==================== block 1
### config.mk
export PLATFORM = sky130hd
export DESIGN_NAME = garbage_sort_top
export DESIGN_NICKNAME = d
export VERILOG_FILES = /design/src/rtl/garbage_sort_pkg.sv /design/src/rtl/garbage_sort_top_conv3x3_filter.sv /design/src/rtl/garbage_sort_top.sv
export SDC_FILE = /design/constraint.sdc
export NUM_CORES = 2
export LEC_CHECK = 0
export CAP_MARGIN = 25
export CELL_PAD_IN_SITES_DETAIL_PLACEMENT = 1
export CELL_PAD_IN_SITES_GLOBAL_PLACEMENT = 2
export CORE_ASPECT_RATIO = 0.75
export CORE_MARGIN = 2
export CORE_UTILIZATION = 52
export CTS_BUF_LIST = sky130_fd_sc_hd__clkbuf_8
export DETAILED_ROUTE_END_ITERATION = 7
export GPL_TIMING_DRIVEN = 0
export PLACE_DENSITY_LB_ADDON = 0.1
export REMOVE_ABC_BUFFERS = 1
export SYNTH_ARGS = -nofsm -noshare
export SYNTH_HDL_FRONTEND = slang
export SYNTH_SLANG_ARGS = --single-unit
### constraint.sdc
create_clock -name clk -period 6.7 [get_ports clk]
set_input_delay 1.34 -clock clk [delete_from_list [all_inputs] [get_ports clk]]
set_output_delay 1.34 -clock clk [all_outputs]
set_load 0.01 [all_outputs]
### src/rtl/garbage_sort_pkg.sv
// Shared constants, types, default filter bank and
// helpers for the garbage-sort CNN front end.
package garbage_sort_pkg;

    localparam int NUM_FILT = 8;
    localparam int PIX_W    = 8;
    localparam int FEAT_W   = 16;
    localparam int ACC_W    = 24;
    localparam int WGT_W    = 8;

    typedef logic [3*PIX_W-1:0]               pix_t;
    typedef logic [2:0][2:0][3*PIX_W-1:0]     win_t;
    typedef logic [FEAT_W-1:0]                feat_t;
    typedef logic [NUM_FILT-1:0][FEAT_W-1:0]  feat_vec_t;
    typedef logic [2:0][2:0][2:0][WGT_W-1:0]  filt_wgt_t;
    typedef logic [NUM_FILT-1:0][2:0][2:0][2:0][WGT_W-1:0] wgt_arr_t;
    typedef logic [NUM_FILT-1:0][WGT_W-1:0]   bias_arr_t;

    // Weights indexed [filter][channel R,G,B][row][col].
    function automatic wgt_arr_t default_wgt();
        wgt_arr_t w;
        w = '0;
        for (int f = 0; f < NUM_FILT; f++) begin
            for (int ch = 0; ch < 3; ch++) begin
                for (int r = 0; r < 3; r++) begin
                    for (int c = 0; c < 3; c++) begin
                        if (f == 0) begin
                            w[f][ch][r][c] = WGT_W'(1);
                        end else if (f == 1) begin
                            w[f][ch][r][c] = '1;
                        end else if (ch == (f - 2) % 3 && r == 1 && c == 1) begin
                            w[f][ch][r][c] = WGT_W'(1);
                        end
                    end
                end
            end
        end
        return w;
    endfunction

    localparam wgt_arr_t  DEF_WGT  = default_wgt();
    localparam bias_arr_t DEF_BIAS = '0;

    function automatic feat_vec_t feat_max(input feat_vec_t a, input feat_vec_t b);
        feat_vec_t m;
        for (int f = 0; f < NUM_FILT; f++) begin
            m[f] = (a[f] > b[f]) ? a[f] : b[f];
        end
        return m;
    endfunction

endpackage

### src/rtl/garbage_sort_top_conv3x3_filter.sv
// One conv filter: 27-tap MAC registered, then
// shift, ReLU and saturation registered.
module conv3x3_filter
    import garbage_sort_pkg::*;
#(
    parameter int                      OUT_SHIFT = 0,
    parameter filt_wgt_t               WGT       = '0,
    parameter logic signed [WGT_W-1:0] BIAS      = '0
) (
    input  logic  clk,
    input  win_t  win,
    output feat_t feat
);
    logic signed [ACC_W-1:0] sum_d, sum_q;
    logic signed [ACC_W-1:0] sh;
    feat_t                   feat_d, feat_q;

    // Signed sum of unsigned pixels times signed weights.
    always_comb begin
        sum_d = ACC_W'(BIAS);
        for (int ch = 0; ch < 3; ch++) begin
            for (int r = 0; r < 3; r++) begin
                for (int c = 0; c < 3; c++) begin
                    sum_d = sum_d
                        + ACC_W'($signed({1'b0, win[r][c][PIX_W*(2-ch) +: PIX_W]}))
                        * ACC_W'($signed(WGT[ch][r][c]));
                end
            end
        end
    end

    // Scale down, clamp negatives to zero, cap at feature max.
    always_comb begin
        sh     = sum_q >>> OUT_SHIFT;
        feat_d = sh[FEAT_W-1:0];
        if (sh[ACC_W-1]) begin
            feat_d = '0;
        end else if (|sh[ACC_W-2:FEAT_W]) begin
            feat_d = '1;
        end
    end

    // Two pipeline registers; datapath needs no reset.
    always_ff @(posedge clk) begin
        sum_q  <= sum_d;
        feat_q <= feat_d;
    end

    assign feat = feat_q;

endmodule

### src/rtl/garbage_sort_top.sv
// Garbage-sort CNN front end: line buffers, 3x3 window,
// eight conv filters, ReLU and 2x2 stride-2 max pool.
module garbage_sort_top
    import garbage_sort_pkg::*;
#(
    parameter int        IMG_W     = 32,
    parameter int        IMG_H     = 32,
    parameter int        OUT_SHIFT = 0,
    parameter wgt_arr_t  WGT       = DEF_WGT,
    parameter bias_arr_t BIAS      = DEF_BIAS
) (
    input  logic                       clk,
    input  logic                       rst,
    input  logic [3*PIX_W-1:0]         d_in,
    input  logic                       conv_start,
    output logic [NUM_FILT*FEAT_W-1:0] pool_out,
    output logic                       pool_valid
);
    localparam int CW = $clog2(IMG_W);
    localparam int RW = $clog2(IMG_H);
    localparam int PB = 1 << (CW - 1);

    logic [CW-1:0] col_d, col_q, cc0_d, cc0_q, cc1_q, cc2_q;
    logic [RW-1:0] row_d, row_q;
    logic          rp0_d, rp0_q, rp1_q, rp2_q;
    logic          v0_d, v0_q, v1_q, v2_q;
    pix_t          lb0_d [IMG_W];
    pix_t          lb0_q [IMG_W];
    pix_t          lb1_d [IMG_W];
    pix_t          lb1_q [IMG_W];
    win_t          win_d, win_q;
    feat_vec_t     feat, m;
    feat_vec_t     hold_d, hold_q;
    feat_vec_t     pbuf_d [PB];
    feat_vec_t     pbuf_q [PB];
    feat_vec_t     pool_d, pool_q;
    logic          pv_d, pv_q;

    // Accept a pixel: update line buffers, window and counters.
    always_comb begin
        col_d = col_q;
        row_d = row_q;
        lb0_d = lb0_q;
        lb1_d = lb1_q;
        win_d = win_q;
        v0_d  = 1'b0;
        cc0_d = cc0_q;
        rp0_d = rp0_q;
        if (conv_start) begin
            lb0_d[col_q] = d_in;
            lb1_d[col_q] = lb0_q[col_q];
            for (int r = 0; r < 3; r++) begin
                win_d[r][0] = win_q[r][1];
                win_d[r][1] = win_q[r][2];
            end
            win_d[0][2] = lb1_q[col_q];
            win_d[1][2] = lb0_q[col_q];
            win_d[2][2] = d_in;
            v0_d  = (row_q >= RW'(2)) && (col_q >= CW'(2));
            cc0_d = col_q - CW'(2);
            rp0_d = row_q[0];
            if (col_q == CW'(IMG_W - 1)) begin
                col_d = '0;
                row_d = (row_q == RW'(IMG_H - 1)) ? '0 : row_q + RW'(1);
            end else begin
                col_d = col_q + CW'(1);
            end
        end
    end

    // Pair horizontally, then vertically via the row buffer.
    always_comb begin
        hold_d = hold_q;
        pbuf_d = pbuf_q;
        pool_d = pool_q;
        pv_d   = 1'b0;
        m      = feat_max(hold_q, feat);
        if (v2_q) begin
            if (!cc2_q[0]) begin
                hold_d = feat;
            end else if (!rp2_q) begin
                pbuf_d[cc2_q[CW-1:1]] = m;
            end else begin
                pool_d = feat_max(pbuf_q[cc2_q[CW-1:1]], m);
                pv_d   = 1'b1;
            end
        end
    end

    // Control state with synchronous active-low reset.
    always_ff @(posedge clk) begin
        if (!rst) begin
            col_q  <= '0;
            row_q  <= '0;
            v0_q   <= 1'b0;
            v1_q   <= 1'b0;
            v2_q   <= 1'b0;
            pool_q <= '0;
            pv_q   <= 1'b0;
        end else begin
            col_q  <= col_d;
            row_q  <= row_d;
            v0_q   <= v0_d;
            v1_q   <= v0_q;
            v2_q   <= v1_q;
            pool_q <= pool_d;
            pv_q   <= pv_d;
        end
    end

    // Datapath storage, always rewritten before use.
    always_ff @(posedge clk) begin
        lb0_q  <= lb0_d;
        lb1_q  <= lb1_d;
        win_q  <= win_d;
        cc0_q  <= cc0_d;
        cc1_q  <= cc0_q;
        cc2_q  <= cc1_q;
        rp0_q  <= rp0_d;
        rp1_q  <= rp0_q;
        rp2_q  <= rp1_q;
        hold_q <= hold_d;
        pbuf_q <= pbuf_d;
    end

    for (genvar f = 0; f < NUM_FILT; f++) begin : g_filt
        conv3x3_filter #(
            .OUT_SHIFT (OUT_SHIFT),
            .WGT       (WGT[f]),
            .BIAS      (BIAS[f])
        ) u_filt (
            .clk  (clk),
            .win  (win_q),
            .feat (feat[f])
        );
    end

    assign pool_out   = pool_q;
    assign pool_valid = pv_q;

endmodule

==> block_1/placed.png <==
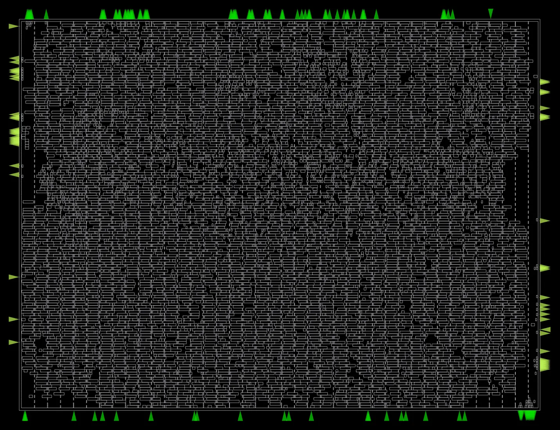
standard-cell rows: 151
post-route core utilization: 0.597
Well-Tap Cells: 2,983
fraction of area in registers: 0.622

==> block_1/m4.png <==
Supply wires on this layer in grey. Cells faint in the background.
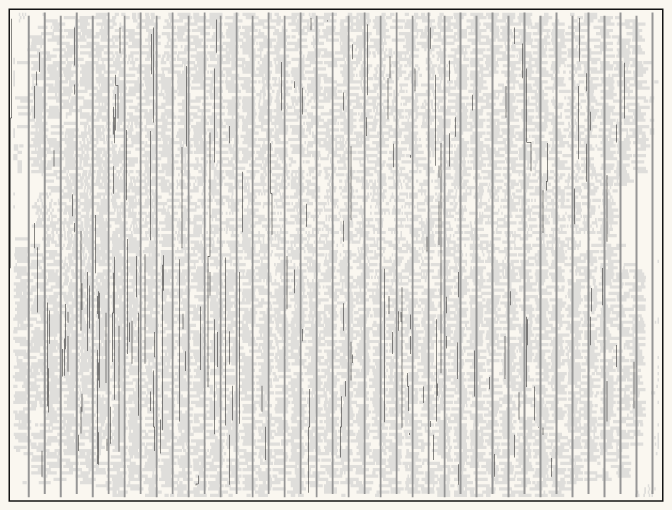
main direction: vertical
longest straight run: 195 um
vias after detailed routing: 58,700
wire length reported by the detailed router: 309,000 um

==> impl_metrics.tcl <==
# collected from the flow reports
set metrics [dict create \
    status "complete, but fails checks" \
    warning_count 37 \
    num-multi-input-gates 2107 \
    post-route-min-period_ns 6.89 \
    track_usage 0.272 \
    regMostFlops "pbuf_q" \
    cts-root-buf "sky130_fd_sc_hd__clkbuf_8" \
    grtUsageMet3 0.0544 \
    post-route-worst-setup-slack_ns -0.189 \
    synth-xor-area-share 0.00164 \
    routed-wl-met2_um 141000 \
    netlist.top_cell.by_area "sky130_fd_sc_hd__edfxtp_1" \
    hp-class "flip-flop to flip-flop" \
    power.leakage_nw 46.4 \
    final_setup_fails 4 \
    setup.worst_path.start "win_q[16]" \
    timing.rr.start "win_q[16]" \
    tightestPinTransition_ns 1.11 \
    fp_util 0.522 \
    die.size.y_um 416 \
    grt_util_met2 0.405 \
    routed.top_layer "met5" \
    violations_in_the_final_reports "negative setup slack" \
    postCtsHoldBufs 0 \
    cts_setup_buffers 6 \
    design_power_total_mw 70.3 \
    fin_area_um2 135000 \
    fmaxAchievable_mhz 145 \
    largest_reg_flops 848 \
    maximum_number_of_pins_on_one_net_before_global_route_repair 111 \
    yosysMostFrequentCell "sky130_fd_sc_hd__edfxtp_1" \
    critical_path.most_common_cell "sky130_fd_sc_hd__fa_1" \
]

==================== block 2
--- config.mk ---
export PLATFORM = sky130hd
export DESIGN_NAME = aq_biu_read_arb
export DESIGN_NICKNAME = d
export VERILOG_FILES = /design/src/rtl/aq_biu_read_arb.sv
export SDC_FILE = /design/constraint.sdc
export NUM_CORES = 1
export LEC_CHECK = 0
export ABC_AREA = 1
export CAP_MARGIN = 0
export CORE_AREA = 3 3 226 228
export DETAILED_ROUTE_END_ITERATION = 12
export DIE_AREA = 0 0 229 231
export PLACE_DENSITY = 0.52
export SYNTH_ARGS = -nofsm -noshare
export SYNTH_HDL_FRONTEND = slang
export SYNTH_SLANG_ARGS = --single-unit
--- constraint.sdc ---
create_clock -name biu_clk -period 1.9 [get_ports biu_clk]
set_input_delay 0.38 -clock biu_clk [delete_from_list [all_inputs] [get_ports biu_clk]]
set_output_delay 0.38 -clock biu_clk [all_outputs]
set_load 0.01 [all_outputs]
--- src/rtl/aq_biu_read_arb.sv ---
// Read-channel arbiter for the BIU: shares one AR port between I-fetch refill (req 0)
// and load/store (req 1), tracks outstanding reads and routes R beats back, registered.
module aq_biu_read_arb #(
   parameter int MAX_OUTSTD = 4
) (
   input  logic         biu_clk,
   input  logic         cpurst_b,

   input  logic         req0_arvalid,
   output logic         req0_arready,
   input  logic [39:0]  req0_araddr,
   input  logic [2:0]   req0_arid,
   input  logic [1:0]   req0_arlen,
   input  logic [2:0]   req0_arsize,
   input  logic [1:0]   req0_arburst,
   input  logic [3:0]   req0_arcache,
   input  logic [2:0]   req0_arprot,
   input  logic         req0_arlock,
   output logic         req0_rvalid,
   output logic [127:0] req0_rdata,
   output logic [2:0]   req0_rid,
   output logic [1:0]   req0_rresp,
   output logic         req0_rlast,

   input  logic         req1_arvalid,
   output logic         req1_arready,
   input  logic [39:0]  req1_araddr,
   input  logic [2:0]   req1_arid,
   input  logic [1:0]   req1_arlen,
   input  logic [2:0]   req1_arsize,
   input  logic [1:0]   req1_arburst,
   input  logic [3:0]   req1_arcache,
   input  logic [2:0]   req1_arprot,
   input  logic         req1_arlock,
   output logic         req1_rvalid,
   output logic [127:0] req1_rdata,
   output logic [2:0]   req1_rid,
   output logic [1:0]   req1_rresp,
   output logic         req1_rlast,

   output logic         arvalid,
   input  logic         arready,
   output logic [39:0]  araddr,
   output logic [3:0]   arid,
   output logic [1:0]   arlen,
   output logic [2:0]   arsize,
   output logic [1:0]   arburst,
   output logic [3:0]   arcache,
   output logic [2:0]   arprot,
   output logic         arlock,

   input  logic         rvalid,
   input  logic [127:0] rdata,
   input  logic [3:0]   rid,
   input  logic [1:0]   rresp,
   input  logic         rlast,

   output logic         arb_err
);

   localparam logic [2:0] MAX_CNT = 3'(MAX_OUTSTD);

   logic       rr_ptr;
   logic       hold;
   logic       hold_idx;
   logic [2:0] cnt_0;
   logic [2:0] cnt_1;

   logic       elig_0;
   logic       elig_1;
   logic       elig_prio;
   logic       elig_alt;
   logic       grant_vld;
   logic       grant_idx;
   logic       ar_hs;
   logic       inc_0;
   logic       inc_1;
   logic       dec_0;
   logic       dec_1;

   // Handshake: a transfer happens when valid and ready are both high at the clock
   // edge; once valid is raised, valid and payload stay unchanged until that edge.
   always_comb begin
      elig_0    = req0_arvalid & (cnt_0 < MAX_CNT);
      elig_1    = req1_arvalid & (cnt_1 < MAX_CNT);
      elig_prio = rr_ptr ? elig_1 : elig_0;
      elig_alt  = rr_ptr ? elig_0 : elig_1;
      grant_vld = 1'b0;
      grant_idx = rr_ptr;
      if (hold) begin
         grant_vld = 1'b1;
         grant_idx = hold_idx;
      end else if (elig_prio) begin
         grant_vld = 1'b1;
         grant_idx = rr_ptr;
      end else if (elig_alt) begin
         grant_vld = 1'b1;
         grant_idx = ~rr_ptr;
      end
   end

   always_comb begin
      if (grant_idx) begin
         araddr  = req1_araddr;
         arid    = {1'b1, req1_arid};
         arlen   = req1_arlen;
         arsize  = req1_arsize;
         arburst = req1_arburst;
         arcache = req1_arcache;
         arprot  = req1_arprot;
         arlock  = req1_arlock;
      end else begin
         araddr  = req0_araddr;
         arid    = {1'b0, req0_arid};
         arlen   = req0_arlen;
         arsize  = req0_arsize;
         arburst = req0_arburst;
         arcache = req0_arcache;
         arprot  = req0_arprot;
         arlock  = req0_arlock;
      end
   end

   assign arvalid      = grant_vld;
   assign ar_hs        = grant_vld & arready;
   assign req0_arready = ar_hs & ~grant_idx;
   assign req1_arready = ar_hs & grant_idx;

   assign inc_0 = req0_arready;
   assign inc_1 = req1_arready;
   assign dec_0 = rvalid & rlast & ~rid[3];
   assign dec_1 = rvalid & rlast & rid[3];

   // A stalled grant is pinned so the presented request cannot change under backpressure.
   always_ff @(posedge biu_clk) begin
      if (!cpurst_b) begin
         rr_ptr   <= 1'b0;
         hold     <= 1'b0;
         hold_idx <= 1'b0;
      end else begin
         hold <= grant_vld & ~arready;
         if (grant_vld & ~arready)
            hold_idx <= grant_idx;
         if (ar_hs)
            rr_ptr <= ~grant_idx;
      end
   end

   always_ff @(posedge biu_clk) begin
      if (!cpurst_b) begin
         cnt_0   <= 3'd0;
         cnt_1   <= 3'd0;
         arb_err <= 1'b0;
      end else begin
         if (inc_0 & ~dec_0)
            cnt_0 <= cnt_0 + 3'd1;
         else if (dec_0 & ~inc_0 & (cnt_0 != 3'd0))
            cnt_0 <= cnt_0 - 3'd1;
         if (inc_1 & ~dec_1)
            cnt_1 <= cnt_1 + 3'd1;
         else if (dec_1 & ~inc_1 & (cnt_1 != 3'd0))
            cnt_1 <= cnt_1 - 3'd1;
         // A final beat with nothing outstanding means the ID routing is broken.
         if ((dec_0 & (cnt_0 == 3'd0)) | (dec_1 & (cnt_1 == 3'd0)))
            arb_err <= 1'b1;
      end
   end

   always_ff @(posedge biu_clk) begin
      if (!cpurst_b) begin
         req0_rvalid <= 1'b0;
         req0_rdata  <= '0;
         req0_rid    <= 3'd0;
         req0_rresp  <= 2'd0;
         req0_rlast  <= 1'b0;
         req1_rvalid <= 1'b0;
         req1_rdata  <= '0;
         req1_rid    <= 3'd0;
         req1_rresp  <= 2'd0;
         req1_rlast  <= 1'b0;
      end else begin
         req0_rvalid <= rvalid & ~rid[3];
         req1_rvalid <= rvalid & rid[3];
         if (rvalid & ~rid[3]) begin
            req0_rdata <= rdata;
            req0_rid   <= rid[2:0];
            req0_rresp <= rresp;
            req0_rlast <= rlast;
         end
         if (rvalid & rid[3]) begin
            req1_rdata <= rdata;
            req1_rid   <= rid[2:0];
            req1_rresp <= rresp;
            req1_rlast <= rlast;
         end
      end
   end

endmodule

==> block_2/sizing.png <==
Scale bar: 50 um.
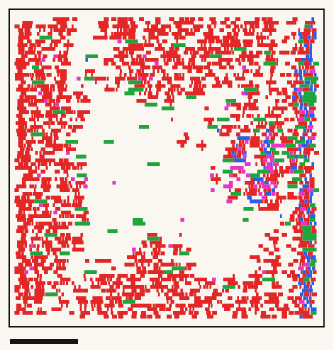
| colour | size | cells |
|---|---|---|
| green | x6 and larger | 103 |
| blue | x2 | 125 |
| red | x1 and smaller | 1,775 |
| magenta | x3 and x4 | 87 |
post-synthesis to final-layout area growth: 82.0%
least setup slack across all paths after layout: -0.424 ns
Plain + repair buffers: 691
final std cell area, no fill: 19,200 um2

==> block_2/layers.png <==
Scale bar: 50 um.
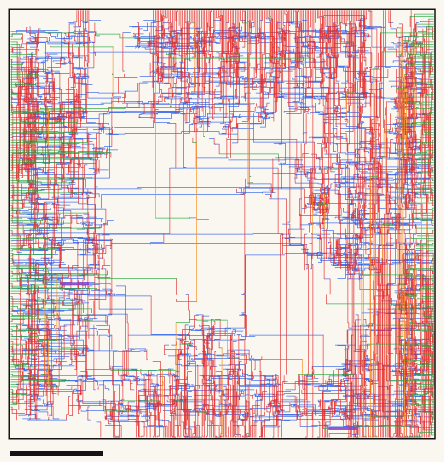
| colour | layer | wire length |
|---|---|---|
| red | M2 | 27.6 mm |
| purple | M5 | 27.6 um |
| blue | M1 | 18,200 um |
| green | M3 | 4,700 um |
| orange | M4 | 2,980 um |
WL per Instance: 19.3 um
aggregate global-route resource usage: 0.192
vias after detailed routing: 11,900
wire length reported by the detailed router: 53,500 um

==> block_2/m4.png <==
Supply wires on this layer in grey. Cells faint in the background.
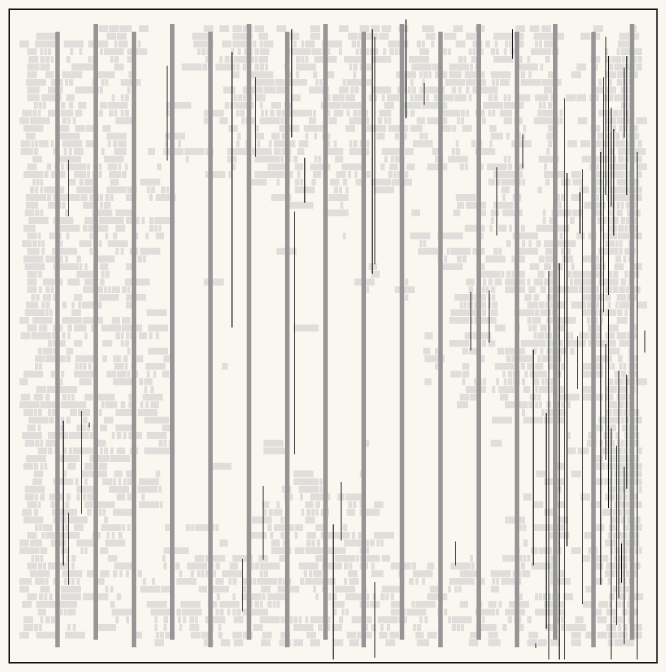
main direction: vertical
nets with wire on the layer: 41
wire length on this layer: 2,980 um
share of all routed wire: 5.6%
longest straight run: 199 um

==> impl_metrics.tcl <==
# collected from the flow reports
set metrics [dict create \
    post-route-worst-setup-slack_ns -0.424 \
    placed_cells 2679 \
    met1Wirelength_um 18200 \
    chip_area_um2 52900 \
    final.setup.tns_ns -23.23 \
    postCtsHoldBufs 0 \
    clockBufferCount 45 \
    cts-root-buf "sky130_fd_sc_hd__clkbuf_16" \
    layout.clock.cell_area_share 0.0500 \
    worst_setup_path_endpoint "araddr[25]" \
    arrival_ns 1.94 \
    timing.rr.start "cnt_1[2]" \
    finalCritPeriodShare 1.22 \
    r2r-end "cnt_1[2]" \
    max_stage_delay_ns 0.32 \
    design_power_total_mw 16.8 \
    status "complete, but fails checks" \
    power.leakage_nw 9.40 \
    syn_avg_cell_area_um2 7.31 \
    worstPathCellList "inv_2 > nand2_2 > nand2_2 > nand2_2 > nand2_4 > nand2_8 > buf_12 > buf_12 > buf_16 > nand2_4 > nand2_1 > buf_2" \
    violations_in_the_final_reports "negative setup slack" \
    clock_path_buffers 3 \
    critical_path.startpoint_type "flip-flop" \
    routabilityCongestion 1.10 \
    drt_pre_antenna_iters 4 \
    most_instantiated_logic_cell_after_routing "sky130_fd_sc_hd__nor2_1" \
    final_setup_fails 65 \
    warning_count 28 \
    layout_top_registers "req0_rdata (128), req1_rdata (128)" \
    floorplan.die.width_um 229 \
    net-switching-power_mw 4.86 \
    worstSetupPathDepth 12 \
    grtUsageMet3 0.0685 \
    placement_rows 81 \
    detailedPlacementHpwl_um 40200 \
    cts_setup_buffers 14 \
    power-per-cell-area_nw_per_um2 874 \
    total_buffers_and_inverters_traversed_by_the_critical_path 5 \
    adder_share_synth 0.00379 \
    worst_slew_margin_rel 0.715 \
    synth_area_um2 10600 \
    maximum_number_of_pins_on_one_net_before_global_route_repair 53 \
]

==================== block 3
==> block_3/placed.png <==
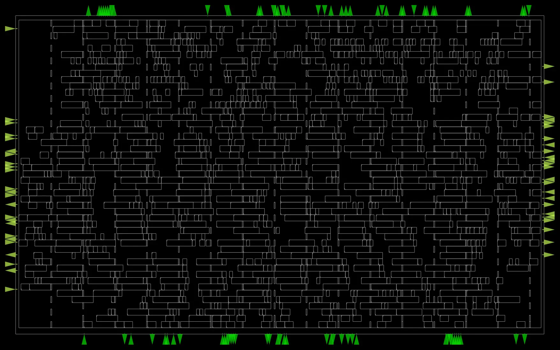
==> block_3/m4.png <==
Supply wires on this layer in grey. Cells faint in the background.
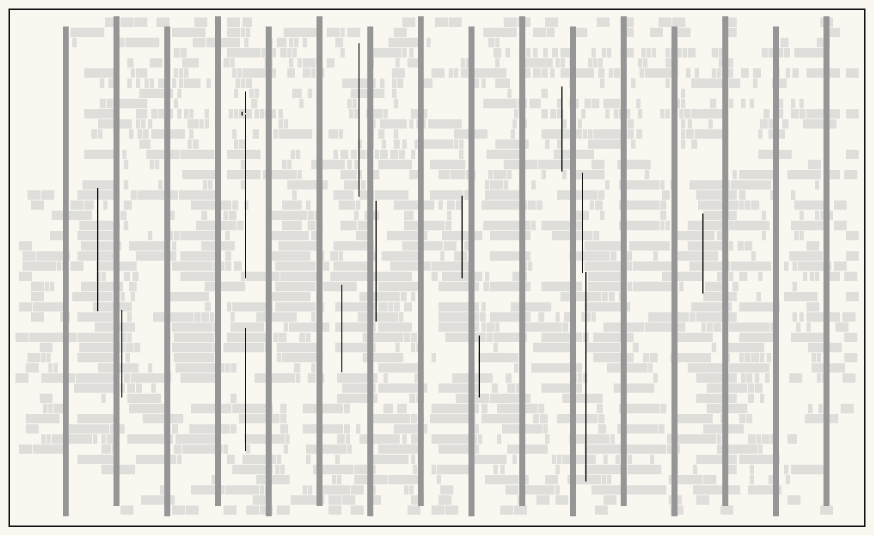
<file path="config.mk">
export PLATFORM = sky130hd
export DESIGN_NAME = lms_sample_scheduler
export DESIGN_NICKNAME = d
export VERILOG_FILES = /design/src/rtl/lms_pkg.sv /design/src/rtl/lms_pair_fifo.sv /design/src/rtl/lms_sample_scheduler.sv
export SDC_FILE = /design/constraint.sdc
export NUM_CORES = 1
export LEC_CHECK = 0
export ABC_AREA = 1
export CELL_PAD_IN_SITES_DETAIL_PLACEMENT = 0
export CELL_PAD_IN_SITES_GLOBAL_PLACEMENT = 2
export CORE_ASPECT_RATIO = 0.6
export CORE_UTILIZATION = 37
export CTS_CLUSTER_SIZE = 14
export DETAILED_ROUTE_END_ITERATION = 10
export GPL_ROUTABILITY_DRIVEN = 0
export MAX_ROUTING_LAYER = met4
export PLACE_DENSITY_LB_ADDON = 0.2
export SLEW_MARGIN = 40
export SYNTH_ARGS = -nofsm -noshare
export SYNTH_HDL_FRONTEND = slang
export SYNTH_HIERARCHICAL = 1
export SYNTH_SLANG_ARGS = --single-unit
</file>
<file path="constraint.sdc">
create_clock -name clk -period 4.7 [get_ports clk]
set_input_delay 0.94 -clock clk [delete_from_list [all_inputs] [get_ports clk]]
set_output_delay 0.94 -clock clk [all_outputs]
set_load 0.02 [all_outputs]
</file>
<file path="src/rtl/lms_pkg.sv">
// lms_pkg
//   Shared definitions for the LMS noise-canceller front-end scheduler.
//   - Default microphone sample width and the width of a stored (main, sub) pair.
//   - Scheduler state encoding, kept as plain localparam constants so that
//     older code that compares raw state codes keeps working.
package lms_pkg;

  localparam int DATASIZE_DEF = 24;
  localparam int PAIR_W_DEF   = 2 * DATASIZE_DEF;

  localparam logic [1:0] ST_IDLE  = 2'd0;
  localparam logic [1:0] ST_WAIT  = 2'd1;
  localparam logic [1:0] ST_ISSUE = 2'd2;
  localparam logic [1:0] ST_BUSY  = 2'd3;

endpackage

</file>
<file path="src/rtl/lms_pair_fifo.sv">
// lms_pair_fifo
//   Small show-ahead FIFO holding (main, sub) sample pairs for the scheduler.
//   Ports:
//     clk, rst_n   clock, asynchronous active-low reset
//     push, wdata  write request and pair; ignored when full unless popping
//     pop          read request; head advances, ignored when empty
//     flush        synchronous clear, wins over push and pop
//     rdata        current head pair (valid when !empty)
//     full, empty  occupancy flags
//     level        current occupancy, 0..DEPTH
module lms_pair_fifo
  import lms_pkg::*;
#(
  parameter int WIDTH = PAIR_W_DEF,
  parameter int DEPTH = 4
) (
  input  logic                     clk,
  input  logic                     rst_n,
  input  logic                     push,
  input  logic                     pop,
  input  logic                     flush,
  input  logic [WIDTH-1:0]         wdata,
  output logic [WIDTH-1:0]         rdata,
  output logic                     full,
  output logic                     empty,
  output logic [$clog2(DEPTH):0]   level
);

  localparam int AW = $clog2(DEPTH);
  localparam logic [AW:0] FULL_CNT = DEPTH[AW:0];

  logic [WIDTH-1:0] mem [DEPTH];
  logic [AW-1:0]    wr_ptr;
  logic [AW-1:0]    rd_ptr;
  logic [AW:0]      count;
  logic             do_push;
  logic             do_pop;

  // A push into a full FIFO is still accepted when the head leaves in the
  // same cycle, so the slot freed by the pop is reused immediately.
  assign do_pop  = pop && (count != '0);
  assign do_push = push && ((count != FULL_CNT) || do_pop);

  assign full  = (count == FULL_CNT);
  assign empty = (count == '0);
  assign level = count;
  assign rdata = mem[rd_ptr];

  // Pointers wrap naturally because DEPTH is a power of two.
  always_ff @(posedge clk or negedge rst_n) begin
    if (!rst_n) begin
      wr_ptr <= '0;
      rd_ptr <= '0;
      count  <= '0;
    end else if (flush) begin
      wr_ptr <= '0;
      rd_ptr <= '0;
      count  <= '0;
    end else begin
      if (do_push) wr_ptr <= wr_ptr + 1'b1;
      if (do_pop)  rd_ptr <= rd_ptr + 1'b1;
      count <= count + {{AW{1'b0}}, do_push} - {{AW{1'b0}}, do_pop};
    end
  end

  always_ff @(posedge clk) begin
    if (do_push && !flush) mem[wr_ptr] <= wdata;
  end

endmodule

</file>
<file path="src/rtl/lms_sample_scheduler.sv">
// lms_sample_scheduler
//   Front-end scheduler for the two-microphone LMS noise canceller. Buffers
//   incoming (main, sub) pairs and hands them one at a time to the LMS
//   sequencing controller, with overrun detection and a hang watchdog.
//   Ports:
//     clk, rst_n            clock, asynchronous active-low reset
//     enable                run request (level)
//     in_valid/in_main/in_sub  ADC sample pair, cannot be stalled
//     in_ready              FIFO not full (informational)
//     core_start            1-cycle pulse when leaving IDLE
//     start_sample          1-cycle pulse, main_out/sub_out valid
//     main_out/sub_out      pair being processed, held until next pop
//     core_done             controller write_output completion pulse
//     busy                  iteration in progress (ISSUE or BUSY)
//     fifo_level            FIFO occupancy
//     overrun_flag/cnt      sticky drop flag and saturating drop count
//     timeout_err           sticky watchdog abort flag
//     clr_status            synchronous clear of the status registers
module lms_sample_scheduler
  import lms_pkg::*;
#(
  parameter int DATASIZE       = DATASIZE_DEF,
  parameter int FIFO_DEPTH     = 4,
  parameter int TIMEOUT_CYCLES = 1024,
  parameter int CNT_W          = 16
) (
  input  logic                          clk,
  input  logic                          rst_n,
  input  logic                          enable,
  input  logic                          in_valid,
  input  logic [DATASIZE-1:0]           in_main,
  input  logic [DATASIZE-1:0]           in_sub,
  output logic                          in_ready,
  output logic                          core_start,
  output logic                          start_sample,
  output logic [DATASIZE-1:0]           main_out,
  output logic [DATASIZE-1:0]           sub_out,
  input  logic                          core_done,
  output logic                          busy,
  output logic [$clog2(FIFO_DEPTH):0]   fifo_level,
  output logic                          overrun_flag,
  output logic [CNT_W-1:0]              overrun_cnt,
  output logic                          timeout_err,
  input  logic                          clr_status
);

  localparam int PAIR_W = 2 * DATASIZE;
  localparam int WD_W   = $clog2(TIMEOUT_CYCLES);
  // The watchdog is cleared in ISSUE and counts BUSY cycles; the abort fires
  // on the edge at which the count would reach TIMEOUT_CYCLES-1.
  localparam logic [WD_W-1:0] WD_LAST = WD_W'(TIMEOUT_CYCLES - 2);

  logic [1:0]        state;
  logic [WD_W-1:0]   wd_cnt;
  logic [PAIR_W-1:0] head;
  logic              fifo_full;
  logic              fifo_empty;
  logic              fifo_push;
  logic              fifo_pop;
  logic              fifo_flush;
  logic              wd_expire;
  logic              iter_end;
  logic              drop;

  // core_done has priority over a coinciding watchdog expiry.
  assign wd_expire  = (state == ST_BUSY) && !core_done && (wd_cnt == WD_LAST);
  assign iter_end   = (state == ST_BUSY) && (core_done || wd_expire);
  assign fifo_pop   = (state == ST_WAIT) && enable && !fifo_empty;
  assign fifo_flush = ((state == ST_WAIT) && !enable) || (iter_end && !enable);
  assign fifo_push  = in_valid && (state != ST_IDLE);
  assign drop       = fifo_push && fifo_full && !fifo_pop;

  assign in_ready = !fifo_full;
  assign busy     = (state == ST_ISSUE) || (state == ST_BUSY);

  lms_pair_fifo #(
    .WIDTH (PAIR_W),
    .DEPTH (FIFO_DEPTH)
  ) u_fifo (
    .clk   (clk),
    .rst_n (rst_n),
    .push  (fifo_push),
    .pop   (fifo_pop),
    .flush (fifo_flush),
    .wdata ({in_main, in_sub}),
    .rdata (head),
    .full  (fifo_full),
    .empty (fifo_empty),
    .level (fifo_level)
  );

  // The start pulses are registered on the transition into WAIT/ISSUE so they
  // line up with the cycle the new state is active.
  always_ff @(posedge clk or negedge rst_n) begin
    if (!rst_n) begin
      state        <= ST_IDLE;
      wd_cnt       <= '0;
      core_start   <= 1'b0;
      start_sample <= 1'b0;
      main_out     <= '0;
      sub_out      <= '0;
    end else begin
      core_start   <= 1'b0;
      start_sample <= 1'b0;
      case (state)
        ST_IDLE: begin
          if (enable) begin
            state      <= ST_WAIT;
            core_start <= 1'b1;
          end
        end
        ST_WAIT: begin
          if (!enable) begin
            state <= ST_IDLE;
          end else if (!fifo_empty) begin
            state               <= ST_ISSUE;
            start_sample        <= 1'b1;
            {main_out, sub_out} <= head;
          end
        end
        ST_ISSUE: begin
          wd_cnt <= '0;
          state  <= ST_BUSY;
        end
        ST_BUSY: begin
          if (iter_end) state  <= enable ? ST_WAIT : ST_IDLE;
          else          wd_cnt <= wd_cnt + 1'b1;
        end
        default: state <= ST_IDLE;
      endcase
    end
  end

  // A new event in the same cycle as clr_status wins, so nothing is lost.
  always_ff @(posedge clk or negedge rst_n) begin
    if (!rst_n) begin
      overrun_flag <= 1'b0;
      overrun_cnt  <= '0;
      timeout_err  <= 1'b0;
    end else begin
      if (drop) begin
        overrun_flag <= 1'b1;
        if (clr_status)              overrun_cnt <= {{(CNT_W-1){1'b0}}, 1'b1};
        else if (overrun_cnt != '1)  overrun_cnt <= overrun_cnt + 1'b1;
      end else if (clr_status) begin
        overrun_flag <= 1'b0;
        overrun_cnt  <= '0;
      end
      if (wd_expire)       timeout_err <= 1'b1;
      else if (clr_status) timeout_err <= 1'b0;
    end
  end

endmodule

</file>
==> impl_metrics.tcl <==
# collected from the flow reports
set metrics [dict create \
    status "finished, final reports clean" \
    cts_setup_buffers 0 \
    cts-buffers-inserted 28 \
    max_cap_violations 0 \
    clockBufferCount 39 \
    combGateArea_um2 2980 \
    post-route-worst-setup-slack_ns 1.49 \
    routed.top_layer "met4" \
    clock_path_buffers 3 \
    drtAntennaViolNets 0 \
    fin_nets 1204 \
    n_all_buffers 139 \
    drt_pre_antenna_iters 5 \
    net-switching-power_mw 2.69 \
    ys_dominant_reg_cell "sky130_fd_sc_hd__edfxtp_1" \
    cpLargestDelayFamily "buffers and inverters" \
    postCtsHoldBufs 0 \
    netlist.area_leader.share 0.506 \
    worst_setup_path_endpoint "u_fifo/mem[2][42]" \
    criticalPathCategory "input pin to flip-flop" \
    critPathSlowestCell "sky130_fd_sc_hd__nor2_4" \
    cts-root-buf "sky130_fd_sc_hd__clkbuf_16" \
    avgRoutedWirePerCell_um 17.3 \
]
Notes on block_3/placed.png above:
flip-flops: 279
placeable core region: 30,100 um2
Well-Tap Cells: 408
post-route core utilization: 0.465

Notes on block_3/m4.png above:
main direction: vertical
nets with wire on the layer: 4
share of all routed wire: 1.5%
wire length on this layer: 398 um
longest straight run: 55.8 um
vias after detailed routing: 7,588
wire length reported by the detailed router: 27,300 um


==================== block 4
==> block_4/placed.png <==
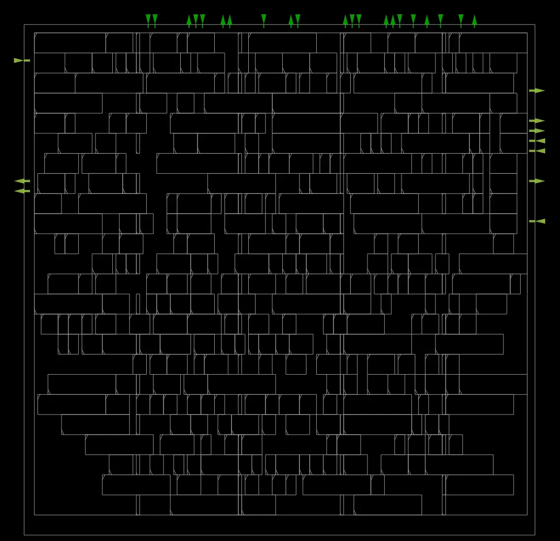
==> block_4/pinout.png <==
Scale bar: 20 um. Pins as bars across the die edge, other pins in grey.
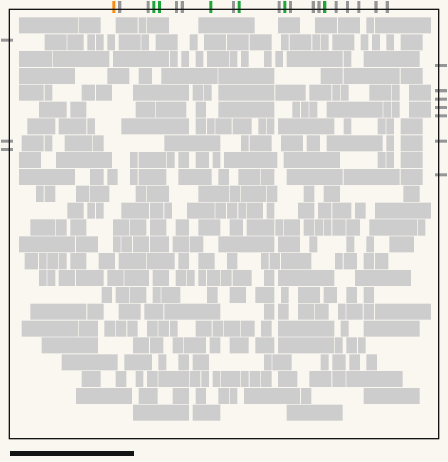
## config.mk

```make
export PLATFORM = sky130hd
export DESIGN_NAME = bomb_controller
export DESIGN_NICKNAME = d
export VERILOG_FILES = /design/src/rtl/bomb_controller.sv
export SDC_FILE = /design/constraint.sdc
export NUM_CORES = 1
export LEC_CHECK = 0
export CORE_MARGIN = 1
export CORE_UTILIZATION = 55
export CTS_CLUSTER_DIAMETER = 120
export DETAILED_ROUTE_END_ITERATION = 10
export PLACE_DENSITY = 0.78
export SLEW_MARGIN = 20
export SYNTH_ARGS = -nofsm -noshare
export SYNTH_HDL_FRONTEND = slang
export SYNTH_SLANG_ARGS = --single-unit
```

## constraint.sdc

```tcl
create_clock -name clk -period 2.5 [get_ports clk]
set_clock_uncertainty 0.15 [all_clocks]
set_input_delay 0.375 -clock clk [delete_from_list [all_inputs] [get_ports clk]]
set_output_delay 0.375 -clock clk [all_outputs]
set_load 0.02 [all_outputs]
```

## src/rtl/bomb_controller.sv

```systemverilog
// Per-player bomb sequencer: latches drop position, runs fuse, strobes bombEnable, then cooldown.
// Optional BOMB_REMOTE_DET_EN: a fresh press while armed detonates the bomb early.
module bomb_controller #(
    parameter int N            = 50000000,
    parameter int FUSE_SEC     = 3,
    parameter int BLAST_CYCLES = 2,
    parameter int COOLDOWN_SEC = 2
) (
    input  logic       clk,
    input  logic       reset,
    input  logic       drop,
    input  logic [5:0] playerPosX,
    input  logic [5:0] playerPosY,
    input  logic       stunned,
    output logic [5:0] bombPosX,
    output logic [5:0] bombPosY,
    output logic       bombArmed,
    output logic       bombEnable,
    output logic       ready
);

    localparam int MAXSEC = (FUSE_SEC > COOLDOWN_SEC) ? FUSE_SEC
                          : ((COOLDOWN_SEC > 1) ? COOLDOWN_SEC : 1);
    localparam int CW = $clog2(N * MAXSEC + 1);
    localparam int COOL_SEC_NZ = (COOLDOWN_SEC > 0) ? COOLDOWN_SEC : 1;

    localparam logic [CW-1:0] FUSE_LOAD  = CW'(N * FUSE_SEC - 1);
    localparam logic [CW-1:0] BLAST_LOAD = CW'(BLAST_CYCLES - 1);
    localparam logic [CW-1:0] COOL_LOAD  = CW'(N * COOL_SEC_NZ - 1);

    typedef enum logic [1:0] {IDLE, ARMED, BLAST, COOLDOWN} state_t;

    state_t        state, stateNext;
    logic [CW-1:0] counter, counterNext;
    logic [5:0]    posXNext, posYNext;
    logic          dropQ;
    logic          dropEdge;

    assign dropEdge   = drop & ~dropQ;
    assign ready      = (state == IDLE);
    assign bombArmed  = (state == ARMED);
    assign bombEnable = (state == BLAST);

    // dropQ resets high so a button held through reset release is not seen as a press
    always_ff @(posedge clk or posedge reset) begin
        if (reset) begin
            state    <= IDLE;
            counter  <= '0;
            bombPosX <= '0;
            bombPosY <= '0;
            dropQ    <= 1'b1;
        end else begin
            state    <= stateNext;
            counter  <= counterNext;
            bombPosX <= posXNext;
            bombPosY <= posYNext;
            dropQ    <= drop;
        end
    end

    always_comb begin
        stateNext   = state;
        counterNext = counter;
        posXNext    = bombPosX;
        posYNext    = bombPosY;
        case (state)
            IDLE: begin
                if (dropEdge && !stunned) begin
                    stateNext   = ARMED;
                    counterNext = FUSE_LOAD;
                    posXNext    = playerPosX;
                    posYNext    = playerPosY;
                end
            end
            ARMED: begin
                counterNext = counter - CW'(1);
                if (counter == '0) begin
                    stateNext   = BLAST;
                    counterNext = BLAST_LOAD;
                end
`ifdef BOMB_REMOTE_DET_EN
                if (dropEdge && !stunned) begin
                    stateNext   = BLAST;
                    counterNext = BLAST_LOAD;
                end
`endif
            end
            BLAST: begin
                counterNext = counter - CW'(1);
                if (counter == '0) begin
                    if (COOLDOWN_SEC > 0) begin
                        stateNext   = COOLDOWN;
                        counterNext = COOL_LOAD;
                    end else begin
                        stateNext   = IDLE;
                        counterNext = '0;
                    end
                end
            end
            COOLDOWN: begin
                counterNext = counter - CW'(1);
                if (counter == '0) begin
                    stateNext   = IDLE;
                    counterNext = '0;
                end
            end
            default: begin
                stateNext   = IDLE;
                counterNext = '0;
            end
        endcase
    end

endmodule

```

==> impl_metrics.tcl <==
# collected from the flow reports
set metrics [dict create \
    status "finished, final reports clean" \
    crit_fanout 9 \
    logic_family "simple AND/OR/NAND/NOR gates" \
    timing_max_transition_violations_final 0 \
    finalCritPeriodShare 0.968 \
    clock_path_buffers 2 \
    dr_wl_met3_um 353 \
    n_all_buffers 51 \
    power-per-cell-area_nw_per_um2 1400 \
    post_drt_via_cell_ratio 6.12 \
    synth.cellmix.compoundShare 0.212 \
    synth_area_um2 2480 \
    critical_path.startpoint_type "flip-flop" \
    crit_required_ns 2.56 \
    met1Wirelength_um 2900 \
    netlist.area_leader.share 0.424 \
    yosysMostFrequentCell "sky130_fd_sc_hd__nand2_1" \
    power.clock.total_uw 547 \
    placement_rows 24 \
    yosys-top-cells-area "sky130_fd_sc_hd__dfrtp_1, sky130_fd_sc_hd__nand2_1, sky130_fd_sc_hd__o21ai_0, sky130_fd_sc_hd__a21oi_1, sky130_fd_sc_hd__nor2_1" \
    dominant_power_group "combinational cells" \
    sequential_cell_power_mw 1.29 \
    synth_area_in_simple_gates 0.281 \
    post-route-worst-setup-slack_ns 0.0804 \
    adder_share_synth 0.0303 \
    placement.cell_area_um2 2950 \
    cpLargestDelayFamily "AND-OR/OR-AND gates" \
    hold_path_startpoint "bombPosX[3]" \
    reg2regPathDepth 9 \
    total_buffers_and_inverters_traversed_by_the_critical_path 2 \
    final_setup_fails 0 \
    worstHoldPathCells 2 \
    tap-cell-count 52 \
    maximum_number_of_pins_on_one_net_before_global_route_repair 44 \
    fmaxAchievable_mhz 413 \
    core_um2 4350 \
    num-fill-cells 364 \
    arrival_ns 2.47 \
]
About block_4/placed.png:
fraction of area in registers: 0.350
post-route core utilization: 0.707

About block_4/pinout.png:
| colour | port | pins | direction | edge |
|---|---|---|---|---|
| green | playerPosY | 6 | input | top |
| orange | stunned | 1 | input | top |
Horiz. Die Dim: 69.1 um
Die H: 69.1 um
number of input and output port buffers inserted: 30


==================== block 5
==> block_5/m3.png <==
Scale bar: 10 um.
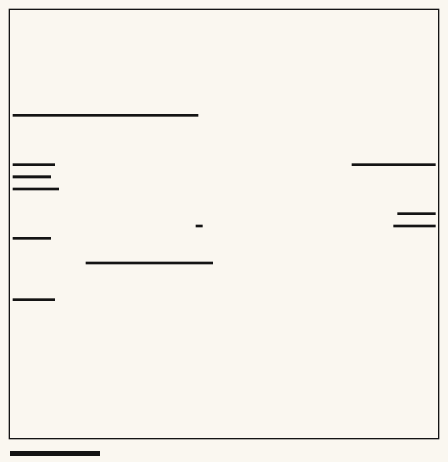
==> block_5/placed.png <==
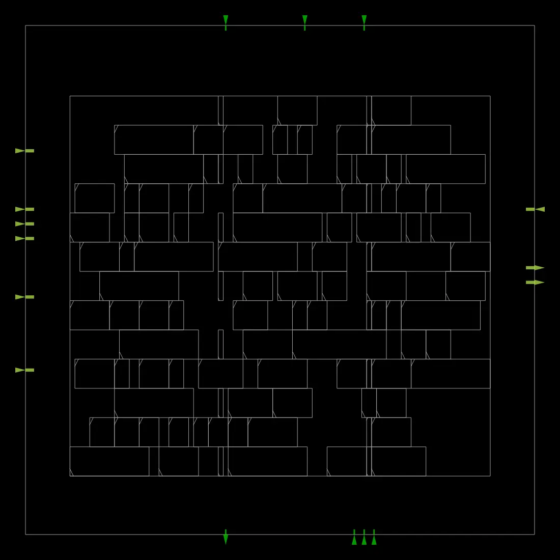
[config.mk]
export PLATFORM = sky130hd
export DESIGN_NAME = uart_ser_param_flat
export DESIGN_NICKNAME = d
export VERILOG_FILES = /design/src/rtl/uart_ser_param_pkg.sv /design/src/rtl/uart_ser_param_if.sv /design/src/rtl/uart_parity_calc.sv /design/src/rtl/uart_ser_param.sv /design/src/flat_wrapper.sv
export SDC_FILE = /design/constraint.sdc
export NUM_CORES = 1
export LEC_CHECK = 0
export CAP_MARGIN = 20
export CORE_MARGIN = 4
export CORE_UTILIZATION = 47
export DETAILED_ROUTE_END_ITERATION = 12
export PLACE_DENSITY = 0.75
export SYNTH_ARGS = -nofsm -noshare
export SYNTH_HDL_FRONTEND = slang
export SYNTH_HIERARCHICAL = 1
export SYNTH_SLANG_ARGS = --single-unit
[constraint.sdc]
create_clock -name CLK -period 2 [get_ports CLK]
set_clock_uncertainty 0.1 [all_clocks]
set_input_delay 0.3 -clock CLK [delete_from_list [all_inputs] [get_ports CLK]]
set_output_delay 0.3 -clock CLK [all_outputs]
set_load 0.02 [all_outputs]
[src/rtl/uart_ser_param_pkg.sv]
`default_nettype none
// +------------------------------------------------------------------------+
// | Package : uart_pkg                                                     |
// | Shared UART types and constants for the TX serializer and RX checker.  |
// | Revision: 1.0 - initial release                                        |
// +------------------------------------------------------------------------+
package uart_pkg;

    typedef enum logic [0:0] {
        SER_IDLE  = 1'b0,
        SER_SHIFT = 1'b1
    } ser_state_e;

    localparam logic PAR_EVEN    = 1'b0;
    localparam logic PAR_ODD     = 1'b1;

    localparam int   UART_DW_MIN = 5;
    localparam int   UART_DW_MAX = 9;

endpackage : uart_pkg
`default_nettype wire

[src/rtl/uart_ser_param_if.sv]
`default_nettype none
// +------------------------------------------------------------------------+
// | Interface : uart_ser_param_if                                          |
// | TX FSM <-> serializer bundle; parity signals exist with                |
// | UART_SER_PARITY_EN defined.                                            |
// | Revision  : 1.0 - initial release                                      |
// +------------------------------------------------------------------------+
interface uart_ser_param_if #(
    parameter int DATA_WIDTH = 8
);
    logic [DATA_WIDTH-1:0] P_DATA;
    logic                  DATA_VALID;
    logic                  busy;
    logic                  ser_en;
    logic                  ser_data;
    logic                  ser_done;
    logic                  data_loaded;
`ifdef UART_SER_PARITY_EN
    logic                  PAR_TYP;
    logic                  par_bit;
`endif

    modport master (
        output P_DATA,
        output DATA_VALID,
        output busy,
        output ser_en,
`ifdef UART_SER_PARITY_EN
        output PAR_TYP,
        input  par_bit,
`endif
        input  ser_data,
        input  ser_done,
        input  data_loaded
    );

    modport slave (
        input  P_DATA,
        input  DATA_VALID,
        input  busy,
        input  ser_en,
`ifdef UART_SER_PARITY_EN
        input  PAR_TYP,
        output par_bit,
`endif
        output ser_data,
        output ser_done,
        output data_loaded
    );

endinterface : uart_ser_param_if
`default_nettype wire

[src/rtl/uart_parity_calc.sv]
`default_nettype none
// +------------------------------------------------------------------------+
// | Module  : uart_parity_calc                                             |
// | Combinational parity of a data word; PAR_TYP selects even/odd.         |
// | Revision: 1.0 - initial release                                        |
// +------------------------------------------------------------------------+
module uart_parity_calc
    import uart_pkg::*;
#(
    parameter int DATA_WIDTH = 8
) (
    input  logic [DATA_WIDTH-1:0] i_data,
    input  logic                  i_par_typ,
    output logic                  o_par_bit
);

    assign o_par_bit = (^i_data) ^ i_par_typ;

endmodule : uart_parity_calc
`default_nettype wire

[src/rtl/uart_ser_param.sv]
`default_nettype none
// +------------------------------------------------------------------------+
// | Module  : uart_ser_param                                               |
// | UART TX serializer with bit-order select and ser_en pause/resume.      |
// | Optional parity capture enabled by macro UART_SER_PARITY_EN.           |
// | Revision: 1.0 - initial release                                        |
// +------------------------------------------------------------------------+
module uart_ser_param
    import uart_pkg::*;
#(
    parameter int DATA_WIDTH = 8,
    parameter int LSB_FIRST  = 1
) (
    input  logic            CLK,
    input  logic            RST,
    uart_ser_param_if.slave ser_if
);

    localparam int                 c_CNT_W = (DATA_WIDTH > 1) ? $clog2(DATA_WIDTH) : 1;
    localparam logic [c_CNT_W-1:0] c_LAST  = c_CNT_W'(DATA_WIDTH - 1);

    generate
        if (DATA_WIDTH < UART_DW_MIN || DATA_WIDTH > UART_DW_MAX) begin : g_dw_check
            $error("uart_ser_param: DATA_WIDTH out of range");
        end
    endgenerate

    ser_state_e              r_state;
    ser_state_e              w_state_nxt;
    logic [DATA_WIDTH-1:0]   r_shadow;
    logic [DATA_WIDTH-1:0]   w_shadow_nxt;
    logic [c_CNT_W-1:0]      r_cnt;
    logic [c_CNT_W-1:0]      w_cnt_nxt;
    logic [c_CNT_W-1:0]      w_bit_idx;
    logic                    r_ser_data;
    logic                    w_ser_data_nxt;
    logic                    r_ser_done;
    logic                    w_ser_done_nxt;
    logic                    r_loaded;
    logic                    w_loaded_nxt;
    logic                    w_load;

    // ser_en must be low on the load cycle so a stale enable cannot shift bit 0 early
    assign w_load    = (r_state == SER_IDLE) && ser_if.DATA_VALID && !ser_if.busy && !ser_if.ser_en;
    assign w_bit_idx = (LSB_FIRST != 0) ? r_cnt : (c_LAST - r_cnt);

    always_comb begin
        w_state_nxt    = r_state;
        w_shadow_nxt   = r_shadow;
        w_cnt_nxt      = r_cnt;
        w_ser_data_nxt = r_ser_data;
        w_ser_done_nxt = 1'b0;
        w_loaded_nxt   = r_loaded;
        case (r_state)
            SER_IDLE: begin
                w_ser_data_nxt = 1'b1;
                if (w_load) begin
                    w_shadow_nxt = ser_if.P_DATA;
                    w_cnt_nxt    = '0;
                    w_loaded_nxt = 1'b1;
                    w_state_nxt  = SER_SHIFT;
                end
            end
            SER_SHIFT: begin
                if (ser_if.ser_en) begin
                    w_ser_data_nxt = r_shadow[w_bit_idx];
                    if (r_cnt == c_LAST) begin
                        w_ser_done_nxt = 1'b1;
                        w_cnt_nxt      = '0;
                        w_loaded_nxt   = 1'b0;
                        w_state_nxt    = SER_IDLE;
                    end else begin
                        w_cnt_nxt = r_cnt + c_CNT_W'(1);
                    end
                end
            end
            default: begin
                w_state_nxt = SER_IDLE;
            end
        endcase
    end

    always_ff @(posedge CLK) begin
        if (!RST) begin
            r_state    <= SER_IDLE;
            r_shadow   <= '0;
            r_cnt      <= '0;
            r_ser_data <= 1'b1;
            r_ser_done <= 1'b0;
            r_loaded   <= 1'b0;
        end else begin
            r_state    <= w_state_nxt;
            r_shadow   <= w_shadow_nxt;
            r_cnt      <= w_cnt_nxt;
            r_ser_data <= w_ser_data_nxt;
            r_ser_done <= w_ser_done_nxt;
            r_loaded   <= w_loaded_nxt;
        end
    end

    assign ser_if.ser_data    = r_ser_data;
    assign ser_if.ser_done    = r_ser_done;
    assign ser_if.data_loaded = r_loaded;

`ifdef UART_SER_PARITY_EN
    logic w_par_calc;
    logic r_par_bit;

    uart_parity_calc #(
        .DATA_WIDTH (DATA_WIDTH)
    ) u_parity_calc (
        .i_data    (ser_if.P_DATA),
        .i_par_typ (ser_if.PAR_TYP),
        .o_par_bit (w_par_calc)
    );

    always_ff @(posedge CLK) begin
        if (!RST) begin
            r_par_bit <= 1'b0;
        end else if (w_load) begin
            r_par_bit <= w_par_calc;
        end
    end

    assign ser_if.par_bit = r_par_bit;
`endif

endmodule : uart_ser_param
`default_nettype wire

[src/flat_wrapper.sv]
// flat-port wrapper written by rule: the top's interface ports become plain ports
module uart_ser_param_flat import uart_pkg::*;
#(
    parameter int DATA_WIDTH = 8,
    parameter int LSB_FIRST  = 1
)
  (CLK, RST, ser_if_P_DATA, ser_if_DATA_VALID, ser_if_busy, ser_if_ser_en, ser_if_ser_data, ser_if_ser_done, ser_if_data_loaded);
  uart_ser_param_if #(.DATA_WIDTH(DATA_WIDTH)) ser_if_i ();
  input  logic CLK;
  input  logic RST;
  input wire logic [$bits(ser_if_i.P_DATA)-1:0] ser_if_P_DATA;
  input wire logic [$bits(ser_if_i.DATA_VALID)-1:0] ser_if_DATA_VALID;
  input wire logic [$bits(ser_if_i.busy)-1:0] ser_if_busy;
  input wire logic [$bits(ser_if_i.ser_en)-1:0] ser_if_ser_en;
  output wire logic [$bits(ser_if_i.ser_data)-1:0] ser_if_ser_data;
  output wire logic [$bits(ser_if_i.ser_done)-1:0] ser_if_ser_done;
  output wire logic [$bits(ser_if_i.data_loaded)-1:0] ser_if_data_loaded;
  assign ser_if_i.P_DATA = ser_if_P_DATA;
  assign ser_if_i.DATA_VALID = ser_if_DATA_VALID;
  assign ser_if_i.busy = ser_if_busy;
  assign ser_if_i.ser_en = ser_if_ser_en;
  assign ser_if_ser_data = ser_if_i.ser_data;
  assign ser_if_ser_done = ser_if_i.ser_done;
  assign ser_if_data_loaded = ser_if_i.data_loaded;
  uart_ser_param #(.DATA_WIDTH(DATA_WIDTH), .LSB_FIRST(LSB_FIRST)) u_core (.CLK(CLK), .RST(RST), .ser_if(ser_if_i));
endmodule
==> impl_metrics.tcl <==
# collected from the flow reports
set metrics [dict create \
    post_synth_mux_area_share 0.0619 \
    crit_fanout 2 \
    share_comb_of_total_power 0.124 \
    worstPathCellList "clkdlybuf4s50_1" \
    maximum_number_of_pins_on_one_net_before_global_route_repair 16 \
    clk_transition_reported_paths_ns 0.09 \
    synth_area_um2 728 \
    final_setup_fails 0 \
    met1Wirelength_um 631 \
    status "finished, final reports clean" \
    worstSetupPathDepth 1 \
    fp_util 0.527 \
    use_met1 0.153 \
    power.leakage_nw 0.325 \
    track_usage 0.143 \
    ys_dominant_reg_cell "sky130_fd_sc_hd__dfxtp_1" \
    cpLargestDelayFamily "buffers and inverters" \
    sequential_cell_area_um2 300 \
    fin_nets 109 \
    final_core_utilization 0.654 \
    combGateArea_um2 394 \
    drt_pre_antenna_iters 4 \
    die.size.y_um 47.4 \
    clockBufferCount 4 \
    post-route-min-period_ns 1.63 \
    grt_antenna_before_repair 0 \
    fin_area_um2 905 \
    clock_path_buffers 2 \
    worstHoldPathCells 2 \
    ys_warn_count 6 \
    wirelength_um 1340 \
    post_synthesis_async_set_or_reset_flop_share 0 \
    timing_max_transition_violations_final 0 \
    hold_path_startpoint "u_core/r_shadow[7]" \
    globalRouteOverflowTotal 0 \
    peakVddDrop_mv 0.427 \
    post_drt_via_cell_ratio 5.23 \
    dr_wl_met3_um 73 \
    rsz0062_at_grt "false" \
    timing.hold.ws_ns 0.355 \
    criticalPathCategory "flip-flop to primary output" \
    synth.cellmix.compoundShare 0.158 \
    floorplan.die.width_um 47.4 \
]
About block_5/m3.png:
share of all routed wire: 5.5%
main direction: horizontal
vias after detailed routing: 560
met3 Track Usage GR: 0.0690

About block_5/placed.png:
fill cell instance count of the final layout: 110
fraction of area in registers: 0.332


==================== block 6
==> block_6/placed.png <==
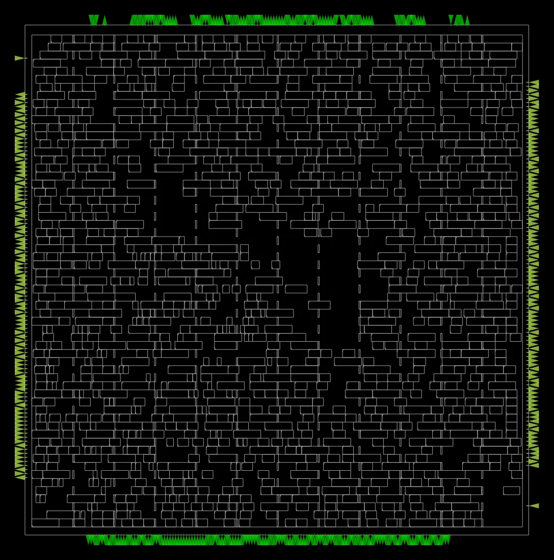
==> block_6/layers.png <==
Scale bar: 50 um.
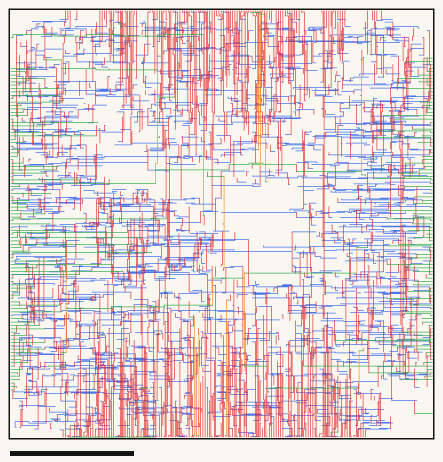
==> block_6/m4.png <==
Supply wires on this layer in grey. Cells faint in the background.
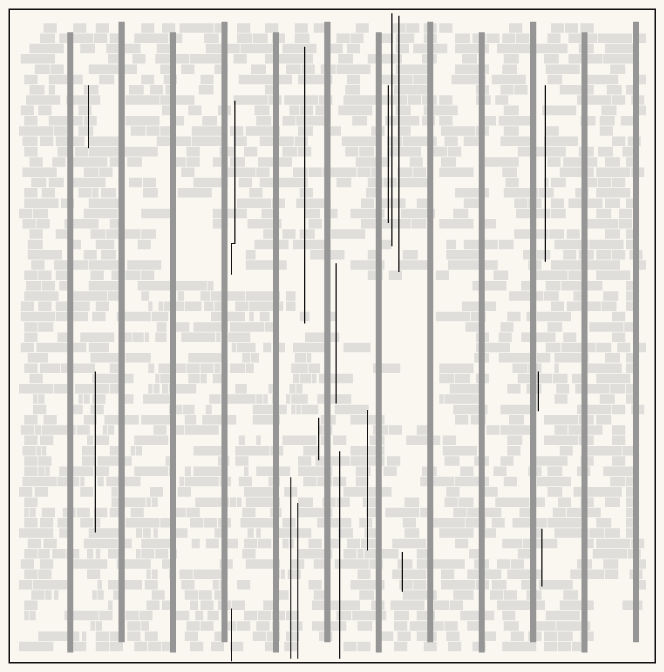
[src/rtl/mem_bus_arbiter.sv]
// mem_bus_arbiter: shares the ROM/RAM/IO bus between the fetch and data ports with per-target wait states
module mem_bus_arbiter #(
  parameter int ADDR_W = 32,
  parameter int DATA_W = 64,
  parameter int ROM_WAIT = 2,
  parameter int RAM_WAIT = 1,
  parameter int IO_WAIT = 0,
  parameter logic [ADDR_W-1:0] IO_LO = 'h00FE,
  parameter logic [ADDR_W-1:0] IO_HI = 'h00FF,
  parameter int FAIR_LIMIT = 4
) (
  input  logic              clock,
  input  logic              reset_n,
  input  logic              f_req,
  input  logic [ADDR_W-1:0] f_addr,
  output logic              f_ack,
  output logic [DATA_W-1:0] f_rdata,
  input  logic              d_req,
  input  logic              d_we,
  input  logic [ADDR_W-1:0] d_addr,
  input  logic [DATA_W-1:0] d_wdata,
  output logic              d_ack,
  output logic [DATA_W-1:0] d_rdata,
  output logic [ADDR_W-1:0] bus_addr,
  output logic [DATA_W-1:0] bus_wdata,
  input  logic [DATA_W-1:0] bus_rdata,
  output logic              bus_we,
  output logic              bus_oe,
  output logic              rom_cs,
  output logic              ram_cs,
  output logic              io_cs,
  output logic              busy
);
  localparam logic [1:0] IDLE = 2'd0, ACCESS = 2'd1, TURN = 2'd2;
  logic [1:0] state;
  logic [3:0] wait_cnt, fair_cnt;
  logic fair_full, gnt_d, gnt_f, is_io;
  always_comb begin
    fair_full = fair_cnt == 4'(FAIR_LIMIT);
    gnt_d = d_req && !(f_req && fair_full);
    gnt_f = f_req && !gnt_d;
    is_io = d_addr >= IO_LO && d_addr <= IO_HI;
  end
  assign busy = state != IDLE;
  // rom_cs doubles as the "granted port is fetch" flag while in ACCESS
  always_ff @(posedge clock or negedge reset_n)
    if (!reset_n) begin
      state <= IDLE;
      wait_cnt <= '0;
      fair_cnt <= '0;
      f_ack <= 1'b0;
      d_ack <= 1'b0;
      f_rdata <= '0;
      d_rdata <= '0;
      bus_addr <= '0;
      bus_wdata <= '0;
      bus_we <= 1'b0;
      bus_oe <= 1'b0;
      rom_cs <= 1'b0;
      ram_cs <= 1'b0;
      io_cs <= 1'b0;
    end else begin
      f_ack <= 1'b0;
      d_ack <= 1'b0;
      if (state == IDLE) begin
        fair_cnt <= (!f_req || gnt_f) ? '0 : (gnt_d && !fair_full) ? fair_cnt + 4'd1 : fair_cnt;
        if (gnt_f || gnt_d) begin
          state <= ACCESS;
          bus_addr <= gnt_f ? f_addr : d_addr;
          bus_wdata <= gnt_d ? d_wdata : bus_wdata;
          bus_we <= gnt_d && d_we;
          bus_oe <= gnt_f || !d_we;
          rom_cs <= gnt_f;
          ram_cs <= gnt_d && !is_io;
          io_cs <= gnt_d && is_io;
          wait_cnt <= gnt_f ? 4'(ROM_WAIT) : is_io ? 4'(IO_WAIT) : 4'(RAM_WAIT);
        end
      end else if (state == ACCESS) begin
        if (wait_cnt == '0) begin
          state <= TURN;
          f_ack <= rom_cs;
          d_ack <= !rom_cs;
          if (!bus_we && rom_cs) f_rdata <= bus_rdata;
          if (!bus_we && !rom_cs) d_rdata <= bus_rdata;
          bus_we <= 1'b0;
          bus_oe <= 1'b0;
          rom_cs <= 1'b0;
          ram_cs <= 1'b0;
          io_cs <= 1'b0;
        end else wait_cnt <= wait_cnt - 4'd1;
      end else state <= IDLE;
    end
endmodule

[config.mk]
export PLATFORM = sky130hd
export DESIGN_NAME = mem_bus_arbiter
export DESIGN_NICKNAME = d
export VERILOG_FILES = /design/src/rtl/mem_bus_arbiter.sv
export SDC_FILE = /design/constraint.sdc
export NUM_CORES = 1
export LEC_CHECK = 0
export CORE_AREA = 2 2 168 170
export DETAILED_ROUTE_END_ITERATION = 8
export DIE_AREA = 0 0 170 172
export GPL_TIMING_DRIVEN = 1
export PLACE_DENSITY_LB_ADDON = 0.05
export SLEW_MARGIN = 0
export SYNTH_ARGS = -nofsm -noshare
export SYNTH_HDL_FRONTEND = slang
export SYNTH_SLANG_ARGS = --single-unit
[constraint.sdc]
create_clock -name clock -period 2.9 [get_ports clock]
set_input_delay 0.58 -clock clock [delete_from_list [all_inputs] [get_ports clock]]
set_output_delay 0.58 -clock clock [all_outputs]
set_load 0.05 [all_outputs]
==> impl_metrics.tcl <==
# collected from the flow reports
set metrics [dict create \
    drive_gt1_frac 0.234 \
    ios 429 \
    internal_power_mw 11.7 \
    yosys-top-cells-area "sky130_fd_sc_hd__dfrtp_1, sky130_fd_sc_hd__mux2_2, sky130_fd_sc_hd__mux2i_1, sky130_fd_sc_hd__a21oi_1, sky130_fd_sc_hd__buf_6" \
    drt_pre_antenna_iters 4 \
    status "finished, final reports clean" \
    flip_flops 241 \
    setup.worst_path.end_class "primary output" \
    busiest_metal_layer_after_global_routing "met2" \
    num-multi-input-gates 358 \
    combGateArea_um2 3290 \
    floorplan.die.width_um 170 \
    cts_h_tree_lvls 1 \
    inverter_count 7 \
    sh_comb_area 0.217 \
    final_core_utilization 0.552 \
    cts_setup_buffers 0 \
    synth_area_in_simple_gates 0.0406 \
    max_stage_delay_ns 0.86 \
    placement_rows 61 \
    crit_required_ns 2.32 \
    post_synth_num_cell_types 42 \
    grtUsageMet3 0.0581 \
    avgRoutedWirePerCell_um 18.4 \
    clock_path_buffers 3 \
    largest_cell_class_by_area "flip-flops and latches" \
    worst_setup_path_endpoint "busy" \
    dr_wl_met3_um 2320 \
    power.clock.total_mw 3.40 \
    warning_count 28 \
]
Notes on block_6/placed.png above:
fraction of area in registers: 0.398
fill cell instance count of the final layout: 2,357

Notes on block_6/layers.png above:
| colour | layer | wire length |
|---|---|---|
| red | M2 | 13,300 um |
| blue | M1 | 10,400 um |
| green | M3 | 2,320 um |
| orange | M4 | 665 um |
aggregate global-route resource usage: 0.176
vias after detailed routing: 6,734
wire length reported by the detailed router: 26,700 um

Notes on block_6/m4.png above:
share of all routed wire: 2.5%
wire length on this layer: 665 um
main direction: vertical
longest straight run: 72.8 um
nets with wire on the layer: 10


==================== block 7
## src/rtl/rvc_asap_5pl_dmem_arb.sv

```systemverilog
// -----------------------------------------------------------------------------
// rvc_asap_5pl_dmem_arb
//
// Shares the single-ported, sync-read data memory between the core load/store
// port (port C, memory stage) and an external master port (port E, e.g. a debug
// loader or DMA). Port C has fixed priority. A starvation counter forces a
// port-E grant after STARVE_LIMIT consecutive denied port-E request cycles.
// Read data returns one cycle after the grant with a per-port valid strobe.
//
// Optional feature macro: RVC_DMEM_ARB_LOCK_EN
//   Adds input ExtLock. A port-E grant with ExtLock = 1 locks the memory to
//   port E (E_LOCK) until the first cycle ExtLock is low.
//
// Ports:
//   Clock, Rst        core clock, synchronous active-high reset
//   Core*             port C request fields in; CoreGnt (combinational),
//                     CoreRspValid / CoreRdData read response out
//   Ext*              port E request fields in; ExtGnt, ExtRspValid /
//                     ExtRdData out (ExtLock in, with the lock feature only)
//   Mem*              D_MEM side: muxed address/data/byte-enables and
//                     write/read enables out, MemRdData in (1-cycle latency)
// -----------------------------------------------------------------------------
module rvc_asap_5pl_dmem_arb #(
  parameter int ADDR_W       = 32,
  parameter int DATA_W       = 32,
  parameter int STARVE_LIMIT = 4    // legal range 1..15 (4-bit counter)
) (
  input  logic                Clock,
  input  logic                Rst,
  input  logic                CoreReq,
  input  logic                CoreWrEn,
  input  logic [ADDR_W-1:0]   CoreAddr,
  input  logic [DATA_W-1:0]   CoreWrData,
  input  logic [DATA_W/8-1:0] CoreByteEn,
  output logic                CoreGnt,
  output logic                CoreRspValid,
  output logic [DATA_W-1:0]   CoreRdData,
  input  logic                ExtReq,
  input  logic                ExtWrEn,
  input  logic [ADDR_W-1:0]   ExtAddr,
  input  logic [DATA_W-1:0]   ExtWrData,
  input  logic [DATA_W/8-1:0] ExtByteEn,
`ifdef RVC_DMEM_ARB_LOCK_EN
  input  logic                ExtLock,
`endif
  output logic                ExtGnt,
  output logic                ExtRspValid,
  output logic [DATA_W-1:0]   ExtRdData,
  output logic [ADDR_W-1:0]   MemAddr,
  output logic [DATA_W-1:0]   MemWrData,
  output logic [DATA_W/8-1:0] MemByteEn,
  output logic                MemWrEn,
  output logic                MemRdEn,
  input  logic [DATA_W-1:0]   MemRdData
);

  localparam logic [3:0] LIMIT = 4'(STARVE_LIMIT);

`ifdef RVC_DMEM_ARB_LOCK_EN
  typedef enum logic [1:0] {C_PRI = 2'd0, E_FORCE = 2'd1, E_LOCK = 2'd2} arb_state_e;
`else
  typedef enum logic [1:0] {C_PRI = 2'd0, E_FORCE = 2'd1} arb_state_e;
`endif

  arb_state_e state_q, state_d;
  logic [3:0] starve_cnt_q, starve_cnt_d;
  logic       core_rsp_q, ext_rsp_q;
  logic       core_gnt, ext_gnt;

  // Arbitration. Grants are combinational so the memory sees the request in
  // the same cycle the master presents it.
  // NOTE: every signal assigned in an always_comb gets a default at the top,
  // otherwise an uncovered path infers a latch.
  always_comb begin
    core_gnt = 1'b0;
    ext_gnt  = 1'b0;
    if (!Rst) begin
      case (state_q)
        E_FORCE: begin
          ext_gnt  = ExtReq;
          core_gnt = CoreReq & ~ExtReq;
        end
`ifdef RVC_DMEM_ARB_LOCK_EN
        E_LOCK: begin
          ext_gnt  = ExtReq;     // core is shut out even when port E idles
        end
`endif
        default: begin
          core_gnt = CoreReq;
          ext_gnt  = ExtReq & ~CoreReq;
        end
      endcase
    end
  end

  // Starvation counter: counts consecutive denied port-E request cycles and
  // clears whenever port E is granted or stops requesting.
  always_comb begin
    starve_cnt_d = '0;
    if (ExtReq && !ext_gnt) begin
      starve_cnt_d = (starve_cnt_q == 4'hF) ? 4'hF : starve_cnt_q + 4'd1;
    end
`ifdef RVC_DMEM_ARB_LOCK_EN
    if (state_q == E_LOCK) begin
      starve_cnt_d = '0;
    end
`endif
  end

  // Next state. Reaching the limit this cycle gives port E priority for
  // exactly the following cycle; the core still wins the current one.
  always_comb begin
    state_d = C_PRI;
    case (state_q)
      C_PRI:   state_d = (starve_cnt_d >= LIMIT) ? E_FORCE : C_PRI;
      E_FORCE: state_d = C_PRI;
`ifdef RVC_DMEM_ARB_LOCK_EN
      E_LOCK:  state_d = ExtLock ? E_LOCK : C_PRI;
`endif
      default: state_d = C_PRI;
    endcase
`ifdef RVC_DMEM_ARB_LOCK_EN
    if (ext_gnt && ExtLock) begin
      state_d = E_LOCK;
    end
`endif
  end

  // NOTE: sequential state uses non-blocking assignments so every register
  // samples pre-edge values regardless of block ordering.
  always_ff @(posedge Clock) begin
    if (Rst) begin
      state_q      <= C_PRI;
      starve_cnt_q <= '0;
      core_rsp_q   <= 1'b0;
      ext_rsp_q    <= 1'b0;
    end else begin
      state_q      <= state_d;
      starve_cnt_q <= starve_cnt_d;
      // Owner tags: a granted read owns the MemRdData of the next cycle.
      core_rsp_q   <= core_gnt & ~CoreWrEn;
      ext_rsp_q    <= ext_gnt & ~ExtWrEn;
    end
  end

  // Memory-side mux; all fields are zero when nobody is granted.
  always_comb begin
    MemAddr   = '0;
    MemWrData = '0;
    MemByteEn = '0;
    MemWrEn   = 1'b0;
    MemRdEn   = 1'b0;
    if (core_gnt) begin
      MemAddr   = CoreAddr;
      MemWrData = CoreWrData;
      MemByteEn = CoreByteEn;
      MemWrEn   = CoreWrEn;
      MemRdEn   = ~CoreWrEn;
    end else if (ext_gnt) begin
      MemAddr   = ExtAddr;
      MemWrData = ExtWrData;
      MemByteEn = ExtByteEn;
      MemWrEn   = ExtWrEn;
      MemRdEn   = ~ExtWrEn;
    end
  end

  assign CoreGnt = core_gnt;
  assign ExtGnt  = ext_gnt;

  // A response owed from the cycle before reset is suppressed while Rst is
  // high; the tags themselves clear on the reset edge.
  assign CoreRspValid = core_rsp_q & ~Rst;
  assign ExtRspValid  = ext_rsp_q & ~Rst;
  assign CoreRdData   = CoreRspValid ? MemRdData : '0;
  assign ExtRdData    = ExtRspValid ? MemRdData : '0;

endmodule
```

## config.mk

```make
export PLATFORM = sky130hd
export DESIGN_NAME = rvc_asap_5pl_dmem_arb
export DESIGN_NICKNAME = d
export VERILOG_FILES = /design/src/rtl/rvc_asap_5pl_dmem_arb.sv
export SDC_FILE = /design/constraint.sdc
export NUM_CORES = 1
export LEC_CHECK = 0
export ABC_AREA = 1
export ABC_CLOCK_PERIOD_IN_PS = 1200
export CORE_AREA = 3 3 121 123
export CTS_CLUSTER_SIZE = 24
export DETAILED_ROUTE_END_ITERATION = 10
export DIE_AREA = 0 0 124 126
export GPL_TIMING_DRIVEN = 0
export HOLD_SLACK_MARGIN = 0.06
export PLACE_DENSITY = 0.55
export REMOVE_ABC_BUFFERS = 1
export SYNTH_ARGS = -nofsm -noshare
export SYNTH_HDL_FRONTEND = slang
export SYNTH_SLANG_ARGS = --single-unit
```

## constraint.sdc

```tcl
create_clock -name Clock -period 1.2 [get_ports Clock]
set_clock_uncertainty 0.15 [all_clocks]
set_input_delay 0.3 -clock Clock [delete_from_list [all_inputs] [get_ports Clock]]
set_output_delay 0.3 -clock Clock [all_outputs]
set_load 0.01 [all_outputs]
```

==> block_7/placed.png <==
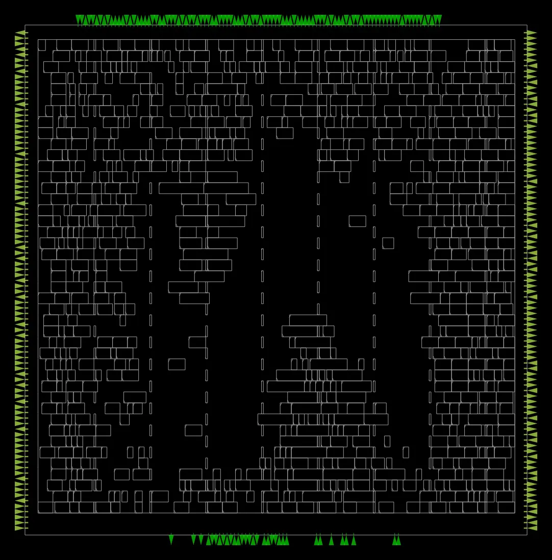
flip-flops: 7
fraction of area in registers: 0.0226
placeable core region: 13,800 um2
post-route core utilization: 0.504
standard-cell rows: 43

==> impl_metrics.tcl <==
# collected from the flow reports
set metrics [dict create \
    clk_transition_reported_paths_ns 0.03 \
    worstSetupPathDepth 10 \
    power-per-cell-area_nw_per_um2 413 \
    buf_share 0.584 \
    sh_comb_area 0.290 \
    violations_in_the_final_reports "negative setup slack" \
    r2r-end "core_rsp_q" \
    routabilityCongestion 0.823 \
    cts_resized 529 \
    ios 312 \
    largest_reg_flops 4 \
    worst_setup_path_endpoint "MemAddr[6]" \
    use_met1 0.166 \
    status "complete, but fails checks" \
    rsz0062_at_grt "true" \
    dp_slack_ns -1.86 \
    critical_path.startpoint_type "flip-flop" \
    post-route-worst-setup-slack_ns -0.778 \
    fin_nets 965 \
    ys_dominant_reg_cell "sky130_fd_sc_hd__dfxtp_1" \
    clock_path_buffers 2 \
    tritoncts "built" \
    timing_max_transition_violations_final 0 \
    num_vias 3909 \
    power_consumed_by_combinational_cells_mw 2.06 \
    setup.worst_path.end_class "primary output" \
    post_synth_mux_area_share 0 \
    setup.worst_path.start "state_q[0]" \
    reg2regPathDepth 7 \
    remaining_drc_errors 0 \
    final_setup_fails 139 \
    met1Wirelength_um 5950 \
    tightestPinTransition_ns 0.221 \
    routed-wl-met2_um 9330 \
    tap-cell-count 180 \
]
==> block_7/sizing.png <==
Scale bar: 20 um.
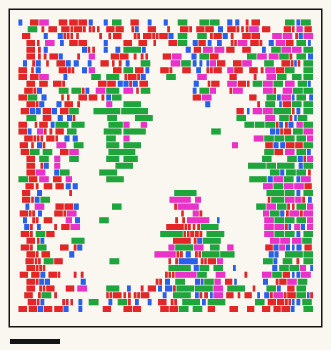
| colour | size | cells |
|---|---|---|
| blue | x2 | 160 |
| magenta | x3 and x4 | 107 |
| green | x6 and larger | 172 |
| red | x1 and smaller | 350 |
least setup slack across all paths after layout: -0.778 ns
post-synthesis to final-layout area growth: 310%
Plain + repair buffers: 413
final std cell area, no fill: 6940 um2


==================== block 8
$ cat config.mk
export PLATFORM = sky130hd
export DESIGN_NAME = mem_arbiter
export DESIGN_NICKNAME = d
export VERILOG_FILES = /design/src/rtl/mem_arbiter.sv
export SDC_FILE = /design/constraint.sdc
export NUM_CORES = 1
export LEC_CHECK = 0
export ABC_AREA = 1
export ABC_CLOCK_PERIOD_IN_PS = 14100
export CORE_AREA = 8 8 209 211
export CTS_BUF_LIST = sky130_fd_sc_hd__clkbuf_8
export DETAILED_ROUTE_END_ITERATION = 10
export DIE_AREA = 0 0 217 219
export SLEW_MARGIN = 20
export SYNTH_ARGS = -nofsm -noshare
export SYNTH_HDL_FRONTEND = slang
export SYNTH_SLANG_ARGS = --single-unit
$ cat constraint.sdc
create_clock -name clk -period 14.1 [get_ports clk]
set_input_delay 2.115 -clock clk [delete_from_list [all_inputs] [get_ports clk]]
set_output_delay 2.115 -clock clk [all_outputs]
set_load 0.02 [all_outputs]
$ cat src/rtl/mem_arbiter.sv
`default_nettype none
// ============================================================================
// Module  : mem_arbiter
// Brief   : N-port arbiter funnelling single-outstanding requests to one memory.
// Revision: 1.0
// ============================================================================

module mem_arbiter #(
    parameter int NUM_PORTS = 2,
    parameter int ADDR_W    = 64,
    parameter int DATA_W    = 64,
    parameter int RR_MODE   = 1,
    parameter int TIMEOUT   = 255
) (
    input  logic                          clk,
    input  logic                          rst,
    input  logic [NUM_PORTS-1:0]          req_valid,
    output logic [NUM_PORTS-1:0]          req_ready,
    input  logic [NUM_PORTS*ADDR_W-1:0]   req_addr,
    input  logic [NUM_PORTS*DATA_W-1:0]   req_wdata,
    input  logic [NUM_PORTS-1:0]          req_we,
    input  logic [NUM_PORTS*DATA_W/8-1:0] req_wstrb,
    output logic [NUM_PORTS-1:0]          rsp_valid,
    output logic [DATA_W-1:0]             rsp_rdata,
    output logic                          rsp_err,
    output logic                          mem_req_valid,
    input  logic                          mem_req_ready,
    output logic [ADDR_W-1:0]             mem_addr,
    output logic [DATA_W-1:0]             mem_wdata,
    output logic                          mem_we,
    output logic [DATA_W/8-1:0]           mem_wstrb,
    input  logic                          mem_rsp_valid,
    input  logic [DATA_W-1:0]             mem_rdata
);

    localparam int                 c_IDX_W    = $clog2(NUM_PORTS);
    localparam int                 c_STRB_W   = DATA_W / 8;
    localparam logic [15:0]        c_TIMEOUT  = 16'(TIMEOUT);
    localparam logic [c_IDX_W-1:0] c_LAST_RST = c_IDX_W'(NUM_PORTS - 1);

    typedef enum logic [1:0] {
        S_IDLE  = 2'd0,
        S_ISSUE = 2'd1,
        S_WAIT  = 2'd2
    } state_t;

    state_t                 r_state;
    state_t                 w_state_nxt;
    logic                   r_rst_meta;
    logic                   r_rst_sync;
    logic [c_IDX_W-1:0]     r_last_grant;
    logic [c_IDX_W-1:0]     r_grant;
    logic [c_IDX_W-1:0]     w_winner;
    logic [NUM_PORTS-1:0]   w_grant_oh;
    logic [15:0]            r_wait_cnt;
    logic                   w_any;
    logic [ADDR_W-1:0]      r_mem_addr;
    logic [DATA_W-1:0]      r_mem_wdata;
    logic                   r_mem_we;
    logic [c_STRB_W-1:0]    r_mem_wstrb;
    logic [NUM_PORTS-1:0]   r_rsp_valid;
    logic [DATA_W-1:0]      r_rsp_rdata;
    logic                   r_rsp_err;

    // Reset asserts at once but leaves the core only on a clock edge.
    always_ff @(posedge clk or negedge rst) begin
        if (!rst) begin
            r_rst_meta <= 1'b0;
            r_rst_sync <= 1'b0;
        end else begin
            r_rst_meta <= 1'b1;
            r_rst_sync <= r_rst_meta;
        end
    end

    assign w_any = |req_valid;

    generate
        if (RR_MODE != 0) begin : g_rr
            // Walk from farthest to nearest so the port right after last_grant wins.
            always_comb begin
                w_winner = r_last_grant;
                for (int k = NUM_PORTS; k >= 1; k--) begin
                    if (req_valid[(int'(r_last_grant) + k) % NUM_PORTS])
                        w_winner = c_IDX_W'((int'(r_last_grant) + k) % NUM_PORTS);
                end
            end
        end else begin : g_fixed
            always_comb begin
                w_winner = '0;
                for (int i = NUM_PORTS - 1; i >= 0; i--) begin
                    if (req_valid[i])
                        w_winner = c_IDX_W'(i);
                end
            end
        end
    endgenerate

    always_comb begin
        req_ready = '0;
        if (r_rst_sync && (r_state == S_IDLE) && w_any)
            req_ready[w_winner] = 1'b1;
    end

    always_comb begin
        w_grant_oh          = '0;
        w_grant_oh[r_grant] = 1'b1;
    end

    always_comb begin
        w_state_nxt = r_state;
        case (r_state)
            S_IDLE:  if (w_any)         w_state_nxt = S_ISSUE;
            S_ISSUE: if (mem_req_ready) w_state_nxt = S_WAIT;
            S_WAIT:  if (mem_rsp_valid || (r_wait_cnt == c_TIMEOUT))
                         w_state_nxt = S_IDLE;
            default: w_state_nxt = S_IDLE;
        endcase
    end

    always_ff @(posedge clk or negedge r_rst_sync) begin
        if (!r_rst_sync) begin
            r_state      <= S_IDLE;
            r_last_grant <= c_LAST_RST;
            r_grant      <= '0;
            r_wait_cnt   <= '0;
            r_mem_addr   <= '0;
            r_mem_wdata  <= '0;
            r_mem_we     <= 1'b0;
            r_mem_wstrb  <= '0;
            r_rsp_valid  <= '0;
            r_rsp_rdata  <= '0;
            r_rsp_err    <= 1'b0;
        end else begin
            r_state     <= w_state_nxt;
            r_rsp_valid <= '0;

            if ((r_state == S_IDLE) && w_any) begin
                r_grant      <= w_winner;
                r_last_grant <= w_winner;
                r_mem_addr   <= req_addr[int'(w_winner) * ADDR_W +: ADDR_W];
                r_mem_wdata  <= req_wdata[int'(w_winner) * DATA_W +: DATA_W];
                r_mem_we     <= req_we[w_winner];
                r_mem_wstrb  <= req_wstrb[int'(w_winner) * c_STRB_W +: c_STRB_W];
            end

            if ((r_state == S_ISSUE) && mem_req_ready)
                r_wait_cnt <= '0;
            else if ((r_state == S_WAIT) && !mem_rsp_valid && (r_wait_cnt != 16'hFFFF))
                r_wait_cnt <= r_wait_cnt + 16'd1;

            // A real response wins over a timeout landing in the same cycle.
            if (r_state == S_WAIT) begin
                if (mem_rsp_valid) begin
                    r_rsp_valid <= w_grant_oh;
                    r_rsp_rdata <= mem_rdata;
                    r_rsp_err   <= 1'b0;
                end else if (r_wait_cnt == c_TIMEOUT) begin
                    r_rsp_valid <= w_grant_oh;
                    r_rsp_rdata <= '0;
                    r_rsp_err   <= 1'b1;
                end
            end
        end
    end

    assign mem_req_valid = (r_state == S_ISSUE);
    assign mem_addr      = r_mem_addr;
    assign mem_wdata     = r_mem_wdata;
    assign mem_we        = r_mem_we;
    assign mem_wstrb     = r_mem_wstrb;
    assign rsp_valid     = r_rsp_valid;
    assign rsp_rdata     = r_rsp_rdata;
    assign rsp_err       = r_rsp_err;

endmodule

`default_nettype wire

==> block_8/layers.png <==
Scale bar: 50 um.
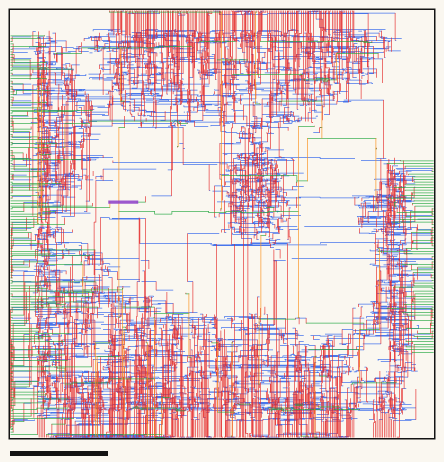
| colour | layer | wire length |
|---|---|---|
| purple | M5 | 13.8 um |
| orange | M4 | 1,270 um |
| red | M2 | 22.7 mm |
| green | M3 | 3,810 um |
| blue | M1 | 16,900 um |
vias after detailed routing: 10,400
aggregate global-route resource usage: 0.179
WL per Instance: 19.4 um
wire length reported by the detailed router: 44,700 um

==> impl_metrics.tcl <==
# collected from the flow reports
set metrics [dict create \
    clockBufferCount 57 \
    netlist.top_cell.by_area "sky130_fd_sc_hd__dfrtp_1" \
    globalRouteOverflowTotal 0 \
    warning_count 32 \
    peakVddDrop_mv 0.134 \
    grt_util_met2 0.313 \
    setup.worst_path.end_class "primary output" \
    final_setup_fails 0 \
    antenna_cells 3 \
    buf_share 0.332 \
    drive_gt1_frac 0.0553 \
    worstSetupPathDepth 5 \
    met1Wirelength_um 16900 \
    use_met1 0.199 \
    clk-insertion-delay-late_ns 0.58 \
    synth.yosys.num_cells 1217 \
    cts_resized 0 \
    num-multi-input-gates 886 \
    clk_transition_reported_paths_ns 0.06 \
    core_um2 40400 \
    portBuffers 550 \
    combGateArea_um2 3910 \
    yosys-top-cells-area "sky130_fd_sc_hd__dfrtp_1, sky130_fd_sc_hd__o21ai_0, sky130_fd_sc_hd__nand2_1, sky130_fd_sc_hd__nor2_1, sky130_fd_sc_hd__nand3_1" \
    timing.hold.ws_ns 0.163 \
    dr_wl_met3_um 3810 \
    arrival_ns 4.23 \
    rrSetupSlack_ns 10.42 \
    worstPathCellList "clkdlybuf4s50_1 > o21ai_4 > nand2_1 > nor2_1 > clkdlybuf4s50_1" \
    grt_antenna_before_repair 4 \
    cts_setup_buffers 0 \
    sequential_cell_power_mw 1.13 \
    status "finished, final reports clean" \
    drtAntennaViolNets 0 \
    max_stage_delay_ns 0.65 \
    rsz0062_at_grt "false" \
    cts_h_tree_lvls 2 \
    post_drt_via_cell_ratio 4.52 \
    ys_dominant_reg_cell "sky130_fd_sc_hd__dfrtp_1" \
    drt_pre_antenna_iters 5 \
    finalCritPeriodShare 0.450 \
]
==> block_8/placed.png <==
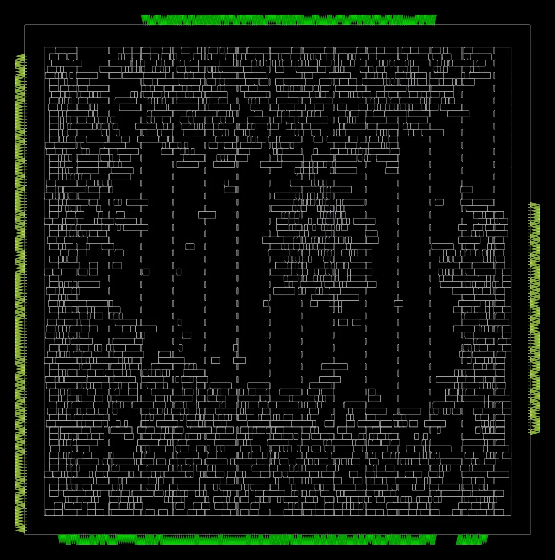
number of standard cells in the layout, taps in and fillers out: 2,308
fraction of area in registers: 0.335
standard-cell rows: 74
flip-flops: 226


==================== block 9
### src/rtl/arbitro_bus_memoria.sv
// Two-master arbiter and access sequencer for the single memory port.
// CPU has priority; DMA is guaranteed a grant after MAX_RACHA back-to-back CPU grants.
module arbitro_bus_memoria #(
  parameter int ANCHO_DATOS = 16,
  parameter int ANCHO_DIR   = 16,
  parameter int ESPERA      = 2,
  parameter int MAX_RACHA   = 4
) (
  input  logic                   Reloj,
  input  logic                   Reiniciar,
  input  logic                   cpu_req,
  input  logic                   cpu_we,
  input  logic [ANCHO_DIR-1:0]   cpu_dir,
  input  logic [ANCHO_DATOS-1:0] cpu_dato_esc,
  output logic                   cpu_ack,
  input  logic                   dma_req,
  input  logic                   dma_we,
  input  logic [ANCHO_DIR-1:0]   dma_dir,
  input  logic [ANCHO_DATOS-1:0] dma_dato_esc,
  output logic                   dma_ack,
  output logic [ANCHO_DATOS-1:0] dato_leido,
  output logic [ANCHO_DIR-1:0]   mem_dir,
  output logic [ANCHO_DATOS-1:0] mem_dato_esc,
  input  logic [ANCHO_DATOS-1:0] mem_dato_lec,
  output logic                   mem_ce,
  output logic                   mem_we,
  output logic                   ocupado,
  output logic                   concesion
);

  typedef enum logic [1:0] {LIBRE, ACCESO, RESP} tEstado;

  localparam logic [3:0] esperaIni = 4'(ESPERA);
  localparam logic [3:0] rachaMax  = 4'(MAX_RACHA);

  tEstado     estado;
  logic [3:0] contador;
  logic [3:0] racha;
  logic       weLatch;
  logic       cpuGana;

  // DMA only overrides the CPU once the CPU has used up its streak.
  always_comb cpuGana = cpu_req && !(dma_req && (racha == rachaMax));

  always_ff @(posedge Reloj) begin
    // NOTE: reset is sampled synchronously and checked first, so it aborts any access in flight.
    if (Reiniciar) begin
      estado       <= LIBRE;
      contador     <= '0;
      racha        <= '0;
      weLatch      <= 1'b0;
      cpu_ack      <= 1'b0;
      dma_ack      <= 1'b0;
      dato_leido   <= '0;
      mem_dir      <= '0;
      mem_dato_esc <= '0;
      mem_ce       <= 1'b0;
      mem_we       <= 1'b0;
      ocupado      <= 1'b0;
      concesion    <= 1'b0;
    end else begin
      case (estado)
        LIBRE: begin
          if (cpu_req || dma_req) begin
            estado   <= ACCESO;
            contador <= esperaIni;
            mem_ce   <= 1'b1;
            ocupado  <= 1'b1;
            if (cpuGana) begin
              concesion    <= 1'b0;
              mem_dir      <= cpu_dir;
              mem_dato_esc <= cpu_dato_esc;
              weLatch      <= cpu_we;
              mem_we       <= cpu_we;
              // A contested CPU win implies racha < rachaMax, so this never overflows.
              racha        <= dma_req ? racha + 4'd1 : 4'd0;
            end else begin
              concesion    <= 1'b1;
              mem_dir      <= dma_dir;
              mem_dato_esc <= dma_dato_esc;
              weLatch      <= dma_we;
              mem_we       <= dma_we;
              racha        <= '0;
            end
          end
        end
        ACCESO: begin
          if (contador == 4'd0) begin
            estado  <= RESP;
            mem_ce  <= 1'b0;
            mem_we  <= 1'b0;
            cpu_ack <= !concesion;
            dma_ack <= concesion;
            if (!weLatch) dato_leido <= mem_dato_lec;
          end else begin
            contador <= contador - 4'd1;
          end
        end
        RESP: begin
          estado  <= LIBRE;
          cpu_ack <= 1'b0;
          dma_ack <= 1'b0;
          ocupado <= 1'b0;
        end
        default: estado <= LIBRE;
      endcase
    end
  end

endmodule

### config.mk
export PLATFORM = sky130hd
export DESIGN_NAME = arbitro_bus_memoria
export DESIGN_NICKNAME = d
export VERILOG_FILES = /design/src/rtl/arbitro_bus_memoria.sv
export SDC_FILE = /design/constraint.sdc
export NUM_CORES = 1
export LEC_CHECK = 0
export CAP_MARGIN = 15
export CORE_AREA = 2 2 148 92
export CTS_CLUSTER_SIZE = 28
export DETAILED_ROUTE_END_ITERATION = 16
export DIE_AREA = 0 0 150 94
export HOLD_SLACK_MARGIN = 0.03
export PLACE_DENSITY = 0.54
export SLEW_MARGIN = 10
export SYNTH_ARGS = -nofsm -noshare
export SYNTH_HDL_FRONTEND = slang
export SYNTH_SLANG_ARGS = --single-unit
### constraint.sdc
create_clock -name Reloj -period 2.3 [get_ports Reloj]
set_input_delay 0.46 -clock Reloj [delete_from_list [all_inputs] [get_ports Reloj]]
set_output_delay 0.46 -clock Reloj [all_outputs]
set_load 0.03 [all_outputs]
==> block_9/sizing.png <==
Scale bar: 50 um.
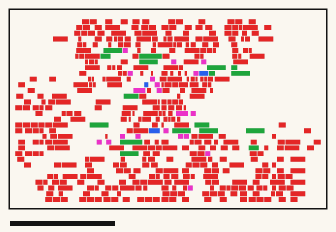
| colour | size | cells |
|---|---|---|
| green | x6 and larger | 17 |
| blue | x2 | 3 |
| magenta | x3 and x4 | 20 |
| red | x1 and smaller | 418 |
Plain + repair buffers: 158
least setup slack across all paths after layout: 0.423 ns
post-synthesis to final-layout area growth: 61.8%
final std cell area, no fill: 5070 um2

==> block_9/placed.png <==
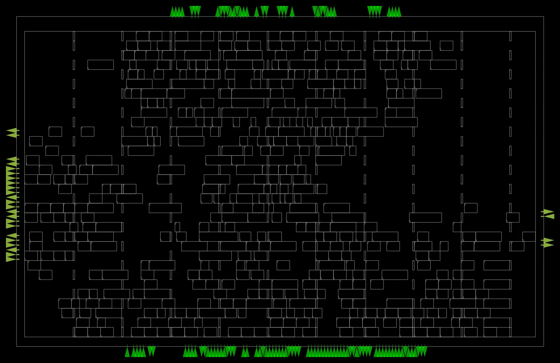
placeable core region: 12,700 um2
post-route core utilization: 0.401
Well-Tap Cells: 170
fraction of area in registers: 0.257

==> impl_metrics.tcl <==
# collected from the flow reports
set metrics [dict create \
    sequential_cell_area_um2 1300 \
    num-multi-input-gates 212 \
    num-fill-cells 1238 \
    grt_pass1_vias 3026 \
    postSynthSeqShare 0.415 \
    critical_path.startpoint_type "flip-flop" \
    placement_rows 32 \
    status "finished, final reports clean" \
    use_met1 0.220 \
    clk_transition_reported_paths_ns 0.06 \
    timing.hold.ws_ns 0.468 \
    dr_wl_met3_um 387 \
    power-per-cell-area_nw_per_um2 784 \
    post-route-min-period_ns 1.88 \
    timing.rr.start "contador[0]" \
    grt_antenna_before_repair 0 \
    max_cap_violations 0 \
    post_synth_num_cell_types 46 \
    post_drt_via_cell_ratio 4.97 \
    worstHoldPathCells 2 \
    edf_count 0 \
    routed-wl-met2_um 4690 \
    num_vias 3119 \
    post_synthesis_async_set_or_reset_flop_share 0 \
    power.leakage_nw 1.96 \
    largest_cell_class_by_area "multi-input combinational cells" \
]

==================== block 10
==> block_10/pinout.png <==
Scale bar: 20 um. Pins as bars across the die edge, other pins in grey.
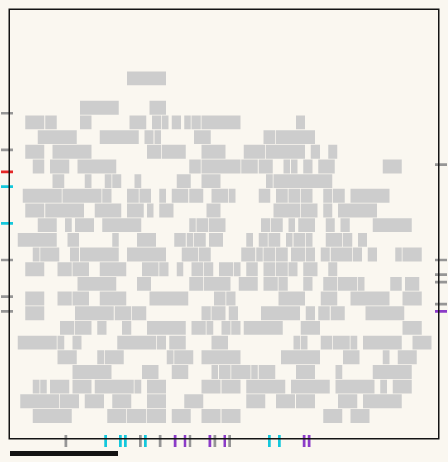
==> block_10/m3.png <==
Scale bar: 20 um.
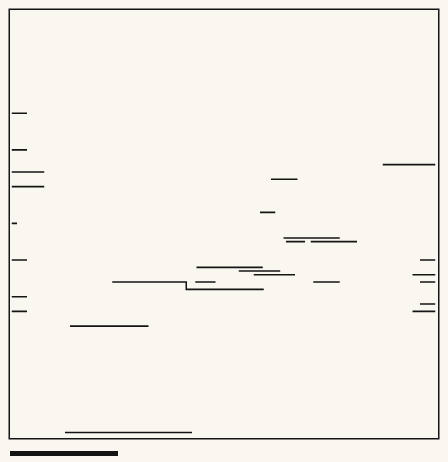
File: config.mk
export PLATFORM = sky130hd
export DESIGN_NAME = i2c_target
export DESIGN_NICKNAME = d
export VERILOG_FILES = /design/src/rtl/i2c_pkg.sv /design/src/rtl/i2c_sync_edge.sv /design/src/rtl/i2c_target.sv
export SDC_FILE = /design/constraint.sdc
export NUM_CORES = 1
export LEC_CHECK = 0
export CAP_MARGIN = 5
export CORE_MARGIN = 1
export CORE_UTILIZATION = 35
export DETAILED_ROUTE_END_ITERATION = 6
export PLACE_DENSITY = 0.64
export SLEW_MARGIN = 10
export SYNTH_ARGS = -nofsm -noshare
export SYNTH_HDL_FRONTEND = slang
export SYNTH_SLANG_ARGS = --single-unit
File: constraint.sdc
create_clock -name clk -period 3.9 [get_ports clk]
set_input_delay 0.39 -clock clk [delete_from_list [all_inputs] [get_ports clk]]
set_output_delay 0.39 -clock clk [all_outputs]
set_load 0.1 [all_outputs]
File: src/rtl/i2c_pkg.sv
// Shared I2C definitions: transfer states and address/direction constants.
package i2c_pkg;

    localparam int   I2C_ADDR_W  = 7;
    localparam logic I2C_RW_READ = 1'b1;

    typedef enum logic [2:0] {
        IDLE,
        ADDR,
        ADDR_ACK,
        WRITE,
        WRITE_ACK,
        READ,
        READ_ACK,
        WAIT_STOP
    } i2c_state_t;

endpackage

File: src/rtl/i2c_sync_edge.sv
// I2C line conditioner: brings SCL/SDA into the clk domain and flags SCL
// edges plus START/STOP bus conditions as single-cycle pulses.
module i2c_sync_edge #(
    parameter int SYNC_STAGES = 2
) (
    input  logic clk,
    input  logic rst,
    input  logic scl_in,
    input  logic sda_in,
    output logic sda_level,
    output logic scl_rise,
    output logic scl_fall,
    output logic start_det,
    output logic stop_det
);

    logic [SYNC_STAGES-1:0] scl_sync;
    logic [SYNC_STAGES-1:0] sda_sync;
    logic                   scl_hist;
    logic                   sda_hist;
    logic                   scl_s;
    logic                   sda_s;

    // Synchronizer chains plus one history flop per line; everything idles high like a released bus
    always_ff @(posedge clk) begin
        if (rst) begin
            scl_sync <= '1;
            sda_sync <= '1;
            scl_hist <= 1'b1;
            sda_hist <= 1'b1;
        end else begin
            scl_sync <= {scl_sync[SYNC_STAGES-2:0], scl_in};
            sda_sync <= {sda_sync[SYNC_STAGES-2:0], sda_in};
            scl_hist <= scl_s;
            sda_hist <= sda_s;
        end
    end

    assign scl_s     = scl_sync[SYNC_STAGES-1];
    assign sda_s     = sda_sync[SYNC_STAGES-1];
    assign sda_level = sda_s;
    assign scl_rise  = scl_s & ~scl_hist;
    assign scl_fall  = ~scl_s & scl_hist;
    assign start_det = sda_hist & ~sda_s & scl_s;
    assign stop_det  = ~sda_hist & sda_s & scl_s;

endmodule

File: src/rtl/i2c_target.sv
// I2C target endpoint: matches a 7-bit address, receives write bytes into
// rx_data and serves read bytes from tx_data, acknowledging via open-drain SDA.
module i2c_target
    import i2c_pkg::*;
#(
    parameter int SYNC_STAGES = 2,
    parameter int ADDR_W      = I2C_ADDR_W
) (
    input  logic              clk,
    input  logic              rst,
    input  logic              scl_in,
    input  logic              sda_in,
    output logic              sda_oe,
    input  logic [ADDR_W-1:0] own_addr,
    input  logic [7:0]        tx_data,
    output logic              tx_req,
    output logic [7:0]        rx_data,
    output logic              rx_valid,
    output logic              busy,
    output logic              addr_match
);

    i2c_state_t        state;
    logic [2:0]        bit_cnt;
    logic [7:0]        shift;
    logic [7:0]        shift_next;
    logic              sda_oe_q;
    logic [ADDR_W-1:0] own_addr_q;
    logic              byte_done;
    logic              master_ack;

    logic sda_level;
    logic scl_rise;
    logic scl_fall;
    logic start_det;
    logic stop_det;

    i2c_sync_edge #(
        .SYNC_STAGES(SYNC_STAGES)
    ) u_sync (
        .clk      (clk),
        .rst      (rst),
        .scl_in   (scl_in),
        .sda_in   (sda_in),
        .sda_level(sda_level),
        .scl_rise (scl_rise),
        .scl_fall (scl_fall),
        .start_det(start_det),
        .stop_det (stop_det)
    );

    assign shift_next = {shift[6:0], sda_level};

    // Reset gates the SDA pull combinationally so the line is let go within the reset cycle itself
    assign sda_oe = sda_oe_q & ~rst;

    // Transfer state machine: bus conditions win over bit events, data moves on SCL edges
    always_ff @(posedge clk) begin
        if (rst) begin
            state      <= IDLE;
            bit_cnt    <= 3'd0;
            shift      <= 8'h00;
            sda_oe_q   <= 1'b0;
            own_addr_q <= '0;
            byte_done  <= 1'b0;
            master_ack <= 1'b0;
            tx_req     <= 1'b0;
            rx_data    <= 8'h00;
            rx_valid   <= 1'b0;
            busy       <= 1'b0;
            addr_match <= 1'b0;
        end else begin
            tx_req   <= 1'b0;
            rx_valid <= 1'b0;
            if (state == IDLE) begin
                own_addr_q <= own_addr;
            end
            if (start_det) begin
                state      <= ADDR;
                bit_cnt    <= 3'd0;
                sda_oe_q   <= 1'b0;
                busy       <= 1'b1;
                addr_match <= 1'b0;
                byte_done  <= 1'b0;
            end else if (stop_det) begin
                state      <= IDLE;
                sda_oe_q   <= 1'b0;
                busy       <= 1'b0;
                addr_match <= 1'b0;
                byte_done  <= 1'b0;
            end else begin
                case (state)
                    IDLE: begin
                    end
                    ADDR: begin
                        if (scl_rise) begin
                            shift   <= shift_next;
                            bit_cnt <= bit_cnt + 3'd1;
                            if (bit_cnt == 3'd7) begin
                                if (shift_next[7:1] == own_addr_q) begin
                                    addr_match <= 1'b1;
                                end else begin
                                    state <= WAIT_STOP;
                                end
                            end
                        end else if (scl_fall && addr_match) begin
                            sda_oe_q <= 1'b1;
                            state    <= ADDR_ACK;
                        end
                    end
                    ADDR_ACK: begin
                        if (scl_fall) begin
                            bit_cnt <= 3'd0;
                            if (shift[0] == I2C_RW_READ) begin
                                shift    <= tx_data;
                                tx_req   <= 1'b1;
                                sda_oe_q <= ~tx_data[7];
                                state    <= READ;
                            end else begin
                                sda_oe_q <= 1'b0;
                                state    <= WRITE;
                            end
                        end
                    end
                    WRITE: begin
                        if (scl_rise) begin
                            shift   <= shift_next;
                            bit_cnt <= bit_cnt + 3'd1;
                            if (bit_cnt == 3'd7) begin
                                rx_data   <= shift_next;
                                rx_valid  <= 1'b1;
                                byte_done <= 1'b1;
                            end
                        end else if (scl_fall && byte_done) begin
                            byte_done <= 1'b0;
                            sda_oe_q  <= 1'b1;
                            state     <= WRITE_ACK;
                        end
                    end
                    WRITE_ACK: begin
                        if (scl_fall) begin
                            sda_oe_q <= 1'b0;
                            state    <= WRITE;
                        end
                    end
                    READ: begin
                        if (scl_fall) begin
                            bit_cnt <= bit_cnt + 3'd1;
                            if (bit_cnt == 3'd7) begin
                                sda_oe_q <= 1'b0;
                                state    <= READ_ACK;
                            end else begin
                                shift    <= {shift[6:0], shift[7]};
                                sda_oe_q <= ~shift[6];
                            end
                        end
                    end
                    READ_ACK: begin
                        if (scl_rise) begin
                            master_ack <= ~sda_level;
                        end else if (scl_fall) begin
                            if (master_ack) begin
                                shift    <= tx_data;
                                tx_req   <= 1'b1;
                                sda_oe_q <= ~tx_data[7];
                                bit_cnt  <= 3'd0;
                                state    <= READ;
                            end else begin
                                sda_oe_q <= 1'b0;
                                state    <= WAIT_STOP;
                            end
                        end
                    end
                    WAIT_STOP: begin
                    end
                    default: begin
                        state    <= IDLE;
                        sda_oe_q <= 1'b0;
                    end
                endcase
            end
        end
    end

endmodule

==> impl_metrics.tcl <==
# collected from the flow reports
set metrics [dict create \
    status "finished, final reports clean" \
    final_layout_top_logic_cells "sky130_fd_sc_hd__dfxtp_1, sky130_fd_sc_hd__clkdlybuf4s50_1, sky130_fd_sc_hd__nor2_1, sky130_fd_sc_hd__a21oi_1, sky130_fd_sc_hd__mux2i_1" \
    fmaxAchievable_mhz 434 \
    clk-insertion-delay-late_ns 0.29 \
    cts_setup_buffers 0 \
    sequential_cell_power_uw 455 \
    globalRouteOverflowTotal 0 \
    ys_warn_count 0 \
    sequential_cell_area_um2 841 \
    r2r-end "shift[5]" \
    tap-cell-count 72 \
    num-fill-cells 543 \
    combGateArea_um2 1160 \
    post_synth_mux_area_share 0.0861 \
    ios 32 \
    rsz0062_at_grt "false" \
    area_growth_pct 21.0 \
    clock_path_buffers 2 \
    adder_share_synth 0.0120 \
    layout_top_registers "rx_data (8), shift (8), own_addr_q (7)" \
    synth.cellmix.compoundShare 0.208 \
    netlist.area_leader.share 0.402 \
    power_consumed_by_combinational_cells_uw 95.1 \
    critical_path.startpoint_type "flip-flop" \
    logic_family "simple AND/OR/NAND/NOR gates" \
    synth.net_count 260 \
    power.clock.fraction 0.388 \
    post_synthesis_async_set_or_reset_flop_share 0 \
    edf_count 0 \
    timing_max_transition_violations_final 0 \
    final_setup_fails 0 \
]
About block_10/pinout.png:
| colour | port | pins | direction | edge |
|---|---|---|---|---|
| purple | own_addr | 7 | input | 6 bottom, 1 right |
| red | busy | 1 | output | left |
| cyan | rx_data | 8 | output | 6 bottom, 2 left |
all pins by edge: 18 bottom, 8 left, 6 right
Horiz. Die Dim: 79.3 um
number of input and output port buffers inserted: 31
Die H: 79.3 um

About block_10/m3.png:
share of all routed wire: 3.8%
nets with wire on the layer: 23
longest straight run: 23.2 um
vias after detailed routing: 1,764
wire length reported by the detailed router: 4770 um
met3 Track Usage GR: 0.0310


==================== block 11
## config.mk

```make
export PLATFORM = sky130hd
export DESIGN_NAME = thermometer_decoder_flat
export DESIGN_NICKNAME = d
export VERILOG_FILES = /design/src/rtl/thermometer_decoder_pkg.sv /design/src/rtl/thermometer_decoder_if.sv /design/src/rtl/thermometer_decoder_code_check.sv /design/src/rtl/thermometer_decoder.sv /design/src/flat_wrapper.sv
export SDC_FILE = /design/constraint.sdc
export NUM_CORES = 1
export LEC_CHECK = 0
export ABC_AREA = 1
export CAP_MARGIN = 20
export CORE_MARGIN = 5
export CORE_UTILIZATION = 55
export CTS_CLUSTER_SIZE = 30
export DETAILED_ROUTE_END_ITERATION = 6
export DONT_BUFFER_PORTS = 1
export PLACE_DENSITY_LB_ADDON = 0.08
export SYNTH_ARGS = -nofsm -noshare
export SYNTH_HDL_FRONTEND = slang
export SYNTH_SLANG_ARGS = --single-unit
```

## constraint.sdc

```tcl
create_clock -name clk -period 2.4 [get_ports clk]
set_input_delay 0.72 -clock clk [delete_from_list [all_inputs] [get_ports clk]]
set_output_delay 0.72 -clock clk [all_outputs]
set_load 0.02 [all_outputs]
```

## src/rtl/thermometer_decoder_pkg.sv

```systemverilog
// Shared definitions for thermometer-code consumers.
//   DEF_WIDTH   : default thermometer code width
//   level_w()   : width of a binary level able to hold 0..w
//   dec_state_e : decoder FSM states
package thermometer_pkg;

    localparam int DEF_WIDTH = 16;

    function automatic int level_w(input int w);
        return $clog2(w + 1);
    endfunction

    typedef enum logic [1:0] {
        ST_WAIT     = 2'd0,   // nothing committed since reset
        ST_LOCKED   = 2'd1,   // sampled level matches level_out
        ST_SETTLING = 2'd2    // legal level differs from level_out, counting
    } dec_state_e;

endpackage

```

## src/rtl/thermometer_decoder_if.sv

```systemverilog
// Bus between a thermometer-code source and the decoder.
//   master : drives therm_in/peak_clr, observes the decoded outputs
//   slave  : the decoder side
interface thermometer_decoder_if
    import thermometer_pkg::*;
#(
    parameter int WIDTH = DEF_WIDTH
);
    localparam int CW = level_w(WIDTH);

    logic [WIDTH-1:0] therm_in;
    logic             peak_clr;
    logic [CW-1:0]    level_out;
    logic             level_valid;
    logic             changed;
    logic             bubble_err;
    logic [CW-1:0]    peak_out;

    modport master (
        output therm_in, peak_clr,
        input  level_out, level_valid, changed, bubble_err, peak_out
    );

    modport slave (
        input  therm_in, peak_clr,
        output level_out, level_valid, changed, bubble_err, peak_out
    );

endinterface

```

## src/rtl/thermometer_decoder_code_check.sv

```systemverilog
// Combinational thermometer-code checker.
//   code_i  : thermometer code, bit 0 = lowest segment
//   cand_o  : number of contiguous ones starting at bit 0
//   legal_o : high when no one appears above the first zero
module therm_code_check #(
    parameter int WIDTH = 16,
    parameter int CW    = 5
) (
    input  logic [WIDTH-1:0] code_i,
    output logic [CW-1:0]    cand_o,
    output logic             legal_o
);

    logic zero_seen;

    always_comb begin
        cand_o    = '0;
        legal_o   = 1'b1;
        zero_seen = 1'b0;
        for (int i = 0; i < WIDTH; i++) begin
            if (code_i[i]) begin
                // a one above a gap is a bubble
                if (zero_seen) legal_o = 1'b0;
                else           cand_o  = CW'(i + 1);
            end else begin
                zero_seen = 1'b1;
            end
        end
    end

endmodule

```

## src/rtl/thermometer_decoder.sv

```systemverilog
// Thermometer-code decoder with bubble rejection, debounce and peak hold.
//   clk, reset_n : clock, asynchronous active-low reset
//   bus (slave)  : therm_in/peak_clr in; level_out, level_valid, changed,
//                  bubble_err, peak_out out
// A level is committed once STABLE_CYCLES consecutive identical legal samples
// have been seen; changed pulses for one cycle on every commit.
module thermometer_decoder
    import thermometer_pkg::*;
#(
    parameter int WIDTH         = DEF_WIDTH,
    parameter int STABLE_CYCLES = 4
) (
    input  logic                  clk,
    input  logic                  reset_n,
    thermometer_decoder_if.slave  bus
);

    localparam int            CW      = level_w(WIDTH);
    localparam int            RW      = 4;
    localparam logic [RW-1:0] RUN_MAX = RW'(STABLE_CYCLES);

    logic [WIDTH-1:0] sample_q;
    logic [CW-1:0]    prev_cand_q;
    logic [RW-1:0]    run_q, run_d;
    dec_state_e       state_q, state_d;
    logic [CW-1:0]    level_q, level_d;
    logic             valid_q;
    logic             changed_q;
    logic             bubble_q;
    logic [CW-1:0]    peak_q, peak_d;

    logic [CW-1:0]    cand;
    logic             legal;
    logic             commit;

    therm_code_check #(.WIDTH(WIDTH), .CW(CW)) u_check (
        .code_i  (sample_q),
        .cand_o  (cand),
        .legal_o (legal)
    );

    always_comb begin
        run_d = run_q;
        if (!legal)                  run_d = '0;
        else if (cand != prev_cand_q) run_d = RW'(1);
        else if (run_q != RUN_MAX)   run_d = run_q + RW'(1);
    end

    // In WAIT the first stable level commits even if it equals the reset
    // value of level_out; afterwards only a differing level commits.
    assign commit = legal && (run_d == RUN_MAX) &&
                    ((state_q == ST_WAIT) || (cand != level_q));

    always_comb begin
        state_d = state_q;
        case (state_q)
            ST_WAIT:     if (commit) state_d = ST_LOCKED;
            ST_LOCKED:   if (legal && (cand != level_q) && !commit) state_d = ST_SETTLING;
            ST_SETTLING: if (commit || (legal && (cand == level_q))) state_d = ST_LOCKED;
            default:     state_d = ST_WAIT;
        endcase
    end

    assign level_d = commit ? cand : level_q;

    // peak_clr reloads from level_d so a coincident commit wins, and WAIT
    // yields 0 because level_q is still at its reset value.
    always_comb begin
        peak_d = peak_q;
        if (bus.peak_clr)                 peak_d = level_d;
        else if (commit && (cand > peak_q)) peak_d = cand;
    end

    always_ff @(posedge clk or negedge reset_n) begin
        if (!reset_n) begin
            sample_q    <= '0;
            prev_cand_q <= '0;
            run_q       <= '0;
            state_q     <= ST_WAIT;
            level_q     <= '0;
            valid_q     <= 1'b0;
            changed_q   <= 1'b0;
            bubble_q    <= 1'b0;
            peak_q      <= '0;
        end else begin
            sample_q    <= bus.therm_in;
            prev_cand_q <= cand;
            run_q       <= run_d;
            state_q     <= state_d;
            level_q     <= level_d;
            valid_q     <= valid_q | commit;
            changed_q   <= commit;
            bubble_q    <= !legal;
            peak_q      <= peak_d;
        end
    end

    assign bus.level_out   = level_q;
    assign bus.level_valid = valid_q;
    assign bus.changed     = changed_q;
    assign bus.bubble_err  = bubble_q;
    assign bus.peak_out    = peak_q;

endmodule

```

## src/flat_wrapper.sv

```systemverilog
// flat-port wrapper written by rule: the top's interface ports become plain ports
module thermometer_decoder_flat import thermometer_pkg::*;
#(
    parameter int WIDTH         = DEF_WIDTH,
    parameter int STABLE_CYCLES = 4
)
  (clk, reset_n, bus_therm_in, bus_peak_clr, bus_level_out, bus_level_valid, bus_changed, bus_bubble_err, bus_peak_out);
  thermometer_decoder_if #(.WIDTH(WIDTH)) bus_i ();
  input  logic clk;
  input  logic reset_n;
  input wire logic [$bits(bus_i.therm_in)-1:0] bus_therm_in;
  input wire logic [$bits(bus_i.peak_clr)-1:0] bus_peak_clr;
  output wire logic [$bits(bus_i.level_out)-1:0] bus_level_out;
  output wire logic [$bits(bus_i.level_valid)-1:0] bus_level_valid;
  output wire logic [$bits(bus_i.changed)-1:0] bus_changed;
  output wire logic [$bits(bus_i.bubble_err)-1:0] bus_bubble_err;
  output wire logic [$bits(bus_i.peak_out)-1:0] bus_peak_out;
  assign bus_i.therm_in = bus_therm_in;
  assign bus_i.peak_clr = bus_peak_clr;
  assign bus_level_out = bus_i.level_out;
  assign bus_level_valid = bus_i.level_valid;
  assign bus_changed = bus_i.changed;
  assign bus_bubble_err = bus_i.bubble_err;
  assign bus_peak_out = bus_i.peak_out;
  thermometer_decoder #(.WIDTH(WIDTH), .STABLE_CYCLES(STABLE_CYCLES)) u_core (.clk(clk), .reset_n(reset_n), .bus(bus_i));
endmodule
```

==> block_11/placed.png <==
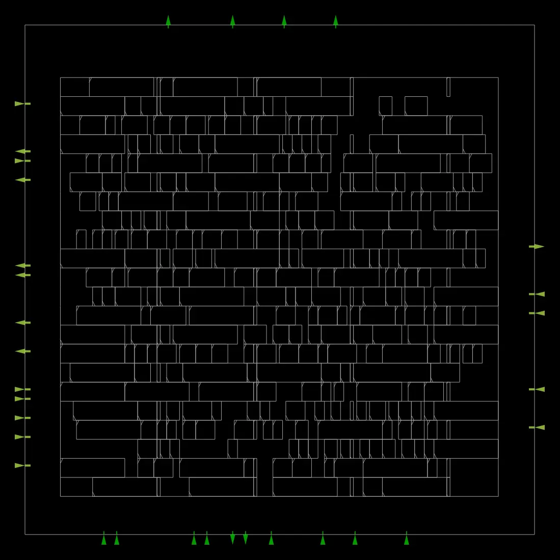
post-route core utilization: 0.755
number of standard cells in the layout, taps in and fillers out: 342
placeable core region: 3740 um2

==> block_11/layers.png <==
Scale bar: 20 um.
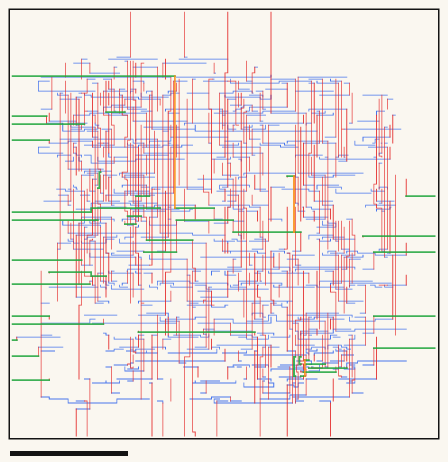
| colour | layer | wire length |
|---|---|---|
| green | M3 | 305 um |
| blue | M1 | 2,070 um |
| orange | M4 | 34.7 um |
| red | M2 | 2,430 um |
wire length reported by the detailed router: 4840 um
vias after detailed routing: 1,796
WL per Instance: 14.1 um

==> impl_metrics.tcl <==
# collected from the flow reports
set metrics [dict create \
    setup.worst_path.start "u_core.sample_q[2]" \
    yosysMostFrequentCell "sky130_fd_sc_hd__nand2_1" \
    postSynthSeqShare 0.462 \
    fin_nets 319 \
    maximum_number_of_pins_on_one_net_before_global_route_repair 41 \
    reg2regPathDepth 19 \
    final_setup_fails 13 \
    initialDrtViolationCount 66 \
    post-route-worst-setup-slack_ns -0.196 \
    power.switching_fraction 0.232 \
    clk_transition_reported_paths_ns 0.09 \
    max_cap_violations 0 \
    setup.worst_path.end_class "flip-flop" \
    synthCells 247 \
    tritoncts "built" \
    status "complete, but fails checks" \
    synth.yosys.num_cells 247 \
    crit_required_ns 2.58 \
    synth_area_um2 2170 \
    internal_power_mw 1.09 \
    chip_area_um2 5300 \
    fmaxAchievable_mhz 385 \
    netlist.area_leader.share 0.462 \
    final_layout_top_logic_cells "sky130_fd_sc_hd__nand2_1, sky130_fd_sc_hd__dfrtp_1, sky130_fd_sc_hd__buf_4, sky130_fd_sc_hd__inv_1, sky130_fd_sc_hd__nand3_1" \
    power.leakage_nw 1.41 \
    dr_wl_met3_um 305 \
    detailedPlacementHpwl_um 3280 \
    area_growth_pct 30.3 \
    ios 32 \
    sequential_cell_power_uw 707 \
    antenna_cells 0 \
    yosys-top-cells-area "sky130_fd_sc_hd__dfrtp_1, sky130_fd_sc_hd__nand2_1, sky130_fd_sc_hd__nand3_1, sky130_fd_sc_hd__inv_1, sky130_fd_sc_hd__ha_1" \
    tap-cell-count 48 \
    globalRouteOverflowTotal 0 \
    violations_in_the_final_reports "negative setup slack" \
]
==> block_11/m3.png <==
Scale bar: 20 um.
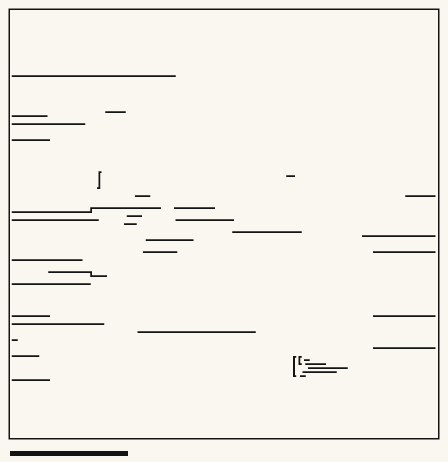
nets with wire on the layer: 32
share of all routed wire: 6.3%
met3 Track Usage GR: 0.0634


==================== block 12
==> block_12/placed.png <==
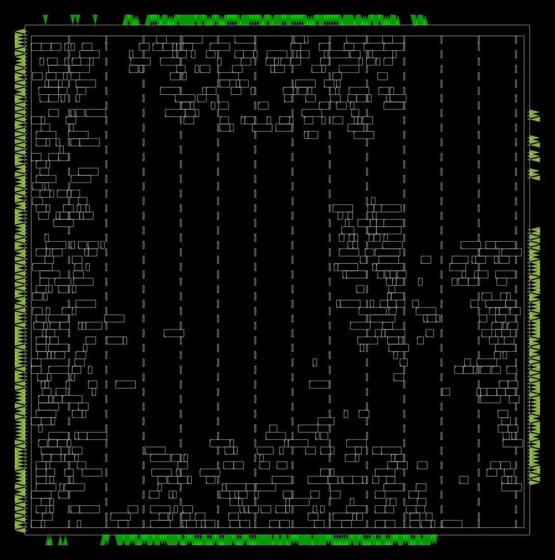
==> block_12/m3.png <==
Scale bar: 50 um.
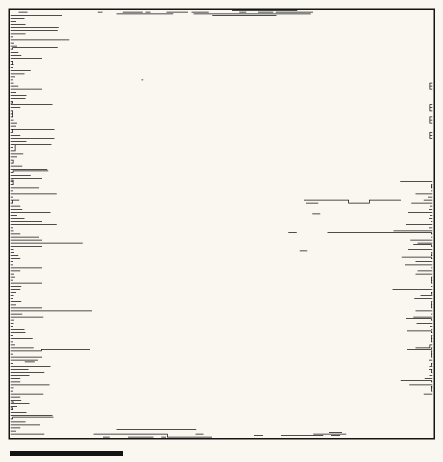
==> block_12/layers.png <==
Scale bar: 50 um.
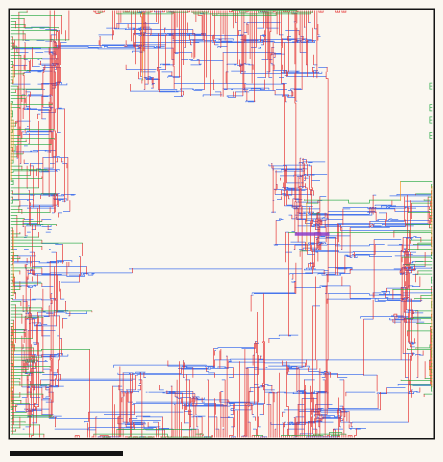
### src/rtl/axi_mem_arb_pkg.sv
// Shared types for the SRAM port arbiter: read-return owner encoding and perf counter width.
// Optional perf counters are enabled with AXI_MEM_ARB_PERF_EN.
package axi_mem_arb_pkg;

    typedef enum logic [1:0] {
        OWN_NONE = 2'd0,
        OWN_HP   = 2'd1,
        OWN_LPR  = 2'd2
    } owner_t;

    localparam int PERF_CNT_WIDTH = 32;

endpackage

### src/rtl/axi_mem_port_arbiter_if.sv
// Client/SRAM bundle for axi_mem_port_arbiter; slave = arbiter side, master = clients plus SRAM macro.
// Handshake: a *_req_i is taken in the cycle its *_gnt_o is high; read data returns one cycle later with *_rvalid_o.
interface axi_mem_port_arbiter_if #(
    parameter int MEM_ADDR_WIDTH = 13,
    parameter int DATA_WIDTH     = 64
);
    localparam int NUMBYTES = DATA_WIDTH / 8;

    logic                      HP_req_i;
    logic                      HP_we_i;
    logic [MEM_ADDR_WIDTH-1:0] HP_addr_i;
    logic [DATA_WIDTH-1:0]     HP_wdata_i;
    logic [NUMBYTES-1:0]       HP_be_i;
    logic                      HP_gnt_o;
    logic                      HP_rvalid_o;
    logic [DATA_WIDTH-1:0]     HP_rdata_o;

    logic                      LPR_req_i;
    logic [MEM_ADDR_WIDTH-1:0] LPR_addr_i;
    logic                      LPR_gnt_o;
    logic                      LPR_rvalid_o;
    logic [DATA_WIDTH-1:0]     LPR_rdata_o;

    logic                      LPW_req_i;
    logic [MEM_ADDR_WIDTH-1:0] LPW_addr_i;
    logic [DATA_WIDTH-1:0]     LPW_wdata_i;
    logic [NUMBYTES-1:0]       LPW_be_i;
    logic                      LPW_gnt_o;

    logic                      CEN;
    logic                      WEN;
    logic [MEM_ADDR_WIDTH-1:0] A;
    logic [DATA_WIDTH-1:0]     D;
    logic [NUMBYTES-1:0]       BE;
    logic [DATA_WIDTH-1:0]     Q;

    modport slave (
        input  HP_req_i, HP_we_i, HP_addr_i, HP_wdata_i, HP_be_i,
        output HP_gnt_o, HP_rvalid_o, HP_rdata_o,
        input  LPR_req_i, LPR_addr_i,
        output LPR_gnt_o, LPR_rvalid_o, LPR_rdata_o,
        input  LPW_req_i, LPW_addr_i, LPW_wdata_i, LPW_be_i,
        output LPW_gnt_o,
        output CEN, WEN, A, D, BE,
        input  Q
    );

    modport master (
        output HP_req_i, HP_we_i, HP_addr_i, HP_wdata_i, HP_be_i,
        input  HP_gnt_o, HP_rvalid_o, HP_rdata_o,
        output LPR_req_i, LPR_addr_i,
        input  LPR_gnt_o, LPR_rvalid_o, LPR_rdata_o,
        output LPW_req_i, LPW_addr_i, LPW_wdata_i, LPW_be_i,
        input  LPW_gnt_o,
        input  CEN, WEN, A, D, BE,
        output Q
    );

endinterface

### src/rtl/axi_mem_arb_wait_cnt.sv
// Counts consecutive cycles an LP request is left waiting and raises force_lp once the bound is hit.
module axi_mem_arb_wait_cnt #(
    parameter int LP_MAX_WAIT    = 8,
    parameter int WAIT_CNT_WIDTH = 8
) (
    input  logic clk,
    input  logic rst_n,
    input  logic lp_req,
    input  logic lp_gnt,
    output logic force_lp
);

    logic [WAIT_CNT_WIDTH-1:0] wait_cnt_q, wait_cnt_d;

    always_comb begin
        wait_cnt_d = wait_cnt_q;
        if (!lp_req || lp_gnt) begin
            wait_cnt_d = '0;
        end else if (wait_cnt_q != '1) begin
            wait_cnt_d = wait_cnt_q + 1'b1;
        end
    end

    always_ff @(posedge clk) begin
        if (!rst_n) begin
            wait_cnt_q <= '0;
        end else begin
            wait_cnt_q <= wait_cnt_d;
        end
    end

    // A bound of zero means LP never overrides HP.
    if (LP_MAX_WAIT == 0) begin : g_strict
        assign force_lp = 1'b0;
    end else begin : g_bounded
        assign force_lp = lp_req && (wait_cnt_q >= WAIT_CNT_WIDTH'(LP_MAX_WAIT));
    end

endmodule

### src/rtl/axi_mem_port_arbiter.sv
// Single-port SRAM arbiter: HP priority with bounded LP wait, LP read/write round robin, tagged read return.
// Define AXI_MEM_ARB_PERF_EN to add the PERF_* clear input and saturating perf counters.
module axi_mem_port_arbiter
    import axi_mem_arb_pkg::*;
#(
    parameter int MEM_ADDR_WIDTH = 13,
    parameter int DATA_WIDTH     = 64,
    parameter int LP_MAX_WAIT    = 8,
    parameter int WAIT_CNT_WIDTH = 8
) (
    input  logic                      ACLK,
    input  logic                      ARESETn,
    axi_mem_port_arbiter_if.slave     bus
`ifdef AXI_MEM_ARB_PERF_EN
    ,
    input  logic                      PERF_CLR_i,
    output logic [PERF_CNT_WIDTH-1:0] PERF_LP_WAIT_o,
    output logic [PERF_CNT_WIDTH-1:0] PERF_FORCED_o
`endif
);

    localparam int NUMBYTES = DATA_WIDTH / 8;

    logic   lp_any, force_lp, hp_win, lp_ok, lpw_win, lpr_win, lp_gnt;
    logic   rr_flag_q, rr_flag_d;
    owner_t owner_q, owner_d;

    logic                      cen, wen;
    logic [MEM_ADDR_WIDTH-1:0] addr;
    logic [DATA_WIDTH-1:0]     wdata;
    logic [NUMBYTES-1:0]       be;

    axi_mem_arb_wait_cnt #(
        .LP_MAX_WAIT    (LP_MAX_WAIT),
        .WAIT_CNT_WIDTH (WAIT_CNT_WIDTH)
    ) u_wait_cnt (
        .clk      (ACLK),
        .rst_n    (ARESETn),
        .lp_req   (lp_any),
        .lp_gnt   (lp_gnt),
        .force_lp (force_lp)
    );

    // rr_flag_q = 0 favours the write controller, 1 favours the read controller.
    assign lp_any  = bus.LPR_req_i | bus.LPW_req_i;
    assign hp_win  = ARESETn & bus.HP_req_i & ~force_lp;
    assign lp_ok   = ARESETn & lp_any & ~hp_win;
    assign lpw_win = lp_ok & bus.LPW_req_i & (~bus.LPR_req_i | ~rr_flag_q);
    assign lpr_win = lp_ok & bus.LPR_req_i & ~lpw_win;
    assign lp_gnt  = lpw_win | lpr_win;

    always_comb begin
        rr_flag_d = rr_flag_q ^ lp_gnt;
        owner_d   = OWN_NONE;
        if (hp_win && !bus.HP_we_i) begin
            owner_d = OWN_HP;
        end else if (lpr_win) begin
            owner_d = OWN_LPR;
        end
    end

    always_comb begin
        cen   = 1'b1;
        wen   = 1'b1;
        addr  = '0;
        wdata = '0;
        be    = '0;
        if (hp_win) begin
            cen  = 1'b0;
            wen  = ~bus.HP_we_i;
            addr = bus.HP_addr_i;
            if (bus.HP_we_i) begin
                wdata = bus.HP_wdata_i;
                be    = bus.HP_be_i;
            end
        end else if (lpw_win) begin
            cen   = 1'b0;
            wen   = 1'b0;
            addr  = bus.LPW_addr_i;
            wdata = bus.LPW_wdata_i;
            be    = bus.LPW_be_i;
        end else if (lpr_win) begin
            cen  = 1'b0;
            addr = bus.LPR_addr_i;
        end
    end

    always_ff @(posedge ACLK) begin
        if (!ARESETn) begin
            rr_flag_q <= 1'b0;
            owner_q   <= OWN_NONE;
        end else begin
            rr_flag_q <= rr_flag_d;
            owner_q   <= owner_d;
        end
    end

    assign bus.HP_gnt_o  = hp_win;
    assign bus.LPR_gnt_o = lpr_win;
    assign bus.LPW_gnt_o = lpw_win;
    assign bus.CEN       = cen;
    assign bus.WEN       = wen;
    assign bus.A         = addr;
    assign bus.D         = wdata;
    assign bus.BE        = be;

    // A read still in flight when reset asserts is dropped, not returned.
    assign bus.HP_rvalid_o  = ARESETn && (owner_q == OWN_HP);
    assign bus.LPR_rvalid_o = ARESETn && (owner_q == OWN_LPR);
    assign bus.HP_rdata_o   = bus.Q;
    assign bus.LPR_rdata_o  = bus.Q;

`ifdef AXI_MEM_ARB_PERF_EN
    logic [PERF_CNT_WIDTH-1:0] perf_lp_wait_q, perf_lp_wait_d;
    logic [PERF_CNT_WIDTH-1:0] perf_forced_q, perf_forced_d;

    always_comb begin
        perf_lp_wait_d = perf_lp_wait_q;
        perf_forced_d  = perf_forced_q;
        if (PERF_CLR_i) begin
            perf_lp_wait_d = '0;
            perf_forced_d  = '0;
        end else begin
            if (lp_any && !lp_gnt && perf_lp_wait_q != '1) begin
                perf_lp_wait_d = perf_lp_wait_q + 1'b1;
            end
            if (force_lp && lp_gnt && perf_forced_q != '1) begin
                perf_forced_d = perf_forced_q + 1'b1;
            end
        end
    end

    always_ff @(posedge ACLK) begin
        if (!ARESETn) begin
            perf_lp_wait_q <= '0;
            perf_forced_q  <= '0;
        end else begin
            perf_lp_wait_q <= perf_lp_wait_d;
            perf_forced_q  <= perf_forced_d;
        end
    end

    assign PERF_LP_WAIT_o = perf_lp_wait_q;
    assign PERF_FORCED_o  = perf_forced_q;
`endif

endmodule
### src/flat_wrapper.sv
// flat-port wrapper written by rule: the top's interface ports become plain ports
module axi_mem_port_arbiter_flat import axi_mem_arb_pkg::*;
#(
    parameter int MEM_ADDR_WIDTH = 13,
    parameter int DATA_WIDTH     = 64,
    parameter int LP_MAX_WAIT    = 8,
    parameter int WAIT_CNT_WIDTH = 8
)
  (ACLK, ARESETn, bus_HP_req_i, bus_HP_we_i, bus_HP_addr_i, bus_HP_wdata_i, bus_HP_be_i, bus_HP_gnt_o, bus_HP_rvalid_o, bus_HP_rdata_o, bus_LPR_req_i, bus_LPR_addr_i, bus_LPR_gnt_o, bus_LPR_rvalid_o, bus_LPR_rdata_o, bus_LPW_req_i, bus_LPW_addr_i, bus_LPW_wdata_i, bus_LPW_be_i, bus_LPW_gnt_o, bus_CEN, bus_WEN, bus_A, bus_D, bus_BE, bus_Q);
  axi_mem_port_arbiter_if #(.MEM_ADDR_WIDTH(MEM_ADDR_WIDTH), .DATA_WIDTH(DATA_WIDTH)) bus_i ();
  input  logic ACLK;
  input  logic ARESETn;
  input wire logic [$bits(bus_i.HP_req_i)-1:0] bus_HP_req_i;
  input wire logic [$bits(bus_i.HP_we_i)-1:0] bus_HP_we_i;
  input wire logic [$bits(bus_i.HP_addr_i)-1:0] bus_HP_addr_i;
  input wire logic [$bits(bus_i.HP_wdata_i)-1:0] bus_HP_wdata_i;
  input wire logic [$bits(bus_i.HP_be_i)-1:0] bus_HP_be_i;
  output wire logic [$bits(bus_i.HP_gnt_o)-1:0] bus_HP_gnt_o;
  output wire logic [$bits(bus_i.HP_rvalid_o)-1:0] bus_HP_rvalid_o;
  output wire logic [$bits(bus_i.HP_rdata_o)-1:0] bus_HP_rdata_o;
  input wire logic [$bits(bus_i.LPR_req_i)-1:0] bus_LPR_req_i;
  input wire logic [$bits(bus_i.LPR_addr_i)-1:0] bus_LPR_addr_i;
  output wire logic [$bits(bus_i.LPR_gnt_o)-1:0] bus_LPR_gnt_o;
  output wire logic [$bits(bus_i.LPR_rvalid_o)-1:0] bus_LPR_rvalid_o;
  output wire logic [$bits(bus_i.LPR_rdata_o)-1:0] bus_LPR_rdata_o;
  input wire logic [$bits(bus_i.LPW_req_i)-1:0] bus_LPW_req_i;
  input wire logic [$bits(bus_i.LPW_addr_i)-1:0] bus_LPW_addr_i;
  input wire logic [$bits(bus_i.LPW_wdata_i)-1:0] bus_LPW_wdata_i;
  input wire logic [$bits(bus_i.LPW_be_i)-1:0] bus_LPW_be_i;
  output wire logic [$bits(bus_i.LPW_gnt_o)-1:0] bus_LPW_gnt_o;
  output wire logic [$bits(bus_i.CEN)-1:0] bus_CEN;
  output wire logic [$bits(bus_i.WEN)-1:0] bus_WEN;
  output wire logic [$bits(bus_i.A)-1:0] bus_A;
  output wire logic [$bits(bus_i.D)-1:0] bus_D;
  output wire logic [$bits(bus_i.BE)-1:0] bus_BE;
  input wire logic [$bits(bus_i.Q)-1:0] bus_Q;
  assign bus_i.HP_req_i = bus_HP_req_i;
  assign bus_i.HP_we_i = bus_HP_we_i;
  assign bus_i.HP_addr_i = bus_HP_addr_i;
  assign bus_i.HP_wdata_i = bus_HP_wdata_i;
  assign bus_i.HP_be_i = bus_HP_be_i;
  assign bus_HP_gnt_o = bus_i.HP_gnt_o;
  assign bus_HP_rvalid_o = bus_i.HP_rvalid_o;
  assign bus_HP_rdata_o = bus_i.HP_rdata_o;
  assign bus_i.LPR_req_i = bus_LPR_req_i;
  assign bus_i.LPR_addr_i = bus_LPR_addr_i;
  assign bus_LPR_gnt_o = bus_i.LPR_gnt_o;
  assign bus_LPR_rvalid_o = bus_i.LPR_rvalid_o;
  assign bus_LPR_rdata_o = bus_i.LPR_rdata_o;
  assign bus_i.LPW_req_i = bus_LPW_req_i;
  assign bus_i.LPW_addr_i = bus_LPW_addr_i;
  assign bus_i.LPW_wdata_i = bus_LPW_wdata_i;
  assign bus_i.LPW_be_i = bus_LPW_be_i;
  assign bus_LPW_gnt_o = bus_i.LPW_gnt_o;
  assign bus_CEN = bus_i.CEN;
  assign bus_WEN = bus_i.WEN;
  assign bus_A = bus_i.A;
  assign bus_D = bus_i.D;
  assign bus_BE = bus_i.BE;
  assign bus_i.Q = bus_Q;
  axi_mem_port_arbiter #(.MEM_ADDR_WIDTH(MEM_ADDR_WIDTH), .DATA_WIDTH(DATA_WIDTH), .LP_MAX_WAIT(LP_MAX_WAIT), .WAIT_CNT_WIDTH(WAIT_CNT_WIDTH)) u_core (.ACLK(ACLK), .ARESETn(ARESETn), .bus(bus_i));
endmodule
### config.mk
export PLATFORM = sky130hd
export DESIGN_NAME = axi_mem_port_arbiter_flat
export DESIGN_NICKNAME = d
export VERILOG_FILES = /design/src/rtl/axi_mem_arb_pkg.sv /design/src/rtl/axi_mem_port_arbiter_if.sv /design/src/rtl/axi_mem_arb_wait_cnt.sv /design/src/rtl/axi_mem_port_arbiter.sv /design/src/flat_wrapper.sv
export SDC_FILE = /design/constraint.sdc
export NUM_CORES = 1
export LEC_CHECK = 0
export ABC_CLOCK_PERIOD_IN_PS = 3320
export CORE_AREA = 2 2 185 187
export DETAILED_ROUTE_END_ITERATION = 12
export DIE_AREA = 0 0 187 189
export GPL_ROUTABILITY_DRIVEN = 1
export PLACE_DENSITY_LB_ADDON = 0.15
export SYNTH_ARGS = -nofsm -noshare
export SYNTH_HDL_FRONTEND = slang
export SYNTH_SLANG_ARGS = --single-unit
### constraint.sdc
create_clock -name ACLK -period 3.32 [get_ports ACLK]
set_input_delay 0.332 -clock ACLK [delete_from_list [all_inputs] [get_ports ACLK]]
set_output_delay 0.332 -clock ACLK [all_outputs]
set_load 0.1 [all_outputs]
==> impl_metrics.tcl <==
# collected from the flow reports
set metrics [dict create \
    clk_transition_reported_paths_ns 0.04 \
    antenna_cells 0 \
    final.setup.tns_ns 0 \
    tightestPinTransition_ns 0.627 \
    power_frac_seq 0.091 \
    yosysMostFrequentCell "sky130_fd_sc_hd__inv_1" \
    crit_fanout 25 \
    synth_area_in_simple_gates 0.0609 \
    setup.worst_path.end_class "primary output" \
    drtAntennaViolNets 0 \
    final-hold-violation-count 0 \
    reg2regPathDepth 4 \
    syn_avg_cell_area_um2 6.51 \
    routed.top_layer "met5" \
    timing.rr.start "u_core.u_wait_cnt.wait_cnt_q[3]" \
    peakVddDrop_mv 0.0965 \
    edf_count 0 \
    post-route-worst-setup-slack_ns 0.517 \
    synth_area_um2 3120 \
    n_all_buffers 293 \
    crit_required_ns 2.99 \
    clock_path_buffers 2 \
    cts-root-buf "sky130_fd_sc_hd__clkbuf_16" \
    remaining_drc_errors 0 \
    ios 473 \
    die.size.y_um 189 \
    total_buffers_and_inverters_traversed_by_the_critical_path 4 \
    status "finished, final reports clean" \
    flip_flops 11 \
    power.switching_fraction 0.490 \
    dp_slack_ns 0.442 \
    final_core_utilization 0.198 \
    design_power_total_mw 1.58 \
    power.clock.fraction 0.141 \
    cts-buffers-inserted 3 \
    grt_pass1_vias 3842 \
    share_comb_of_total_power 0.768 \
    floorplan.die.width_um 187 \
    sh_comb_area 0.195 \
    arrival_ns 2.47 \
    dominant_power_group "combinational cells" \
]
## Picture notes: block_12/placed.png
standard-cell rows: 67
fill cell instance count of the final layout: 3,718
Well-Tap Cells: 448
fraction of area in registers: 0.0334

## Picture notes: block_12/m3.png
main direction: horizontal
share of all routed wire: 11%
wire length on this layer: 1,790 um
nets with wire on the layer: 198
longest straight run: 51.5 um
vias after detailed routing: 3,559
met3 Track Usage GR: 0.0404
wire length reported by the detailed router: 15,600 um

## Picture notes: block_12/layers.png
| colour | layer | wire length |
|---|---|---|
| blue | M1 | 5,820 um |
| purple | M5 | 13.8 um |
| orange | M4 | 262 um |
| red | M2 | 7,730 um |
| green | M3 | 1,790 um |
aggregate global-route resource usage: 0.0832
WL per Instance: 14.6 um


==================== block 13
==> block_13/layers.png <==
Scale bar: 50 um.
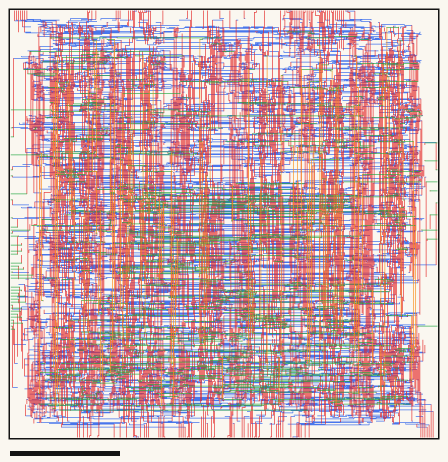
==> block_13/sizing.png <==
Scale bar: 50 um.
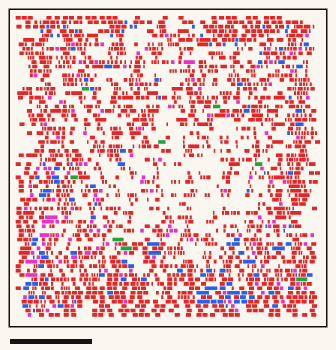
==> block_13/m3.png <==
Scale bar: 50 um.
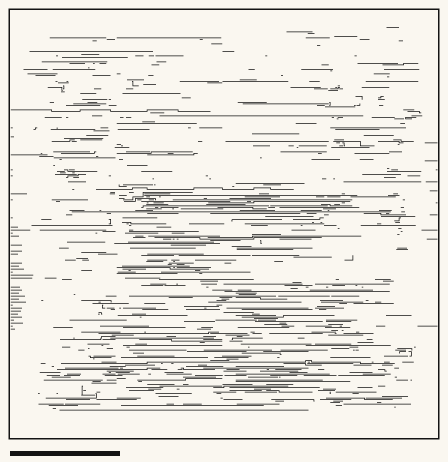
$ cat src/rtl/rv32i_pkg.sv
// Shared RV32I ALU definitions: widths, opcode encodings and the response record.
package rv32i_pkg;
   localparam int XLEN  = 32;
   localparam int SEL_W = 4;

   localparam logic [SEL_W-1:0] ALU_ADD  = 4'd0;
   localparam logic [SEL_W-1:0] ALU_SUB  = 4'd1;
   localparam logic [SEL_W-1:0] ALU_SLL  = 4'd2;
   localparam logic [SEL_W-1:0] ALU_SLT  = 4'd3;
   localparam logic [SEL_W-1:0] ALU_SLTU = 4'd4;
   localparam logic [SEL_W-1:0] ALU_XOR  = 4'd5;
   localparam logic [SEL_W-1:0] ALU_SRL  = 4'd6;
   localparam logic [SEL_W-1:0] ALU_SRA  = 4'd7;
   localparam logic [SEL_W-1:0] ALU_OR   = 4'd8;
   localparam logic [SEL_W-1:0] ALU_AND  = 4'd9;
   localparam logic [SEL_W-1:0] ALU_SEL_MAX = 4'd9;

   typedef struct packed {
      logic            id;
      logic            err;
      logic [XLEN-1:0] data;
   } alu_rsp_t;

   function automatic logic is_shift_op(input logic [SEL_W-1:0] sel);
      return (sel == ALU_SLL) || (sel == ALU_SRL) || (sel == ALU_SRA);
   endfunction
endpackage

$ cat src/rtl/alu.sv
// Single-cycle RV32I integer ALU; shifts use the full second operand as given.
module alu
   import rv32i_pkg::*;
(
   input  logic [XLEN-1:0]  Register1_value,
   input  logic [XLEN-1:0]  Register2_value,
   input  logic [SEL_W-1:0] ALU_sel,
   output logic [XLEN-1:0]  ALU_output
);
   always_comb begin
      ALU_output = '0;
      case (ALU_sel)
         ALU_ADD:  ALU_output = Register1_value + Register2_value;
         ALU_SUB:  ALU_output = Register1_value - Register2_value;
         ALU_SLL:  ALU_output = Register1_value << Register2_value;
         ALU_SLT:  ALU_output = {{(XLEN-1){1'b0}}, $signed(Register1_value) < $signed(Register2_value)};
         ALU_SLTU: ALU_output = {{(XLEN-1){1'b0}}, Register1_value < Register2_value};
         ALU_XOR:  ALU_output = Register1_value ^ Register2_value;
         ALU_SRL:  ALU_output = Register1_value >> Register2_value;
         ALU_SRA:  ALU_output = $unsigned($signed(Register1_value) >>> Register2_value);
         ALU_OR:   ALU_output = Register1_value | Register2_value;
         ALU_AND:  ALU_output = Register1_value & Register2_value;
         default:  ALU_output = '0;
      endcase
   end
endmodule

$ cat src/rtl/alu_arbiter.sv
// Two-requester round-robin front end for one shared ALU, with a single-entry
// response register that is held until downstream takes it.
module alu_arbiter
   import rv32i_pkg::*;
(
   input  logic             clk,
   input  logic             rst_n,
   input  logic             req0_valid,
   output logic             req0_ready,
   input  logic [XLEN-1:0]  req0_a,
   input  logic [XLEN-1:0]  req0_b,
   input  logic [SEL_W-1:0] req0_sel,
   input  logic             req1_valid,
   output logic             req1_ready,
   input  logic [XLEN-1:0]  req1_a,
   input  logic [XLEN-1:0]  req1_b,
   input  logic [SEL_W-1:0] req1_sel,
   output logic             rsp_valid,
   input  logic             rsp_ready,
   output logic             rsp_id,
   output logic [XLEN-1:0]  rsp_data,
   output logic             rsp_err
);
   localparam logic [0:0] ST_EMPTY = 1'b0;
   localparam logic [0:0] ST_FULL  = 1'b1;

   logic [0:0]       state;
   logic             last_grant;
   alu_rsp_t         rsp_q;
   logic             can_accept, gnt0, gnt1, gnt_any, gnt_id, illegal;
   logic [XLEN-1:0]  op_a, op_b, op_b_m, alu_out;
   logic [SEL_W-1:0] op_sel;

   // Reset gates the grant so nothing is consumed while the block is held in reset.
   assign can_accept = rst_n & ((state == ST_EMPTY) | rsp_ready);
   assign gnt0       = can_accept & req0_valid & (~req1_valid | last_grant);
   assign gnt1       = can_accept & req1_valid & (~req0_valid | ~last_grant);
   assign gnt_any    = gnt0 | gnt1;
   assign gnt_id     = gnt1;
   assign req0_ready = gnt0;
   assign req1_ready = gnt1;

   assign op_a    = gnt_id ? req1_a   : req0_a;
   assign op_b    = gnt_id ? req1_b   : req0_b;
   assign op_sel  = gnt_id ? req1_sel : req0_sel;
   assign op_b_m  = is_shift_op(op_sel) ? {{(XLEN-5){1'b0}}, op_b[4:0]} : op_b;
   assign illegal = op_sel > ALU_SEL_MAX;

   alu u_alu (
      .Register1_value (op_a),
      .Register2_value (op_b_m),
      .ALU_sel         (op_sel),
      .ALU_output      (alu_out)
   );

   always_ff @(posedge clk) begin
      if (!rst_n) begin
         state      <= ST_EMPTY;
         last_grant <= 1'b1;
         rsp_q      <= '0;
      end else if (gnt_any) begin
         state      <= ST_FULL;
         last_grant <= gnt_id;
         rsp_q.id   <= gnt_id;
         rsp_q.err  <= illegal;
         rsp_q.data <= illegal ? '0 : alu_out;
      end else if (rsp_ready) begin
         state <= ST_EMPTY;
      end
   end

   assign rsp_valid = (state == ST_FULL);
   assign rsp_id    = rsp_q.id;
   assign rsp_data  = rsp_q.data;
   assign rsp_err   = rsp_q.err;
endmodule
$ cat config.mk
export PLATFORM = sky130hd
export DESIGN_NAME = alu_arbiter
export DESIGN_NICKNAME = d
export VERILOG_FILES = /design/src/rtl/rv32i_pkg.sv /design/src/rtl/alu.sv /design/src/rtl/alu_arbiter.sv
export SDC_FILE = /design/constraint.sdc
export NUM_CORES = 1
export LEC_CHECK = 0
export CAP_MARGIN = 5
export CORE_MARGIN = 3
export CORE_UTILIZATION = 40
export CTS_BUF_LIST = sky130_fd_sc_hd__clkbuf_8
export DETAILED_ROUTE_END_ITERATION = 10
export PLACE_DENSITY = 0.63
export SLEW_MARGIN = 20
export SYNTH_ARGS = -nofsm -noshare
export SYNTH_HDL_FRONTEND = slang
export SYNTH_SLANG_ARGS = --single-unit
$ cat constraint.sdc
create_clock -name clk -period 6.2 [get_ports clk]
set_input_delay 1.24 -clock clk [delete_from_list [all_inputs] [get_ports clk]]
set_output_delay 1.24 -clock clk [all_outputs]
set_load 0.005 [all_outputs]
==> impl_metrics.tcl <==
# collected from the flow reports
set metrics [dict create \
    fin_cells 2611 \
    routed.top_layer "met4" \
    post-route-min-period_ns 5.87 \
    adder_share_synth 0.0889 \
    status "finished, final reports clean" \
    max_stage_delay_ns 0.53 \
    arrival_ns 6.14 \
    syn_avg_cell_area_um2 7.00 \
    net-switching-power_mw 1.34 \
    power.clock.fraction 0.090 \
    cts_resized 0 \
    dp_slack_ns 0.116 \
    r2r-end "rsp_data[30]" \
    finalCritPeriodShare 0.946 \
    grt_util_met2 0.631 \
    synthCells 2014 \
    clk-insertion-delay-late_ns 0.36 \
]
About block_13/layers.png:
| colour | layer | wire length |
|---|---|---|
| red | M2 | 35.1 mm |
| orange | M4 | 5,660 um |
| blue | M1 | 32.7 mm |
| green | M3 | 8,070 um |
aggregate global-route resource usage: 0.409
wire length reported by the detailed router: 81,500 um
WL per Instance: 31.2 um
vias after detailed routing: 18,200

About block_13/sizing.png:
| colour | size | cells |
|---|---|---|
| magenta | x3 and x4 | 128 |
| green | x6 and larger | 8 |
| red | x1 and smaller | 1,902 |
| blue | x2 | 117 |
Plain + repair buffers: 299
final std cell area, no fill: 16,700 um2
post-synthesis to final-layout area growth: 18.6%
least setup slack across all paths after layout: 0.334 ns

About block_13/m3.png:
nets with wire on the layer: 415
share of all routed wire: 9.9%
longest straight run: 144 um
main direction: horizontal
met3 Track Usage GR: 0.0740


==================== block 14
### src/rtl/axi_engine_pkg.sv
// Shared AXI encodings and engine state type for the per-port read/write burst engines.
package axi_engine_pkg;

    localparam logic [1:0] BURST_INCR    = 2'b01;
    localparam logic [1:0] LOCK_NORMAL   = 2'b00;
    localparam logic [3:0] CACHE_DEFAULT = 4'b0011;
    localparam logic [2:0] PROT_DEFAULT  = 3'b010;
    localparam logic [3:0] QOS_DEFAULT   = 4'b0000;
    localparam logic [3:0] REGION_DEFAULT = 4'b0000;

    localparam logic [1:0] RESP_OKAY   = 2'b00;
    localparam logic [1:0] RESP_EXOKAY = 2'b01;
    localparam logic [1:0] RESP_SLVERR = 2'b10;
    localparam logic [1:0] RESP_DECERR = 2'b11;

    typedef enum logic [1:0] {
        IDLE = 2'd0,
        ADDR = 2'd1,
        DATA = 2'd2,
        RESP = 2'd3
    } engine_state_e;

    // AxSIZE for a full-width beat; anything wider than 256 bits is treated as 512.
    function automatic logic [2:0] axsize_f(input int unsigned dw);
        case (dw)
            64:      axsize_f = 3'b011;
            128:     axsize_f = 3'b100;
            256:     axsize_f = 3'b101;
            default: axsize_f = 3'b110;
        endcase
    endfunction

endpackage

### src/rtl/write_engine_if.sv
// AXI4 write-channel bundle (AW, W, B) between a burst engine and the memory port.
interface write_engine_if #(
    parameter int unsigned ADDR_WIDTH = 33,
    parameter int unsigned DATA_WIDTH = 256,
    parameter int unsigned ID_WIDTH   = 6,
    parameter int unsigned LEN_WIDTH  = 8
);
    localparam int unsigned STRB_WIDTH = DATA_WIDTH / 8;

    logic                  AWVALID;
    logic                  AWREADY;
    logic [ADDR_WIDTH-1:0] AWADDR;
    logic [ID_WIDTH-1:0]   AWID;
    logic [LEN_WIDTH-1:0]  AWLEN;
    logic [2:0]            AWSIZE;
    logic [1:0]            AWBURST;
    logic [1:0]            AWLOCK;
    logic [3:0]            AWCACHE;
    logic [2:0]            AWPROT;
    logic [3:0]            AWQOS;
    logic [3:0]            AWREGION;

    logic                  WVALID;
    logic                  WREADY;
    logic [DATA_WIDTH-1:0] WDATA;
    logic [STRB_WIDTH-1:0] WSTRB;
    logic                  WLAST;

    logic                  BVALID;
    logic                  BREADY;
    logic [ID_WIDTH-1:0]   BID;
    logic [1:0]            BRESP;

    modport master (
        output AWVALID, AWADDR, AWID, AWLEN, AWSIZE, AWBURST, AWLOCK, AWCACHE, AWPROT, AWQOS, AWREGION,
        output WVALID, WDATA, WSTRB, WLAST, BREADY,
        input  AWREADY, WREADY, BVALID, BID, BRESP
    );

    modport slave (
        input  AWVALID, AWADDR, AWID, AWLEN, AWSIZE, AWBURST, AWLOCK, AWCACHE, AWPROT, AWQOS, AWREGION,
        input  WVALID, WDATA, WSTRB, WLAST, BREADY,
        output AWREADY, WREADY, BVALID, BID, BRESP
    );

endinterface

### src/rtl/write_engine.sv
// AXI4 write-burst initiator: one AW beat, burst+1 streamed W beats from the controller, then the B response.
module write_engine
    import axi_engine_pkg::*;
#(
    parameter int unsigned ENGINE_ID  = 0,
    parameter int unsigned ADDR_WIDTH = 33,
    parameter int unsigned DATA_WIDTH = 256,
    parameter int unsigned ID_WIDTH   = 6,
    parameter int unsigned LEN_WIDTH  = 8
) (
    input  logic                  clk,
    input  logic                  resetn,
    input  logic                  start,
    input  logic [ADDR_WIDTH-1:0] write_addr,
    input  logic [LEN_WIDTH-1:0]  burst,
    input  logic [DATA_WIDTH-1:0] wr_data,
    input  logic                  wr_valid,
    output logic                  wr_ready,
    output logic                  write_busy,
    output logic                  write_end,
    output logic                  write_err,
    write_engine_if.master        m_axi
);

    engine_state_e         state_q, state_d;
    logic                  awvalid_q, awvalid_d;
    logic [ADDR_WIDTH-1:0] awaddr_q, awaddr_d;
    logic [LEN_WIDTH-1:0]  awlen_q, awlen_d;
    logic [LEN_WIDTH-1:0]  beat_cnt_q, beat_cnt_d;
    logic                  bready_q, bready_d;
    logic                  busy_q, busy_d;
    logic                  end_q, end_d;
    logic                  err_q, err_d;

    logic in_data_c;
    logic w_hs_c;
    logic last_c;

    assign in_data_c = (state_q == DATA);
    assign last_c    = in_data_c && (beat_cnt_q == awlen_q);
    assign w_hs_c    = in_data_c && wr_valid && m_axi.WREADY;

    always_ff @(posedge clk or negedge resetn) begin
        if (!resetn) begin
            state_q    <= IDLE;
            awvalid_q  <= 1'b0;
            awaddr_q   <= '0;
            awlen_q    <= '0;
            beat_cnt_q <= '0;
            bready_q   <= 1'b0;
            busy_q     <= 1'b0;
            end_q      <= 1'b0;
            err_q      <= 1'b0;
        end else begin
            state_q    <= state_d;
            awvalid_q  <= awvalid_d;
            awaddr_q   <= awaddr_d;
            awlen_q    <= awlen_d;
            beat_cnt_q <= beat_cnt_d;
            bready_q   <= bready_d;
            busy_q     <= busy_d;
            end_q      <= end_d;
            err_q      <= err_d;
        end
    end

    always_comb begin
        state_d    = state_q;
        awvalid_d  = awvalid_q;
        awaddr_d   = awaddr_q;
        awlen_d    = awlen_q;
        beat_cnt_d = beat_cnt_q;
        bready_d   = bready_q;
        busy_d     = busy_q;
        end_d      = 1'b0;
        err_d      = 1'b0;

        unique case (state_q)
            IDLE: begin
                // A start coinciding with the write_end pulse is dropped; the controller retries next cycle.
                if (start && !end_q) begin
                    awaddr_d   = write_addr;
                    awlen_d    = burst;
                    awvalid_d  = 1'b1;
                    busy_d     = 1'b1;
                    beat_cnt_d = '0;
                    state_d    = ADDR;
                end
            end
            ADDR: begin
                if (m_axi.AWREADY) begin
                    awvalid_d = 1'b0;
                    state_d   = DATA;
                end
            end
            DATA: begin
                if (w_hs_c) begin
                    beat_cnt_d = beat_cnt_q + LEN_WIDTH'(1);
                    if (last_c) begin
                        bready_d = 1'b1;
                        state_d  = RESP;
                    end
                end
            end
            RESP: begin
                if (m_axi.BVALID) begin
                    bready_d = 1'b0;
                    end_d    = 1'b1;
                    err_d    = m_axi.BRESP[1];
                    busy_d   = 1'b0;
                    state_d  = IDLE;
                end
            end
            default: state_d = IDLE;
        endcase
    end

    // W channel is a zero-latency pass-through of the controller stream while in DATA.
    assign m_axi.WVALID = in_data_c && wr_valid;
    assign m_axi.WDATA  = wr_data;
    assign m_axi.WLAST  = last_c;
    assign m_axi.WSTRB  = '1;
    assign wr_ready     = in_data_c && m_axi.WREADY;

    assign m_axi.AWVALID  = awvalid_q;
    assign m_axi.AWADDR   = awaddr_q;
    assign m_axi.AWLEN    = awlen_q;
    assign m_axi.AWID     = ID_WIDTH'(ENGINE_ID);
    assign m_axi.AWSIZE   = axsize_f(DATA_WIDTH);
    assign m_axi.AWBURST  = BURST_INCR;
    assign m_axi.AWLOCK   = LOCK_NORMAL;
    assign m_axi.AWCACHE  = CACHE_DEFAULT;
    assign m_axi.AWPROT   = PROT_DEFAULT;
    assign m_axi.AWQOS    = QOS_DEFAULT;
    assign m_axi.AWREGION = REGION_DEFAULT;
    assign m_axi.BREADY   = bready_q;

    assign write_busy = busy_q;
    assign write_end  = end_q;
    assign write_err  = err_q;

endmodule

### src/flat_wrapper.sv
// flat-port wrapper written by rule: the top's interface ports become plain ports
module write_engine_flat import axi_engine_pkg::*;
#(
    parameter int unsigned ENGINE_ID  = 0,
    parameter int unsigned ADDR_WIDTH = 33,
    parameter int unsigned DATA_WIDTH = 256,
    parameter int unsigned ID_WIDTH   = 6,
    parameter int unsigned LEN_WIDTH  = 8
)
  (clk, resetn, start, write_addr, burst, wr_data, wr_valid, wr_ready, write_busy, write_end, write_err, m_axi_AWVALID, m_axi_AWADDR, m_axi_AWID, m_axi_AWLEN, m_axi_AWSIZE, m_axi_AWBURST, m_axi_AWLOCK, m_axi_AWCACHE, m_axi_AWPROT, m_axi_AWQOS, m_axi_AWREGION, m_axi_WVALID, m_axi_WDATA, m_axi_WSTRB, m_axi_WLAST, m_axi_BREADY, m_axi_AWREADY, m_axi_WREADY, m_axi_BVALID, m_axi_BID, m_axi_BRESP);
  write_engine_if #(.ADDR_WIDTH(ADDR_WIDTH), .DATA_WIDTH(DATA_WIDTH), .ID_WIDTH(ID_WIDTH), .LEN_WIDTH(LEN_WIDTH)) m_axi_i ();
  input  logic clk;
  input  logic resetn;
  input  logic start;
  input  logic [ADDR_WIDTH-1:0] write_addr;
  input  logic [LEN_WIDTH-1:0] burst;
  input  logic [DATA_WIDTH-1:0] wr_data;
  input  logic wr_valid;
  output logic wr_ready;
  output logic write_busy;
  output logic write_end;
  output logic write_err;
  output wire logic [$bits(m_axi_i.AWVALID)-1:0] m_axi_AWVALID;
  output wire logic [$bits(m_axi_i.AWADDR)-1:0] m_axi_AWADDR;
  output wire logic [$bits(m_axi_i.AWID)-1:0] m_axi_AWID;
  output wire logic [$bits(m_axi_i.AWLEN)-1:0] m_axi_AWLEN;
  output wire logic [$bits(m_axi_i.AWSIZE)-1:0] m_axi_AWSIZE;
  output wire logic [$bits(m_axi_i.AWBURST)-1:0] m_axi_AWBURST;
  output wire logic [$bits(m_axi_i.AWLOCK)-1:0] m_axi_AWLOCK;
  output wire logic [$bits(m_axi_i.AWCACHE)-1:0] m_axi_AWCACHE;
  output wire logic [$bits(m_axi_i.AWPROT)-1:0] m_axi_AWPROT;
  output wire logic [$bits(m_axi_i.AWQOS)-1:0] m_axi_AWQOS;
  output wire logic [$bits(m_axi_i.AWREGION)-1:0] m_axi_AWREGION;
  output wire logic [$bits(m_axi_i.WVALID)-1:0] m_axi_WVALID;
  output wire logic [$bits(m_axi_i.WDATA)-1:0] m_axi_WDATA;
  output wire logic [$bits(m_axi_i.WSTRB)-1:0] m_axi_WSTRB;
  output wire logic [$bits(m_axi_i.WLAST)-1:0] m_axi_WLAST;
  output wire logic [$bits(m_axi_i.BREADY)-1:0] m_axi_BREADY;
  input wire logic [$bits(m_axi_i.AWREADY)-1:0] m_axi_AWREADY;
  input wire logic [$bits(m_axi_i.WREADY)-1:0] m_axi_WREADY;
  input wire logic [$bits(m_axi_i.BVALID)-1:0] m_axi_BVALID;
  input wire logic [$bits(m_axi_i.BID)-1:0] m_axi_BID;
  input wire logic [$bits(m_axi_i.BRESP)-1:0] m_axi_BRESP;
  assign m_axi_AWVALID = m_axi_i.AWVALID;
  assign m_axi_AWADDR = m_axi_i.AWADDR;
  assign m_axi_AWID = m_axi_i.AWID;
  assign m_axi_AWLEN = m_axi_i.AWLEN;
  assign m_axi_AWSIZE = m_axi_i.AWSIZE;
  assign m_axi_AWBURST = m_axi_i.AWBURST;
  assign m_axi_AWLOCK = m_axi_i.AWLOCK;
  assign m_axi_AWCACHE = m_axi_i.AWCACHE;
  assign m_axi_AWPROT = m_axi_i.AWPROT;
  assign m_axi_AWQOS = m_axi_i.AWQOS;
  assign m_axi_AWREGION = m_axi_i.AWREGION;
  assign m_axi_WVALID = m_axi_i.WVALID;
  assign m_axi_WDATA = m_axi_i.WDATA;
  assign m_axi_WSTRB = m_axi_i.WSTRB;
  assign m_axi_WLAST = m_axi_i.WLAST;
  assign m_axi_BREADY = m_axi_i.BREADY;
  assign m_axi_i.AWREADY = m_axi_AWREADY;
  assign m_axi_i.WREADY = m_axi_WREADY;
  assign m_axi_i.BVALID = m_axi_BVALID;
  assign m_axi_i.BID = m_axi_BID;
  assign m_axi_i.BRESP = m_axi_BRESP;
  write_engine #(.ENGINE_ID(ENGINE_ID), .ADDR_WIDTH(ADDR_WIDTH), .DATA_WIDTH(DATA_WIDTH), .ID_WIDTH(ID_WIDTH), .LEN_WIDTH(LEN_WIDTH)) u_core (.clk(clk), .resetn(resetn), .start(start), .write_addr(write_addr), .burst(burst), .wr_data(wr_data), .wr_valid(wr_valid), .wr_ready(wr_ready), .write_busy(write_busy), .write_end(write_end), .write_err(write_err), .m_axi(m_axi_i));
endmodule
### config.mk
export PLATFORM = sky130hd
export DESIGN_NAME = write_engine_flat
export DESIGN_NICKNAME = d
export VERILOG_FILES = /design/src/rtl/axi_engine_pkg.sv /design/src/rtl/write_engine_if.sv /design/src/rtl/write_engine.sv /design/src/flat_wrapper.sv
export SDC_FILE = /design/constraint.sdc
export NUM_CORES = 1
export LEC_CHECK = 0
export ABC_CLOCK_PERIOD_IN_PS = 3600
export CORE_AREA = 2 2 261 263
export CTS_CLUSTER_SIZE = 30
export DETAILED_ROUTE_END_ITERATION = 16
export DIE_AREA = 0 0 263 265
export HOLD_SLACK_MARGIN = 0.06
export PLACE_DENSITY_LB_ADDON = 0.12
export SETUP_SLACK_MARGIN = 0.5
export SLEW_MARGIN = 20
export SYNTH_ARGS = -nofsm -noshare
export SYNTH_HDL_FRONTEND = slang
export SYNTH_SLANG_ARGS = --single-unit
### constraint.sdc
create_clock -name clk -period 3.6 [get_ports clk]
set_clock_uncertainty 0.15 [all_clocks]
set_input_delay 0.72 -clock clk [delete_from_list [all_inputs] [get_ports clk]]
set_output_delay 0.72 -clock clk [all_outputs]
set_load 0.01 [all_outputs]
==> block_14/m3.png <==
Scale bar: 100 um.
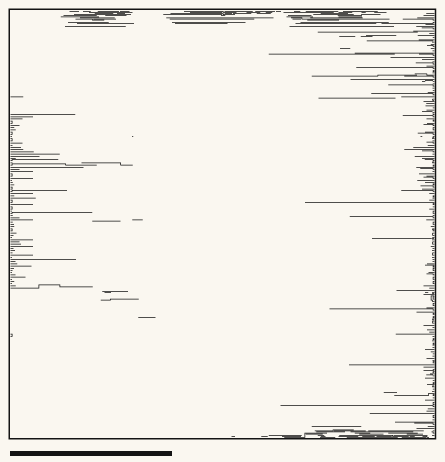
share of all routed wire: 21%
nets with wire on the layer: 268
main direction: horizontal
wire length on this layer: 4,380 um
wire length reported by the detailed router: 20,800 um
met3 Track Usage GR: 0.0542
vias after detailed routing: 2,453

==> impl_metrics.tcl <==
# collected from the flow reports
set metrics [dict create \
    finalCritPeriodShare 0.810 \
    synth.yosys.num_cells 510 \
    post_drt_via_cell_ratio 2.00 \
    final_setup_fails 0 \
    critical_path.startpoint_type "flip-flop" \
    portBuffers 97 \
    arrival_ns 2.05 \
    share_comb_of_total_power 0.268 \
    fin_nets 672 \
    clockBufferCount 5 \
    worstHoldPathCells 1 \
    status "finished, final reports clean" \
    post-route-min-period_ns 2.92 \
    core_um2 66800 \
    most_instantiated_logic_cell_after_routing "sky130_fd_sc_hd__clkdlybuf4s50_1" \
    tightestPinTransition_ns 0.899 \
    postCtsHoldBufs 0 \
    final-hold-violation-count 0 \
    initialDrtViolationCount 77 \
    reg2regPathDepth 7 \
    worst_slew_margin_rel 0.401 \
    num-fill-cells 7796 \
    final_layout_top_logic_cells "sky130_fd_sc_hd__clkdlybuf4s50_1, sky130_fd_sc_hd__conb_1, sky130_fd_sc_hd__dfrtp_1, sky130_fd_sc_hd__mux2_2, sky130_fd_sc_hd__nand2_1" \
    rsz0062_at_grt "false" \
    avgRoutedWirePerCell_um 16.9 \
    tritoncts "built" \
    clk-insertion-delay-late_ns 0.32 \
    drt_pre_antenna_iters 4 \
    largest_reg_flops 33 \
    num-multi-input-gates 181 \
    crit_fanout 5 \
]
==> block_14/placed.png <==
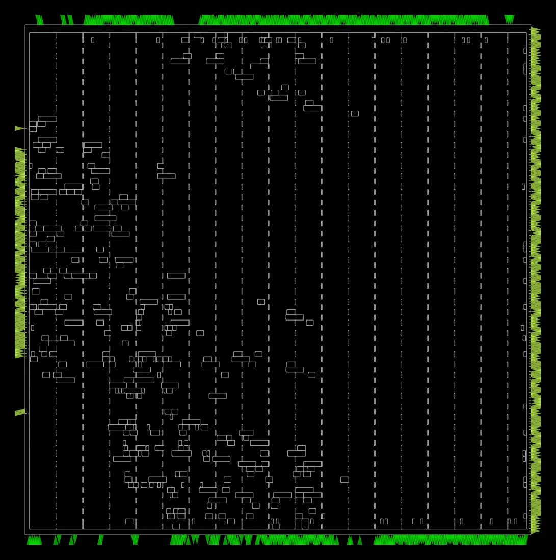
fraction of area in registers: 0.281
number of standard cells in the layout, taps in and fillers out: 1,228
standard-cell rows: 95


==================== block 15
==> block_15/m3.png <==
Scale bar: 20 um.
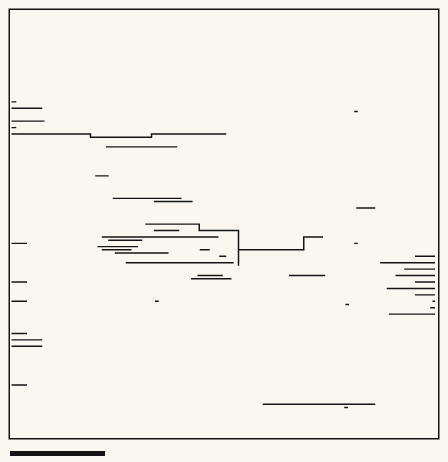
==> block_15/pinout.png <==
Scale bar: 20 um. Pins as bars across the die edge, other pins in grey.
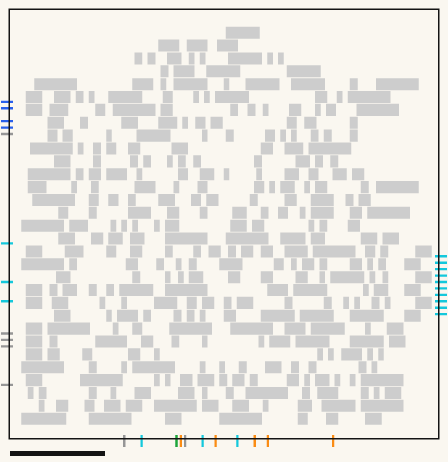
[src/rtl/hit_encoder16.sv]
// hit_encoder16: captures a 16-bit multi-hot line-hit vector and streams out
// the 4-bit index of every set line, one beat per cycle, on a valid/ready port.
// This is the inverse of the array's 4-to-16 row/column decoder.
//
// Ports:
//   clk          system clock, rising edge
//   reset        asynchronous active-high reset
//   in_valid     in_vec is valid this cycle
//   in_ready     block is idle and will capture in_vec on in_valid
//   in_vec       multi-hot hit vector, bit i = line i hit
//   out_valid    out_addr holds a valid encoded index
//   out_ready    downstream accepts the current beat
//   out_addr     encoded index of the current hit line
//   out_last     current beat is the final hit of the frame
//   out_count    popcount of the last captured vector (0..16)
//   frame_empty  one-cycle pulse after capturing an all-zero vector
//
// Parameter LSB_FIRST: 1 = emit lowest set index first, 0 = highest first.
module hit_encoder16 #(
    parameter int unsigned LSB_FIRST = 1
) (
    input  logic       clk,
    input  logic       reset,
    input  logic       in_valid,
    output logic       in_ready,
    input  logic [15:0] in_vec,
    output logic       out_valid,
    input  logic       out_ready,
    output logic [3:0] out_addr,
    output logic       out_last,
    output logic [4:0] out_count,
    output logic       frame_empty
);

    localparam int unsigned VEC_W  = 16;
    localparam int unsigned ADDR_W = 4;
    localparam int unsigned CNT_W  = 5;

    typedef enum logic [0:0] {
        IDLE = 1'b0,
        EMIT = 1'b1
    } state_t;

    state_t             state, state_n;
    logic [VEC_W-1:0]   pending, pending_n;
    logic [VEC_W-1:0]   remaining;
    logic               in_ready_n;
    logic               out_valid_n;
    logic [ADDR_W-1:0]  out_addr_n;
    logic               out_last_n;
    logic [CNT_W-1:0]   out_count_n;
    logic               frame_empty_n;

    // Index of the first set bit in emit order; don't-care for v == 0.
    function automatic logic [ADDR_W-1:0] pick_index(input logic [VEC_W-1:0] v);
        logic [ADDR_W-1:0] idx;
        idx = '0;
        if (LSB_FIRST != 0) begin
            for (int i = int'(VEC_W) - 1; i >= 0; i--) begin
                if (v[i]) idx = ADDR_W'(i);
            end
        end else begin
            for (int i = 0; i < int'(VEC_W); i++) begin
                if (v[i]) idx = ADDR_W'(i);
            end
        end
        return idx;
    endfunction

    // Number of set bits, 0..16.
    function automatic logic [CNT_W-1:0] pop_count(input logic [VEC_W-1:0] v);
        logic [CNT_W-1:0] cnt;
        cnt = '0;
        for (int i = 0; i < int'(VEC_W); i++) begin
            cnt = cnt + CNT_W'(v[i]);
        end
        return cnt;
    endfunction

    // State and output registers.
    always_ff @(posedge clk or posedge reset) begin
        if (reset) begin
            state       <= IDLE;
            pending     <= '0;
            in_ready    <= 1'b1;
            out_valid   <= 1'b0;
            out_addr    <= '0;
            out_last    <= 1'b0;
            out_count   <= '0;
            frame_empty <= 1'b0;
        end else begin
            state       <= state_n;
            pending     <= pending_n;
            in_ready    <= in_ready_n;
            out_valid   <= out_valid_n;
            out_addr    <= out_addr_n;
            out_last    <= out_last_n;
            out_count   <= out_count_n;
            frame_empty <= frame_empty_n;
        end
    end

    // Next-state and next-output logic.
    always_comb begin
        state_n       = state;
        pending_n     = pending;
        in_ready_n    = in_ready;
        out_valid_n   = out_valid;
        out_addr_n    = out_addr;
        out_last_n    = out_last;
        out_count_n   = out_count;
        frame_empty_n = 1'b0;
        // Hits left once the beat currently on out_addr is taken.
        remaining     = pending & ~(VEC_W'(1) << out_addr);

        unique case (state)
            IDLE: begin
                // in_vec is only looked at on an actual capture.
                if (in_valid) begin
                    pending_n   = in_vec;
                    out_count_n = pop_count(in_vec);
                    if (in_vec != '0) begin
                        state_n     = EMIT;
                        in_ready_n  = 1'b0;
                        out_valid_n = 1'b1;
                        out_addr_n  = pick_index(in_vec);
                        out_last_n  = (pop_count(in_vec) == CNT_W'(1));
                    end else begin
                        frame_empty_n = 1'b1;
                    end
                end
            end
            EMIT: begin
                // Without out_ready everything holds.
                if (out_ready) begin
                    pending_n = remaining;
                    if (remaining != '0) begin
                        out_addr_n = pick_index(remaining);
                        out_last_n = (pop_count(remaining) == CNT_W'(1));
                    end else begin
                        state_n     = IDLE;
                        in_ready_n  = 1'b1;
                        out_valid_n = 1'b0;
                        out_last_n  = 1'b0;
                    end
                end
            end
            default: begin
                state_n = IDLE;
            end
        endcase
    end

endmodule

[config.mk]
export PLATFORM = sky130hd
export DESIGN_NAME = hit_encoder16
export DESIGN_NICKNAME = d
export VERILOG_FILES = /design/src/rtl/hit_encoder16.sv
export SDC_FILE = /design/constraint.sdc
export NUM_CORES = 1
export LEC_CHECK = 0
export ABC_AREA = 0
export CAP_MARGIN = 20
export CELL_PAD_IN_SITES_DETAIL_PLACEMENT = 1
export CELL_PAD_IN_SITES_GLOBAL_PLACEMENT = 2
export CORE_UTILIZATION = 35
export CTS_CLUSTER_SIZE = 25
export DETAILED_ROUTE_END_ITERATION = 8
export PLACE_DENSITY = 0.79
export SYNTH_ARGS = -nofsm -noshare
export SYNTH_HDL_FRONTEND = slang
export SYNTH_SLANG_ARGS = --single-unit
[constraint.sdc]
create_clock -name clk -period 9 [get_ports clk]
set_clock_uncertainty 0.05 [all_clocks]
set_input_delay 1.8 -clock clk [delete_from_list [all_inputs] [get_ports clk]]
set_output_delay 1.8 -clock clk [all_outputs]
set_load 0.05 [all_outputs]
==> impl_metrics.tcl <==
# collected from the flow reports
set metrics [dict create \
    wirelength_um 8890 \
    ios 33 \
    total_buffers_and_inverters_traversed_by_the_critical_path 4 \
    tap-cell-count 99 \
    r2r-end "out_last" \
    cpLargestDelayFamily "adder cells" \
    final_layout_top_logic_cells "sky130_fd_sc_hd__inv_1, sky130_fd_sc_hd__o21ai_0, sky130_fd_sc_hd__clkdlybuf4s50_1, sky130_fd_sc_hd__dfrtp_1" \
    detailedPlacementHpwl_um 6910 \
    flip_flops 30 \
    cts-root-buf "sky130_fd_sc_hd__clkbuf_8" \
    adder_share_synth 0.201 \
    dp_slack_ns 2.92 \
    drtAntennaViolNets 0 \
    grt_util_met2 0.361 \
    netlist.area_leader.share 0.265 \
    crit_fanout 6 \
    status "finished, final reports clean" \
    dr_wl_met3_um 369 \
    worst_setup_path_endpoint "out_last" \
    placement_rows 31 \
    drive_gt1_frac 0.0534 \
    timing.rr.start "out_addr[1]" \
    antenna_cells 0 \
    cts_sinks 30 \
    postCtsHoldBufs 0 \
    yosys_chip_area_um2 2740 \
    avgRoutedWirePerCell_um 20.4 \
    warning_count 28 \
    critical_path.most_common_cell "sky130_fd_sc_hd__fa_1" \
    fin_cells 436 \
    n_all_buffers 34 \
    reg2regPathDepth 13 \
]
About block_15/m3.png:
main direction: horizontal
share of all routed wire: 4.2%
wire length on this layer: 370 um
longest straight run: 24.4 um
met3 Track Usage GR: 0.0345
vias after detailed routing: 2,484

About block_15/pinout.png:
| colour | port | pins | direction | edge |
|---|---|---|---|---|
| blue | out_addr | 4 | output | left |
| orange | out_count | 5 | output | bottom |
| green | frame_empty | 1 | output | bottom |
| cyan | in_vec | 16 | input | 10 right, 3 left, 3 bottom |
all pins by edge: 12 left, 11 bottom, 10 right
number of input and output port buffers inserted: 32
Die H: 90.5 um


==================== block 16
==> block_16/sizing.png <==
Scale bar: 50 um.
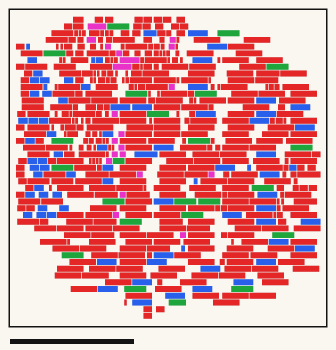
==> src/rtl/ps2_event_queue_pkg.sv <==
// Shared definitions for the PS/2 event queue: bus addresses, entry layout, status layout.
package ps2_event_queue_pkg;

    // Default ZX-UNO register addresses
    localparam logic [7:0] QDATA_ADDR_DEF   = 8'h0A;
    localparam logic [7:0] QSTATUS_ADDR_DEF = 8'h0B;

    // Queue entry layout: {chan[1:0], released, extended, scancode[7:0]}
    localparam int unsigned ENTRY_W  = 12;
    localparam int unsigned SC_LSB   = 0;
    localparam int unsigned EXT_BIT  = 8;
    localparam int unsigned RLS_BIT  = 9;
    localparam int unsigned CHAN_LSB = 10;

    // Status register bit positions
    localparam int unsigned ST_NEMPTY   = 7;
    localparam int unsigned ST_OVF      = 6;
    localparam int unsigned ST_RLS      = 5;
    localparam int unsigned ST_EXT      = 4;
    localparam int unsigned ST_CHAN_LSB = 2;
    localparam int unsigned ST_FULL     = 1;

    // Control bits written to the status address
    localparam int unsigned CTRL_FLUSH   = 0;
    localparam int unsigned CTRL_CLR_OVF = 1;

    typedef logic [ENTRY_W-1:0] entry_t;

    function automatic entry_t pack_entry(logic [1:0] chan, logic rls, logic ext,
                                          logic [7:0] sc);
        entry_t e;
        e = '0;
        e[CHAN_LSB +: 2] = chan;
        e[RLS_BIT]       = rls;
        e[EXT_BIT]       = ext;
        e[SC_LSB +: 8]   = sc;
        return e;
    endfunction

    // Head fields are expected to be zeroed by the caller when the queue is empty
    function automatic logic [7:0] status_byte(logic nempty, logic ovf, logic full, entry_t head);
        logic [7:0] s;
        s = 8'h00;
        s[ST_NEMPTY]         = nempty;
        s[ST_OVF]            = ovf;
        s[ST_RLS]            = head[RLS_BIT];
        s[ST_EXT]            = head[EXT_BIT];
        s[ST_CHAN_LSB +: 2]  = head[CHAN_LSB +: 2];
        s[ST_FULL]           = full;
        return s;
    endfunction

endpackage

==> src/rtl/ps2_evq_fifo.sv <==
// Synchronous FIFO of queue entries with push/pop/flush; push and pop may coincide even when full.
module ps2_evq_fifo
    import ps2_event_queue_pkg::*;
#(
    parameter int unsigned DEPTH_LOG2 = 4
) (
    input  logic                clk,
    input  logic                rst_n,
    input  logic                push,
    input  logic                pop,
    input  logic                flush,
    input  entry_t              wdata,
    output entry_t              rdata,
    output logic                full,
    output logic                empty,
    output logic [DEPTH_LOG2:0] count
);

    localparam int unsigned DEPTH = 1 << DEPTH_LOG2;
    localparam logic [DEPTH_LOG2-1:0] PTR_ONE  = {{(DEPTH_LOG2-1){1'b0}}, 1'b1};
    localparam logic [DEPTH_LOG2:0]   CNT_ONE  = {{DEPTH_LOG2{1'b0}}, 1'b1};
    localparam logic [DEPTH_LOG2:0]   CNT_FULL = {1'b1, {DEPTH_LOG2{1'b0}}};

    entry_t                mem_q [DEPTH];
    logic [DEPTH_LOG2-1:0] wr_ptr_q, rd_ptr_q;
    logic [DEPTH_LOG2:0]   count_q;
    logic                  do_push, do_pop;

    assign full    = (count_q == CNT_FULL);
    assign empty   = (count_q == '0);
    assign do_pop  = pop & ~empty;
    // A pop in the same cycle frees the slot this push lands in
    assign do_push = push & (~full | do_pop);
    assign rdata   = mem_q[rd_ptr_q];
    assign count   = count_q;

    // Pointer and occupancy tracking; flush beats any push/pop
    always_ff @(posedge clk or negedge rst_n) begin
        if (!rst_n) begin
            wr_ptr_q <= '0;
            rd_ptr_q <= '0;
            count_q  <= '0;
        end else if (flush) begin
            wr_ptr_q <= '0;
            rd_ptr_q <= '0;
            count_q  <= '0;
        end else begin
            if (do_push) wr_ptr_q <= wr_ptr_q + PTR_ONE;
            if (do_pop)  rd_ptr_q <= rd_ptr_q + PTR_ONE;
            if (do_push && !do_pop)      count_q <= count_q + CNT_ONE;
            else if (do_pop && !do_push) count_q <= count_q - CNT_ONE;
        end
    end

    // Storage array; contents are don't-care while the slot is not occupied
    always_ff @(posedge clk) begin
        if (do_push && !flush) mem_q[wr_ptr_q] <= wdata;
    end

endmodule

==> src/rtl/ps2_event_queue.sv <==
// Multi-channel PS/2 event queue: per-channel holding registers, round-robin arbiter, FIFO,
// and the ZX-UNO data/status register pair used by the CPU to drain it.
module ps2_event_queue
    import ps2_event_queue_pkg::*;
#(
    parameter int unsigned NUM_CH       = 2,
    parameter int unsigned DEPTH_LOG2   = 4,
    parameter logic [7:0]  QDATA_ADDR   = QDATA_ADDR_DEF,
    parameter logic [7:0]  QSTATUS_ADDR = QSTATUS_ADDR_DEF
) (
    input  logic                  clk,
    input  logic                  rst_n,
    input  logic [NUM_CH-1:0]     ev_valid,
    input  logic [8*NUM_CH-1:0]   ev_scancode,
    input  logic [NUM_CH-1:0]     ev_extended,
    input  logic [NUM_CH-1:0]     ev_released,
    input  logic [7:0]            zxuno_addr,
    input  logic                  zxuno_regrd,
    input  logic                  zxuno_regwr,
    input  logic [7:0]            din,
    output logic [7:0]            dout,
    output logic                  oe,
    output logic                  irq
);

    logic [NUM_CH-1:0]   hold_v_q;
    entry_t              hold_data_q [NUM_CH];
    logic [1:0]          rr_q;
    logic                ovf_q;
    logic                rd_pend_q;

    logic                sel_data, sel_stat, flush, clr_ovf, pop, can_push;
    logic                gnt_any, ovf_evt, nempty;
    logic [1:0]          gnt_idx;
    entry_t              push_data, head, head_vis;
    logic                fifo_full, fifo_empty;
    logic [DEPTH_LOG2:0] fifo_count;
    logic [5:0]          unused_din;

    assign unused_din = din[7:2];
    assign sel_data   = (zxuno_addr == QDATA_ADDR);
    assign sel_stat   = (zxuno_addr == QSTATUS_ADDR);
    assign flush      = zxuno_regwr & sel_stat & din[CTRL_FLUSH];
    assign clr_ovf    = zxuno_regwr & sel_stat & din[CTRL_CLR_OVF];
    // One pop per data-read access, issued once the read strobe drops
    assign pop        = rd_pend_q & ~zxuno_regrd;
    assign can_push   = (~fifo_full | pop) & ~flush;
    assign nempty     = (fifo_count != '0);
    assign irq        = nempty;

    // Round-robin grant: first valid holding register at or after the priority pointer
    always_comb begin
        gnt_any = 1'b0;
        gnt_idx = '0;
        for (int unsigned off = 0; off < NUM_CH; off++) begin
            for (int unsigned c = 0; c < NUM_CH; c++) begin
                if (can_push && !gnt_any && hold_v_q[c] &&
                    (c == (32'(rr_q) + off) % NUM_CH)) begin
                    gnt_any = 1'b1;
                    gnt_idx = 2'(c);
                end
            end
        end
    end

    // Select the granted holding register as FIFO write data
    always_comb begin
        push_data = '0;
        for (int unsigned c = 0; c < NUM_CH; c++) begin
            if (gnt_idx == 2'(c)) push_data = hold_data_q[c];
        end
    end

    // An event is dropped when its holding register is full and not draining this cycle
    always_comb begin
        ovf_evt = 1'b0;
        for (int unsigned c = 0; c < NUM_CH; c++) begin
            if (ev_valid[c] && hold_v_q[c] && !(gnt_any && gnt_idx == 2'(c)) && !flush) begin
                ovf_evt = 1'b1;
            end
        end
    end

    // Holding registers: load on strobe, reload when draining, clear on grant or flush
    always_ff @(posedge clk or negedge rst_n) begin
        if (!rst_n) begin
            hold_v_q <= '0;
            for (int unsigned c = 0; c < NUM_CH; c++) hold_data_q[c] <= '0;
        end else begin
            for (int unsigned c = 0; c < NUM_CH; c++) begin
                if (flush) begin
                    hold_v_q[c] <= 1'b0;
                end else if (ev_valid[c] &&
                             (!hold_v_q[c] || (gnt_any && gnt_idx == 2'(c)))) begin
                    hold_v_q[c]    <= 1'b1;
                    hold_data_q[c] <= pack_entry(2'(c), ev_released[c], ev_extended[c],
                                                 ev_scancode[8*c +: 8]);
                end else if (gnt_any && gnt_idx == 2'(c)) begin
                    hold_v_q[c] <= 1'b0;
                end
            end
        end
    end

    // Priority pointer, sticky overflow flag and pending-pop tracking
    always_ff @(posedge clk or negedge rst_n) begin
        if (!rst_n) begin
            rr_q      <= '0;
            ovf_q     <= 1'b0;
            rd_pend_q <= 1'b0;
        end else begin
            if (gnt_any) rr_q <= (gnt_idx == 2'(NUM_CH - 1)) ? 2'd0 : gnt_idx + 2'd1;
            ovf_q <= (ovf_q & ~clr_ovf) | ovf_evt;
            if (flush)            rd_pend_q <= 1'b0;
            else if (zxuno_regrd) rd_pend_q <= rd_pend_q | (sel_data & nempty);
            else                  rd_pend_q <= 1'b0;
        end
    end

    ps2_evq_fifo #(
        .DEPTH_LOG2 (DEPTH_LOG2)
    ) u_fifo (
        .clk   (clk),
        .rst_n (rst_n),
        .push  (gnt_any),
        .pop   (pop),
        .flush (flush),
        .wdata (push_data),
        .rdata (head),
        .full  (fifo_full),
        .empty (fifo_empty),
        .count (fifo_count)
    );

    assign head_vis = fifo_empty ? '0 : head;

    // Register read mux, combinational from state and bus inputs
    always_comb begin
        oe   = zxuno_regrd & (sel_data | sel_stat);
        dout = 8'h00;
        if (zxuno_regrd && sel_data)      dout = head_vis[SC_LSB +: 8];
        else if (zxuno_regrd && sel_stat) dout = status_byte(nempty, ovf_q, fifo_full, head_vis);
    end

endmodule

==> config.mk <==
export PLATFORM = sky130hd
export DESIGN_NAME = ps2_event_queue
export DESIGN_NICKNAME = d
export VERILOG_FILES = /design/src/rtl/ps2_event_queue_pkg.sv /design/src/rtl/ps2_evq_fifo.sv /design/src/rtl/ps2_event_queue.sv
export SDC_FILE = /design/constraint.sdc
export NUM_CORES = 1
export LEC_CHECK = 0
export CORE_MARGIN = 2
export CORE_UTILIZATION = 59
export DETAILED_ROUTE_END_ITERATION = 10
export PLACE_DENSITY = 0.87
export SYNTH_ARGS = -nofsm -noshare
export SYNTH_HDL_FRONTEND = slang
export SYNTH_SLANG_ARGS = --single-unit
==> constraint.sdc <==
create_clock -name clk -period 3.8 [get_ports clk]
set_input_delay 0.38 -clock clk [delete_from_list [all_inputs] [get_ports clk]]
set_output_delay 0.38 -clock clk [all_outputs]
set_load 0.005 [all_outputs]
==> impl_metrics.tcl <==
# collected from the flow reports
set metrics [dict create \
    status "finished, final reports clean" \
    total_buffers_and_inverters_traversed_by_the_critical_path 2 \
    clk-insertion-delay-late_ns 0.49 \
    yosysMostFrequentCell "sky130_fd_sc_hd__edfxtp_1" \
    area.share.sequential 0.608 \
    worst_setup_path_endpoint "dout[2]" \
    power_consumed_by_combinational_cells_mw 1.57 \
    ys_dominant_reg_cell "sky130_fd_sc_hd__edfxtp_1" \
    routabilityCongestion 0.851 \
    clockBufferCount 29 \
    critPathSlowestCell "sky130_fd_sc_hd__dfrtp_2" \
    timing.rr.start "u_fifo.count[0]" \
    cts_setup_buffers 0 \
    die.size.y_um 128 \
    synth.net_count 537 \
    largest_cell_class_by_area "flip-flops and latches" \
    dr_wl_met3_um 1150 \
    num-fill-cells 922 \
    power.leakage_nw 3.51 \
    synthCells 485 \
    tightestPinTransition_ns 0.866 \
    flip_flops 215 \
    hp-class "input pin to asynchronous set/reset pin" \
    netlist.top_cell.by_area "sky130_fd_sc_hd__edfxtp_1" \
    reg2regPathDepth 9 \
    routed-wl-met2_um 9420 \
    adder_share_synth 0.0147 \
]
## Picture notes: block_16/sizing.png
| colour | size | cells |
|---|---|---|
| blue | x2 | 79 |
| magenta | x3 and x4 | 21 |
| red | x1 and smaller | 439 |
| green | x6 and larger | 23 |
least setup slack across all paths after layout: 0.275 ns
final std cell area, no fill: 10,300 um2


==================== block 17
==> block_17/placed.png <==
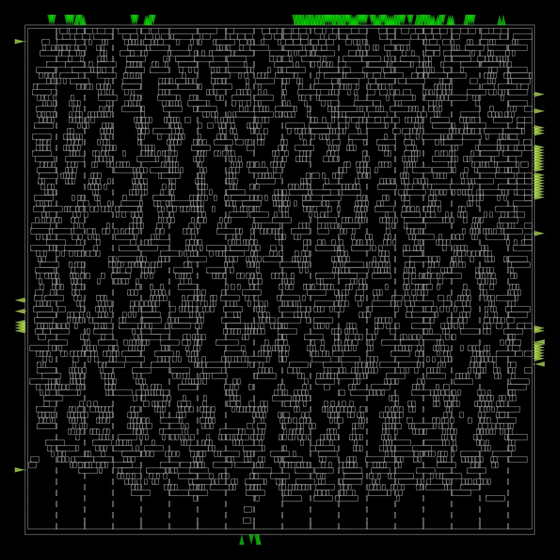
==> block_17/layers.png <==
Scale bar: 50 um.
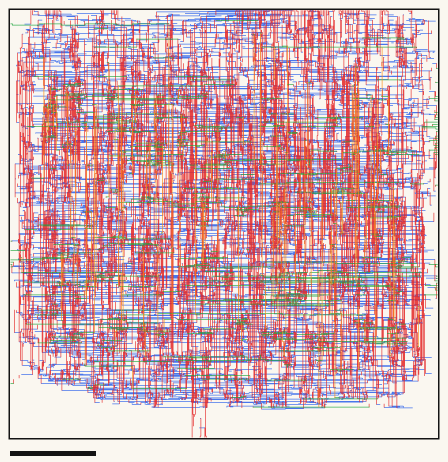
File: src/rtl/alu_issue_ctrl_if.sv
// Bundle of the fetch, register-load, debug, ALU-drive and writeback signals
// seen by alu_issue_ctrl. The controller takes the slave view.
interface alu_issue_ctrl_if #(
  parameter int DATA_W = 16
);
  logic              instr_valid;
  logic [15:0]       instr;
  logic              instr_ready;
  logic              load_en;
  logic [3:0]        load_addr;
  logic [DATA_W-1:0] load_data;
  logic [3:0]        dbg_addr;
  logic [DATA_W-1:0] dbg_data;
  logic [3:0]        alu_opcode;
  logic [DATA_W-1:0] alu_r2;
  logic [DATA_W-1:0] alu_r3;
  logic [3:0]        alu_shift;
  logic              alu_execute;
  logic [DATA_W-1:0] alu_r1;
  logic [3:0]        alu_flags;
  logic              wb_valid;
  logic [3:0]        wb_addr;
  logic [DATA_W-1:0] wb_data;
  logic [3:0]        flags_q;
  logic              illegal_q;
  logic              busy;

  modport slave (
    input  instr_valid, instr, load_en, load_addr, load_data, dbg_addr,
           alu_r1, alu_flags,
    output instr_ready, dbg_data, alu_opcode, alu_r2, alu_r3, alu_shift,
           alu_execute, wb_valid, wb_addr, wb_data, flags_q, illegal_q, busy
  );

  modport master (
    output instr_valid, instr, load_en, load_addr, load_data, dbg_addr,
           alu_r1, alu_flags,
    input  instr_ready, dbg_data, alu_opcode, alu_r2, alu_r3, alu_shift,
           alu_execute, wb_valid, wb_addr, wb_data, flags_q, illegal_q, busy
  );
endinterface

File: src/rtl/alu_issue_ctrl.sv
// Issue/writeback controller for a combinational ALU: accept an instruction,
// drive operands for one EXEC cycle, then write result and flags back.
module alu_issue_ctrl #(
  parameter int DATA_W = 16,
  parameter int NREGS  = 16
) (
  input  logic             clk,
  input  logic             rst,
  alu_issue_ctrl_if.slave  bus
);

  localparam logic [3:0] OP_SUB = 4'd1;
  localparam logic [3:0] OP_XOR = 4'd5;
  localparam logic [3:0] OP_RSH = 4'd6;
  localparam logic [3:0] OP_ROR = 4'd8;
  localparam logic [3:0] OP_CMP = 4'd9;

  typedef enum logic [1:0] {
    S_IDLE,
    S_EXEC,
    S_WB
  } state_e;

  state_e state_q, state_d;

  logic [DATA_W-1:0] rf_q [NREGS];
  logic [3:0]        op_q, rd_q;
  logic [DATA_W-1:0] alu_r2_q, alu_r3_q, res_q;
  logic [3:0]        alu_opcode_q, alu_shift_q;
  logic [3:0]        cap_flags_q, flags_q;
  logic              illegal_q;

  logic [3:0] in_op, in_rd, in_rs, in_rt;
  logic       accept, do_load;
  logic       op_legal, op_writes;
  logic       in_uses_rt, in_is_shift;

  assign in_op = bus.instr[15:12];
  assign in_rd = bus.instr[11:8];
  assign in_rs = bus.instr[7:4];
  assign in_rt = bus.instr[3:0];

  assign op_legal    = (op_q <= OP_CMP);
  assign op_writes   = (op_q <= OP_ROR);
  assign in_uses_rt  = (in_op <= OP_XOR) || (in_op == OP_CMP);
  assign in_is_shift = (in_op >= OP_RSH) && (in_op <= OP_ROR);

  // FSM next state and control outputs.
  always_comb begin
    // NOTE: every signal written here gets a default first, so no path can
    // leave one unassigned and infer a latch.
    state_d         = state_q;
    accept          = 1'b0;
    do_load         = 1'b0;
    bus.instr_ready = 1'b0;
    bus.alu_execute = 1'b0;
    bus.wb_valid    = 1'b0;
    bus.busy        = 1'b1;
    unique case (state_q)
      S_IDLE: begin
        bus.busy        = 1'b0;
        bus.instr_ready = ~bus.load_en;
        do_load         = bus.load_en;
        accept          = bus.instr_valid & ~bus.load_en;
        if (accept) state_d = S_EXEC;
      end
      S_EXEC: begin
        bus.alu_execute = op_legal;
        state_d         = S_WB;
      end
      S_WB: begin
        bus.wb_valid = op_writes;
        state_d      = S_IDLE;
      end
      default: state_d = S_IDLE;
    endcase
  end

  always_ff @(posedge clk or posedge rst) begin
    if (rst) state_q <= S_IDLE;
    else     state_q <= state_d;
  end

  // Datapath: operand latch at accept, ALU capture in EXEC, writeback in WB.
  always_ff @(posedge clk or posedge rst) begin
    if (rst) begin
      // NOTE: the register file is a flop array rather than a RAM precisely
      // because it must clear on reset; a RAM macro could not be reset here.
      for (int i = 0; i < NREGS; i++) rf_q[i] <= '0;
      op_q         <= '0;
      rd_q         <= '0;
      alu_r2_q     <= '0;
      alu_r3_q     <= '0;
      alu_shift_q  <= '0;
      alu_opcode_q <= '0;
      res_q        <= '0;
      cap_flags_q  <= '0;
      flags_q      <= '0;
      illegal_q    <= 1'b0;
    end else begin
      if (accept) begin
        op_q         <= in_op;
        rd_q         <= in_rd;
        alu_r2_q     <= rf_q[in_rs];
        alu_r3_q     <= in_uses_rt  ? rf_q[in_rt] : '0;
        alu_shift_q  <= in_is_shift ? in_rt : '0;
        alu_opcode_q <= (in_op == OP_CMP) ? OP_SUB : in_op;
        illegal_q    <= 1'b0;
      end
      if (do_load) rf_q[bus.load_addr] <= bus.load_data;
      if (state_q == S_EXEC) begin
        res_q       <= bus.alu_r1;
        cap_flags_q <= bus.alu_flags;
      end
      // The WB write lands one edge before the earliest next accept, so the
      // following instruction always reads the fresh value.
      if (state_q == S_WB) begin
        if (op_writes) rf_q[rd_q] <= res_q;
        if (op_legal)  flags_q    <= cap_flags_q;
        else           illegal_q  <= 1'b1;
      end
    end
  end

  assign bus.alu_opcode = alu_opcode_q;
  assign bus.alu_r2     = alu_r2_q;
  assign bus.alu_r3     = alu_r3_q;
  assign bus.alu_shift  = alu_shift_q;
  assign bus.wb_addr    = rd_q;
  assign bus.wb_data    = res_q;
  assign bus.flags_q    = flags_q;
  assign bus.illegal_q  = illegal_q;
  assign bus.dbg_data   = rf_q[bus.dbg_addr];

endmodule

File: src/flat_wrapper.sv
// flat-port wrapper written by rule: the top's interface ports become plain ports
module alu_issue_ctrl_flat 
#(
  parameter int DATA_W = 16,
  parameter int NREGS  = 16
)
  (clk, rst, bus_instr_valid, bus_instr, bus_load_en, bus_load_addr, bus_load_data, bus_dbg_addr, bus_alu_r1, bus_alu_flags, bus_instr_ready, bus_dbg_data, bus_alu_opcode, bus_alu_r2, bus_alu_r3, bus_alu_shift, bus_alu_execute, bus_wb_valid, bus_wb_addr, bus_wb_data, bus_flags_q, bus_illegal_q, bus_busy);
  alu_issue_ctrl_if #(.DATA_W(DATA_W)) bus_i ();
  input  logic clk;
  input  logic rst;
  input wire logic [$bits(bus_i.instr_valid)-1:0] bus_instr_valid;
  input wire logic [$bits(bus_i.instr)-1:0] bus_instr;
  input wire logic [$bits(bus_i.load_en)-1:0] bus_load_en;
  input wire logic [$bits(bus_i.load_addr)-1:0] bus_load_addr;
  input wire logic [$bits(bus_i.load_data)-1:0] bus_load_data;
  input wire logic [$bits(bus_i.dbg_addr)-1:0] bus_dbg_addr;
  input wire logic [$bits(bus_i.alu_r1)-1:0] bus_alu_r1;
  input wire logic [$bits(bus_i.alu_flags)-1:0] bus_alu_flags;
  output wire logic [$bits(bus_i.instr_ready)-1:0] bus_instr_ready;
  output wire logic [$bits(bus_i.dbg_data)-1:0] bus_dbg_data;
  output wire logic [$bits(bus_i.alu_opcode)-1:0] bus_alu_opcode;
  output wire logic [$bits(bus_i.alu_r2)-1:0] bus_alu_r2;
  output wire logic [$bits(bus_i.alu_r3)-1:0] bus_alu_r3;
  output wire logic [$bits(bus_i.alu_shift)-1:0] bus_alu_shift;
  output wire logic [$bits(bus_i.alu_execute)-1:0] bus_alu_execute;
  output wire logic [$bits(bus_i.wb_valid)-1:0] bus_wb_valid;
  output wire logic [$bits(bus_i.wb_addr)-1:0] bus_wb_addr;
  output wire logic [$bits(bus_i.wb_data)-1:0] bus_wb_data;
  output wire logic [$bits(bus_i.flags_q)-1:0] bus_flags_q;
  output wire logic [$bits(bus_i.illegal_q)-1:0] bus_illegal_q;
  output wire logic [$bits(bus_i.busy)-1:0] bus_busy;
  assign bus_i.instr_valid = bus_instr_valid;
  assign bus_i.instr = bus_instr;
  assign bus_i.load_en = bus_load_en;
  assign bus_i.load_addr = bus_load_addr;
  assign bus_i.load_data = bus_load_data;
  assign bus_i.dbg_addr = bus_dbg_addr;
  assign bus_i.alu_r1 = bus_alu_r1;
  assign bus_i.alu_flags = bus_alu_flags;
  assign bus_instr_ready = bus_i.instr_ready;
  assign bus_dbg_data = bus_i.dbg_data;
  assign bus_alu_opcode = bus_i.alu_opcode;
  assign bus_alu_r2 = bus_i.alu_r2;
  assign bus_alu_r3 = bus_i.alu_r3;
  assign bus_alu_shift = bus_i.alu_shift;
  assign bus_alu_execute = bus_i.alu_execute;
  assign bus_wb_valid = bus_i.wb_valid;
  assign bus_wb_addr = bus_i.wb_addr;
  assign bus_wb_data = bus_i.wb_data;
  assign bus_flags_q = bus_i.flags_q;
  assign bus_illegal_q = bus_i.illegal_q;
  assign bus_busy = bus_i.busy;
  alu_issue_ctrl #(.DATA_W(DATA_W), .NREGS(NREGS)) u_core (.clk(clk), .rst(rst), .bus(bus_i));
endmodule
File: config.mk
export PLATFORM = sky130hd
export DESIGN_NAME = alu_issue_ctrl_flat
export DESIGN_NICKNAME = d
export VERILOG_FILES = /design/src/rtl/alu_issue_ctrl_if.sv /design/src/rtl/alu_issue_ctrl.sv /design/src/flat_wrapper.sv
export SDC_FILE = /design/constraint.sdc
export NUM_CORES = 1
export LEC_CHECK = 0
export ABC_AREA = 1
export ABC_CLOCK_PERIOD_IN_PS = 13770
export CAP_MARGIN = 20
export CELL_PAD_IN_SITES_DETAIL_PLACEMENT = 0
export CELL_PAD_IN_SITES_GLOBAL_PLACEMENT = 1
export CORE_UTILIZATION = 36
export CTS_CLUSTER_SIZE = 24
export DETAILED_ROUTE_END_ITERATION = 6
export PLACE_DENSITY_LB_ADDON = 0.1
export SETUP_SLACK_MARGIN = 0.02
export SLEW_MARGIN = 20
export SYNTH_ARGS = -nofsm -noshare
export SYNTH_HDL_FRONTEND = slang
export SYNTH_SLANG_ARGS = --single-unit
File: constraint.sdc
create_clock -name clk -period 13.77 [get_ports clk]
set_input_delay 1.377 -clock clk [delete_from_list [all_inputs] [get_ports clk]]
set_output_delay 1.377 -clock clk [all_outputs]
set_load 0.05 [all_outputs]
==> impl_metrics.tcl <==
# collected from the flow reports
set metrics [dict create \
    buf_share 0.0707 \
    ys.flops 331 \
    critical_path.most_common_cell "sky130_fd_sc_hd__nand3_1" \
    finClkSkew_ns 0.0234 \
    tap-cell-count 782 \
    netlist.top_cell.by_area "sky130_fd_sc_hd__dfrtp_1" \
    max_cap_violations 0 \
    timing_max_transition_violations_final 0 \
    max_stage_delay_ns 1.00 \
    yosysMostFrequentCell "sky130_fd_sc_hd__nand2_1" \
    fin_area_um2 25100 \
    clockBufferCount 63 \
    dp_slack_ns 8.36 \
    power_consumed_by_combinational_cells_mw 1.61 \
    cpLargestDelayFamily "buffers and inverters" \
    ys_dominant_reg_cell "sky130_fd_sc_hd__dfrtp_1" \
    synth.net_count 3540 \
    layout.clock.cell_area_share 0.0578 \
    synth.cellmix.compoundShare 0.179 \
    status "finished, final reports clean" \
    final-hold-violation-count 0 \
    power.clock.total_mw 1.18 \
    total_buffers_and_inverters_traversed_by_the_critical_path 3 \
    placed_cells 4152 \
    design_power_total_mw 4.55 \
    criticalPathCategory "input pin to primary output" \
    internal_power_mw 2.62 \
    fin_nets 3478 \
    tightestPinTransition_ns 1.12 \
    cts-buffers-inserted 42 \
    grt_first_pass_wirelength_um 145000 \
    worst_slew_margin_rel 0.247 \
    post-route-worst-setup-slack_ns 8.01 \
    routabilityCongestion 0.899 \
    antenna_cells 0 \
    fp_util 0.364 \
    detailedPlacementHpwl_um 62700 \
    clock_path_buffers 3 \
    worstSetupPathDepth 6 \
    crit_fanout 22 \
    synth_area_um2 22000 \
]
## Picture notes: block_17/placed.png
fraction of area in registers: 0.330
fill cell instance count of the final layout: 6,303
standard-cell rows: 90
flip-flops: 331
post-route core utilization: 0.416

## Picture notes: block_17/layers.png
| colour | layer | wire length |
|---|---|---|
| blue | M1 | 40.8 mm |
| green | M3 | 6,170 um |
| red | M2 | 45.5 mm |
| orange | M4 | 5,110 um |
wire length reported by the detailed router: 97,600 um
WL per Instance: 23.1 um
aggregate global-route resource usage: 0.311


==================== block 18
==> block_18/layers.png <==
Scale bar: 20 um.
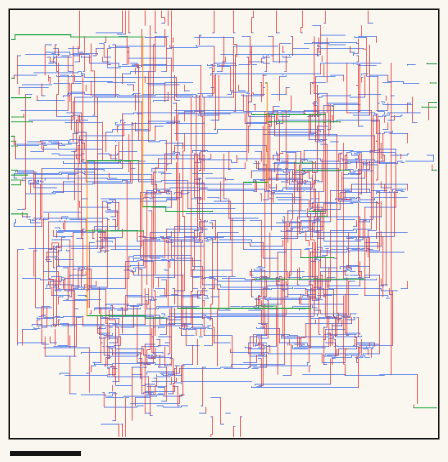
==> block_18/m3.png <==
Scale bar: 20 um.
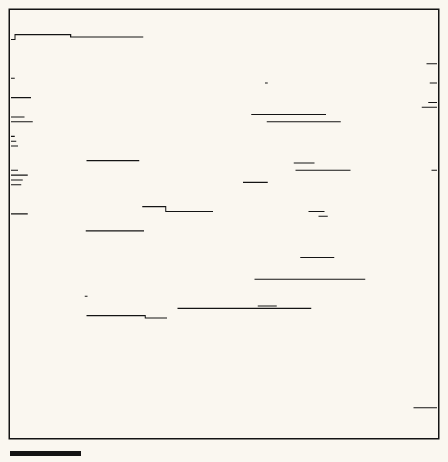
==> block_18/placed.png <==
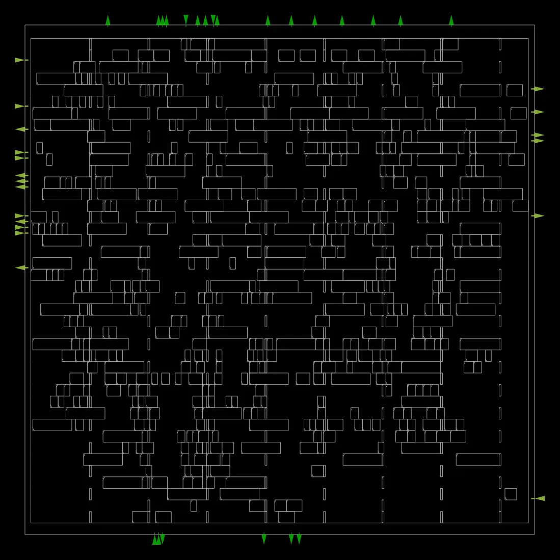
==> src/rtl/loader_pkg.sv <==
// Shared types and constants for the program loader: FSM states, default frame marker, byte/word widths.
package loader_pkg;

   localparam int unsigned BYTE_W = 8;
   localparam int unsigned WORD_W = 16;
   localparam logic [BYTE_W-1:0] HDR_BYTE_DEF = 8'hA5;

   typedef enum logic [2:0] {
      ST_IDLE,
      ST_LEN_HI,
      ST_LEN_LO,
      ST_DATA_HI,
      ST_DATA_LO,
      ST_CSUM,
      ST_DONE,
      ST_ERR
   } ld_state_e;

endpackage

==> src/rtl/loader_csum.sv <==
// Running 8-bit XOR accumulator; clear wins over enable.
module loader_csum
   import loader_pkg::*;
(
   input  logic              clk,
   input  logic              rst_n,
   input  logic              clr_i,
   input  logic              en_i,
   input  logic [BYTE_W-1:0] data_i,
   output logic [BYTE_W-1:0] csum_o
);

   logic [BYTE_W-1:0] csum_q, csum_d;

   always_comb begin
      csum_d = csum_q;
      if (clr_i)
         csum_d = '0;
      else if (en_i)
         csum_d = csum_q ^ data_i;
   end

   always_ff @(posedge clk or negedge rst_n) begin
      if (!rst_n)
         csum_q <= '0;
      else
         csum_q <= csum_d;
   end

   assign csum_o = csum_q;

endmodule

==> src/rtl/prog_loader.sv <==
// Framed byte-stream loader writing 16-bit words into instruction memory; holds the CPU in reset until a frame is accepted.
// Optional mid-frame idle timeout enabled by defining LOADER_TIMEOUT_EN.
module prog_loader
   import loader_pkg::*;
#(
   parameter int unsigned       ADDR_W      = 8,
   parameter logic [BYTE_W-1:0] HDR_BYTE    = HDR_BYTE_DEF,
   parameter int unsigned       TIMEOUT_CYC = 1000
) (
   input  logic              clk,
   input  logic              rst_n,
   input  logic              in_valid,
   input  logic [BYTE_W-1:0] in_data,
   output logic              in_ready,
   input  logic              reload,
   output logic              mem_we,
   output logic [ADDR_W-1:0] mem_addr,
   output logic [WORD_W-1:0] mem_wdata,
   output logic              cpu_rst_n,
   output logic              done,
   output logic              error
);

   if (ADDR_W < 1 || ADDR_W > 16) begin : g_bad_addr_w
      $error("ADDR_W must be within 1..16");
   end
   if (TIMEOUT_CYC == 0) begin : g_bad_timeout
      $error("TIMEOUT_CYC must be nonzero");
   end

   localparam logic [16:0] MAX_LEN = 17'(1) << ADDR_W;

   ld_state_e         state_q, state_d;
   logic [15:0]       len_q;
   logic [BYTE_W-1:0] hi_q;
   logic [16:0]       idx_q;
   logic [BYTE_W-1:0] csum;
   logic              xfer;
   logic [15:0]       len_rx;

   logic              in_ready_q, in_ready_d;
   logic              mem_we_q, mem_we_d;
   logic [ADDR_W-1:0] mem_addr_q, mem_addr_d;
   logic [WORD_W-1:0] mem_wdata_q, mem_wdata_d;
   logic              cpu_rst_n_q, cpu_rst_n_d;
   logic              done_q, done_d;
   logic              error_q, error_d;

   // A byte offered alongside reload is dropped, so it never counts as a transfer.
   assign xfer   = in_valid && in_ready_q && !reload;
   assign len_rx = {len_q[15:8], in_data};

`ifdef LOADER_TIMEOUT_EN
   logic        active;
   logic        tmo_hit;
   logic [31:0] tmo_q;

   assign active  = state_q inside {ST_LEN_HI, ST_LEN_LO, ST_DATA_HI, ST_DATA_LO, ST_CSUM};
   assign tmo_hit = active && !xfer && (tmo_q == TIMEOUT_CYC - 1);

   always_ff @(posedge clk or negedge rst_n) begin
      if (!rst_n)
         tmo_q <= '0;
      else if (!active || xfer || reload)
         tmo_q <= '0;
      else
         tmo_q <= tmo_q + 32'd1;
   end
`endif

   loader_csum u_csum (
      .clk    (clk),
      .rst_n  (rst_n),
      .clr_i  (xfer && state_q == ST_IDLE && in_data == HDR_BYTE),
      .en_i   (xfer && state_q inside {ST_LEN_HI, ST_LEN_LO, ST_DATA_HI, ST_DATA_LO}),
      .data_i (in_data),
      .csum_o (csum)
   );

   always_ff @(posedge clk or negedge rst_n) begin
      if (!rst_n)
         state_q <= ST_IDLE;
      else
         state_q <= state_d;
   end

   always_comb begin
      state_d = state_q;
      if (reload) begin
         state_d = ST_IDLE;
      end else begin
         case (state_q)
            ST_IDLE:    if (xfer && in_data == HDR_BYTE) state_d = ST_LEN_HI;
            ST_LEN_HI:  if (xfer) state_d = ST_LEN_LO;
            ST_LEN_LO:
               if (xfer) begin
                  if ({1'b0, len_rx} > MAX_LEN) state_d = ST_ERR;
                  else if (len_rx == '0)        state_d = ST_CSUM;
                  else                          state_d = ST_DATA_HI;
               end
            ST_DATA_HI: if (xfer) state_d = ST_DATA_LO;
            ST_DATA_LO:
               if (xfer) state_d = (idx_q + 17'd1 == {1'b0, len_q}) ? ST_CSUM : ST_DATA_HI;
            ST_CSUM:    if (xfer) state_d = (in_data == csum) ? ST_DONE : ST_ERR;
            default:    state_d = state_q;
         endcase
`ifdef LOADER_TIMEOUT_EN
         if (tmo_hit) state_d = ST_ERR;
`endif
      end
   end

   always_comb begin
      in_ready_d  = !(state_d inside {ST_DONE, ST_ERR});
      mem_we_d    = xfer && state_q == ST_DATA_LO;
      mem_addr_d  = mem_we_d ? idx_q[ADDR_W-1:0] : mem_addr_q;
      mem_wdata_d = mem_we_d ? {hi_q, in_data} : mem_wdata_q;
      done_d      = state_d == ST_DONE;
      error_d     = state_d == ST_ERR;
      cpu_rst_n_d = state_d == ST_DONE;
   end

   always_ff @(posedge clk or negedge rst_n) begin
      if (!rst_n) begin
         len_q       <= '0;
         hi_q        <= '0;
         idx_q       <= '0;
         in_ready_q  <= 1'b0;
         mem_we_q    <= 1'b0;
         mem_addr_q  <= '0;
         mem_wdata_q <= '0;
         cpu_rst_n_q <= 1'b0;
         done_q      <= 1'b0;
         error_q     <= 1'b0;
      end else begin
         if (xfer) begin
            case (state_q)
               ST_IDLE:    if (in_data == HDR_BYTE) begin
                              len_q <= '0;
                              idx_q <= '0;
                           end
               ST_LEN_HI:  len_q[15:8] <= in_data;
               ST_LEN_LO:  len_q[7:0]  <= in_data;
               ST_DATA_HI: hi_q        <= in_data;
               ST_DATA_LO: idx_q       <= idx_q + 17'd1;
               default:    ;
            endcase
         end
         in_ready_q  <= in_ready_d;
         mem_we_q    <= mem_we_d;
         mem_addr_q  <= mem_addr_d;
         mem_wdata_q <= mem_wdata_d;
         cpu_rst_n_q <= cpu_rst_n_d;
         done_q      <= done_d;
         error_q     <= error_d;
      end
   end

   assign in_ready  = in_ready_q;
   assign mem_we    = mem_we_q;
   assign mem_addr  = mem_addr_q;
   assign mem_wdata = mem_wdata_q;
   assign cpu_rst_n = cpu_rst_n_q;
   assign done      = done_q;
   assign error     = error_q;

endmodule

==> config.mk <==
export PLATFORM = sky130hd
export DESIGN_NAME = prog_loader
export DESIGN_NICKNAME = d
export VERILOG_FILES = /design/src/rtl/loader_pkg.sv /design/src/rtl/loader_csum.sv /design/src/rtl/prog_loader.sv
export SDC_FILE = /design/constraint.sdc
export NUM_CORES = 1
export LEC_CHECK = 0
export CAP_MARGIN = 20
export CORE_UTILIZATION = 30
export CTS_CLUSTER_DIAMETER = 60
export DETAILED_ROUTE_END_ITERATION = 8
export GPL_TIMING_DRIVEN = 0
export PLACE_DENSITY_LB_ADDON = 0.05
export SYNTH_ARGS = -nofsm -noshare
export SYNTH_HDL_FRONTEND = slang
export SYNTH_SLANG_ARGS = --single-unit
==> constraint.sdc <==
create_clock -name clk -period 3.1 [get_ports clk]
set_input_delay 0.62 -clock clk [delete_from_list [all_inputs] [get_ports clk]]
set_output_delay 0.62 -clock clk [all_outputs]
set_load 0.03 [all_outputs]
==> impl_metrics.tcl <==
# collected from the flow reports
set metrics [dict create \
    placement.cell_area_um2 4750 \
    internal_power_mw 1.69 \
    synth.cellmix.compoundShare 0.155 \
    rsz0062_at_grt "false" \
    power.leakage_nw 2.27 \
    tap-cell-count 176 \
    cts_resized 0 \
    cpLargestDelayFamily "simple AND/OR/NAND/NOR gates" \
    design_power_total_mw 2.20 \
    maximum_number_of_pins_on_one_net_before_global_route_repair 58 \
    routabilityCongestion 0.786 \
    yosys_chip_area_um2 4190 \
    busiest_metal_layer_after_global_routing "met2" \
    power-per-cell-area_nw_per_um2 436 \
    ys_dominant_reg_cell "sky130_fd_sc_hd__dfrtp_1" \
    fin_area_um2 5060 \
    power_frac_seq 0.476 \
    final_core_utilization 0.377 \
    remaining_drc_errors 0 \
    yosysMostFrequentCell "sky130_fd_sc_hd__nand2_1" \
    regMostFlops "idx_q" \
    grt_util_met2 0.268 \
    status "finished, final reports clean" \
    crit_required_ns 3.30 \
    dr_wl_met3_um 323 \
    ys_warn_count 0 \
    synth_area_in_simple_gates 0.239 \
    routed-wl-met2_um 5400 \
    warning_count 26 \
    core_um2 13400 \
    arrival_ns 3.03 \
]
About block_18/layers.png:
| colour | layer | wire length |
|---|---|---|
| orange | M4 | 119 um |
| red | M2 | 5,400 um |
| green | M3 | 324 um |
| blue | M1 | 5,680 um |
aggregate global-route resource usage: 0.175
vias after detailed routing: 3,532
WL per Instance: 16.4 um

About block_18/m3.png:
wire length on this layer: 324 um
share of all routed wire: 2.8%
main direction: horizontal
longest straight run: 37.3 um
wire length reported by the detailed router: 11,500 um
met3 Track Usage GR: 0.0428

About block_18/placed.png:
fraction of area in registers: 0.396
standard-cell rows: 42


==================== block 19
==> block_19/m4.png <==
Supply wires on this layer in grey. Cells faint in the background.
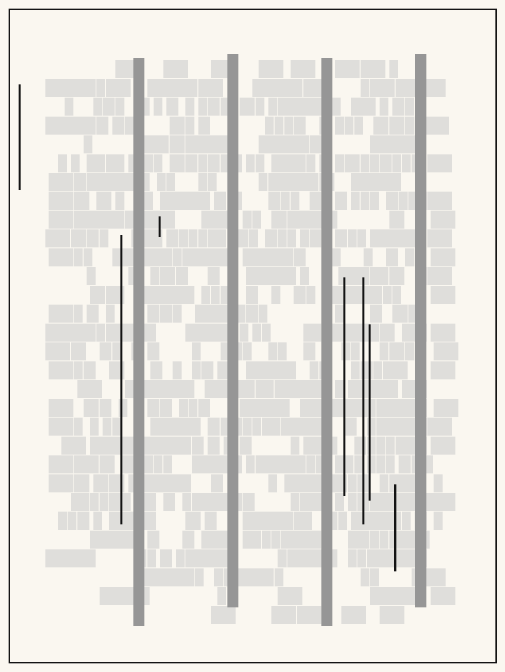
==> block_19/layers.png <==
Scale bar: 20 um.
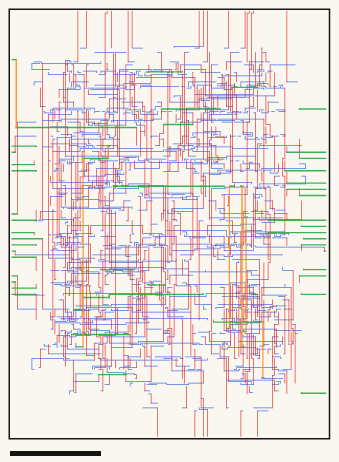
===== config.mk =====
export PLATFORM = sky130hd
export DESIGN_NAME = bsg_link_upstream_out
export DESIGN_NICKNAME = d
export VERILOG_FILES = /design/src/rtl/bsg_link_upstream_out.sv
export SDC_FILE = /design/constraint.sdc
export NUM_CORES = 1
export LEC_CHECK = 0
export ABC_AREA = 1
export ABC_CLOCK_PERIOD_IN_PS = 3300
export CORE_ASPECT_RATIO = 1.4
export CORE_MARGIN = 5
export CORE_UTILIZATION = 53
export CTS_BUF_LIST = sky130_fd_sc_hd__clkbuf_4 sky130_fd_sc_hd__clkbuf_8
export DETAILED_ROUTE_END_ITERATION = 16
export PLACE_DENSITY_LB_ADDON = 0.1
export SYNTH_ARGS = -nofsm -noshare
export SYNTH_HDL_FRONTEND = slang
export SYNTH_SLANG_ARGS = --single-unit

===== constraint.sdc =====
create_clock -name clk -period 3.3 [get_ports clk]
set_input_delay 0.825 -clock clk [delete_from_list [all_inputs] [get_ports clk]]
set_output_delay 0.825 -clock clk [all_outputs]
set_load 0.02 [all_outputs]

===== src/rtl/bsg_link_upstream_out.sv =====
// Transmit side of the off-chip link: serializes core words into io beats
// (LSB first) under credit-based flow control fed by decimated tokens.
module bsg_link_upstream_out #(
  parameter int WIDTH_IN         = 32,
  parameter int WIDTH_OUT        = 8,
  parameter int BEATS            = 4,
  parameter int CREDITS          = 16,
  parameter int TOKEN_DECIMATION = 4,
  parameter int SYNC_STAGES      = 2
) (
  input  logic                           clk,
  input  logic                           rst,
  input  logic [WIDTH_IN-1:0]            core_data_i,
  input  logic                           core_valid_i,
  output logic                           core_ready_o,
  output logic [WIDTH_OUT-1:0]           io_data_o,
  output logic                           io_valid_o,
  input  logic                           token_i,
  output logic [$clog2(CREDITS+1)-1:0]   credits_o,
  output logic                           busy_o,
  output logic                           credit_overflow_o
);

  localparam int CW = $clog2(CREDITS + 1);
  localparam int BW = (BEATS > 1) ? $clog2(BEATS) : 1;
  localparam int SW = $clog2(CREDITS + TOKEN_DECIMATION + 1) + 1;

  typedef enum logic {
    IDLE = 1'b0,
    SEND = 1'b1
  } state_t;

  state_t                 state_q, state_d;
  logic [BW-1:0]          beat_q, beat_d;
  logic [WIDTH_IN-1:0]    shreg_q, shreg_d;
  logic [WIDTH_OUT-1:0]   data_q, data_d;
  logic [CW-1:0]          credits_q, credits_d;
  logic                   ovf_q, ovf_d;
  logic [SYNC_STAGES-1:0] sync_q;
  logic                   prev_q;
  logic                   tok_edge;
  logic                   last_beat;
  logic                   ready;
  logic                   accept;
  logic [SW-1:0]          sum;

  assign last_beat = (beat_q == BW'(BEATS - 1));
  assign ready     = !rst && (credits_q != '0) && ((state_q == IDLE) || last_beat);
  assign accept    = core_valid_i && ready;
  assign tok_edge  = sync_q[SYNC_STAGES-1] && !prev_q;

  // token_i is asynchronous; only the last stage feeds the edge detector
  always_ff @(posedge clk) begin
    if (rst) begin
      sync_q <= '0;
      prev_q <= 1'b0;
    end else begin
      sync_q <= {sync_q[SYNC_STAGES-2:0], token_i};
      prev_q <= sync_q[SYNC_STAGES-1];
    end
  end

  // Serializer: the beat on io_data_o is registered; shreg holds the bytes still to go
  always_comb begin
    state_d = state_q;
    beat_d  = beat_q;
    shreg_d = shreg_q;
    data_d  = data_q;
    case (state_q)
      IDLE: begin
        if (accept) begin
          state_d = SEND;
          beat_d  = '0;
          data_d  = core_data_i[WIDTH_OUT-1:0];
          shreg_d = core_data_i >> WIDTH_OUT;
        end
      end
      SEND: begin
        if (last_beat) begin
          if (accept) begin
            beat_d  = '0;
            data_d  = core_data_i[WIDTH_OUT-1:0];
            shreg_d = core_data_i >> WIDTH_OUT;
          end else begin
            state_d = IDLE;
          end
        end else begin
          beat_d  = beat_q + 1'b1;
          data_d  = shreg_q[WIDTH_OUT-1:0];
          shreg_d = shreg_q >> WIDTH_OUT;
        end
      end
      default: state_d = IDLE;
    endcase
  end

  always_comb begin
    credits_d = credits_q;
    ovf_d     = ovf_q;
    sum       = SW'(credits_q) + (tok_edge ? SW'(TOKEN_DECIMATION) : SW'(0)) - SW'(accept);
    if (sum > SW'(CREDITS)) begin
      credits_d = CW'(CREDITS);
      ovf_d     = 1'b1;
    end else begin
      credits_d = sum[CW-1:0];
    end
  end

  always_ff @(posedge clk) begin
    if (rst) begin
      state_q   <= IDLE;
      beat_q    <= '0;
      shreg_q   <= '0;
      data_q    <= '0;
      credits_q <= CW'(CREDITS);
      ovf_q     <= 1'b0;
    end else begin
      state_q   <= state_d;
      beat_q    <= beat_d;
      shreg_q   <= shreg_d;
      data_q    <= data_d;
      credits_q <= credits_d;
      ovf_q     <= ovf_d;
    end
  end

  assign core_ready_o      = ready;
  assign io_valid_o        = !rst && (state_q == SEND);
  assign busy_o            = !rst && (state_q == SEND);
  assign io_data_o         = rst ? '0 : data_q;
  assign credits_o         = credits_q;
  assign credit_overflow_o = ovf_q;

endmodule


==> impl_metrics.tcl <==
# collected from the flow reports
set metrics [dict create \
    warning_count 26 \
    largest_reg_flops 32 \
    grtUsageMet3 0.0450 \
    post_synth_mux_area_share 0 \
    worst_setup_path_endpoint "core_ready_o" \
    cts-root-buf "sky130_fd_sc_hd__clkbuf_8" \
    globalRouteOverflowTotal 0 \
    rrSetupSlack_ns 0.61 \
    worst_slew_margin_rel 0.536 \
    status "finished, final reports clean" \
    cpLargestDelayFamily "buffers and inverters" \
    timing_max_transition_violations_final 0 \
    dominant_power_group "registers" \
    post_synth_num_cell_types 24 \
    hp-class "flip-flop to flip-flop" \
    timing.hold.ws_ns 0.425 \
    yosys_chip_area_um2 2690 \
    finClkSkew_ns 0.00831 \
    placement_rows 30 \
    chip_area_um2 6610 \
    post-route-worst-setup-slack_ns 0.148 \
    timing.hold.worst_endpoint "prev_q" \
    total_buffers_and_inverters_traversed_by_the_critical_path 3 \
    area_growth_pct 24.6 \
    fin_nets 478 \
    power.switching_fraction 0.354 \
    routabilityCongestion 0.812 \
    core_um2 4880 \
    worstPathCellList "clkdlybuf4s50_1 > a21oi_4 > nand2_1 > inv_1 > clkdlybuf4s50_1" \
    flip_flops 52 \
    max_stage_delay_ns 0.60 \
    reg2regPathDepth 16 \
    n_all_buffers 60 \
    ys_warn_count 0 \
    remaining_drc_errors 0 \
    criticalPathCategory "input pin to primary output" \
    cts_sinks 52 \
    tritoncts "built" \
    synth.cellmix.compoundShare 0.0843 \
]
Notes on block_19/m4.png above:
wire length on this layer: 163 um
main direction: vertical
nets with wire on the layer: 6
longest straight run: 41.5 um
share of all routed wire: 2.7%
vias after detailed routing: 2,522
wire length reported by the detailed router: 5960 um

Notes on block_19/layers.png above:
| colour | layer | wire length |
|---|---|---|
| orange | M4 | 163 um |
| red | M2 | 2,910 um |
| green | M3 | 337 um |
| blue | M1 | 2,550 um |
WL per Instance: 11.9 um
aggregate global-route resource usage: 0.187


==================== block 20
File: src/rtl/conv2d_sequencer.sv
// conv2d_sequencer
// ----------------
// Sequencing controller for the combinational conv2d patch datapath. After a
// start pulse it walks every output pixel of one feature map in raster order.
// For each pixel it does four things in turn:
//   1. requests the matching input patch from the fetcher,
//   2. waits for the patch to be loaded,
//   3. captures the conv2d result vector,
//   4. offers the result downstream over a valid/ready handshake.
//
// Optional feature macro: CONV2D_SEQ_RELU_EN.
//   Defined:   any result lane with its sign bit set is captured as zero.
//   Undefined: lanes are captured unmodified.
//   Latency is the same in both builds.
//
// Ports
//   clk              in   rising-edge clock
//   rst_n            in   synchronous active-low reset
//   start            in   launch one feature-map pass (honoured only when idle)
//   busy             out  pass in progress (cycle after start .. DONE state)
//   done             out  one-cycle pulse after the final pixel is accepted
//   patch_req_valid  out  patch request valid
//   patch_req_ready  in   fetcher accepts the request
//   patch_y/patch_x  out  signed top-left input coordinate of the patch
//   patch_done       in   fetcher pulse: patch register loaded
//   conv_result      in   conv2d output vector, OUT_CH lanes of ACC_WIDTH bits
//   out_valid        out  captured pixel valid
//   out_ready        in   downstream accepts the pixel
//   out_data         out  captured result vector, lane oc at [ACC_WIDTH*oc +: ACC_WIDTH]
//   out_y/out_x      out  unsigned output pixel coordinate
//   out_last         out  final pixel of the pass (qualified by out_valid)

module conv2d_sequencer #(
    parameter int IN_H      = 8,
    parameter int IN_W      = 8,
    parameter int KH        = 3,
    parameter int KW        = 3,
    parameter int STRIDE    = 1,
    parameter int PAD       = 1,
    parameter int OUT_CH    = 1,
    parameter int ACC_WIDTH = 32,
    parameter int COORD_W   = 8
) (
    input  logic                        clk,
    input  logic                        rst_n,
    input  logic                        start,
    output logic                        busy,
    output logic                        done,
    output logic                        patch_req_valid,
    input  logic                        patch_req_ready,
    output logic [COORD_W-1:0]          patch_y,
    output logic [COORD_W-1:0]          patch_x,
    input  logic                        patch_done,
    input  logic [ACC_WIDTH*OUT_CH-1:0] conv_result,
    output logic                        out_valid,
    input  logic                        out_ready,
    output logic [ACC_WIDTH*OUT_CH-1:0] out_data,
    output logic [COORD_W-1:0]          out_y,
    output logic [COORD_W-1:0]          out_x,
    output logic                        out_last
);

    localparam int OUT_H = (IN_H + 2*PAD - KH) / STRIDE + 1;
    localparam int OUT_W = (IN_W + 2*PAD - KW) / STRIDE + 1;

    localparam logic [COORD_W-1:0] LAST_Y = COORD_W'(OUT_H - 1);
    localparam logic [COORD_W-1:0] LAST_X = COORD_W'(OUT_W - 1);
    localparam logic [COORD_W-1:0] STEP   = COORD_W'(STRIDE);
    localparam logic [COORD_W-1:0] ORIGIN = COORD_W'(-PAD);
    localparam logic [COORD_W-1:0] ONE    = COORD_W'(1);

    typedef enum logic [2:0] {
        S_IDLE,
        S_REQ,
        S_WAIT,
        S_CAPTURE,
        S_OUT,
        S_DONE
    } state_t;

    state_t                        state_q, state_d;
    logic [COORD_W-1:0]            oy_q, oy_d;
    logic [COORD_W-1:0]            ox_q, ox_d;
    logic [COORD_W-1:0]            py_q, py_d;
    logic [COORD_W-1:0]            px_q, px_d;
    logic [ACC_WIDTH*OUT_CH-1:0]   data_q, data_d;
    logic [ACC_WIDTH*OUT_CH-1:0]   capture_val;
    logic                          is_last;

    // Per-lane capture value. With the ReLU build a negative lane is forced to
    // zero before it reaches the holding register.
    for (genvar gi = 0; gi < OUT_CH; gi++) begin : g_lane
        logic [ACC_WIDTH-1:0] lane_in;
        assign lane_in = conv_result[ACC_WIDTH*gi +: ACC_WIDTH];
`ifdef CONV2D_SEQ_RELU_EN
        assign capture_val[ACC_WIDTH*gi +: ACC_WIDTH] =
            lane_in[ACC_WIDTH-1] ? '0 : lane_in;
`else
        assign capture_val[ACC_WIDTH*gi +: ACC_WIDTH] = lane_in;
`endif
    end

    assign is_last = (oy_q == LAST_Y) && (ox_q == LAST_X);

    always_comb begin
        state_d = state_q;
        oy_d    = oy_q;
        ox_d    = ox_q;
        py_d    = py_q;
        px_d    = px_q;
        data_d  = data_q;
        case (state_q)
            S_IDLE: begin
                if (start) begin
                    state_d = S_REQ;
                    oy_d    = '0;
                    ox_d    = '0;
                    py_d    = ORIGIN;
                    px_d    = ORIGIN;
                end
            end
            S_REQ: begin
                if (patch_req_ready) begin
                    state_d = S_WAIT;
                end
            end
            S_WAIT: begin
                if (patch_done) begin
                    state_d = S_CAPTURE;
                end
            end
            S_CAPTURE: begin
                // conv2d has had the whole previous cycle to settle.
                data_d  = capture_val;
                state_d = S_OUT;
            end
            S_OUT: begin
                if (out_ready) begin
                    if (is_last) begin
                        state_d = S_DONE;
                    end else begin
                        state_d = S_REQ;
                        // Patch coordinates track the counters incrementally,
                        // so no multiplier is needed.
                        if (ox_q == LAST_X) begin
                            ox_d = '0;
                            oy_d = oy_q + ONE;
                            px_d = ORIGIN;
                            py_d = py_q + STEP;
                        end else begin
                            ox_d = ox_q + ONE;
                            px_d = px_q + STEP;
                        end
                    end
                end
            end
            S_DONE: begin
                state_d = S_IDLE;
            end
            default: begin
                state_d = S_IDLE;
            end
        endcase
    end

    always_ff @(posedge clk) begin
        if (!rst_n) begin
            state_q <= S_IDLE;
            oy_q    <= '0;
            ox_q    <= '0;
            py_q    <= '0;
            px_q    <= '0;
            data_q  <= '0;
        end else begin
            state_q <= state_d;
            oy_q    <= oy_d;
            ox_q    <= ox_d;
            py_q    <= py_d;
            px_q    <= px_d;
            data_q  <= data_d;
        end
    end

    assign busy            = (state_q != S_IDLE);
    assign done            = (state_q == S_DONE);
    assign patch_req_valid = (state_q == S_REQ);
    assign out_valid       = (state_q == S_OUT);
    assign out_last        = (state_q == S_OUT) && is_last;
    assign patch_y         = py_q;
    assign patch_x         = px_q;
    assign out_y           = oy_q;
    assign out_x           = ox_q;
    assign out_data        = data_q;

endmodule

File: config.mk
export PLATFORM = sky130hd
export DESIGN_NAME = conv2d_sequencer
export DESIGN_NICKNAME = d
export VERILOG_FILES = /design/src/rtl/conv2d_sequencer.sv
export SDC_FILE = /design/constraint.sdc
export NUM_CORES = 1
export LEC_CHECK = 0
export CAP_MARGIN = 20
export CORE_ASPECT_RATIO = 1.4
export CORE_MARGIN = 3
export CORE_UTILIZATION = 44
export CTS_BUF_LIST = sky130_fd_sc_hd__clkbuf_16
export CTS_CLUSTER_DIAMETER = 60
export DETAILED_ROUTE_END_ITERATION = 16
export GPL_TIMING_DRIVEN = 0
export HOLD_SLACK_MARGIN = 0.06
export PLACE_DENSITY = 0.79
export SLEW_MARGIN = 20
export SYNTH_ARGS = -nofsm -noshare
export SYNTH_HDL_FRONTEND = slang
export SYNTH_SLANG_ARGS = --single-unit
File: constraint.sdc
create_clock -name clk -period 2.4 [get_ports clk]
set_input_delay 0.6 -clock clk [delete_from_list [all_inputs] [get_ports clk]]
set_output_delay 0.6 -clock clk [all_outputs]
set_load 0.01 [all_outputs]
==> impl_metrics.tcl <==
# collected from the flow reports
set metrics [dict create \
    status "complete, but fails checks" \
    violations_in_the_final_reports "negative setup slack" \
    synth.yosys.num_cells 359 \
    finClkSkew_ns 0.00529 \
    post-route-worst-setup-slack_ns -0.154 \
    buf_share 0.260 \
    ys_dominant_reg_cell "sky130_fd_sc_hd__dfxtp_1" \
    yosys_chip_area_um2 2940 \
    power.switching_fraction 0.226 \
    grt_antenna_before_repair 0 \
    initialDrtViolationCount 230 \
    synth.cellmix.compoundShare 0.215 \
    avgRoutedWirePerCell_um 15.9 \
    cts_h_tree_lvls 3 \
    drive_gt1_frac 0.0947 \
    antenna_cells 0 \
    final_layout_top_logic_cells "sky130_fd_sc_hd__clkdlybuf4s50_1, sky130_fd_sc_hd__nand2_1, sky130_fd_sc_hd__dfxtp_1, sky130_fd_sc_hd__a21oi_1, sky130_fd_sc_hd__nand3_1" \
    worst_slew_margin_rel 0.628 \
    maximum_number_of_pins_on_one_net_before_global_route_repair 13 \
    worstHoldPathCells 2 \
    net-switching-power_uw 685 \
    placement.cell_area_um2 4080 \
    drtAntennaViolNets 0 \
    routabilityCongestion 0.879 \
    synth.net_count 401 \
    use_met1 0.277 \
    core_um2 6340 \
    fin_area_um2 4520 \
    clockBufferCount 9 \
    adder_share_synth 0.0170 \
    netlist.top_cell.by_area "sky130_fd_sc_hd__dfxtp_1" \
    final.setup.tns_ns -0.177 \
    yosys-top-cells-area "sky130_fd_sc_hd__dfxtp_1, sky130_fd_sc_hd__nand2_1, sky130_fd_sc_hd__a21oi_1, sky130_fd_sc_hd__nand3_1, sky130_fd_sc_hd__o21ai_0" \
    arrival_ns 1.95 \
    track_usage 0.229 \
    power.clock.fraction 0.496 \
    tightestPinTransition_ns 0.558 \
    final_setup_fails 2 \
    cpLargestDelayFamily "simple AND/OR/NAND/NOR gates" \
    critical_path.startpoint_type "flip-flop" \
]
==> block_20/placed.png <==
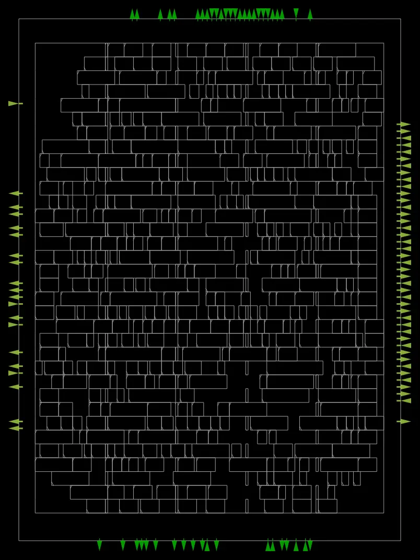
fill cell instance count of the final layout: 529
number of standard cells in the layout, taps in and fillers out: 558
post-route core utilization: 0.712
flip-flops: 67
Well-Tap Cells: 72

==> block_20/sizing.png <==
Scale bar: 20 um.
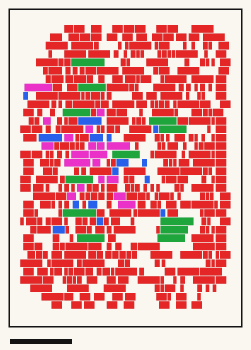
| colour | size | cells |
|---|---|---|
| blue | x2 | 15 |
| red | x1 and smaller | 440 |
| magenta | x3 and x4 | 19 |
| green | x6 and larger | 12 |
least setup slack across all paths after layout: -0.154 ns
Plain + repair buffers: 130
post-synthesis to final-layout area growth: 53.6%


==================== block 21
==> block_21/sizing.png <==
Scale bar: 20 um.
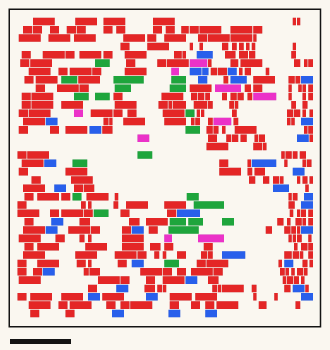
==> block_21/placed.png <==
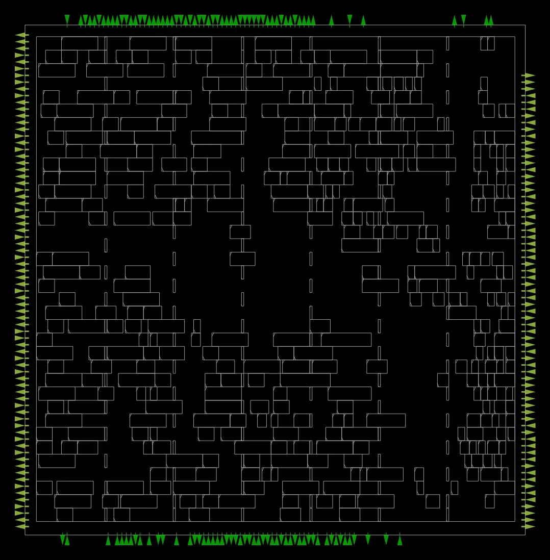
[config.mk]
export PLATFORM = sky130hd
export DESIGN_NAME = memory_access
export DESIGN_NICKNAME = d
export VERILOG_FILES = /design/src/rtl/mem_pkg.sv /design/src/rtl/mem_lane_fmt.sv /design/src/rtl/memory_access.sv
export SDC_FILE = /design/constraint.sdc
export NUM_CORES = 1
export LEC_CHECK = 0
export CAP_MARGIN = 20
export CORE_AREA = 2 2 99 101
export CTS_CLUSTER_SIZE = 8
export DETAILED_ROUTE_END_ITERATION = 7
export DIE_AREA = 0 0 101 103
export DONT_BUFFER_PORTS = 1
export GPL_TIMING_DRIVEN = 0
export PLACE_DENSITY_LB_ADDON = 0.08
export REMOVE_ABC_BUFFERS = 1
export SLEW_MARGIN = 20
export SYNTH_ARGS = -nofsm -noshare
export SYNTH_HDL_FRONTEND = slang
export SYNTH_SLANG_ARGS = --single-unit
export TNS_END_PERCENT = 100
[constraint.sdc]
create_clock -name clk -period 3.8 [get_ports clk]
set_input_delay 1.14 -clock clk [delete_from_list [all_inputs] [get_ports clk]]
set_output_delay 1.14 -clock clk [all_outputs]
set_load 0.01 [all_outputs]
[src/rtl/mem_pkg.sv]
// Shared types for the memory-access stage: access sizes and bus FSM states.
package mem_pkg;

  typedef enum logic [1:0] {
    MEM_B = 2'b00,
    MEM_H = 2'b01,
    MEM_W = 2'b10
  } mem_size_t;

  localparam logic [1:0] MEM_SIZE_RSVD = 2'b11;

  typedef enum logic {
    IDLE = 1'b0,
    WAIT = 1'b1
  } mem_state_t;

endpackage

[src/rtl/mem_lane_fmt.sv]
// Combinational lane logic: store byte enables / data replication,
// load lane extraction with sign or zero extension, misalignment detect.
module mem_lane_fmt
  import mem_pkg::*;
(
  input  logic [1:0]  size,
  input  logic        is_unsigned,
  input  logic [1:0]  addr_lo,
  input  logic [31:0] store_data,
  input  logic [31:0] load_raw,
  output logic [3:0]  be,
  output logic [31:0] wdata,
  output logic [31:0] load_data,
  output logic        misaligned
);

  logic [7:0]  byte_sel;
  logic [15:0] half_sel;

  assign byte_sel = load_raw[{addr_lo, 3'b000} +: 8];
  assign half_sel = addr_lo[1] ? load_raw[31:16] : load_raw[15:0];

  always_comb begin
    be         = 4'b0000;
    wdata      = '0;
    load_data  = '0;
    misaligned = 1'b0;
    case (size)
      MEM_B: begin
        be        = 4'b0001 << addr_lo;
        wdata     = {4{store_data[7:0]}};
        load_data = is_unsigned ? {24'h0, byte_sel} : {{24{byte_sel[7]}}, byte_sel};
      end
      MEM_H: begin
        misaligned = addr_lo[0];
        be         = addr_lo[1] ? 4'b1100 : 4'b0011;
        wdata      = {2{store_data[15:0]}};
        load_data  = is_unsigned ? {16'h0, half_sel} : {{16{half_sel[15]}}, half_sel};
      end
      // the reserved encoding behaves exactly like a word access
      MEM_W, MEM_SIZE_RSVD: begin
        misaligned = (addr_lo != 2'b00);
        be         = 4'b1111;
        wdata      = store_data;
        load_data  = load_raw;
      end
      default: begin
        misaligned = (addr_lo != 2'b00);
        be         = 4'b1111;
        wdata      = store_data;
        load_data  = load_raw;
      end
    endcase
  end

endmodule

[src/rtl/memory_access.sv]
// Memory-access pipeline stage: E->M register, variable-latency data-memory
// handshake with optional timeout, load formatting and front-end stall.
module memory_access
  import mem_pkg::*;
#(
  parameter int TIMEOUT_CYCLES = 256,
  parameter int CNT_W          = 9
) (
  input  logic        clk,
  input  logic        rst,
  input  logic        reg_write_e,
  input  logic        mem_to_reg_e,
  input  logic        mem_write_e,
  input  logic [1:0]  mem_size_e,
  input  logic        mem_unsigned_e,
  input  logic [31:0] alu_out_e,
  input  logic [31:0] write_data_e,
  input  logic [4:0]  write_reg_e,
  output logic        dmem_req,
  output logic        dmem_we,
  output logic [31:0] dmem_addr,
  output logic [3:0]  dmem_be,
  output logic [31:0] dmem_wdata,
  input  logic [31:0] dmem_rdata,
  input  logic        dmem_ack,
  output logic        stall_m,
  output logic        reg_write_m,
  output logic        mem_to_reg_m,
  output logic [31:0] alu_out_m,
  output logic [31:0] read_data_m,
  output logic [4:0]  write_reg_m,
  output logic        addr_err_m,
  output logic        bus_err_m
);

  localparam bit              TIMEOUT_EN  = (TIMEOUT_CYCLES != 0);
  localparam logic [CNT_W-1:0] TIMEOUT_VAL = CNT_W'(TIMEOUT_CYCLES);

  logic        reg_write_p0, mem_to_reg_p0, mem_write_p0, mem_unsigned_p0;
  logic [1:0]  mem_size_p0;
  logic [31:0] alu_out_p0, write_data_p0;
  logic [4:0]  write_reg_p0;

  mem_state_t       state, state_next;
  logic [CNT_W-1:0] cnt, cnt_next;
  logic             timeout_hit;
  logic             access, misaligned_raw, misaligned, mem_op;
  logic [31:0]      load_data;

  // E -> M register; held while an access is outstanding so the bus stays stable
  always_ff @(posedge clk) begin
    if (rst) begin
      reg_write_p0    <= 1'b0;
      mem_to_reg_p0   <= 1'b0;
      mem_write_p0    <= 1'b0;
      mem_size_p0     <= 2'b00;
      mem_unsigned_p0 <= 1'b0;
      alu_out_p0      <= '0;
      write_data_p0   <= '0;
      write_reg_p0    <= '0;
    end else if (!stall_m) begin
      reg_write_p0    <= reg_write_e;
      mem_to_reg_p0   <= mem_to_reg_e;
      mem_write_p0    <= mem_write_e;
      mem_size_p0     <= mem_size_e;
      mem_unsigned_p0 <= mem_unsigned_e;
      alu_out_p0      <= alu_out_e;
      write_data_p0   <= write_data_e;
      write_reg_p0    <= write_reg_e;
    end
  end

  mem_lane_fmt u_lane_fmt (
    .size        (mem_size_p0),
    .is_unsigned (mem_unsigned_p0),
    .addr_lo     (alu_out_p0[1:0]),
    .store_data  (write_data_p0),
    .load_raw    (dmem_rdata),
    .be          (dmem_be),
    .wdata       (dmem_wdata),
    .load_data   (load_data),
    .misaligned  (misaligned_raw)
  );

  assign access     = mem_to_reg_p0 | mem_write_p0;
  assign misaligned = access & misaligned_raw;
  assign mem_op     = access & ~misaligned_raw;

  always_ff @(posedge clk) begin
    if (rst) begin
      state <= IDLE;
      cnt   <= '0;
    end else begin
      state <= state_next;
      cnt   <= cnt_next;
    end
  end

  always_comb begin
    state_next  = state;
    cnt_next    = cnt;
    dmem_req    = 1'b0;
    timeout_hit = 1'b0;
    case (state)
      IDLE: begin
        dmem_req = mem_op;
        if (mem_op && !dmem_ack) begin
          state_next = WAIT;
          cnt_next   = CNT_W'(1);
        end
      end
      WAIT: begin
        dmem_req = 1'b1;
        if (dmem_ack) begin
          state_next = IDLE;
        end else if (TIMEOUT_EN && (cnt == TIMEOUT_VAL)) begin
          // abandon the access; write-back sees it as a completed load of 0
          timeout_hit = 1'b1;
          state_next  = IDLE;
        end else begin
          cnt_next = cnt + 1'b1;
        end
      end
      default: state_next = IDLE;
    endcase
  end

  assign dmem_we      = mem_write_p0;
  assign dmem_addr    = {alu_out_p0[31:2], 2'b00};
  assign stall_m      = dmem_req & ~dmem_ack & ~timeout_hit;
  assign bus_err_m    = timeout_hit;
  assign addr_err_m   = misaligned;
  assign reg_write_m  = reg_write_p0 & ~stall_m & ~misaligned;
  assign mem_to_reg_m = mem_to_reg_p0;
  assign alu_out_m    = alu_out_p0;
  assign write_reg_m  = write_reg_p0;
  assign read_data_m  = (mem_to_reg_p0 & ~misaligned & ~timeout_hit) ? load_data : '0;

endmodule

==> impl_metrics.tcl <==
# collected from the flow reports
set metrics [dict create \
    status "finished, final reports clean" \
    tightestPinTransition_ns 1.03 \
    chip_area_um2 10400 \
    drtAntennaViolNets 0 \
    num-multi-input-gates 279 \
    worst_slew_margin_rel 0.316 \
    setup.worst_path.start "mem_size_p0[0]" \
    placement_rows 36 \
    globalRouteOverflowTotal 0 \
    power_frac_seq 0.518 \
    final-hold-violation-count 0 \
    postSynthSeqShare 0.403 \
    timing.rr.start "cnt[0]" \
    worstSetupPathDepth 4 \
    worst_setup_path_endpoint "reg_write_m" \
    total_buffers_and_inverters_traversed_by_the_critical_path 0 \
    synth.yosys.num_cells 450 \
    power.leakage_nw 1.59 \
    ys.flops 85 \
]
About block_21/sizing.png:
| colour | size | cells |
|---|---|---|
| blue | x2 | 36 |
| red | x1 and smaller | 331 |
| green | x6 and larger | 21 |
| magenta | x3 and x4 | 9 |
Plain + repair buffers: 8
least setup slack across all paths after layout: 0.261 ns

About block_21/placed.png:
Well-Tap Cells: 114
placeable core region: 9460 um2
post-route core utilization: 0.450
fraction of area in registers: 0.401


==================== block 22
==> block_22/m4.png <==
Supply wires on this layer in grey. Cells faint in the background.
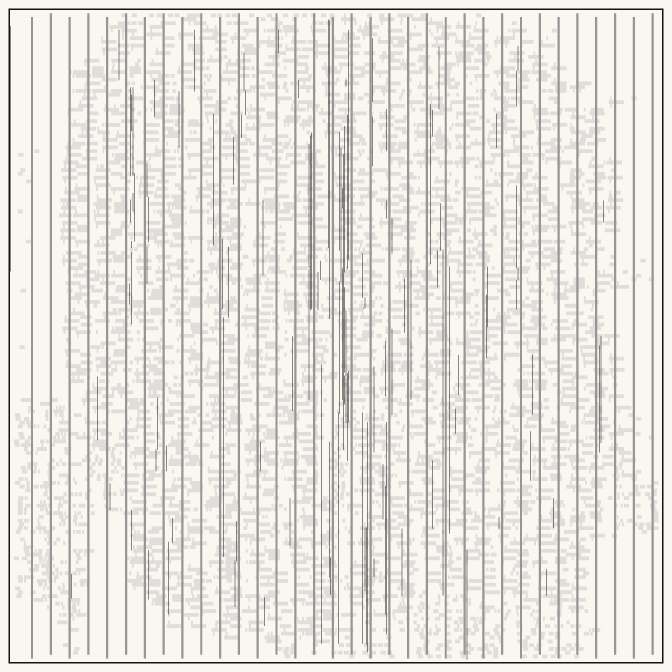
==> block_22/layers.png <==
Scale bar: 100 um.
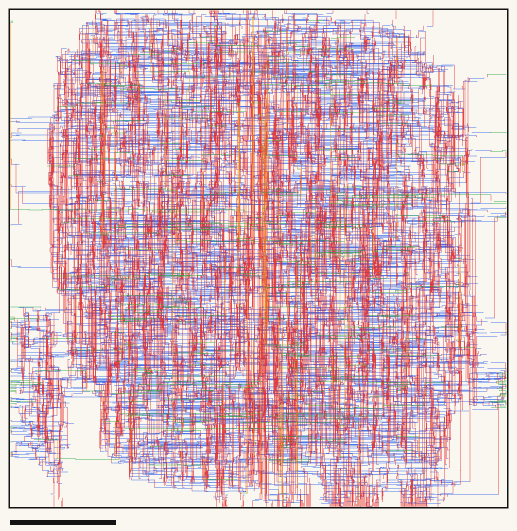
==> block_22/placed.png <==
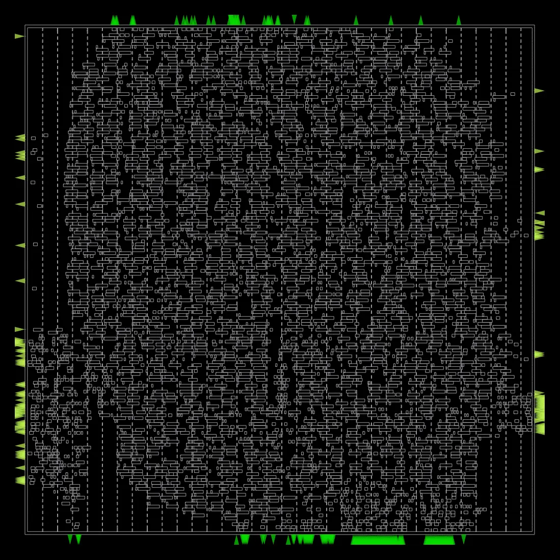
[src/rtl/wb_grf_if.sv]
// Bus bundle between the M/W pipeline register, the D-stage readers and wb_grf.
// master drives the W-stage inputs and read addresses; slave is the register file.
interface wb_grf_if #(
    parameter int CNT_W = 32
);
    logic [31:0]      W_PC8;
    logic [2:0]       W_RegWrite;
    logic [2:0]       W_RegWriteSel;
    logic [31:0]      W_LoadData;
    logic [31:0]      W_ALURe;
    logic [4:0]       W_A3;
    logic [4:0]       D_A1;
    logic [4:0]       D_A2;
    logic [31:0]      D_RD1;
    logic [31:0]      D_RD2;
    logic [31:0]      W_WD;
    logic             W_WE;
    logic [4:0]       W_FwdA3;
    logic [CNT_W-1:0] commit_cnt;

    modport master (
        output W_PC8, W_RegWrite, W_RegWriteSel, W_LoadData, W_ALURe, W_A3, D_A1, D_A2,
        input  D_RD1, D_RD2, W_WD, W_WE, W_FwdA3, commit_cnt
    );

    modport slave (
        input  W_PC8, W_RegWrite, W_RegWriteSel, W_LoadData, W_ALURe, W_A3, D_A1, D_A2,
        output D_RD1, D_RD2, W_WD, W_WE, W_FwdA3, commit_cnt
    );
endinterface

[src/rtl/wb_grf.sv]
// Writeback mux, 32x32 register file with two combinational read ports and a commit counter.
// Define WB_GRF_BYPASS_EN to return the in-flight writeback value on a same-cycle read.
module wb_grf #(
    parameter int NREG  = 32,
    parameter int CNT_W = 32
) (
    input  logic     clk,
    input  logic     reset,
    wb_grf_if.slave  bus
);
    localparam logic [CNT_W-1:0] CNT_ONE = {{(CNT_W-1){1'b0}}, 1'b1};

    logic [31:0]      grf [1:NREG-1];
    logic [CNT_W-1:0] cnt;
    logic [31:0]      wd;
    logic             we;
    logic [31:0]      rd1;
    logic [31:0]      rd2;

    always_comb begin
        case (bus.W_RegWriteSel)
            3'd0:    wd = bus.W_ALURe;
            3'd1:    wd = bus.W_LoadData;
            3'd2:    wd = bus.W_PC8;
            default: wd = 32'h0;
        endcase
    end

    assign we = (bus.W_RegWrite != 3'd0) && (bus.W_A3 != 5'd0) && !reset;

    always_ff @(posedge clk) begin
        if (reset) begin
            for (int i = 1; i < NREG; i++) grf[i] <= 32'h0;
            cnt <= '0;
        end else if (we) begin
            grf[bus.W_A3] <= wd;
            cnt           <= cnt + CNT_ONE;
        end
    end

    always_comb begin
        rd1 = (bus.D_A1 == 5'd0) ? 32'h0 : grf[bus.D_A1];
        rd2 = (bus.D_A2 == 5'd0) ? 32'h0 : grf[bus.D_A2];
`ifdef WB_GRF_BYPASS_EN
        // we already excludes $0, so the zero register can never take the bypass
        if (we && (bus.D_A1 == bus.W_A3)) rd1 = wd;
        if (we && (bus.D_A2 == bus.W_A3)) rd2 = wd;
`endif
    end

    assign bus.D_RD1      = rd1;
    assign bus.D_RD2      = rd2;
    assign bus.W_WD       = wd;
    assign bus.W_WE       = we;
    assign bus.W_FwdA3    = we ? bus.W_A3 : 5'd0;
    assign bus.commit_cnt = cnt;
endmodule

[src/flat_wrapper.sv]
// flat-port wrapper written by rule: the top's interface ports become plain ports
module wb_grf_flat 
#(
    parameter int NREG  = 32,
    parameter int CNT_W = 32
)
  (clk, reset, bus_W_PC8, bus_W_RegWrite, bus_W_RegWriteSel, bus_W_LoadData, bus_W_ALURe, bus_W_A3, bus_D_A1, bus_D_A2, bus_D_RD1, bus_D_RD2, bus_W_WD, bus_W_WE, bus_W_FwdA3, bus_commit_cnt);
  wb_grf_if #(.CNT_W(CNT_W)) bus_i ();
  input  logic clk;
  input  logic reset;
  input wire logic [$bits(bus_i.W_PC8)-1:0] bus_W_PC8;
  input wire logic [$bits(bus_i.W_RegWrite)-1:0] bus_W_RegWrite;
  input wire logic [$bits(bus_i.W_RegWriteSel)-1:0] bus_W_RegWriteSel;
  input wire logic [$bits(bus_i.W_LoadData)-1:0] bus_W_LoadData;
  input wire logic [$bits(bus_i.W_ALURe)-1:0] bus_W_ALURe;
  input wire logic [$bits(bus_i.W_A3)-1:0] bus_W_A3;
  input wire logic [$bits(bus_i.D_A1)-1:0] bus_D_A1;
  input wire logic [$bits(bus_i.D_A2)-1:0] bus_D_A2;
  output wire logic [$bits(bus_i.D_RD1)-1:0] bus_D_RD1;
  output wire logic [$bits(bus_i.D_RD2)-1:0] bus_D_RD2;
  output wire logic [$bits(bus_i.W_WD)-1:0] bus_W_WD;
  output wire logic [$bits(bus_i.W_WE)-1:0] bus_W_WE;
  output wire logic [$bits(bus_i.W_FwdA3)-1:0] bus_W_FwdA3;
  output wire logic [$bits(bus_i.commit_cnt)-1:0] bus_commit_cnt;
  assign bus_i.W_PC8 = bus_W_PC8;
  assign bus_i.W_RegWrite = bus_W_RegWrite;
  assign bus_i.W_RegWriteSel = bus_W_RegWriteSel;
  assign bus_i.W_LoadData = bus_W_LoadData;
  assign bus_i.W_ALURe = bus_W_ALURe;
  assign bus_i.W_A3 = bus_W_A3;
  assign bus_i.D_A1 = bus_D_A1;
  assign bus_i.D_A2 = bus_D_A2;
  assign bus_D_RD1 = bus_i.D_RD1;
  assign bus_D_RD2 = bus_i.D_RD2;
  assign bus_W_WD = bus_i.W_WD;
  assign bus_W_WE = bus_i.W_WE;
  assign bus_W_FwdA3 = bus_i.W_FwdA3;
  assign bus_commit_cnt = bus_i.commit_cnt;
  wb_grf #(.NREG(NREG), .CNT_W(CNT_W)) u_core (.clk(clk), .reset(reset), .bus(bus_i));
endmodule
[config.mk]
export PLATFORM = sky130hd
export DESIGN_NAME = wb_grf_flat
export DESIGN_NICKNAME = d
export VERILOG_FILES = /design/src/rtl/wb_grf_if.sv /design/src/rtl/wb_grf.sv /design/src/flat_wrapper.sv
export SDC_FILE = /design/constraint.sdc
export NUM_CORES = 2
export LEC_CHECK = 0
export CELL_PAD_IN_SITES_DETAIL_PLACEMENT = 1
export CELL_PAD_IN_SITES_GLOBAL_PLACEMENT = 2
export CORE_MARGIN = 2
export CORE_UTILIZATION = 25
export CTS_CLUSTER_DIAMETER = 150
export DETAILED_ROUTE_END_ITERATION = 6
export MAX_ROUTING_LAYER = met4
export PLACE_DENSITY_LB_ADDON = 0.1
export SYNTH_ARGS = -nofsm -noshare
export SYNTH_HDL_FRONTEND = slang
export SYNTH_SLANG_ARGS = --single-unit
[constraint.sdc]
create_clock -name clk -period 8.25 [get_ports clk]
set_clock_uncertainty 0.1 [all_clocks]
set_input_delay 1.2375 -clock clk [delete_from_list [all_inputs] [get_ports clk]]
set_output_delay 1.2375 -clock clk [all_outputs]
set_load 0.01 [all_outputs]
==> impl_metrics.tcl <==
# collected from the flow reports
set metrics [dict create \
    remaining_drc_errors 0 \
    die.size.y_um 470 \
    grt_pass1_vias 38900 \
    antenna_cells 2 \
    final_setup_fails 0 \
    worstHoldPathCells 2 \
    peakVddDrop_mv 0.228 \
    clk-insertion-delay-late_ns 0.80 \
    fin_area_um2 65200 \
    max_stage_delay_ns 1.00 \
    dr_wl_met3_um 9220 \
    cts-buffers-inserted 140 \
    power-per-cell-area_nw_per_um2 221 \
    total_buffers_and_inverters_traversed_by_the_critical_path 3 \
    timing_max_transition_violations_final 0 \
    sequential_cell_area_um2 31400 \
    post_synth_mux_area_share 0.256 \
    drive_gt1_frac 0.261 \
    arrival_ns 5.03 \
    grtUsageMet3 0.0242 \
    edf_count 1024 \
    tightestPinTransition_ns 1.39 \
    rrSetupSlack_ns 5.90 \
    r2r-end "u_core.bus.commit_cnt[24]" \
    crit_fanout 59 \
    reg2regPathDepth 5 \
    critPathSlowestCell "sky130_fd_sc_hd__o21ai_0" \
    placed_cells 6800 \
    cts_setup_buffers 0 \
    buf_share 0.0615 \
    tritoncts "built" \
    warning_count 27 \
    floorplan.die.width_um 470 \
    routed-wl-met2_um 123000 \
    setup.worst_path.end_class "primary output" \
    status "finished, final reports clean" \
    power_consumed_by_combinational_cells_mw 1.99 \
    portBuffers 252 \
    post_synth_num_cell_types 46 \
    setup.worst_path.start "bus_D_A1[0]" \
    met1Wirelength_um 111000 \
    largest_reg_flops 1024 \
]
About block_22/m4.png:
main direction: vertical
wire length on this layer: 7,030 um
wire length reported by the detailed router: 250,000 um
vias after detailed routing: 36,500

About block_22/layers.png:
| colour | layer | wire length |
|---|---|---|
| orange | M4 | 7,030 um |
| red | M2 | 123 mm |
| green | M3 | 9,220 um |
| blue | M1 | 111 mm |
WL per Instance: 35.5 um
aggregate global-route resource usage: 0.231

About block_22/placed.png:
number of standard cells in the layout, taps in and fillers out: 7,049
fraction of area in registers: 0.482


==================== block 23
==> block_23/placed.png <==
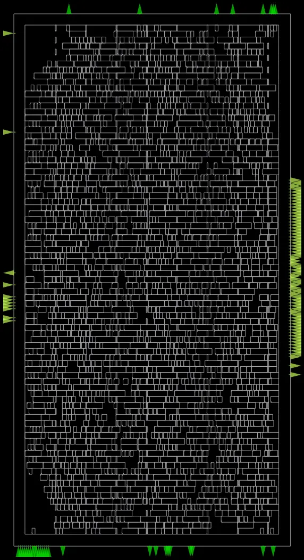
### src/rtl/gonso_pkg.sv
// Register map shared by the gonso channel bank and its channel engine.
// Offsets, control/status bit positions, channel stride and a byte-lane helper.
package gonso_pkg;

    localparam int CH_STRIDE = 16;
    localparam int CH_SHIFT  = $clog2(CH_STRIDE);

    localparam logic [3:0] OFF_IN     = 4'h0;
    localparam logic [3:0] OFF_OUT    = 4'h4;
    localparam logic [3:0] OFF_CTRL   = 4'h8;
    localparam logic [3:0] OFF_STATUS = 4'hC;

    localparam int CTRL_START_BIT = 0;
    localparam int CTRL_CLEAR_BIT = 1;
    localparam int STAT_BUSY_BIT  = 0;
    localparam int STAT_DONE_BIT  = 1;

    function automatic logic [31:0] lane_mask(input logic [3:0] sel);
        logic [31:0] m;
        for (int b = 0; b < 4; b++) begin
            m[8*b +: 8] = {8{sel[b]}};
        end
        return m;
    endfunction

endpackage

### src/rtl/gonso_chan.sv
// One accumulate channel: OUT <= OUT + IN, result lands PIPE_LAT+1 cycles after start.
// Start while busy is dropped; clear aborts and has priority; completion beats a same-cycle done clear.
module gonso_chan #(
    parameter int DATA_W   = 20,
    parameter int PIPE_LAT = 3
) (
    input  logic              clk,
    input  logic              rst,
    input  logic              in_we,
    input  logic [DATA_W-1:0] in_wdat,
    input  logic              start,
    input  logic              clear,
    input  logic              done_clr,
    output logic [DATA_W-1:0] in_val,
    output logic [DATA_W-1:0] out_val,
    output logic              busy,
    output logic              done
);

    logic [DATA_W-1:0] op_in;
    logic [3:0]        cnt;

    always_ff @(posedge clk) begin
        if (rst) begin
            in_val  <= '0;
            out_val <= '0;
            op_in   <= '0;
            cnt     <= '0;
            busy    <= 1'b0;
            done    <= 1'b0;
        end else begin
            if (in_we) begin
                in_val <= in_wdat;
            end
            // Later assignments below override this, so a completing op keeps done set.
            if (done_clr) begin
                done <= 1'b0;
            end
            if (clear) begin
                out_val <= '0;
                done    <= 1'b0;
                busy    <= start;
                cnt     <= 4'(PIPE_LAT);
                op_in   <= in_val;
            end else if (start && !busy) begin
                busy  <= 1'b1;
                done  <= 1'b0;
                cnt   <= 4'(PIPE_LAT);
                op_in <= in_val;
            end else if (busy) begin
                if (cnt == 4'd0) begin
                    out_val <= out_val + op_in;
                    busy    <= 1'b0;
                    done    <= 1'b1;
                end else begin
                    cnt <= cnt - 4'd1;
                end
            end
        end
    end

endmodule

### src/rtl/gonso_wb_regbank.sv
// Wishbone register bank of NUM_CH accumulate channels; ack one cycle after strobe, then low one cycle.
// Optional macro GONSO_IRQ_EN adds the IRQ_EN register and a registered level irq.
module gonso_wb_regbank
    import gonso_pkg::*;
#(
    parameter logic [31:0] BASE_ADDR = 32'h3003_0000,
    parameter int          NUM_CH    = 4,
    parameter int          DATA_W    = 20,
    parameter int          PIPE_LAT  = 3
) (
    input  logic        clk,
    input  logic        rst,
    input  logic        wbs_cyc_i,
    input  logic        wbs_stb_i,
    input  logic        wbs_we_i,
    input  logic [31:0] wbs_adr_i,
    input  logic [31:0] wbs_dat_i,
    input  logic [3:0]  wbs_sel_i,
    output logic [31:0] wbs_dat_o,
    output logic        wbs_ack_o,
    output logic        irq
);

    localparam int CIDX_W = 32 - CH_SHIFT;

    logic              acc;
    logic              wr;
    logic [31:0]       off;
    logic              above;
    logic [CIDX_W-1:0] ch_idx;
    logic [3:0]        woff;
    logic              ch_hit;
    logic [31:0]       lane_m;
    logic [DATA_W-1:0] wmask;
    logic [31:0]       rdata;

    logic [DATA_W-1:0] in_val  [NUM_CH];
    logic [DATA_W-1:0] out_val [NUM_CH];
    logic [NUM_CH-1:0] busy;
    logic [NUM_CH-1:0] done;

    // A held strobe is only taken again once the previous ack has dropped.
    assign acc    = wbs_cyc_i && wbs_stb_i && !wbs_ack_o;
    assign wr     = acc && wbs_we_i;
    assign off    = wbs_adr_i - BASE_ADDR;
    assign above  = wbs_adr_i >= BASE_ADDR;
    assign ch_idx = off[31:CH_SHIFT];
    assign woff   = {off[3:2], 2'b00};
    assign ch_hit = above && (ch_idx < CIDX_W'(NUM_CH));
    assign lane_m = lane_mask(wbs_sel_i);
    assign wmask  = lane_m[DATA_W-1:0];

    for (genvar c = 0; c < NUM_CH; c++) begin : g_ch
        logic sel_ch;
        logic ctrl_wr;
        assign sel_ch  = wr && ch_hit && (ch_idx == CIDX_W'(c));
        assign ctrl_wr = sel_ch && (woff == OFF_CTRL) && wbs_sel_i[0];

        gonso_chan #(
            .DATA_W   (DATA_W),
            .PIPE_LAT (PIPE_LAT)
        ) u_chan (
            .clk      (clk),
            .rst      (rst),
            .in_we    (sel_ch && (woff == OFF_IN)),
            .in_wdat  ((in_val[c] & ~wmask) | (wbs_dat_i[DATA_W-1:0] & wmask)),
            .start    (ctrl_wr && wbs_dat_i[CTRL_START_BIT]),
            .clear    (ctrl_wr && wbs_dat_i[CTRL_CLEAR_BIT]),
            .done_clr (sel_ch && (woff == OFF_STATUS) && wbs_sel_i[0] && wbs_dat_i[STAT_DONE_BIT]),
            .in_val   (in_val[c]),
            .out_val  (out_val[c]),
            .busy     (busy[c]),
            .done     (done[c])
        );
    end

`ifdef GONSO_IRQ_EN
    logic              irq_hit;
    logic [NUM_CH-1:0] irq_en;

    assign irq_hit = above && (ch_idx == CIDX_W'(NUM_CH)) && (off[3:2] == 2'b00);

    always_ff @(posedge clk) begin
        if (rst) begin
            irq_en <= '0;
            irq    <= 1'b0;
        end else begin
            if (wr && irq_hit && wbs_sel_i[0]) begin
                irq_en <= wbs_dat_i[NUM_CH-1:0];
            end
            irq <= |(done & irq_en);
        end
    end
`else
    assign irq = 1'b0;
`endif

    always_comb begin
        rdata = '0;
        for (int c = 0; c < NUM_CH; c++) begin
            if (ch_hit && (ch_idx == CIDX_W'(c))) begin
                case (woff)
                    OFF_IN:  rdata = 32'(in_val[c]);
                    OFF_OUT: rdata = 32'(out_val[c]);
                    OFF_STATUS: begin
                        rdata[STAT_BUSY_BIT] = busy[c];
                        rdata[STAT_DONE_BIT] = done[c];
                    end
                    default: rdata = '0;
                endcase
            end
        end
`ifdef GONSO_IRQ_EN
        if (irq_hit) begin
            rdata = 32'(irq_en);
        end
`endif
    end

    always_ff @(posedge clk) begin
        if (rst) begin
            wbs_ack_o <= 1'b0;
            wbs_dat_o <= '0;
        end else begin
            wbs_ack_o <= acc;
            wbs_dat_o <= (acc && !wbs_we_i) ? rdata : '0;
        end
    end

    logic unused_bits;
    assign unused_bits = &{1'b0, off[1:0], lane_m, wbs_dat_i};

endmodule

### config.mk
export PLATFORM = sky130hd
export DESIGN_NAME = gonso_wb_regbank
export DESIGN_NICKNAME = d
export VERILOG_FILES = /design/src/rtl/gonso_pkg.sv /design/src/rtl/gonso_chan.sv /design/src/rtl/gonso_wb_regbank.sv
export SDC_FILE = /design/constraint.sdc
export NUM_CORES = 1
export LEC_CHECK = 0
export CAP_MARGIN = 10
export CORE_ASPECT_RATIO = 2
export CORE_MARGIN = 5
export CORE_UTILIZATION = 60
export DETAILED_ROUTE_END_ITERATION = 16
export PLACE_DENSITY_LB_ADDON = 0.05
export SETUP_SLACK_MARGIN = 0.1
export SKIP_LAST_GASP = 1
export SYNTH_ARGS = -nofsm -noshare
export SYNTH_HDL_FRONTEND = slang
export SYNTH_HIERARCHICAL = 1
export SYNTH_SLANG_ARGS = --single-unit
### constraint.sdc
create_clock -name clk -period 3.7 [get_ports clk]
set_clock_uncertainty 0.2 [all_clocks]
set_input_delay 0.37 -clock clk [delete_from_list [all_inputs] [get_ports clk]]
set_output_delay 0.37 -clock clk [all_outputs]
set_load 0.05 [all_outputs]
==> impl_metrics.tcl <==
# collected from the flow reports
set metrics [dict create \
    status "finished, final reports clean" \
    floorplan.die.width_um 126 \
    die.size.y_um 242 \
    synth.cellmix.compoundShare 0.192 \
    num_vias 14200 \
    met1Wirelength_um 19100 \
    largest_cell_class_by_area "multi-input combinational cells" \
    grt_pass1_vias 13500 \
    arrival_ns 3.28 \
    cpLargestDelayFamily "AND-OR/OR-AND gates" \
    critical_path.startpoint_type "input pin" \
    routed-wl-met2_um 22600 \
    remaining_drc_errors 0 \
    routed.top_layer "met5" \
    core_um2 26700 \
    tap-cell-count 348 \
    design_power_total_mw 6.38 \
    setup.worst_path.start "wbs_adr_i[16]" \
    final_layout_top_logic_cells "sky130_fd_sc_hd__nand2_1, sky130_fd_sc_hd__dfxtp_1, sky130_fd_sc_hd__a21oi_1, sky130_fd_sc_hd__mux2i_1, sky130_fd_sc_hd__nor2_1" \
    buf_share 0.0725 \
    placement.cell_area_um2 17500 \
    rrSetupSlack_ns 0.82 \
    clock_path_buffers 3 \
    cts-buffers-inserted 26 \
    post-route-min-period_ns 3.09 \
    reg2regPathDepth 8 \
    fin_area_um2 18400 \
    power.switching_fraction 0.226 \
    criticalPathCategory "input pin to flip-flop" \
    netlist.top_cell.by_area "sky130_fd_sc_hd__dfxtp_1" \
    logic_family "AND-OR/OR-AND gates" \
    portBuffers 78 \
    setup.worst_path.end_class "flip-flop" \
    yosysMostFrequentCell "sky130_fd_sc_hd__nand2_1" \
    share_comb_of_total_power 0.054 \
]
About block_23/placed.png:
standard-cell rows: 85
fraction of area in registers: 0.310
flip-flops: 285
fill cell instance count of the final layout: 2,231



==> layout pictures side by side <==
Signal wires on met3.
image #1
Scale bar: 20 um.
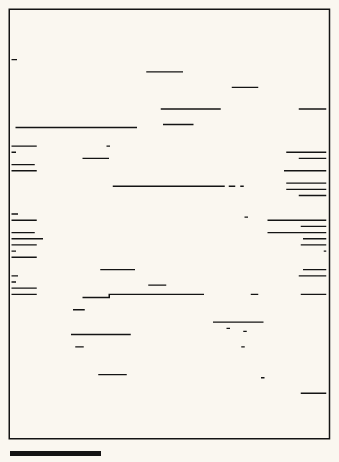
image #2
Scale bar: 20 um.
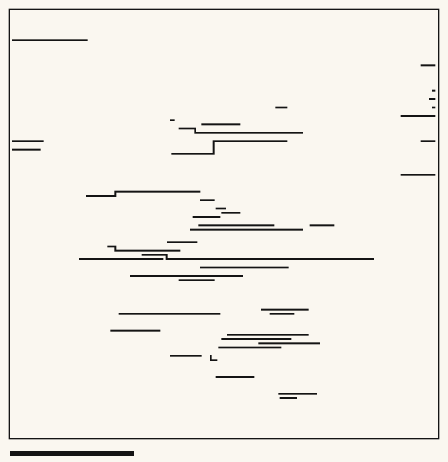
image #3
Scale bar: 200 um.
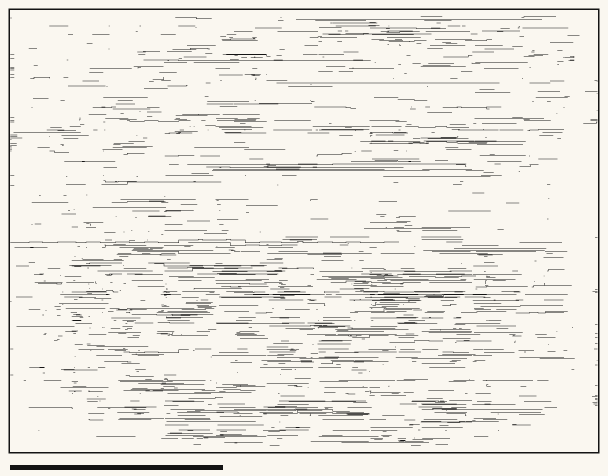
image #4
Scale bar: 20 um.
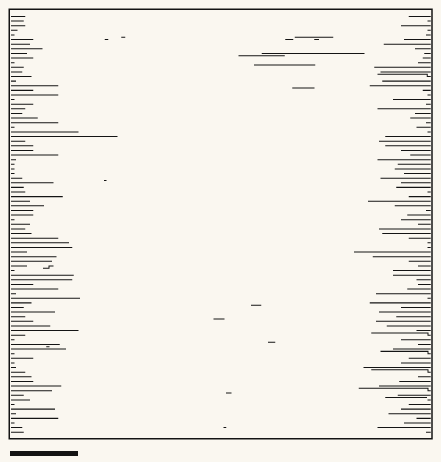
image #5
Scale bar: 50 um.
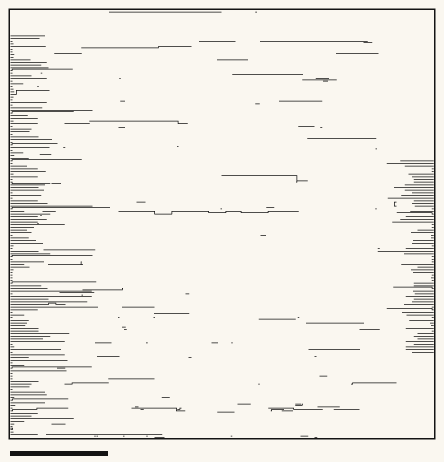
image #6
Scale bar: 50 um.
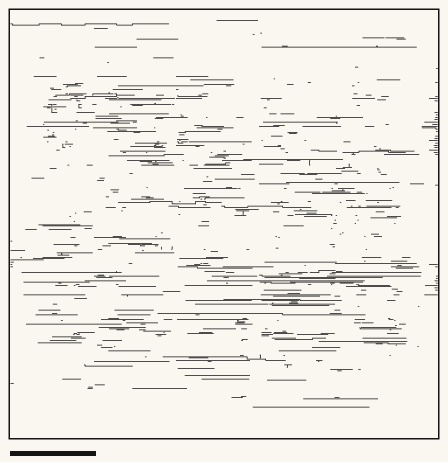
Image #2 comes from block 4.
Image #3 comes from block 1.
Image #1 comes from block 19.
Image #4 comes from block 7.
Image #6 comes from block 17.
Image #5 comes from block 8.
The one with the largest die is image #3.
The one with the smallest die is image #2.

Key to image #2:
share of all routed wire: 5.7%
longest straight run: 33.3 um
wire length on this layer: 353 um
nets with wire on the layer: 35


## Gallery

Signal wires on met3.
panel A
Scale bar: 20 um.
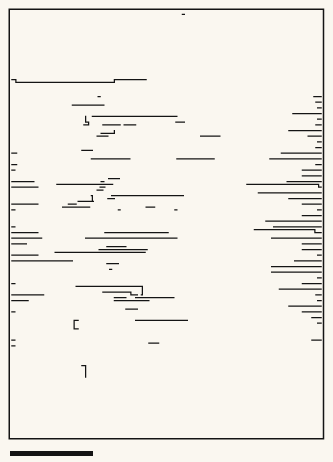
panel B
Scale bar: 50 um.
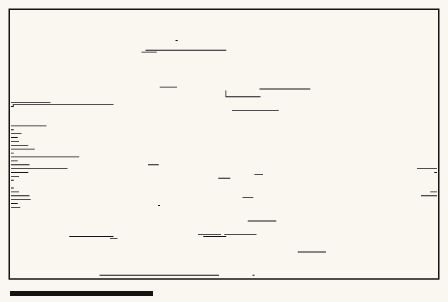
panel C
Scale bar: 50 um.
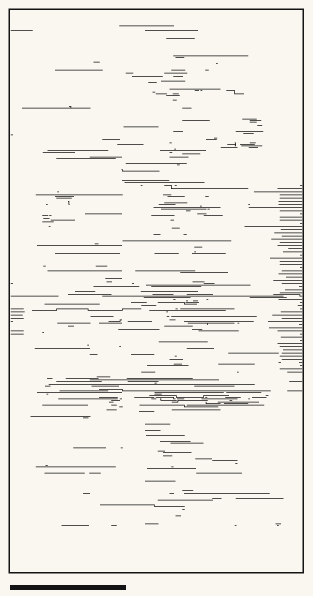
panel D
Scale bar: 20 um.
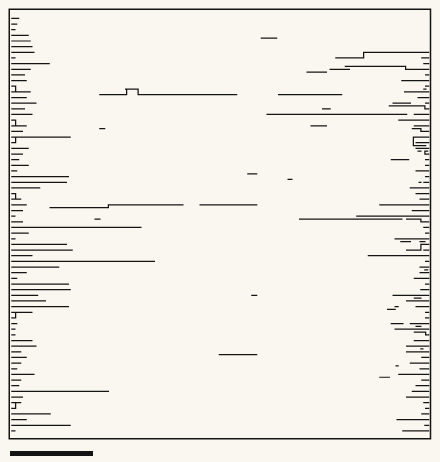
panel E
Scale bar: 50 um.
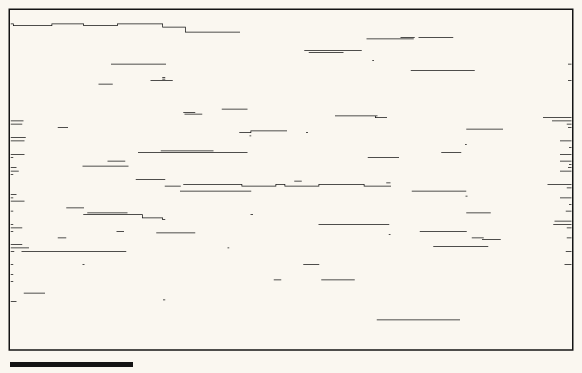
panel F
Scale bar: 50 um.
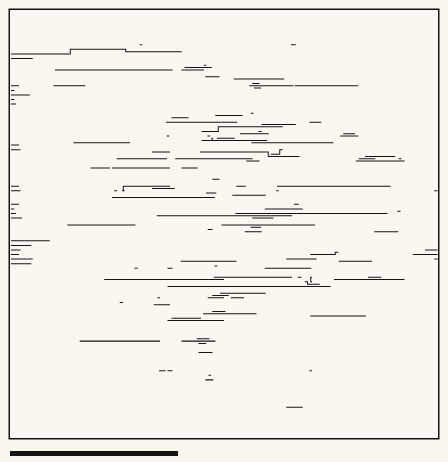
Panel C comes from block 23.
Panel A comes from block 20.
Panel F comes from block 16.
Panel B comes from block 9.
Panel D comes from block 21.
Panel E comes from block 3.
The one with the smallest die is panel A.

No activity file was given, so power comes from the tool's default toggle rates.
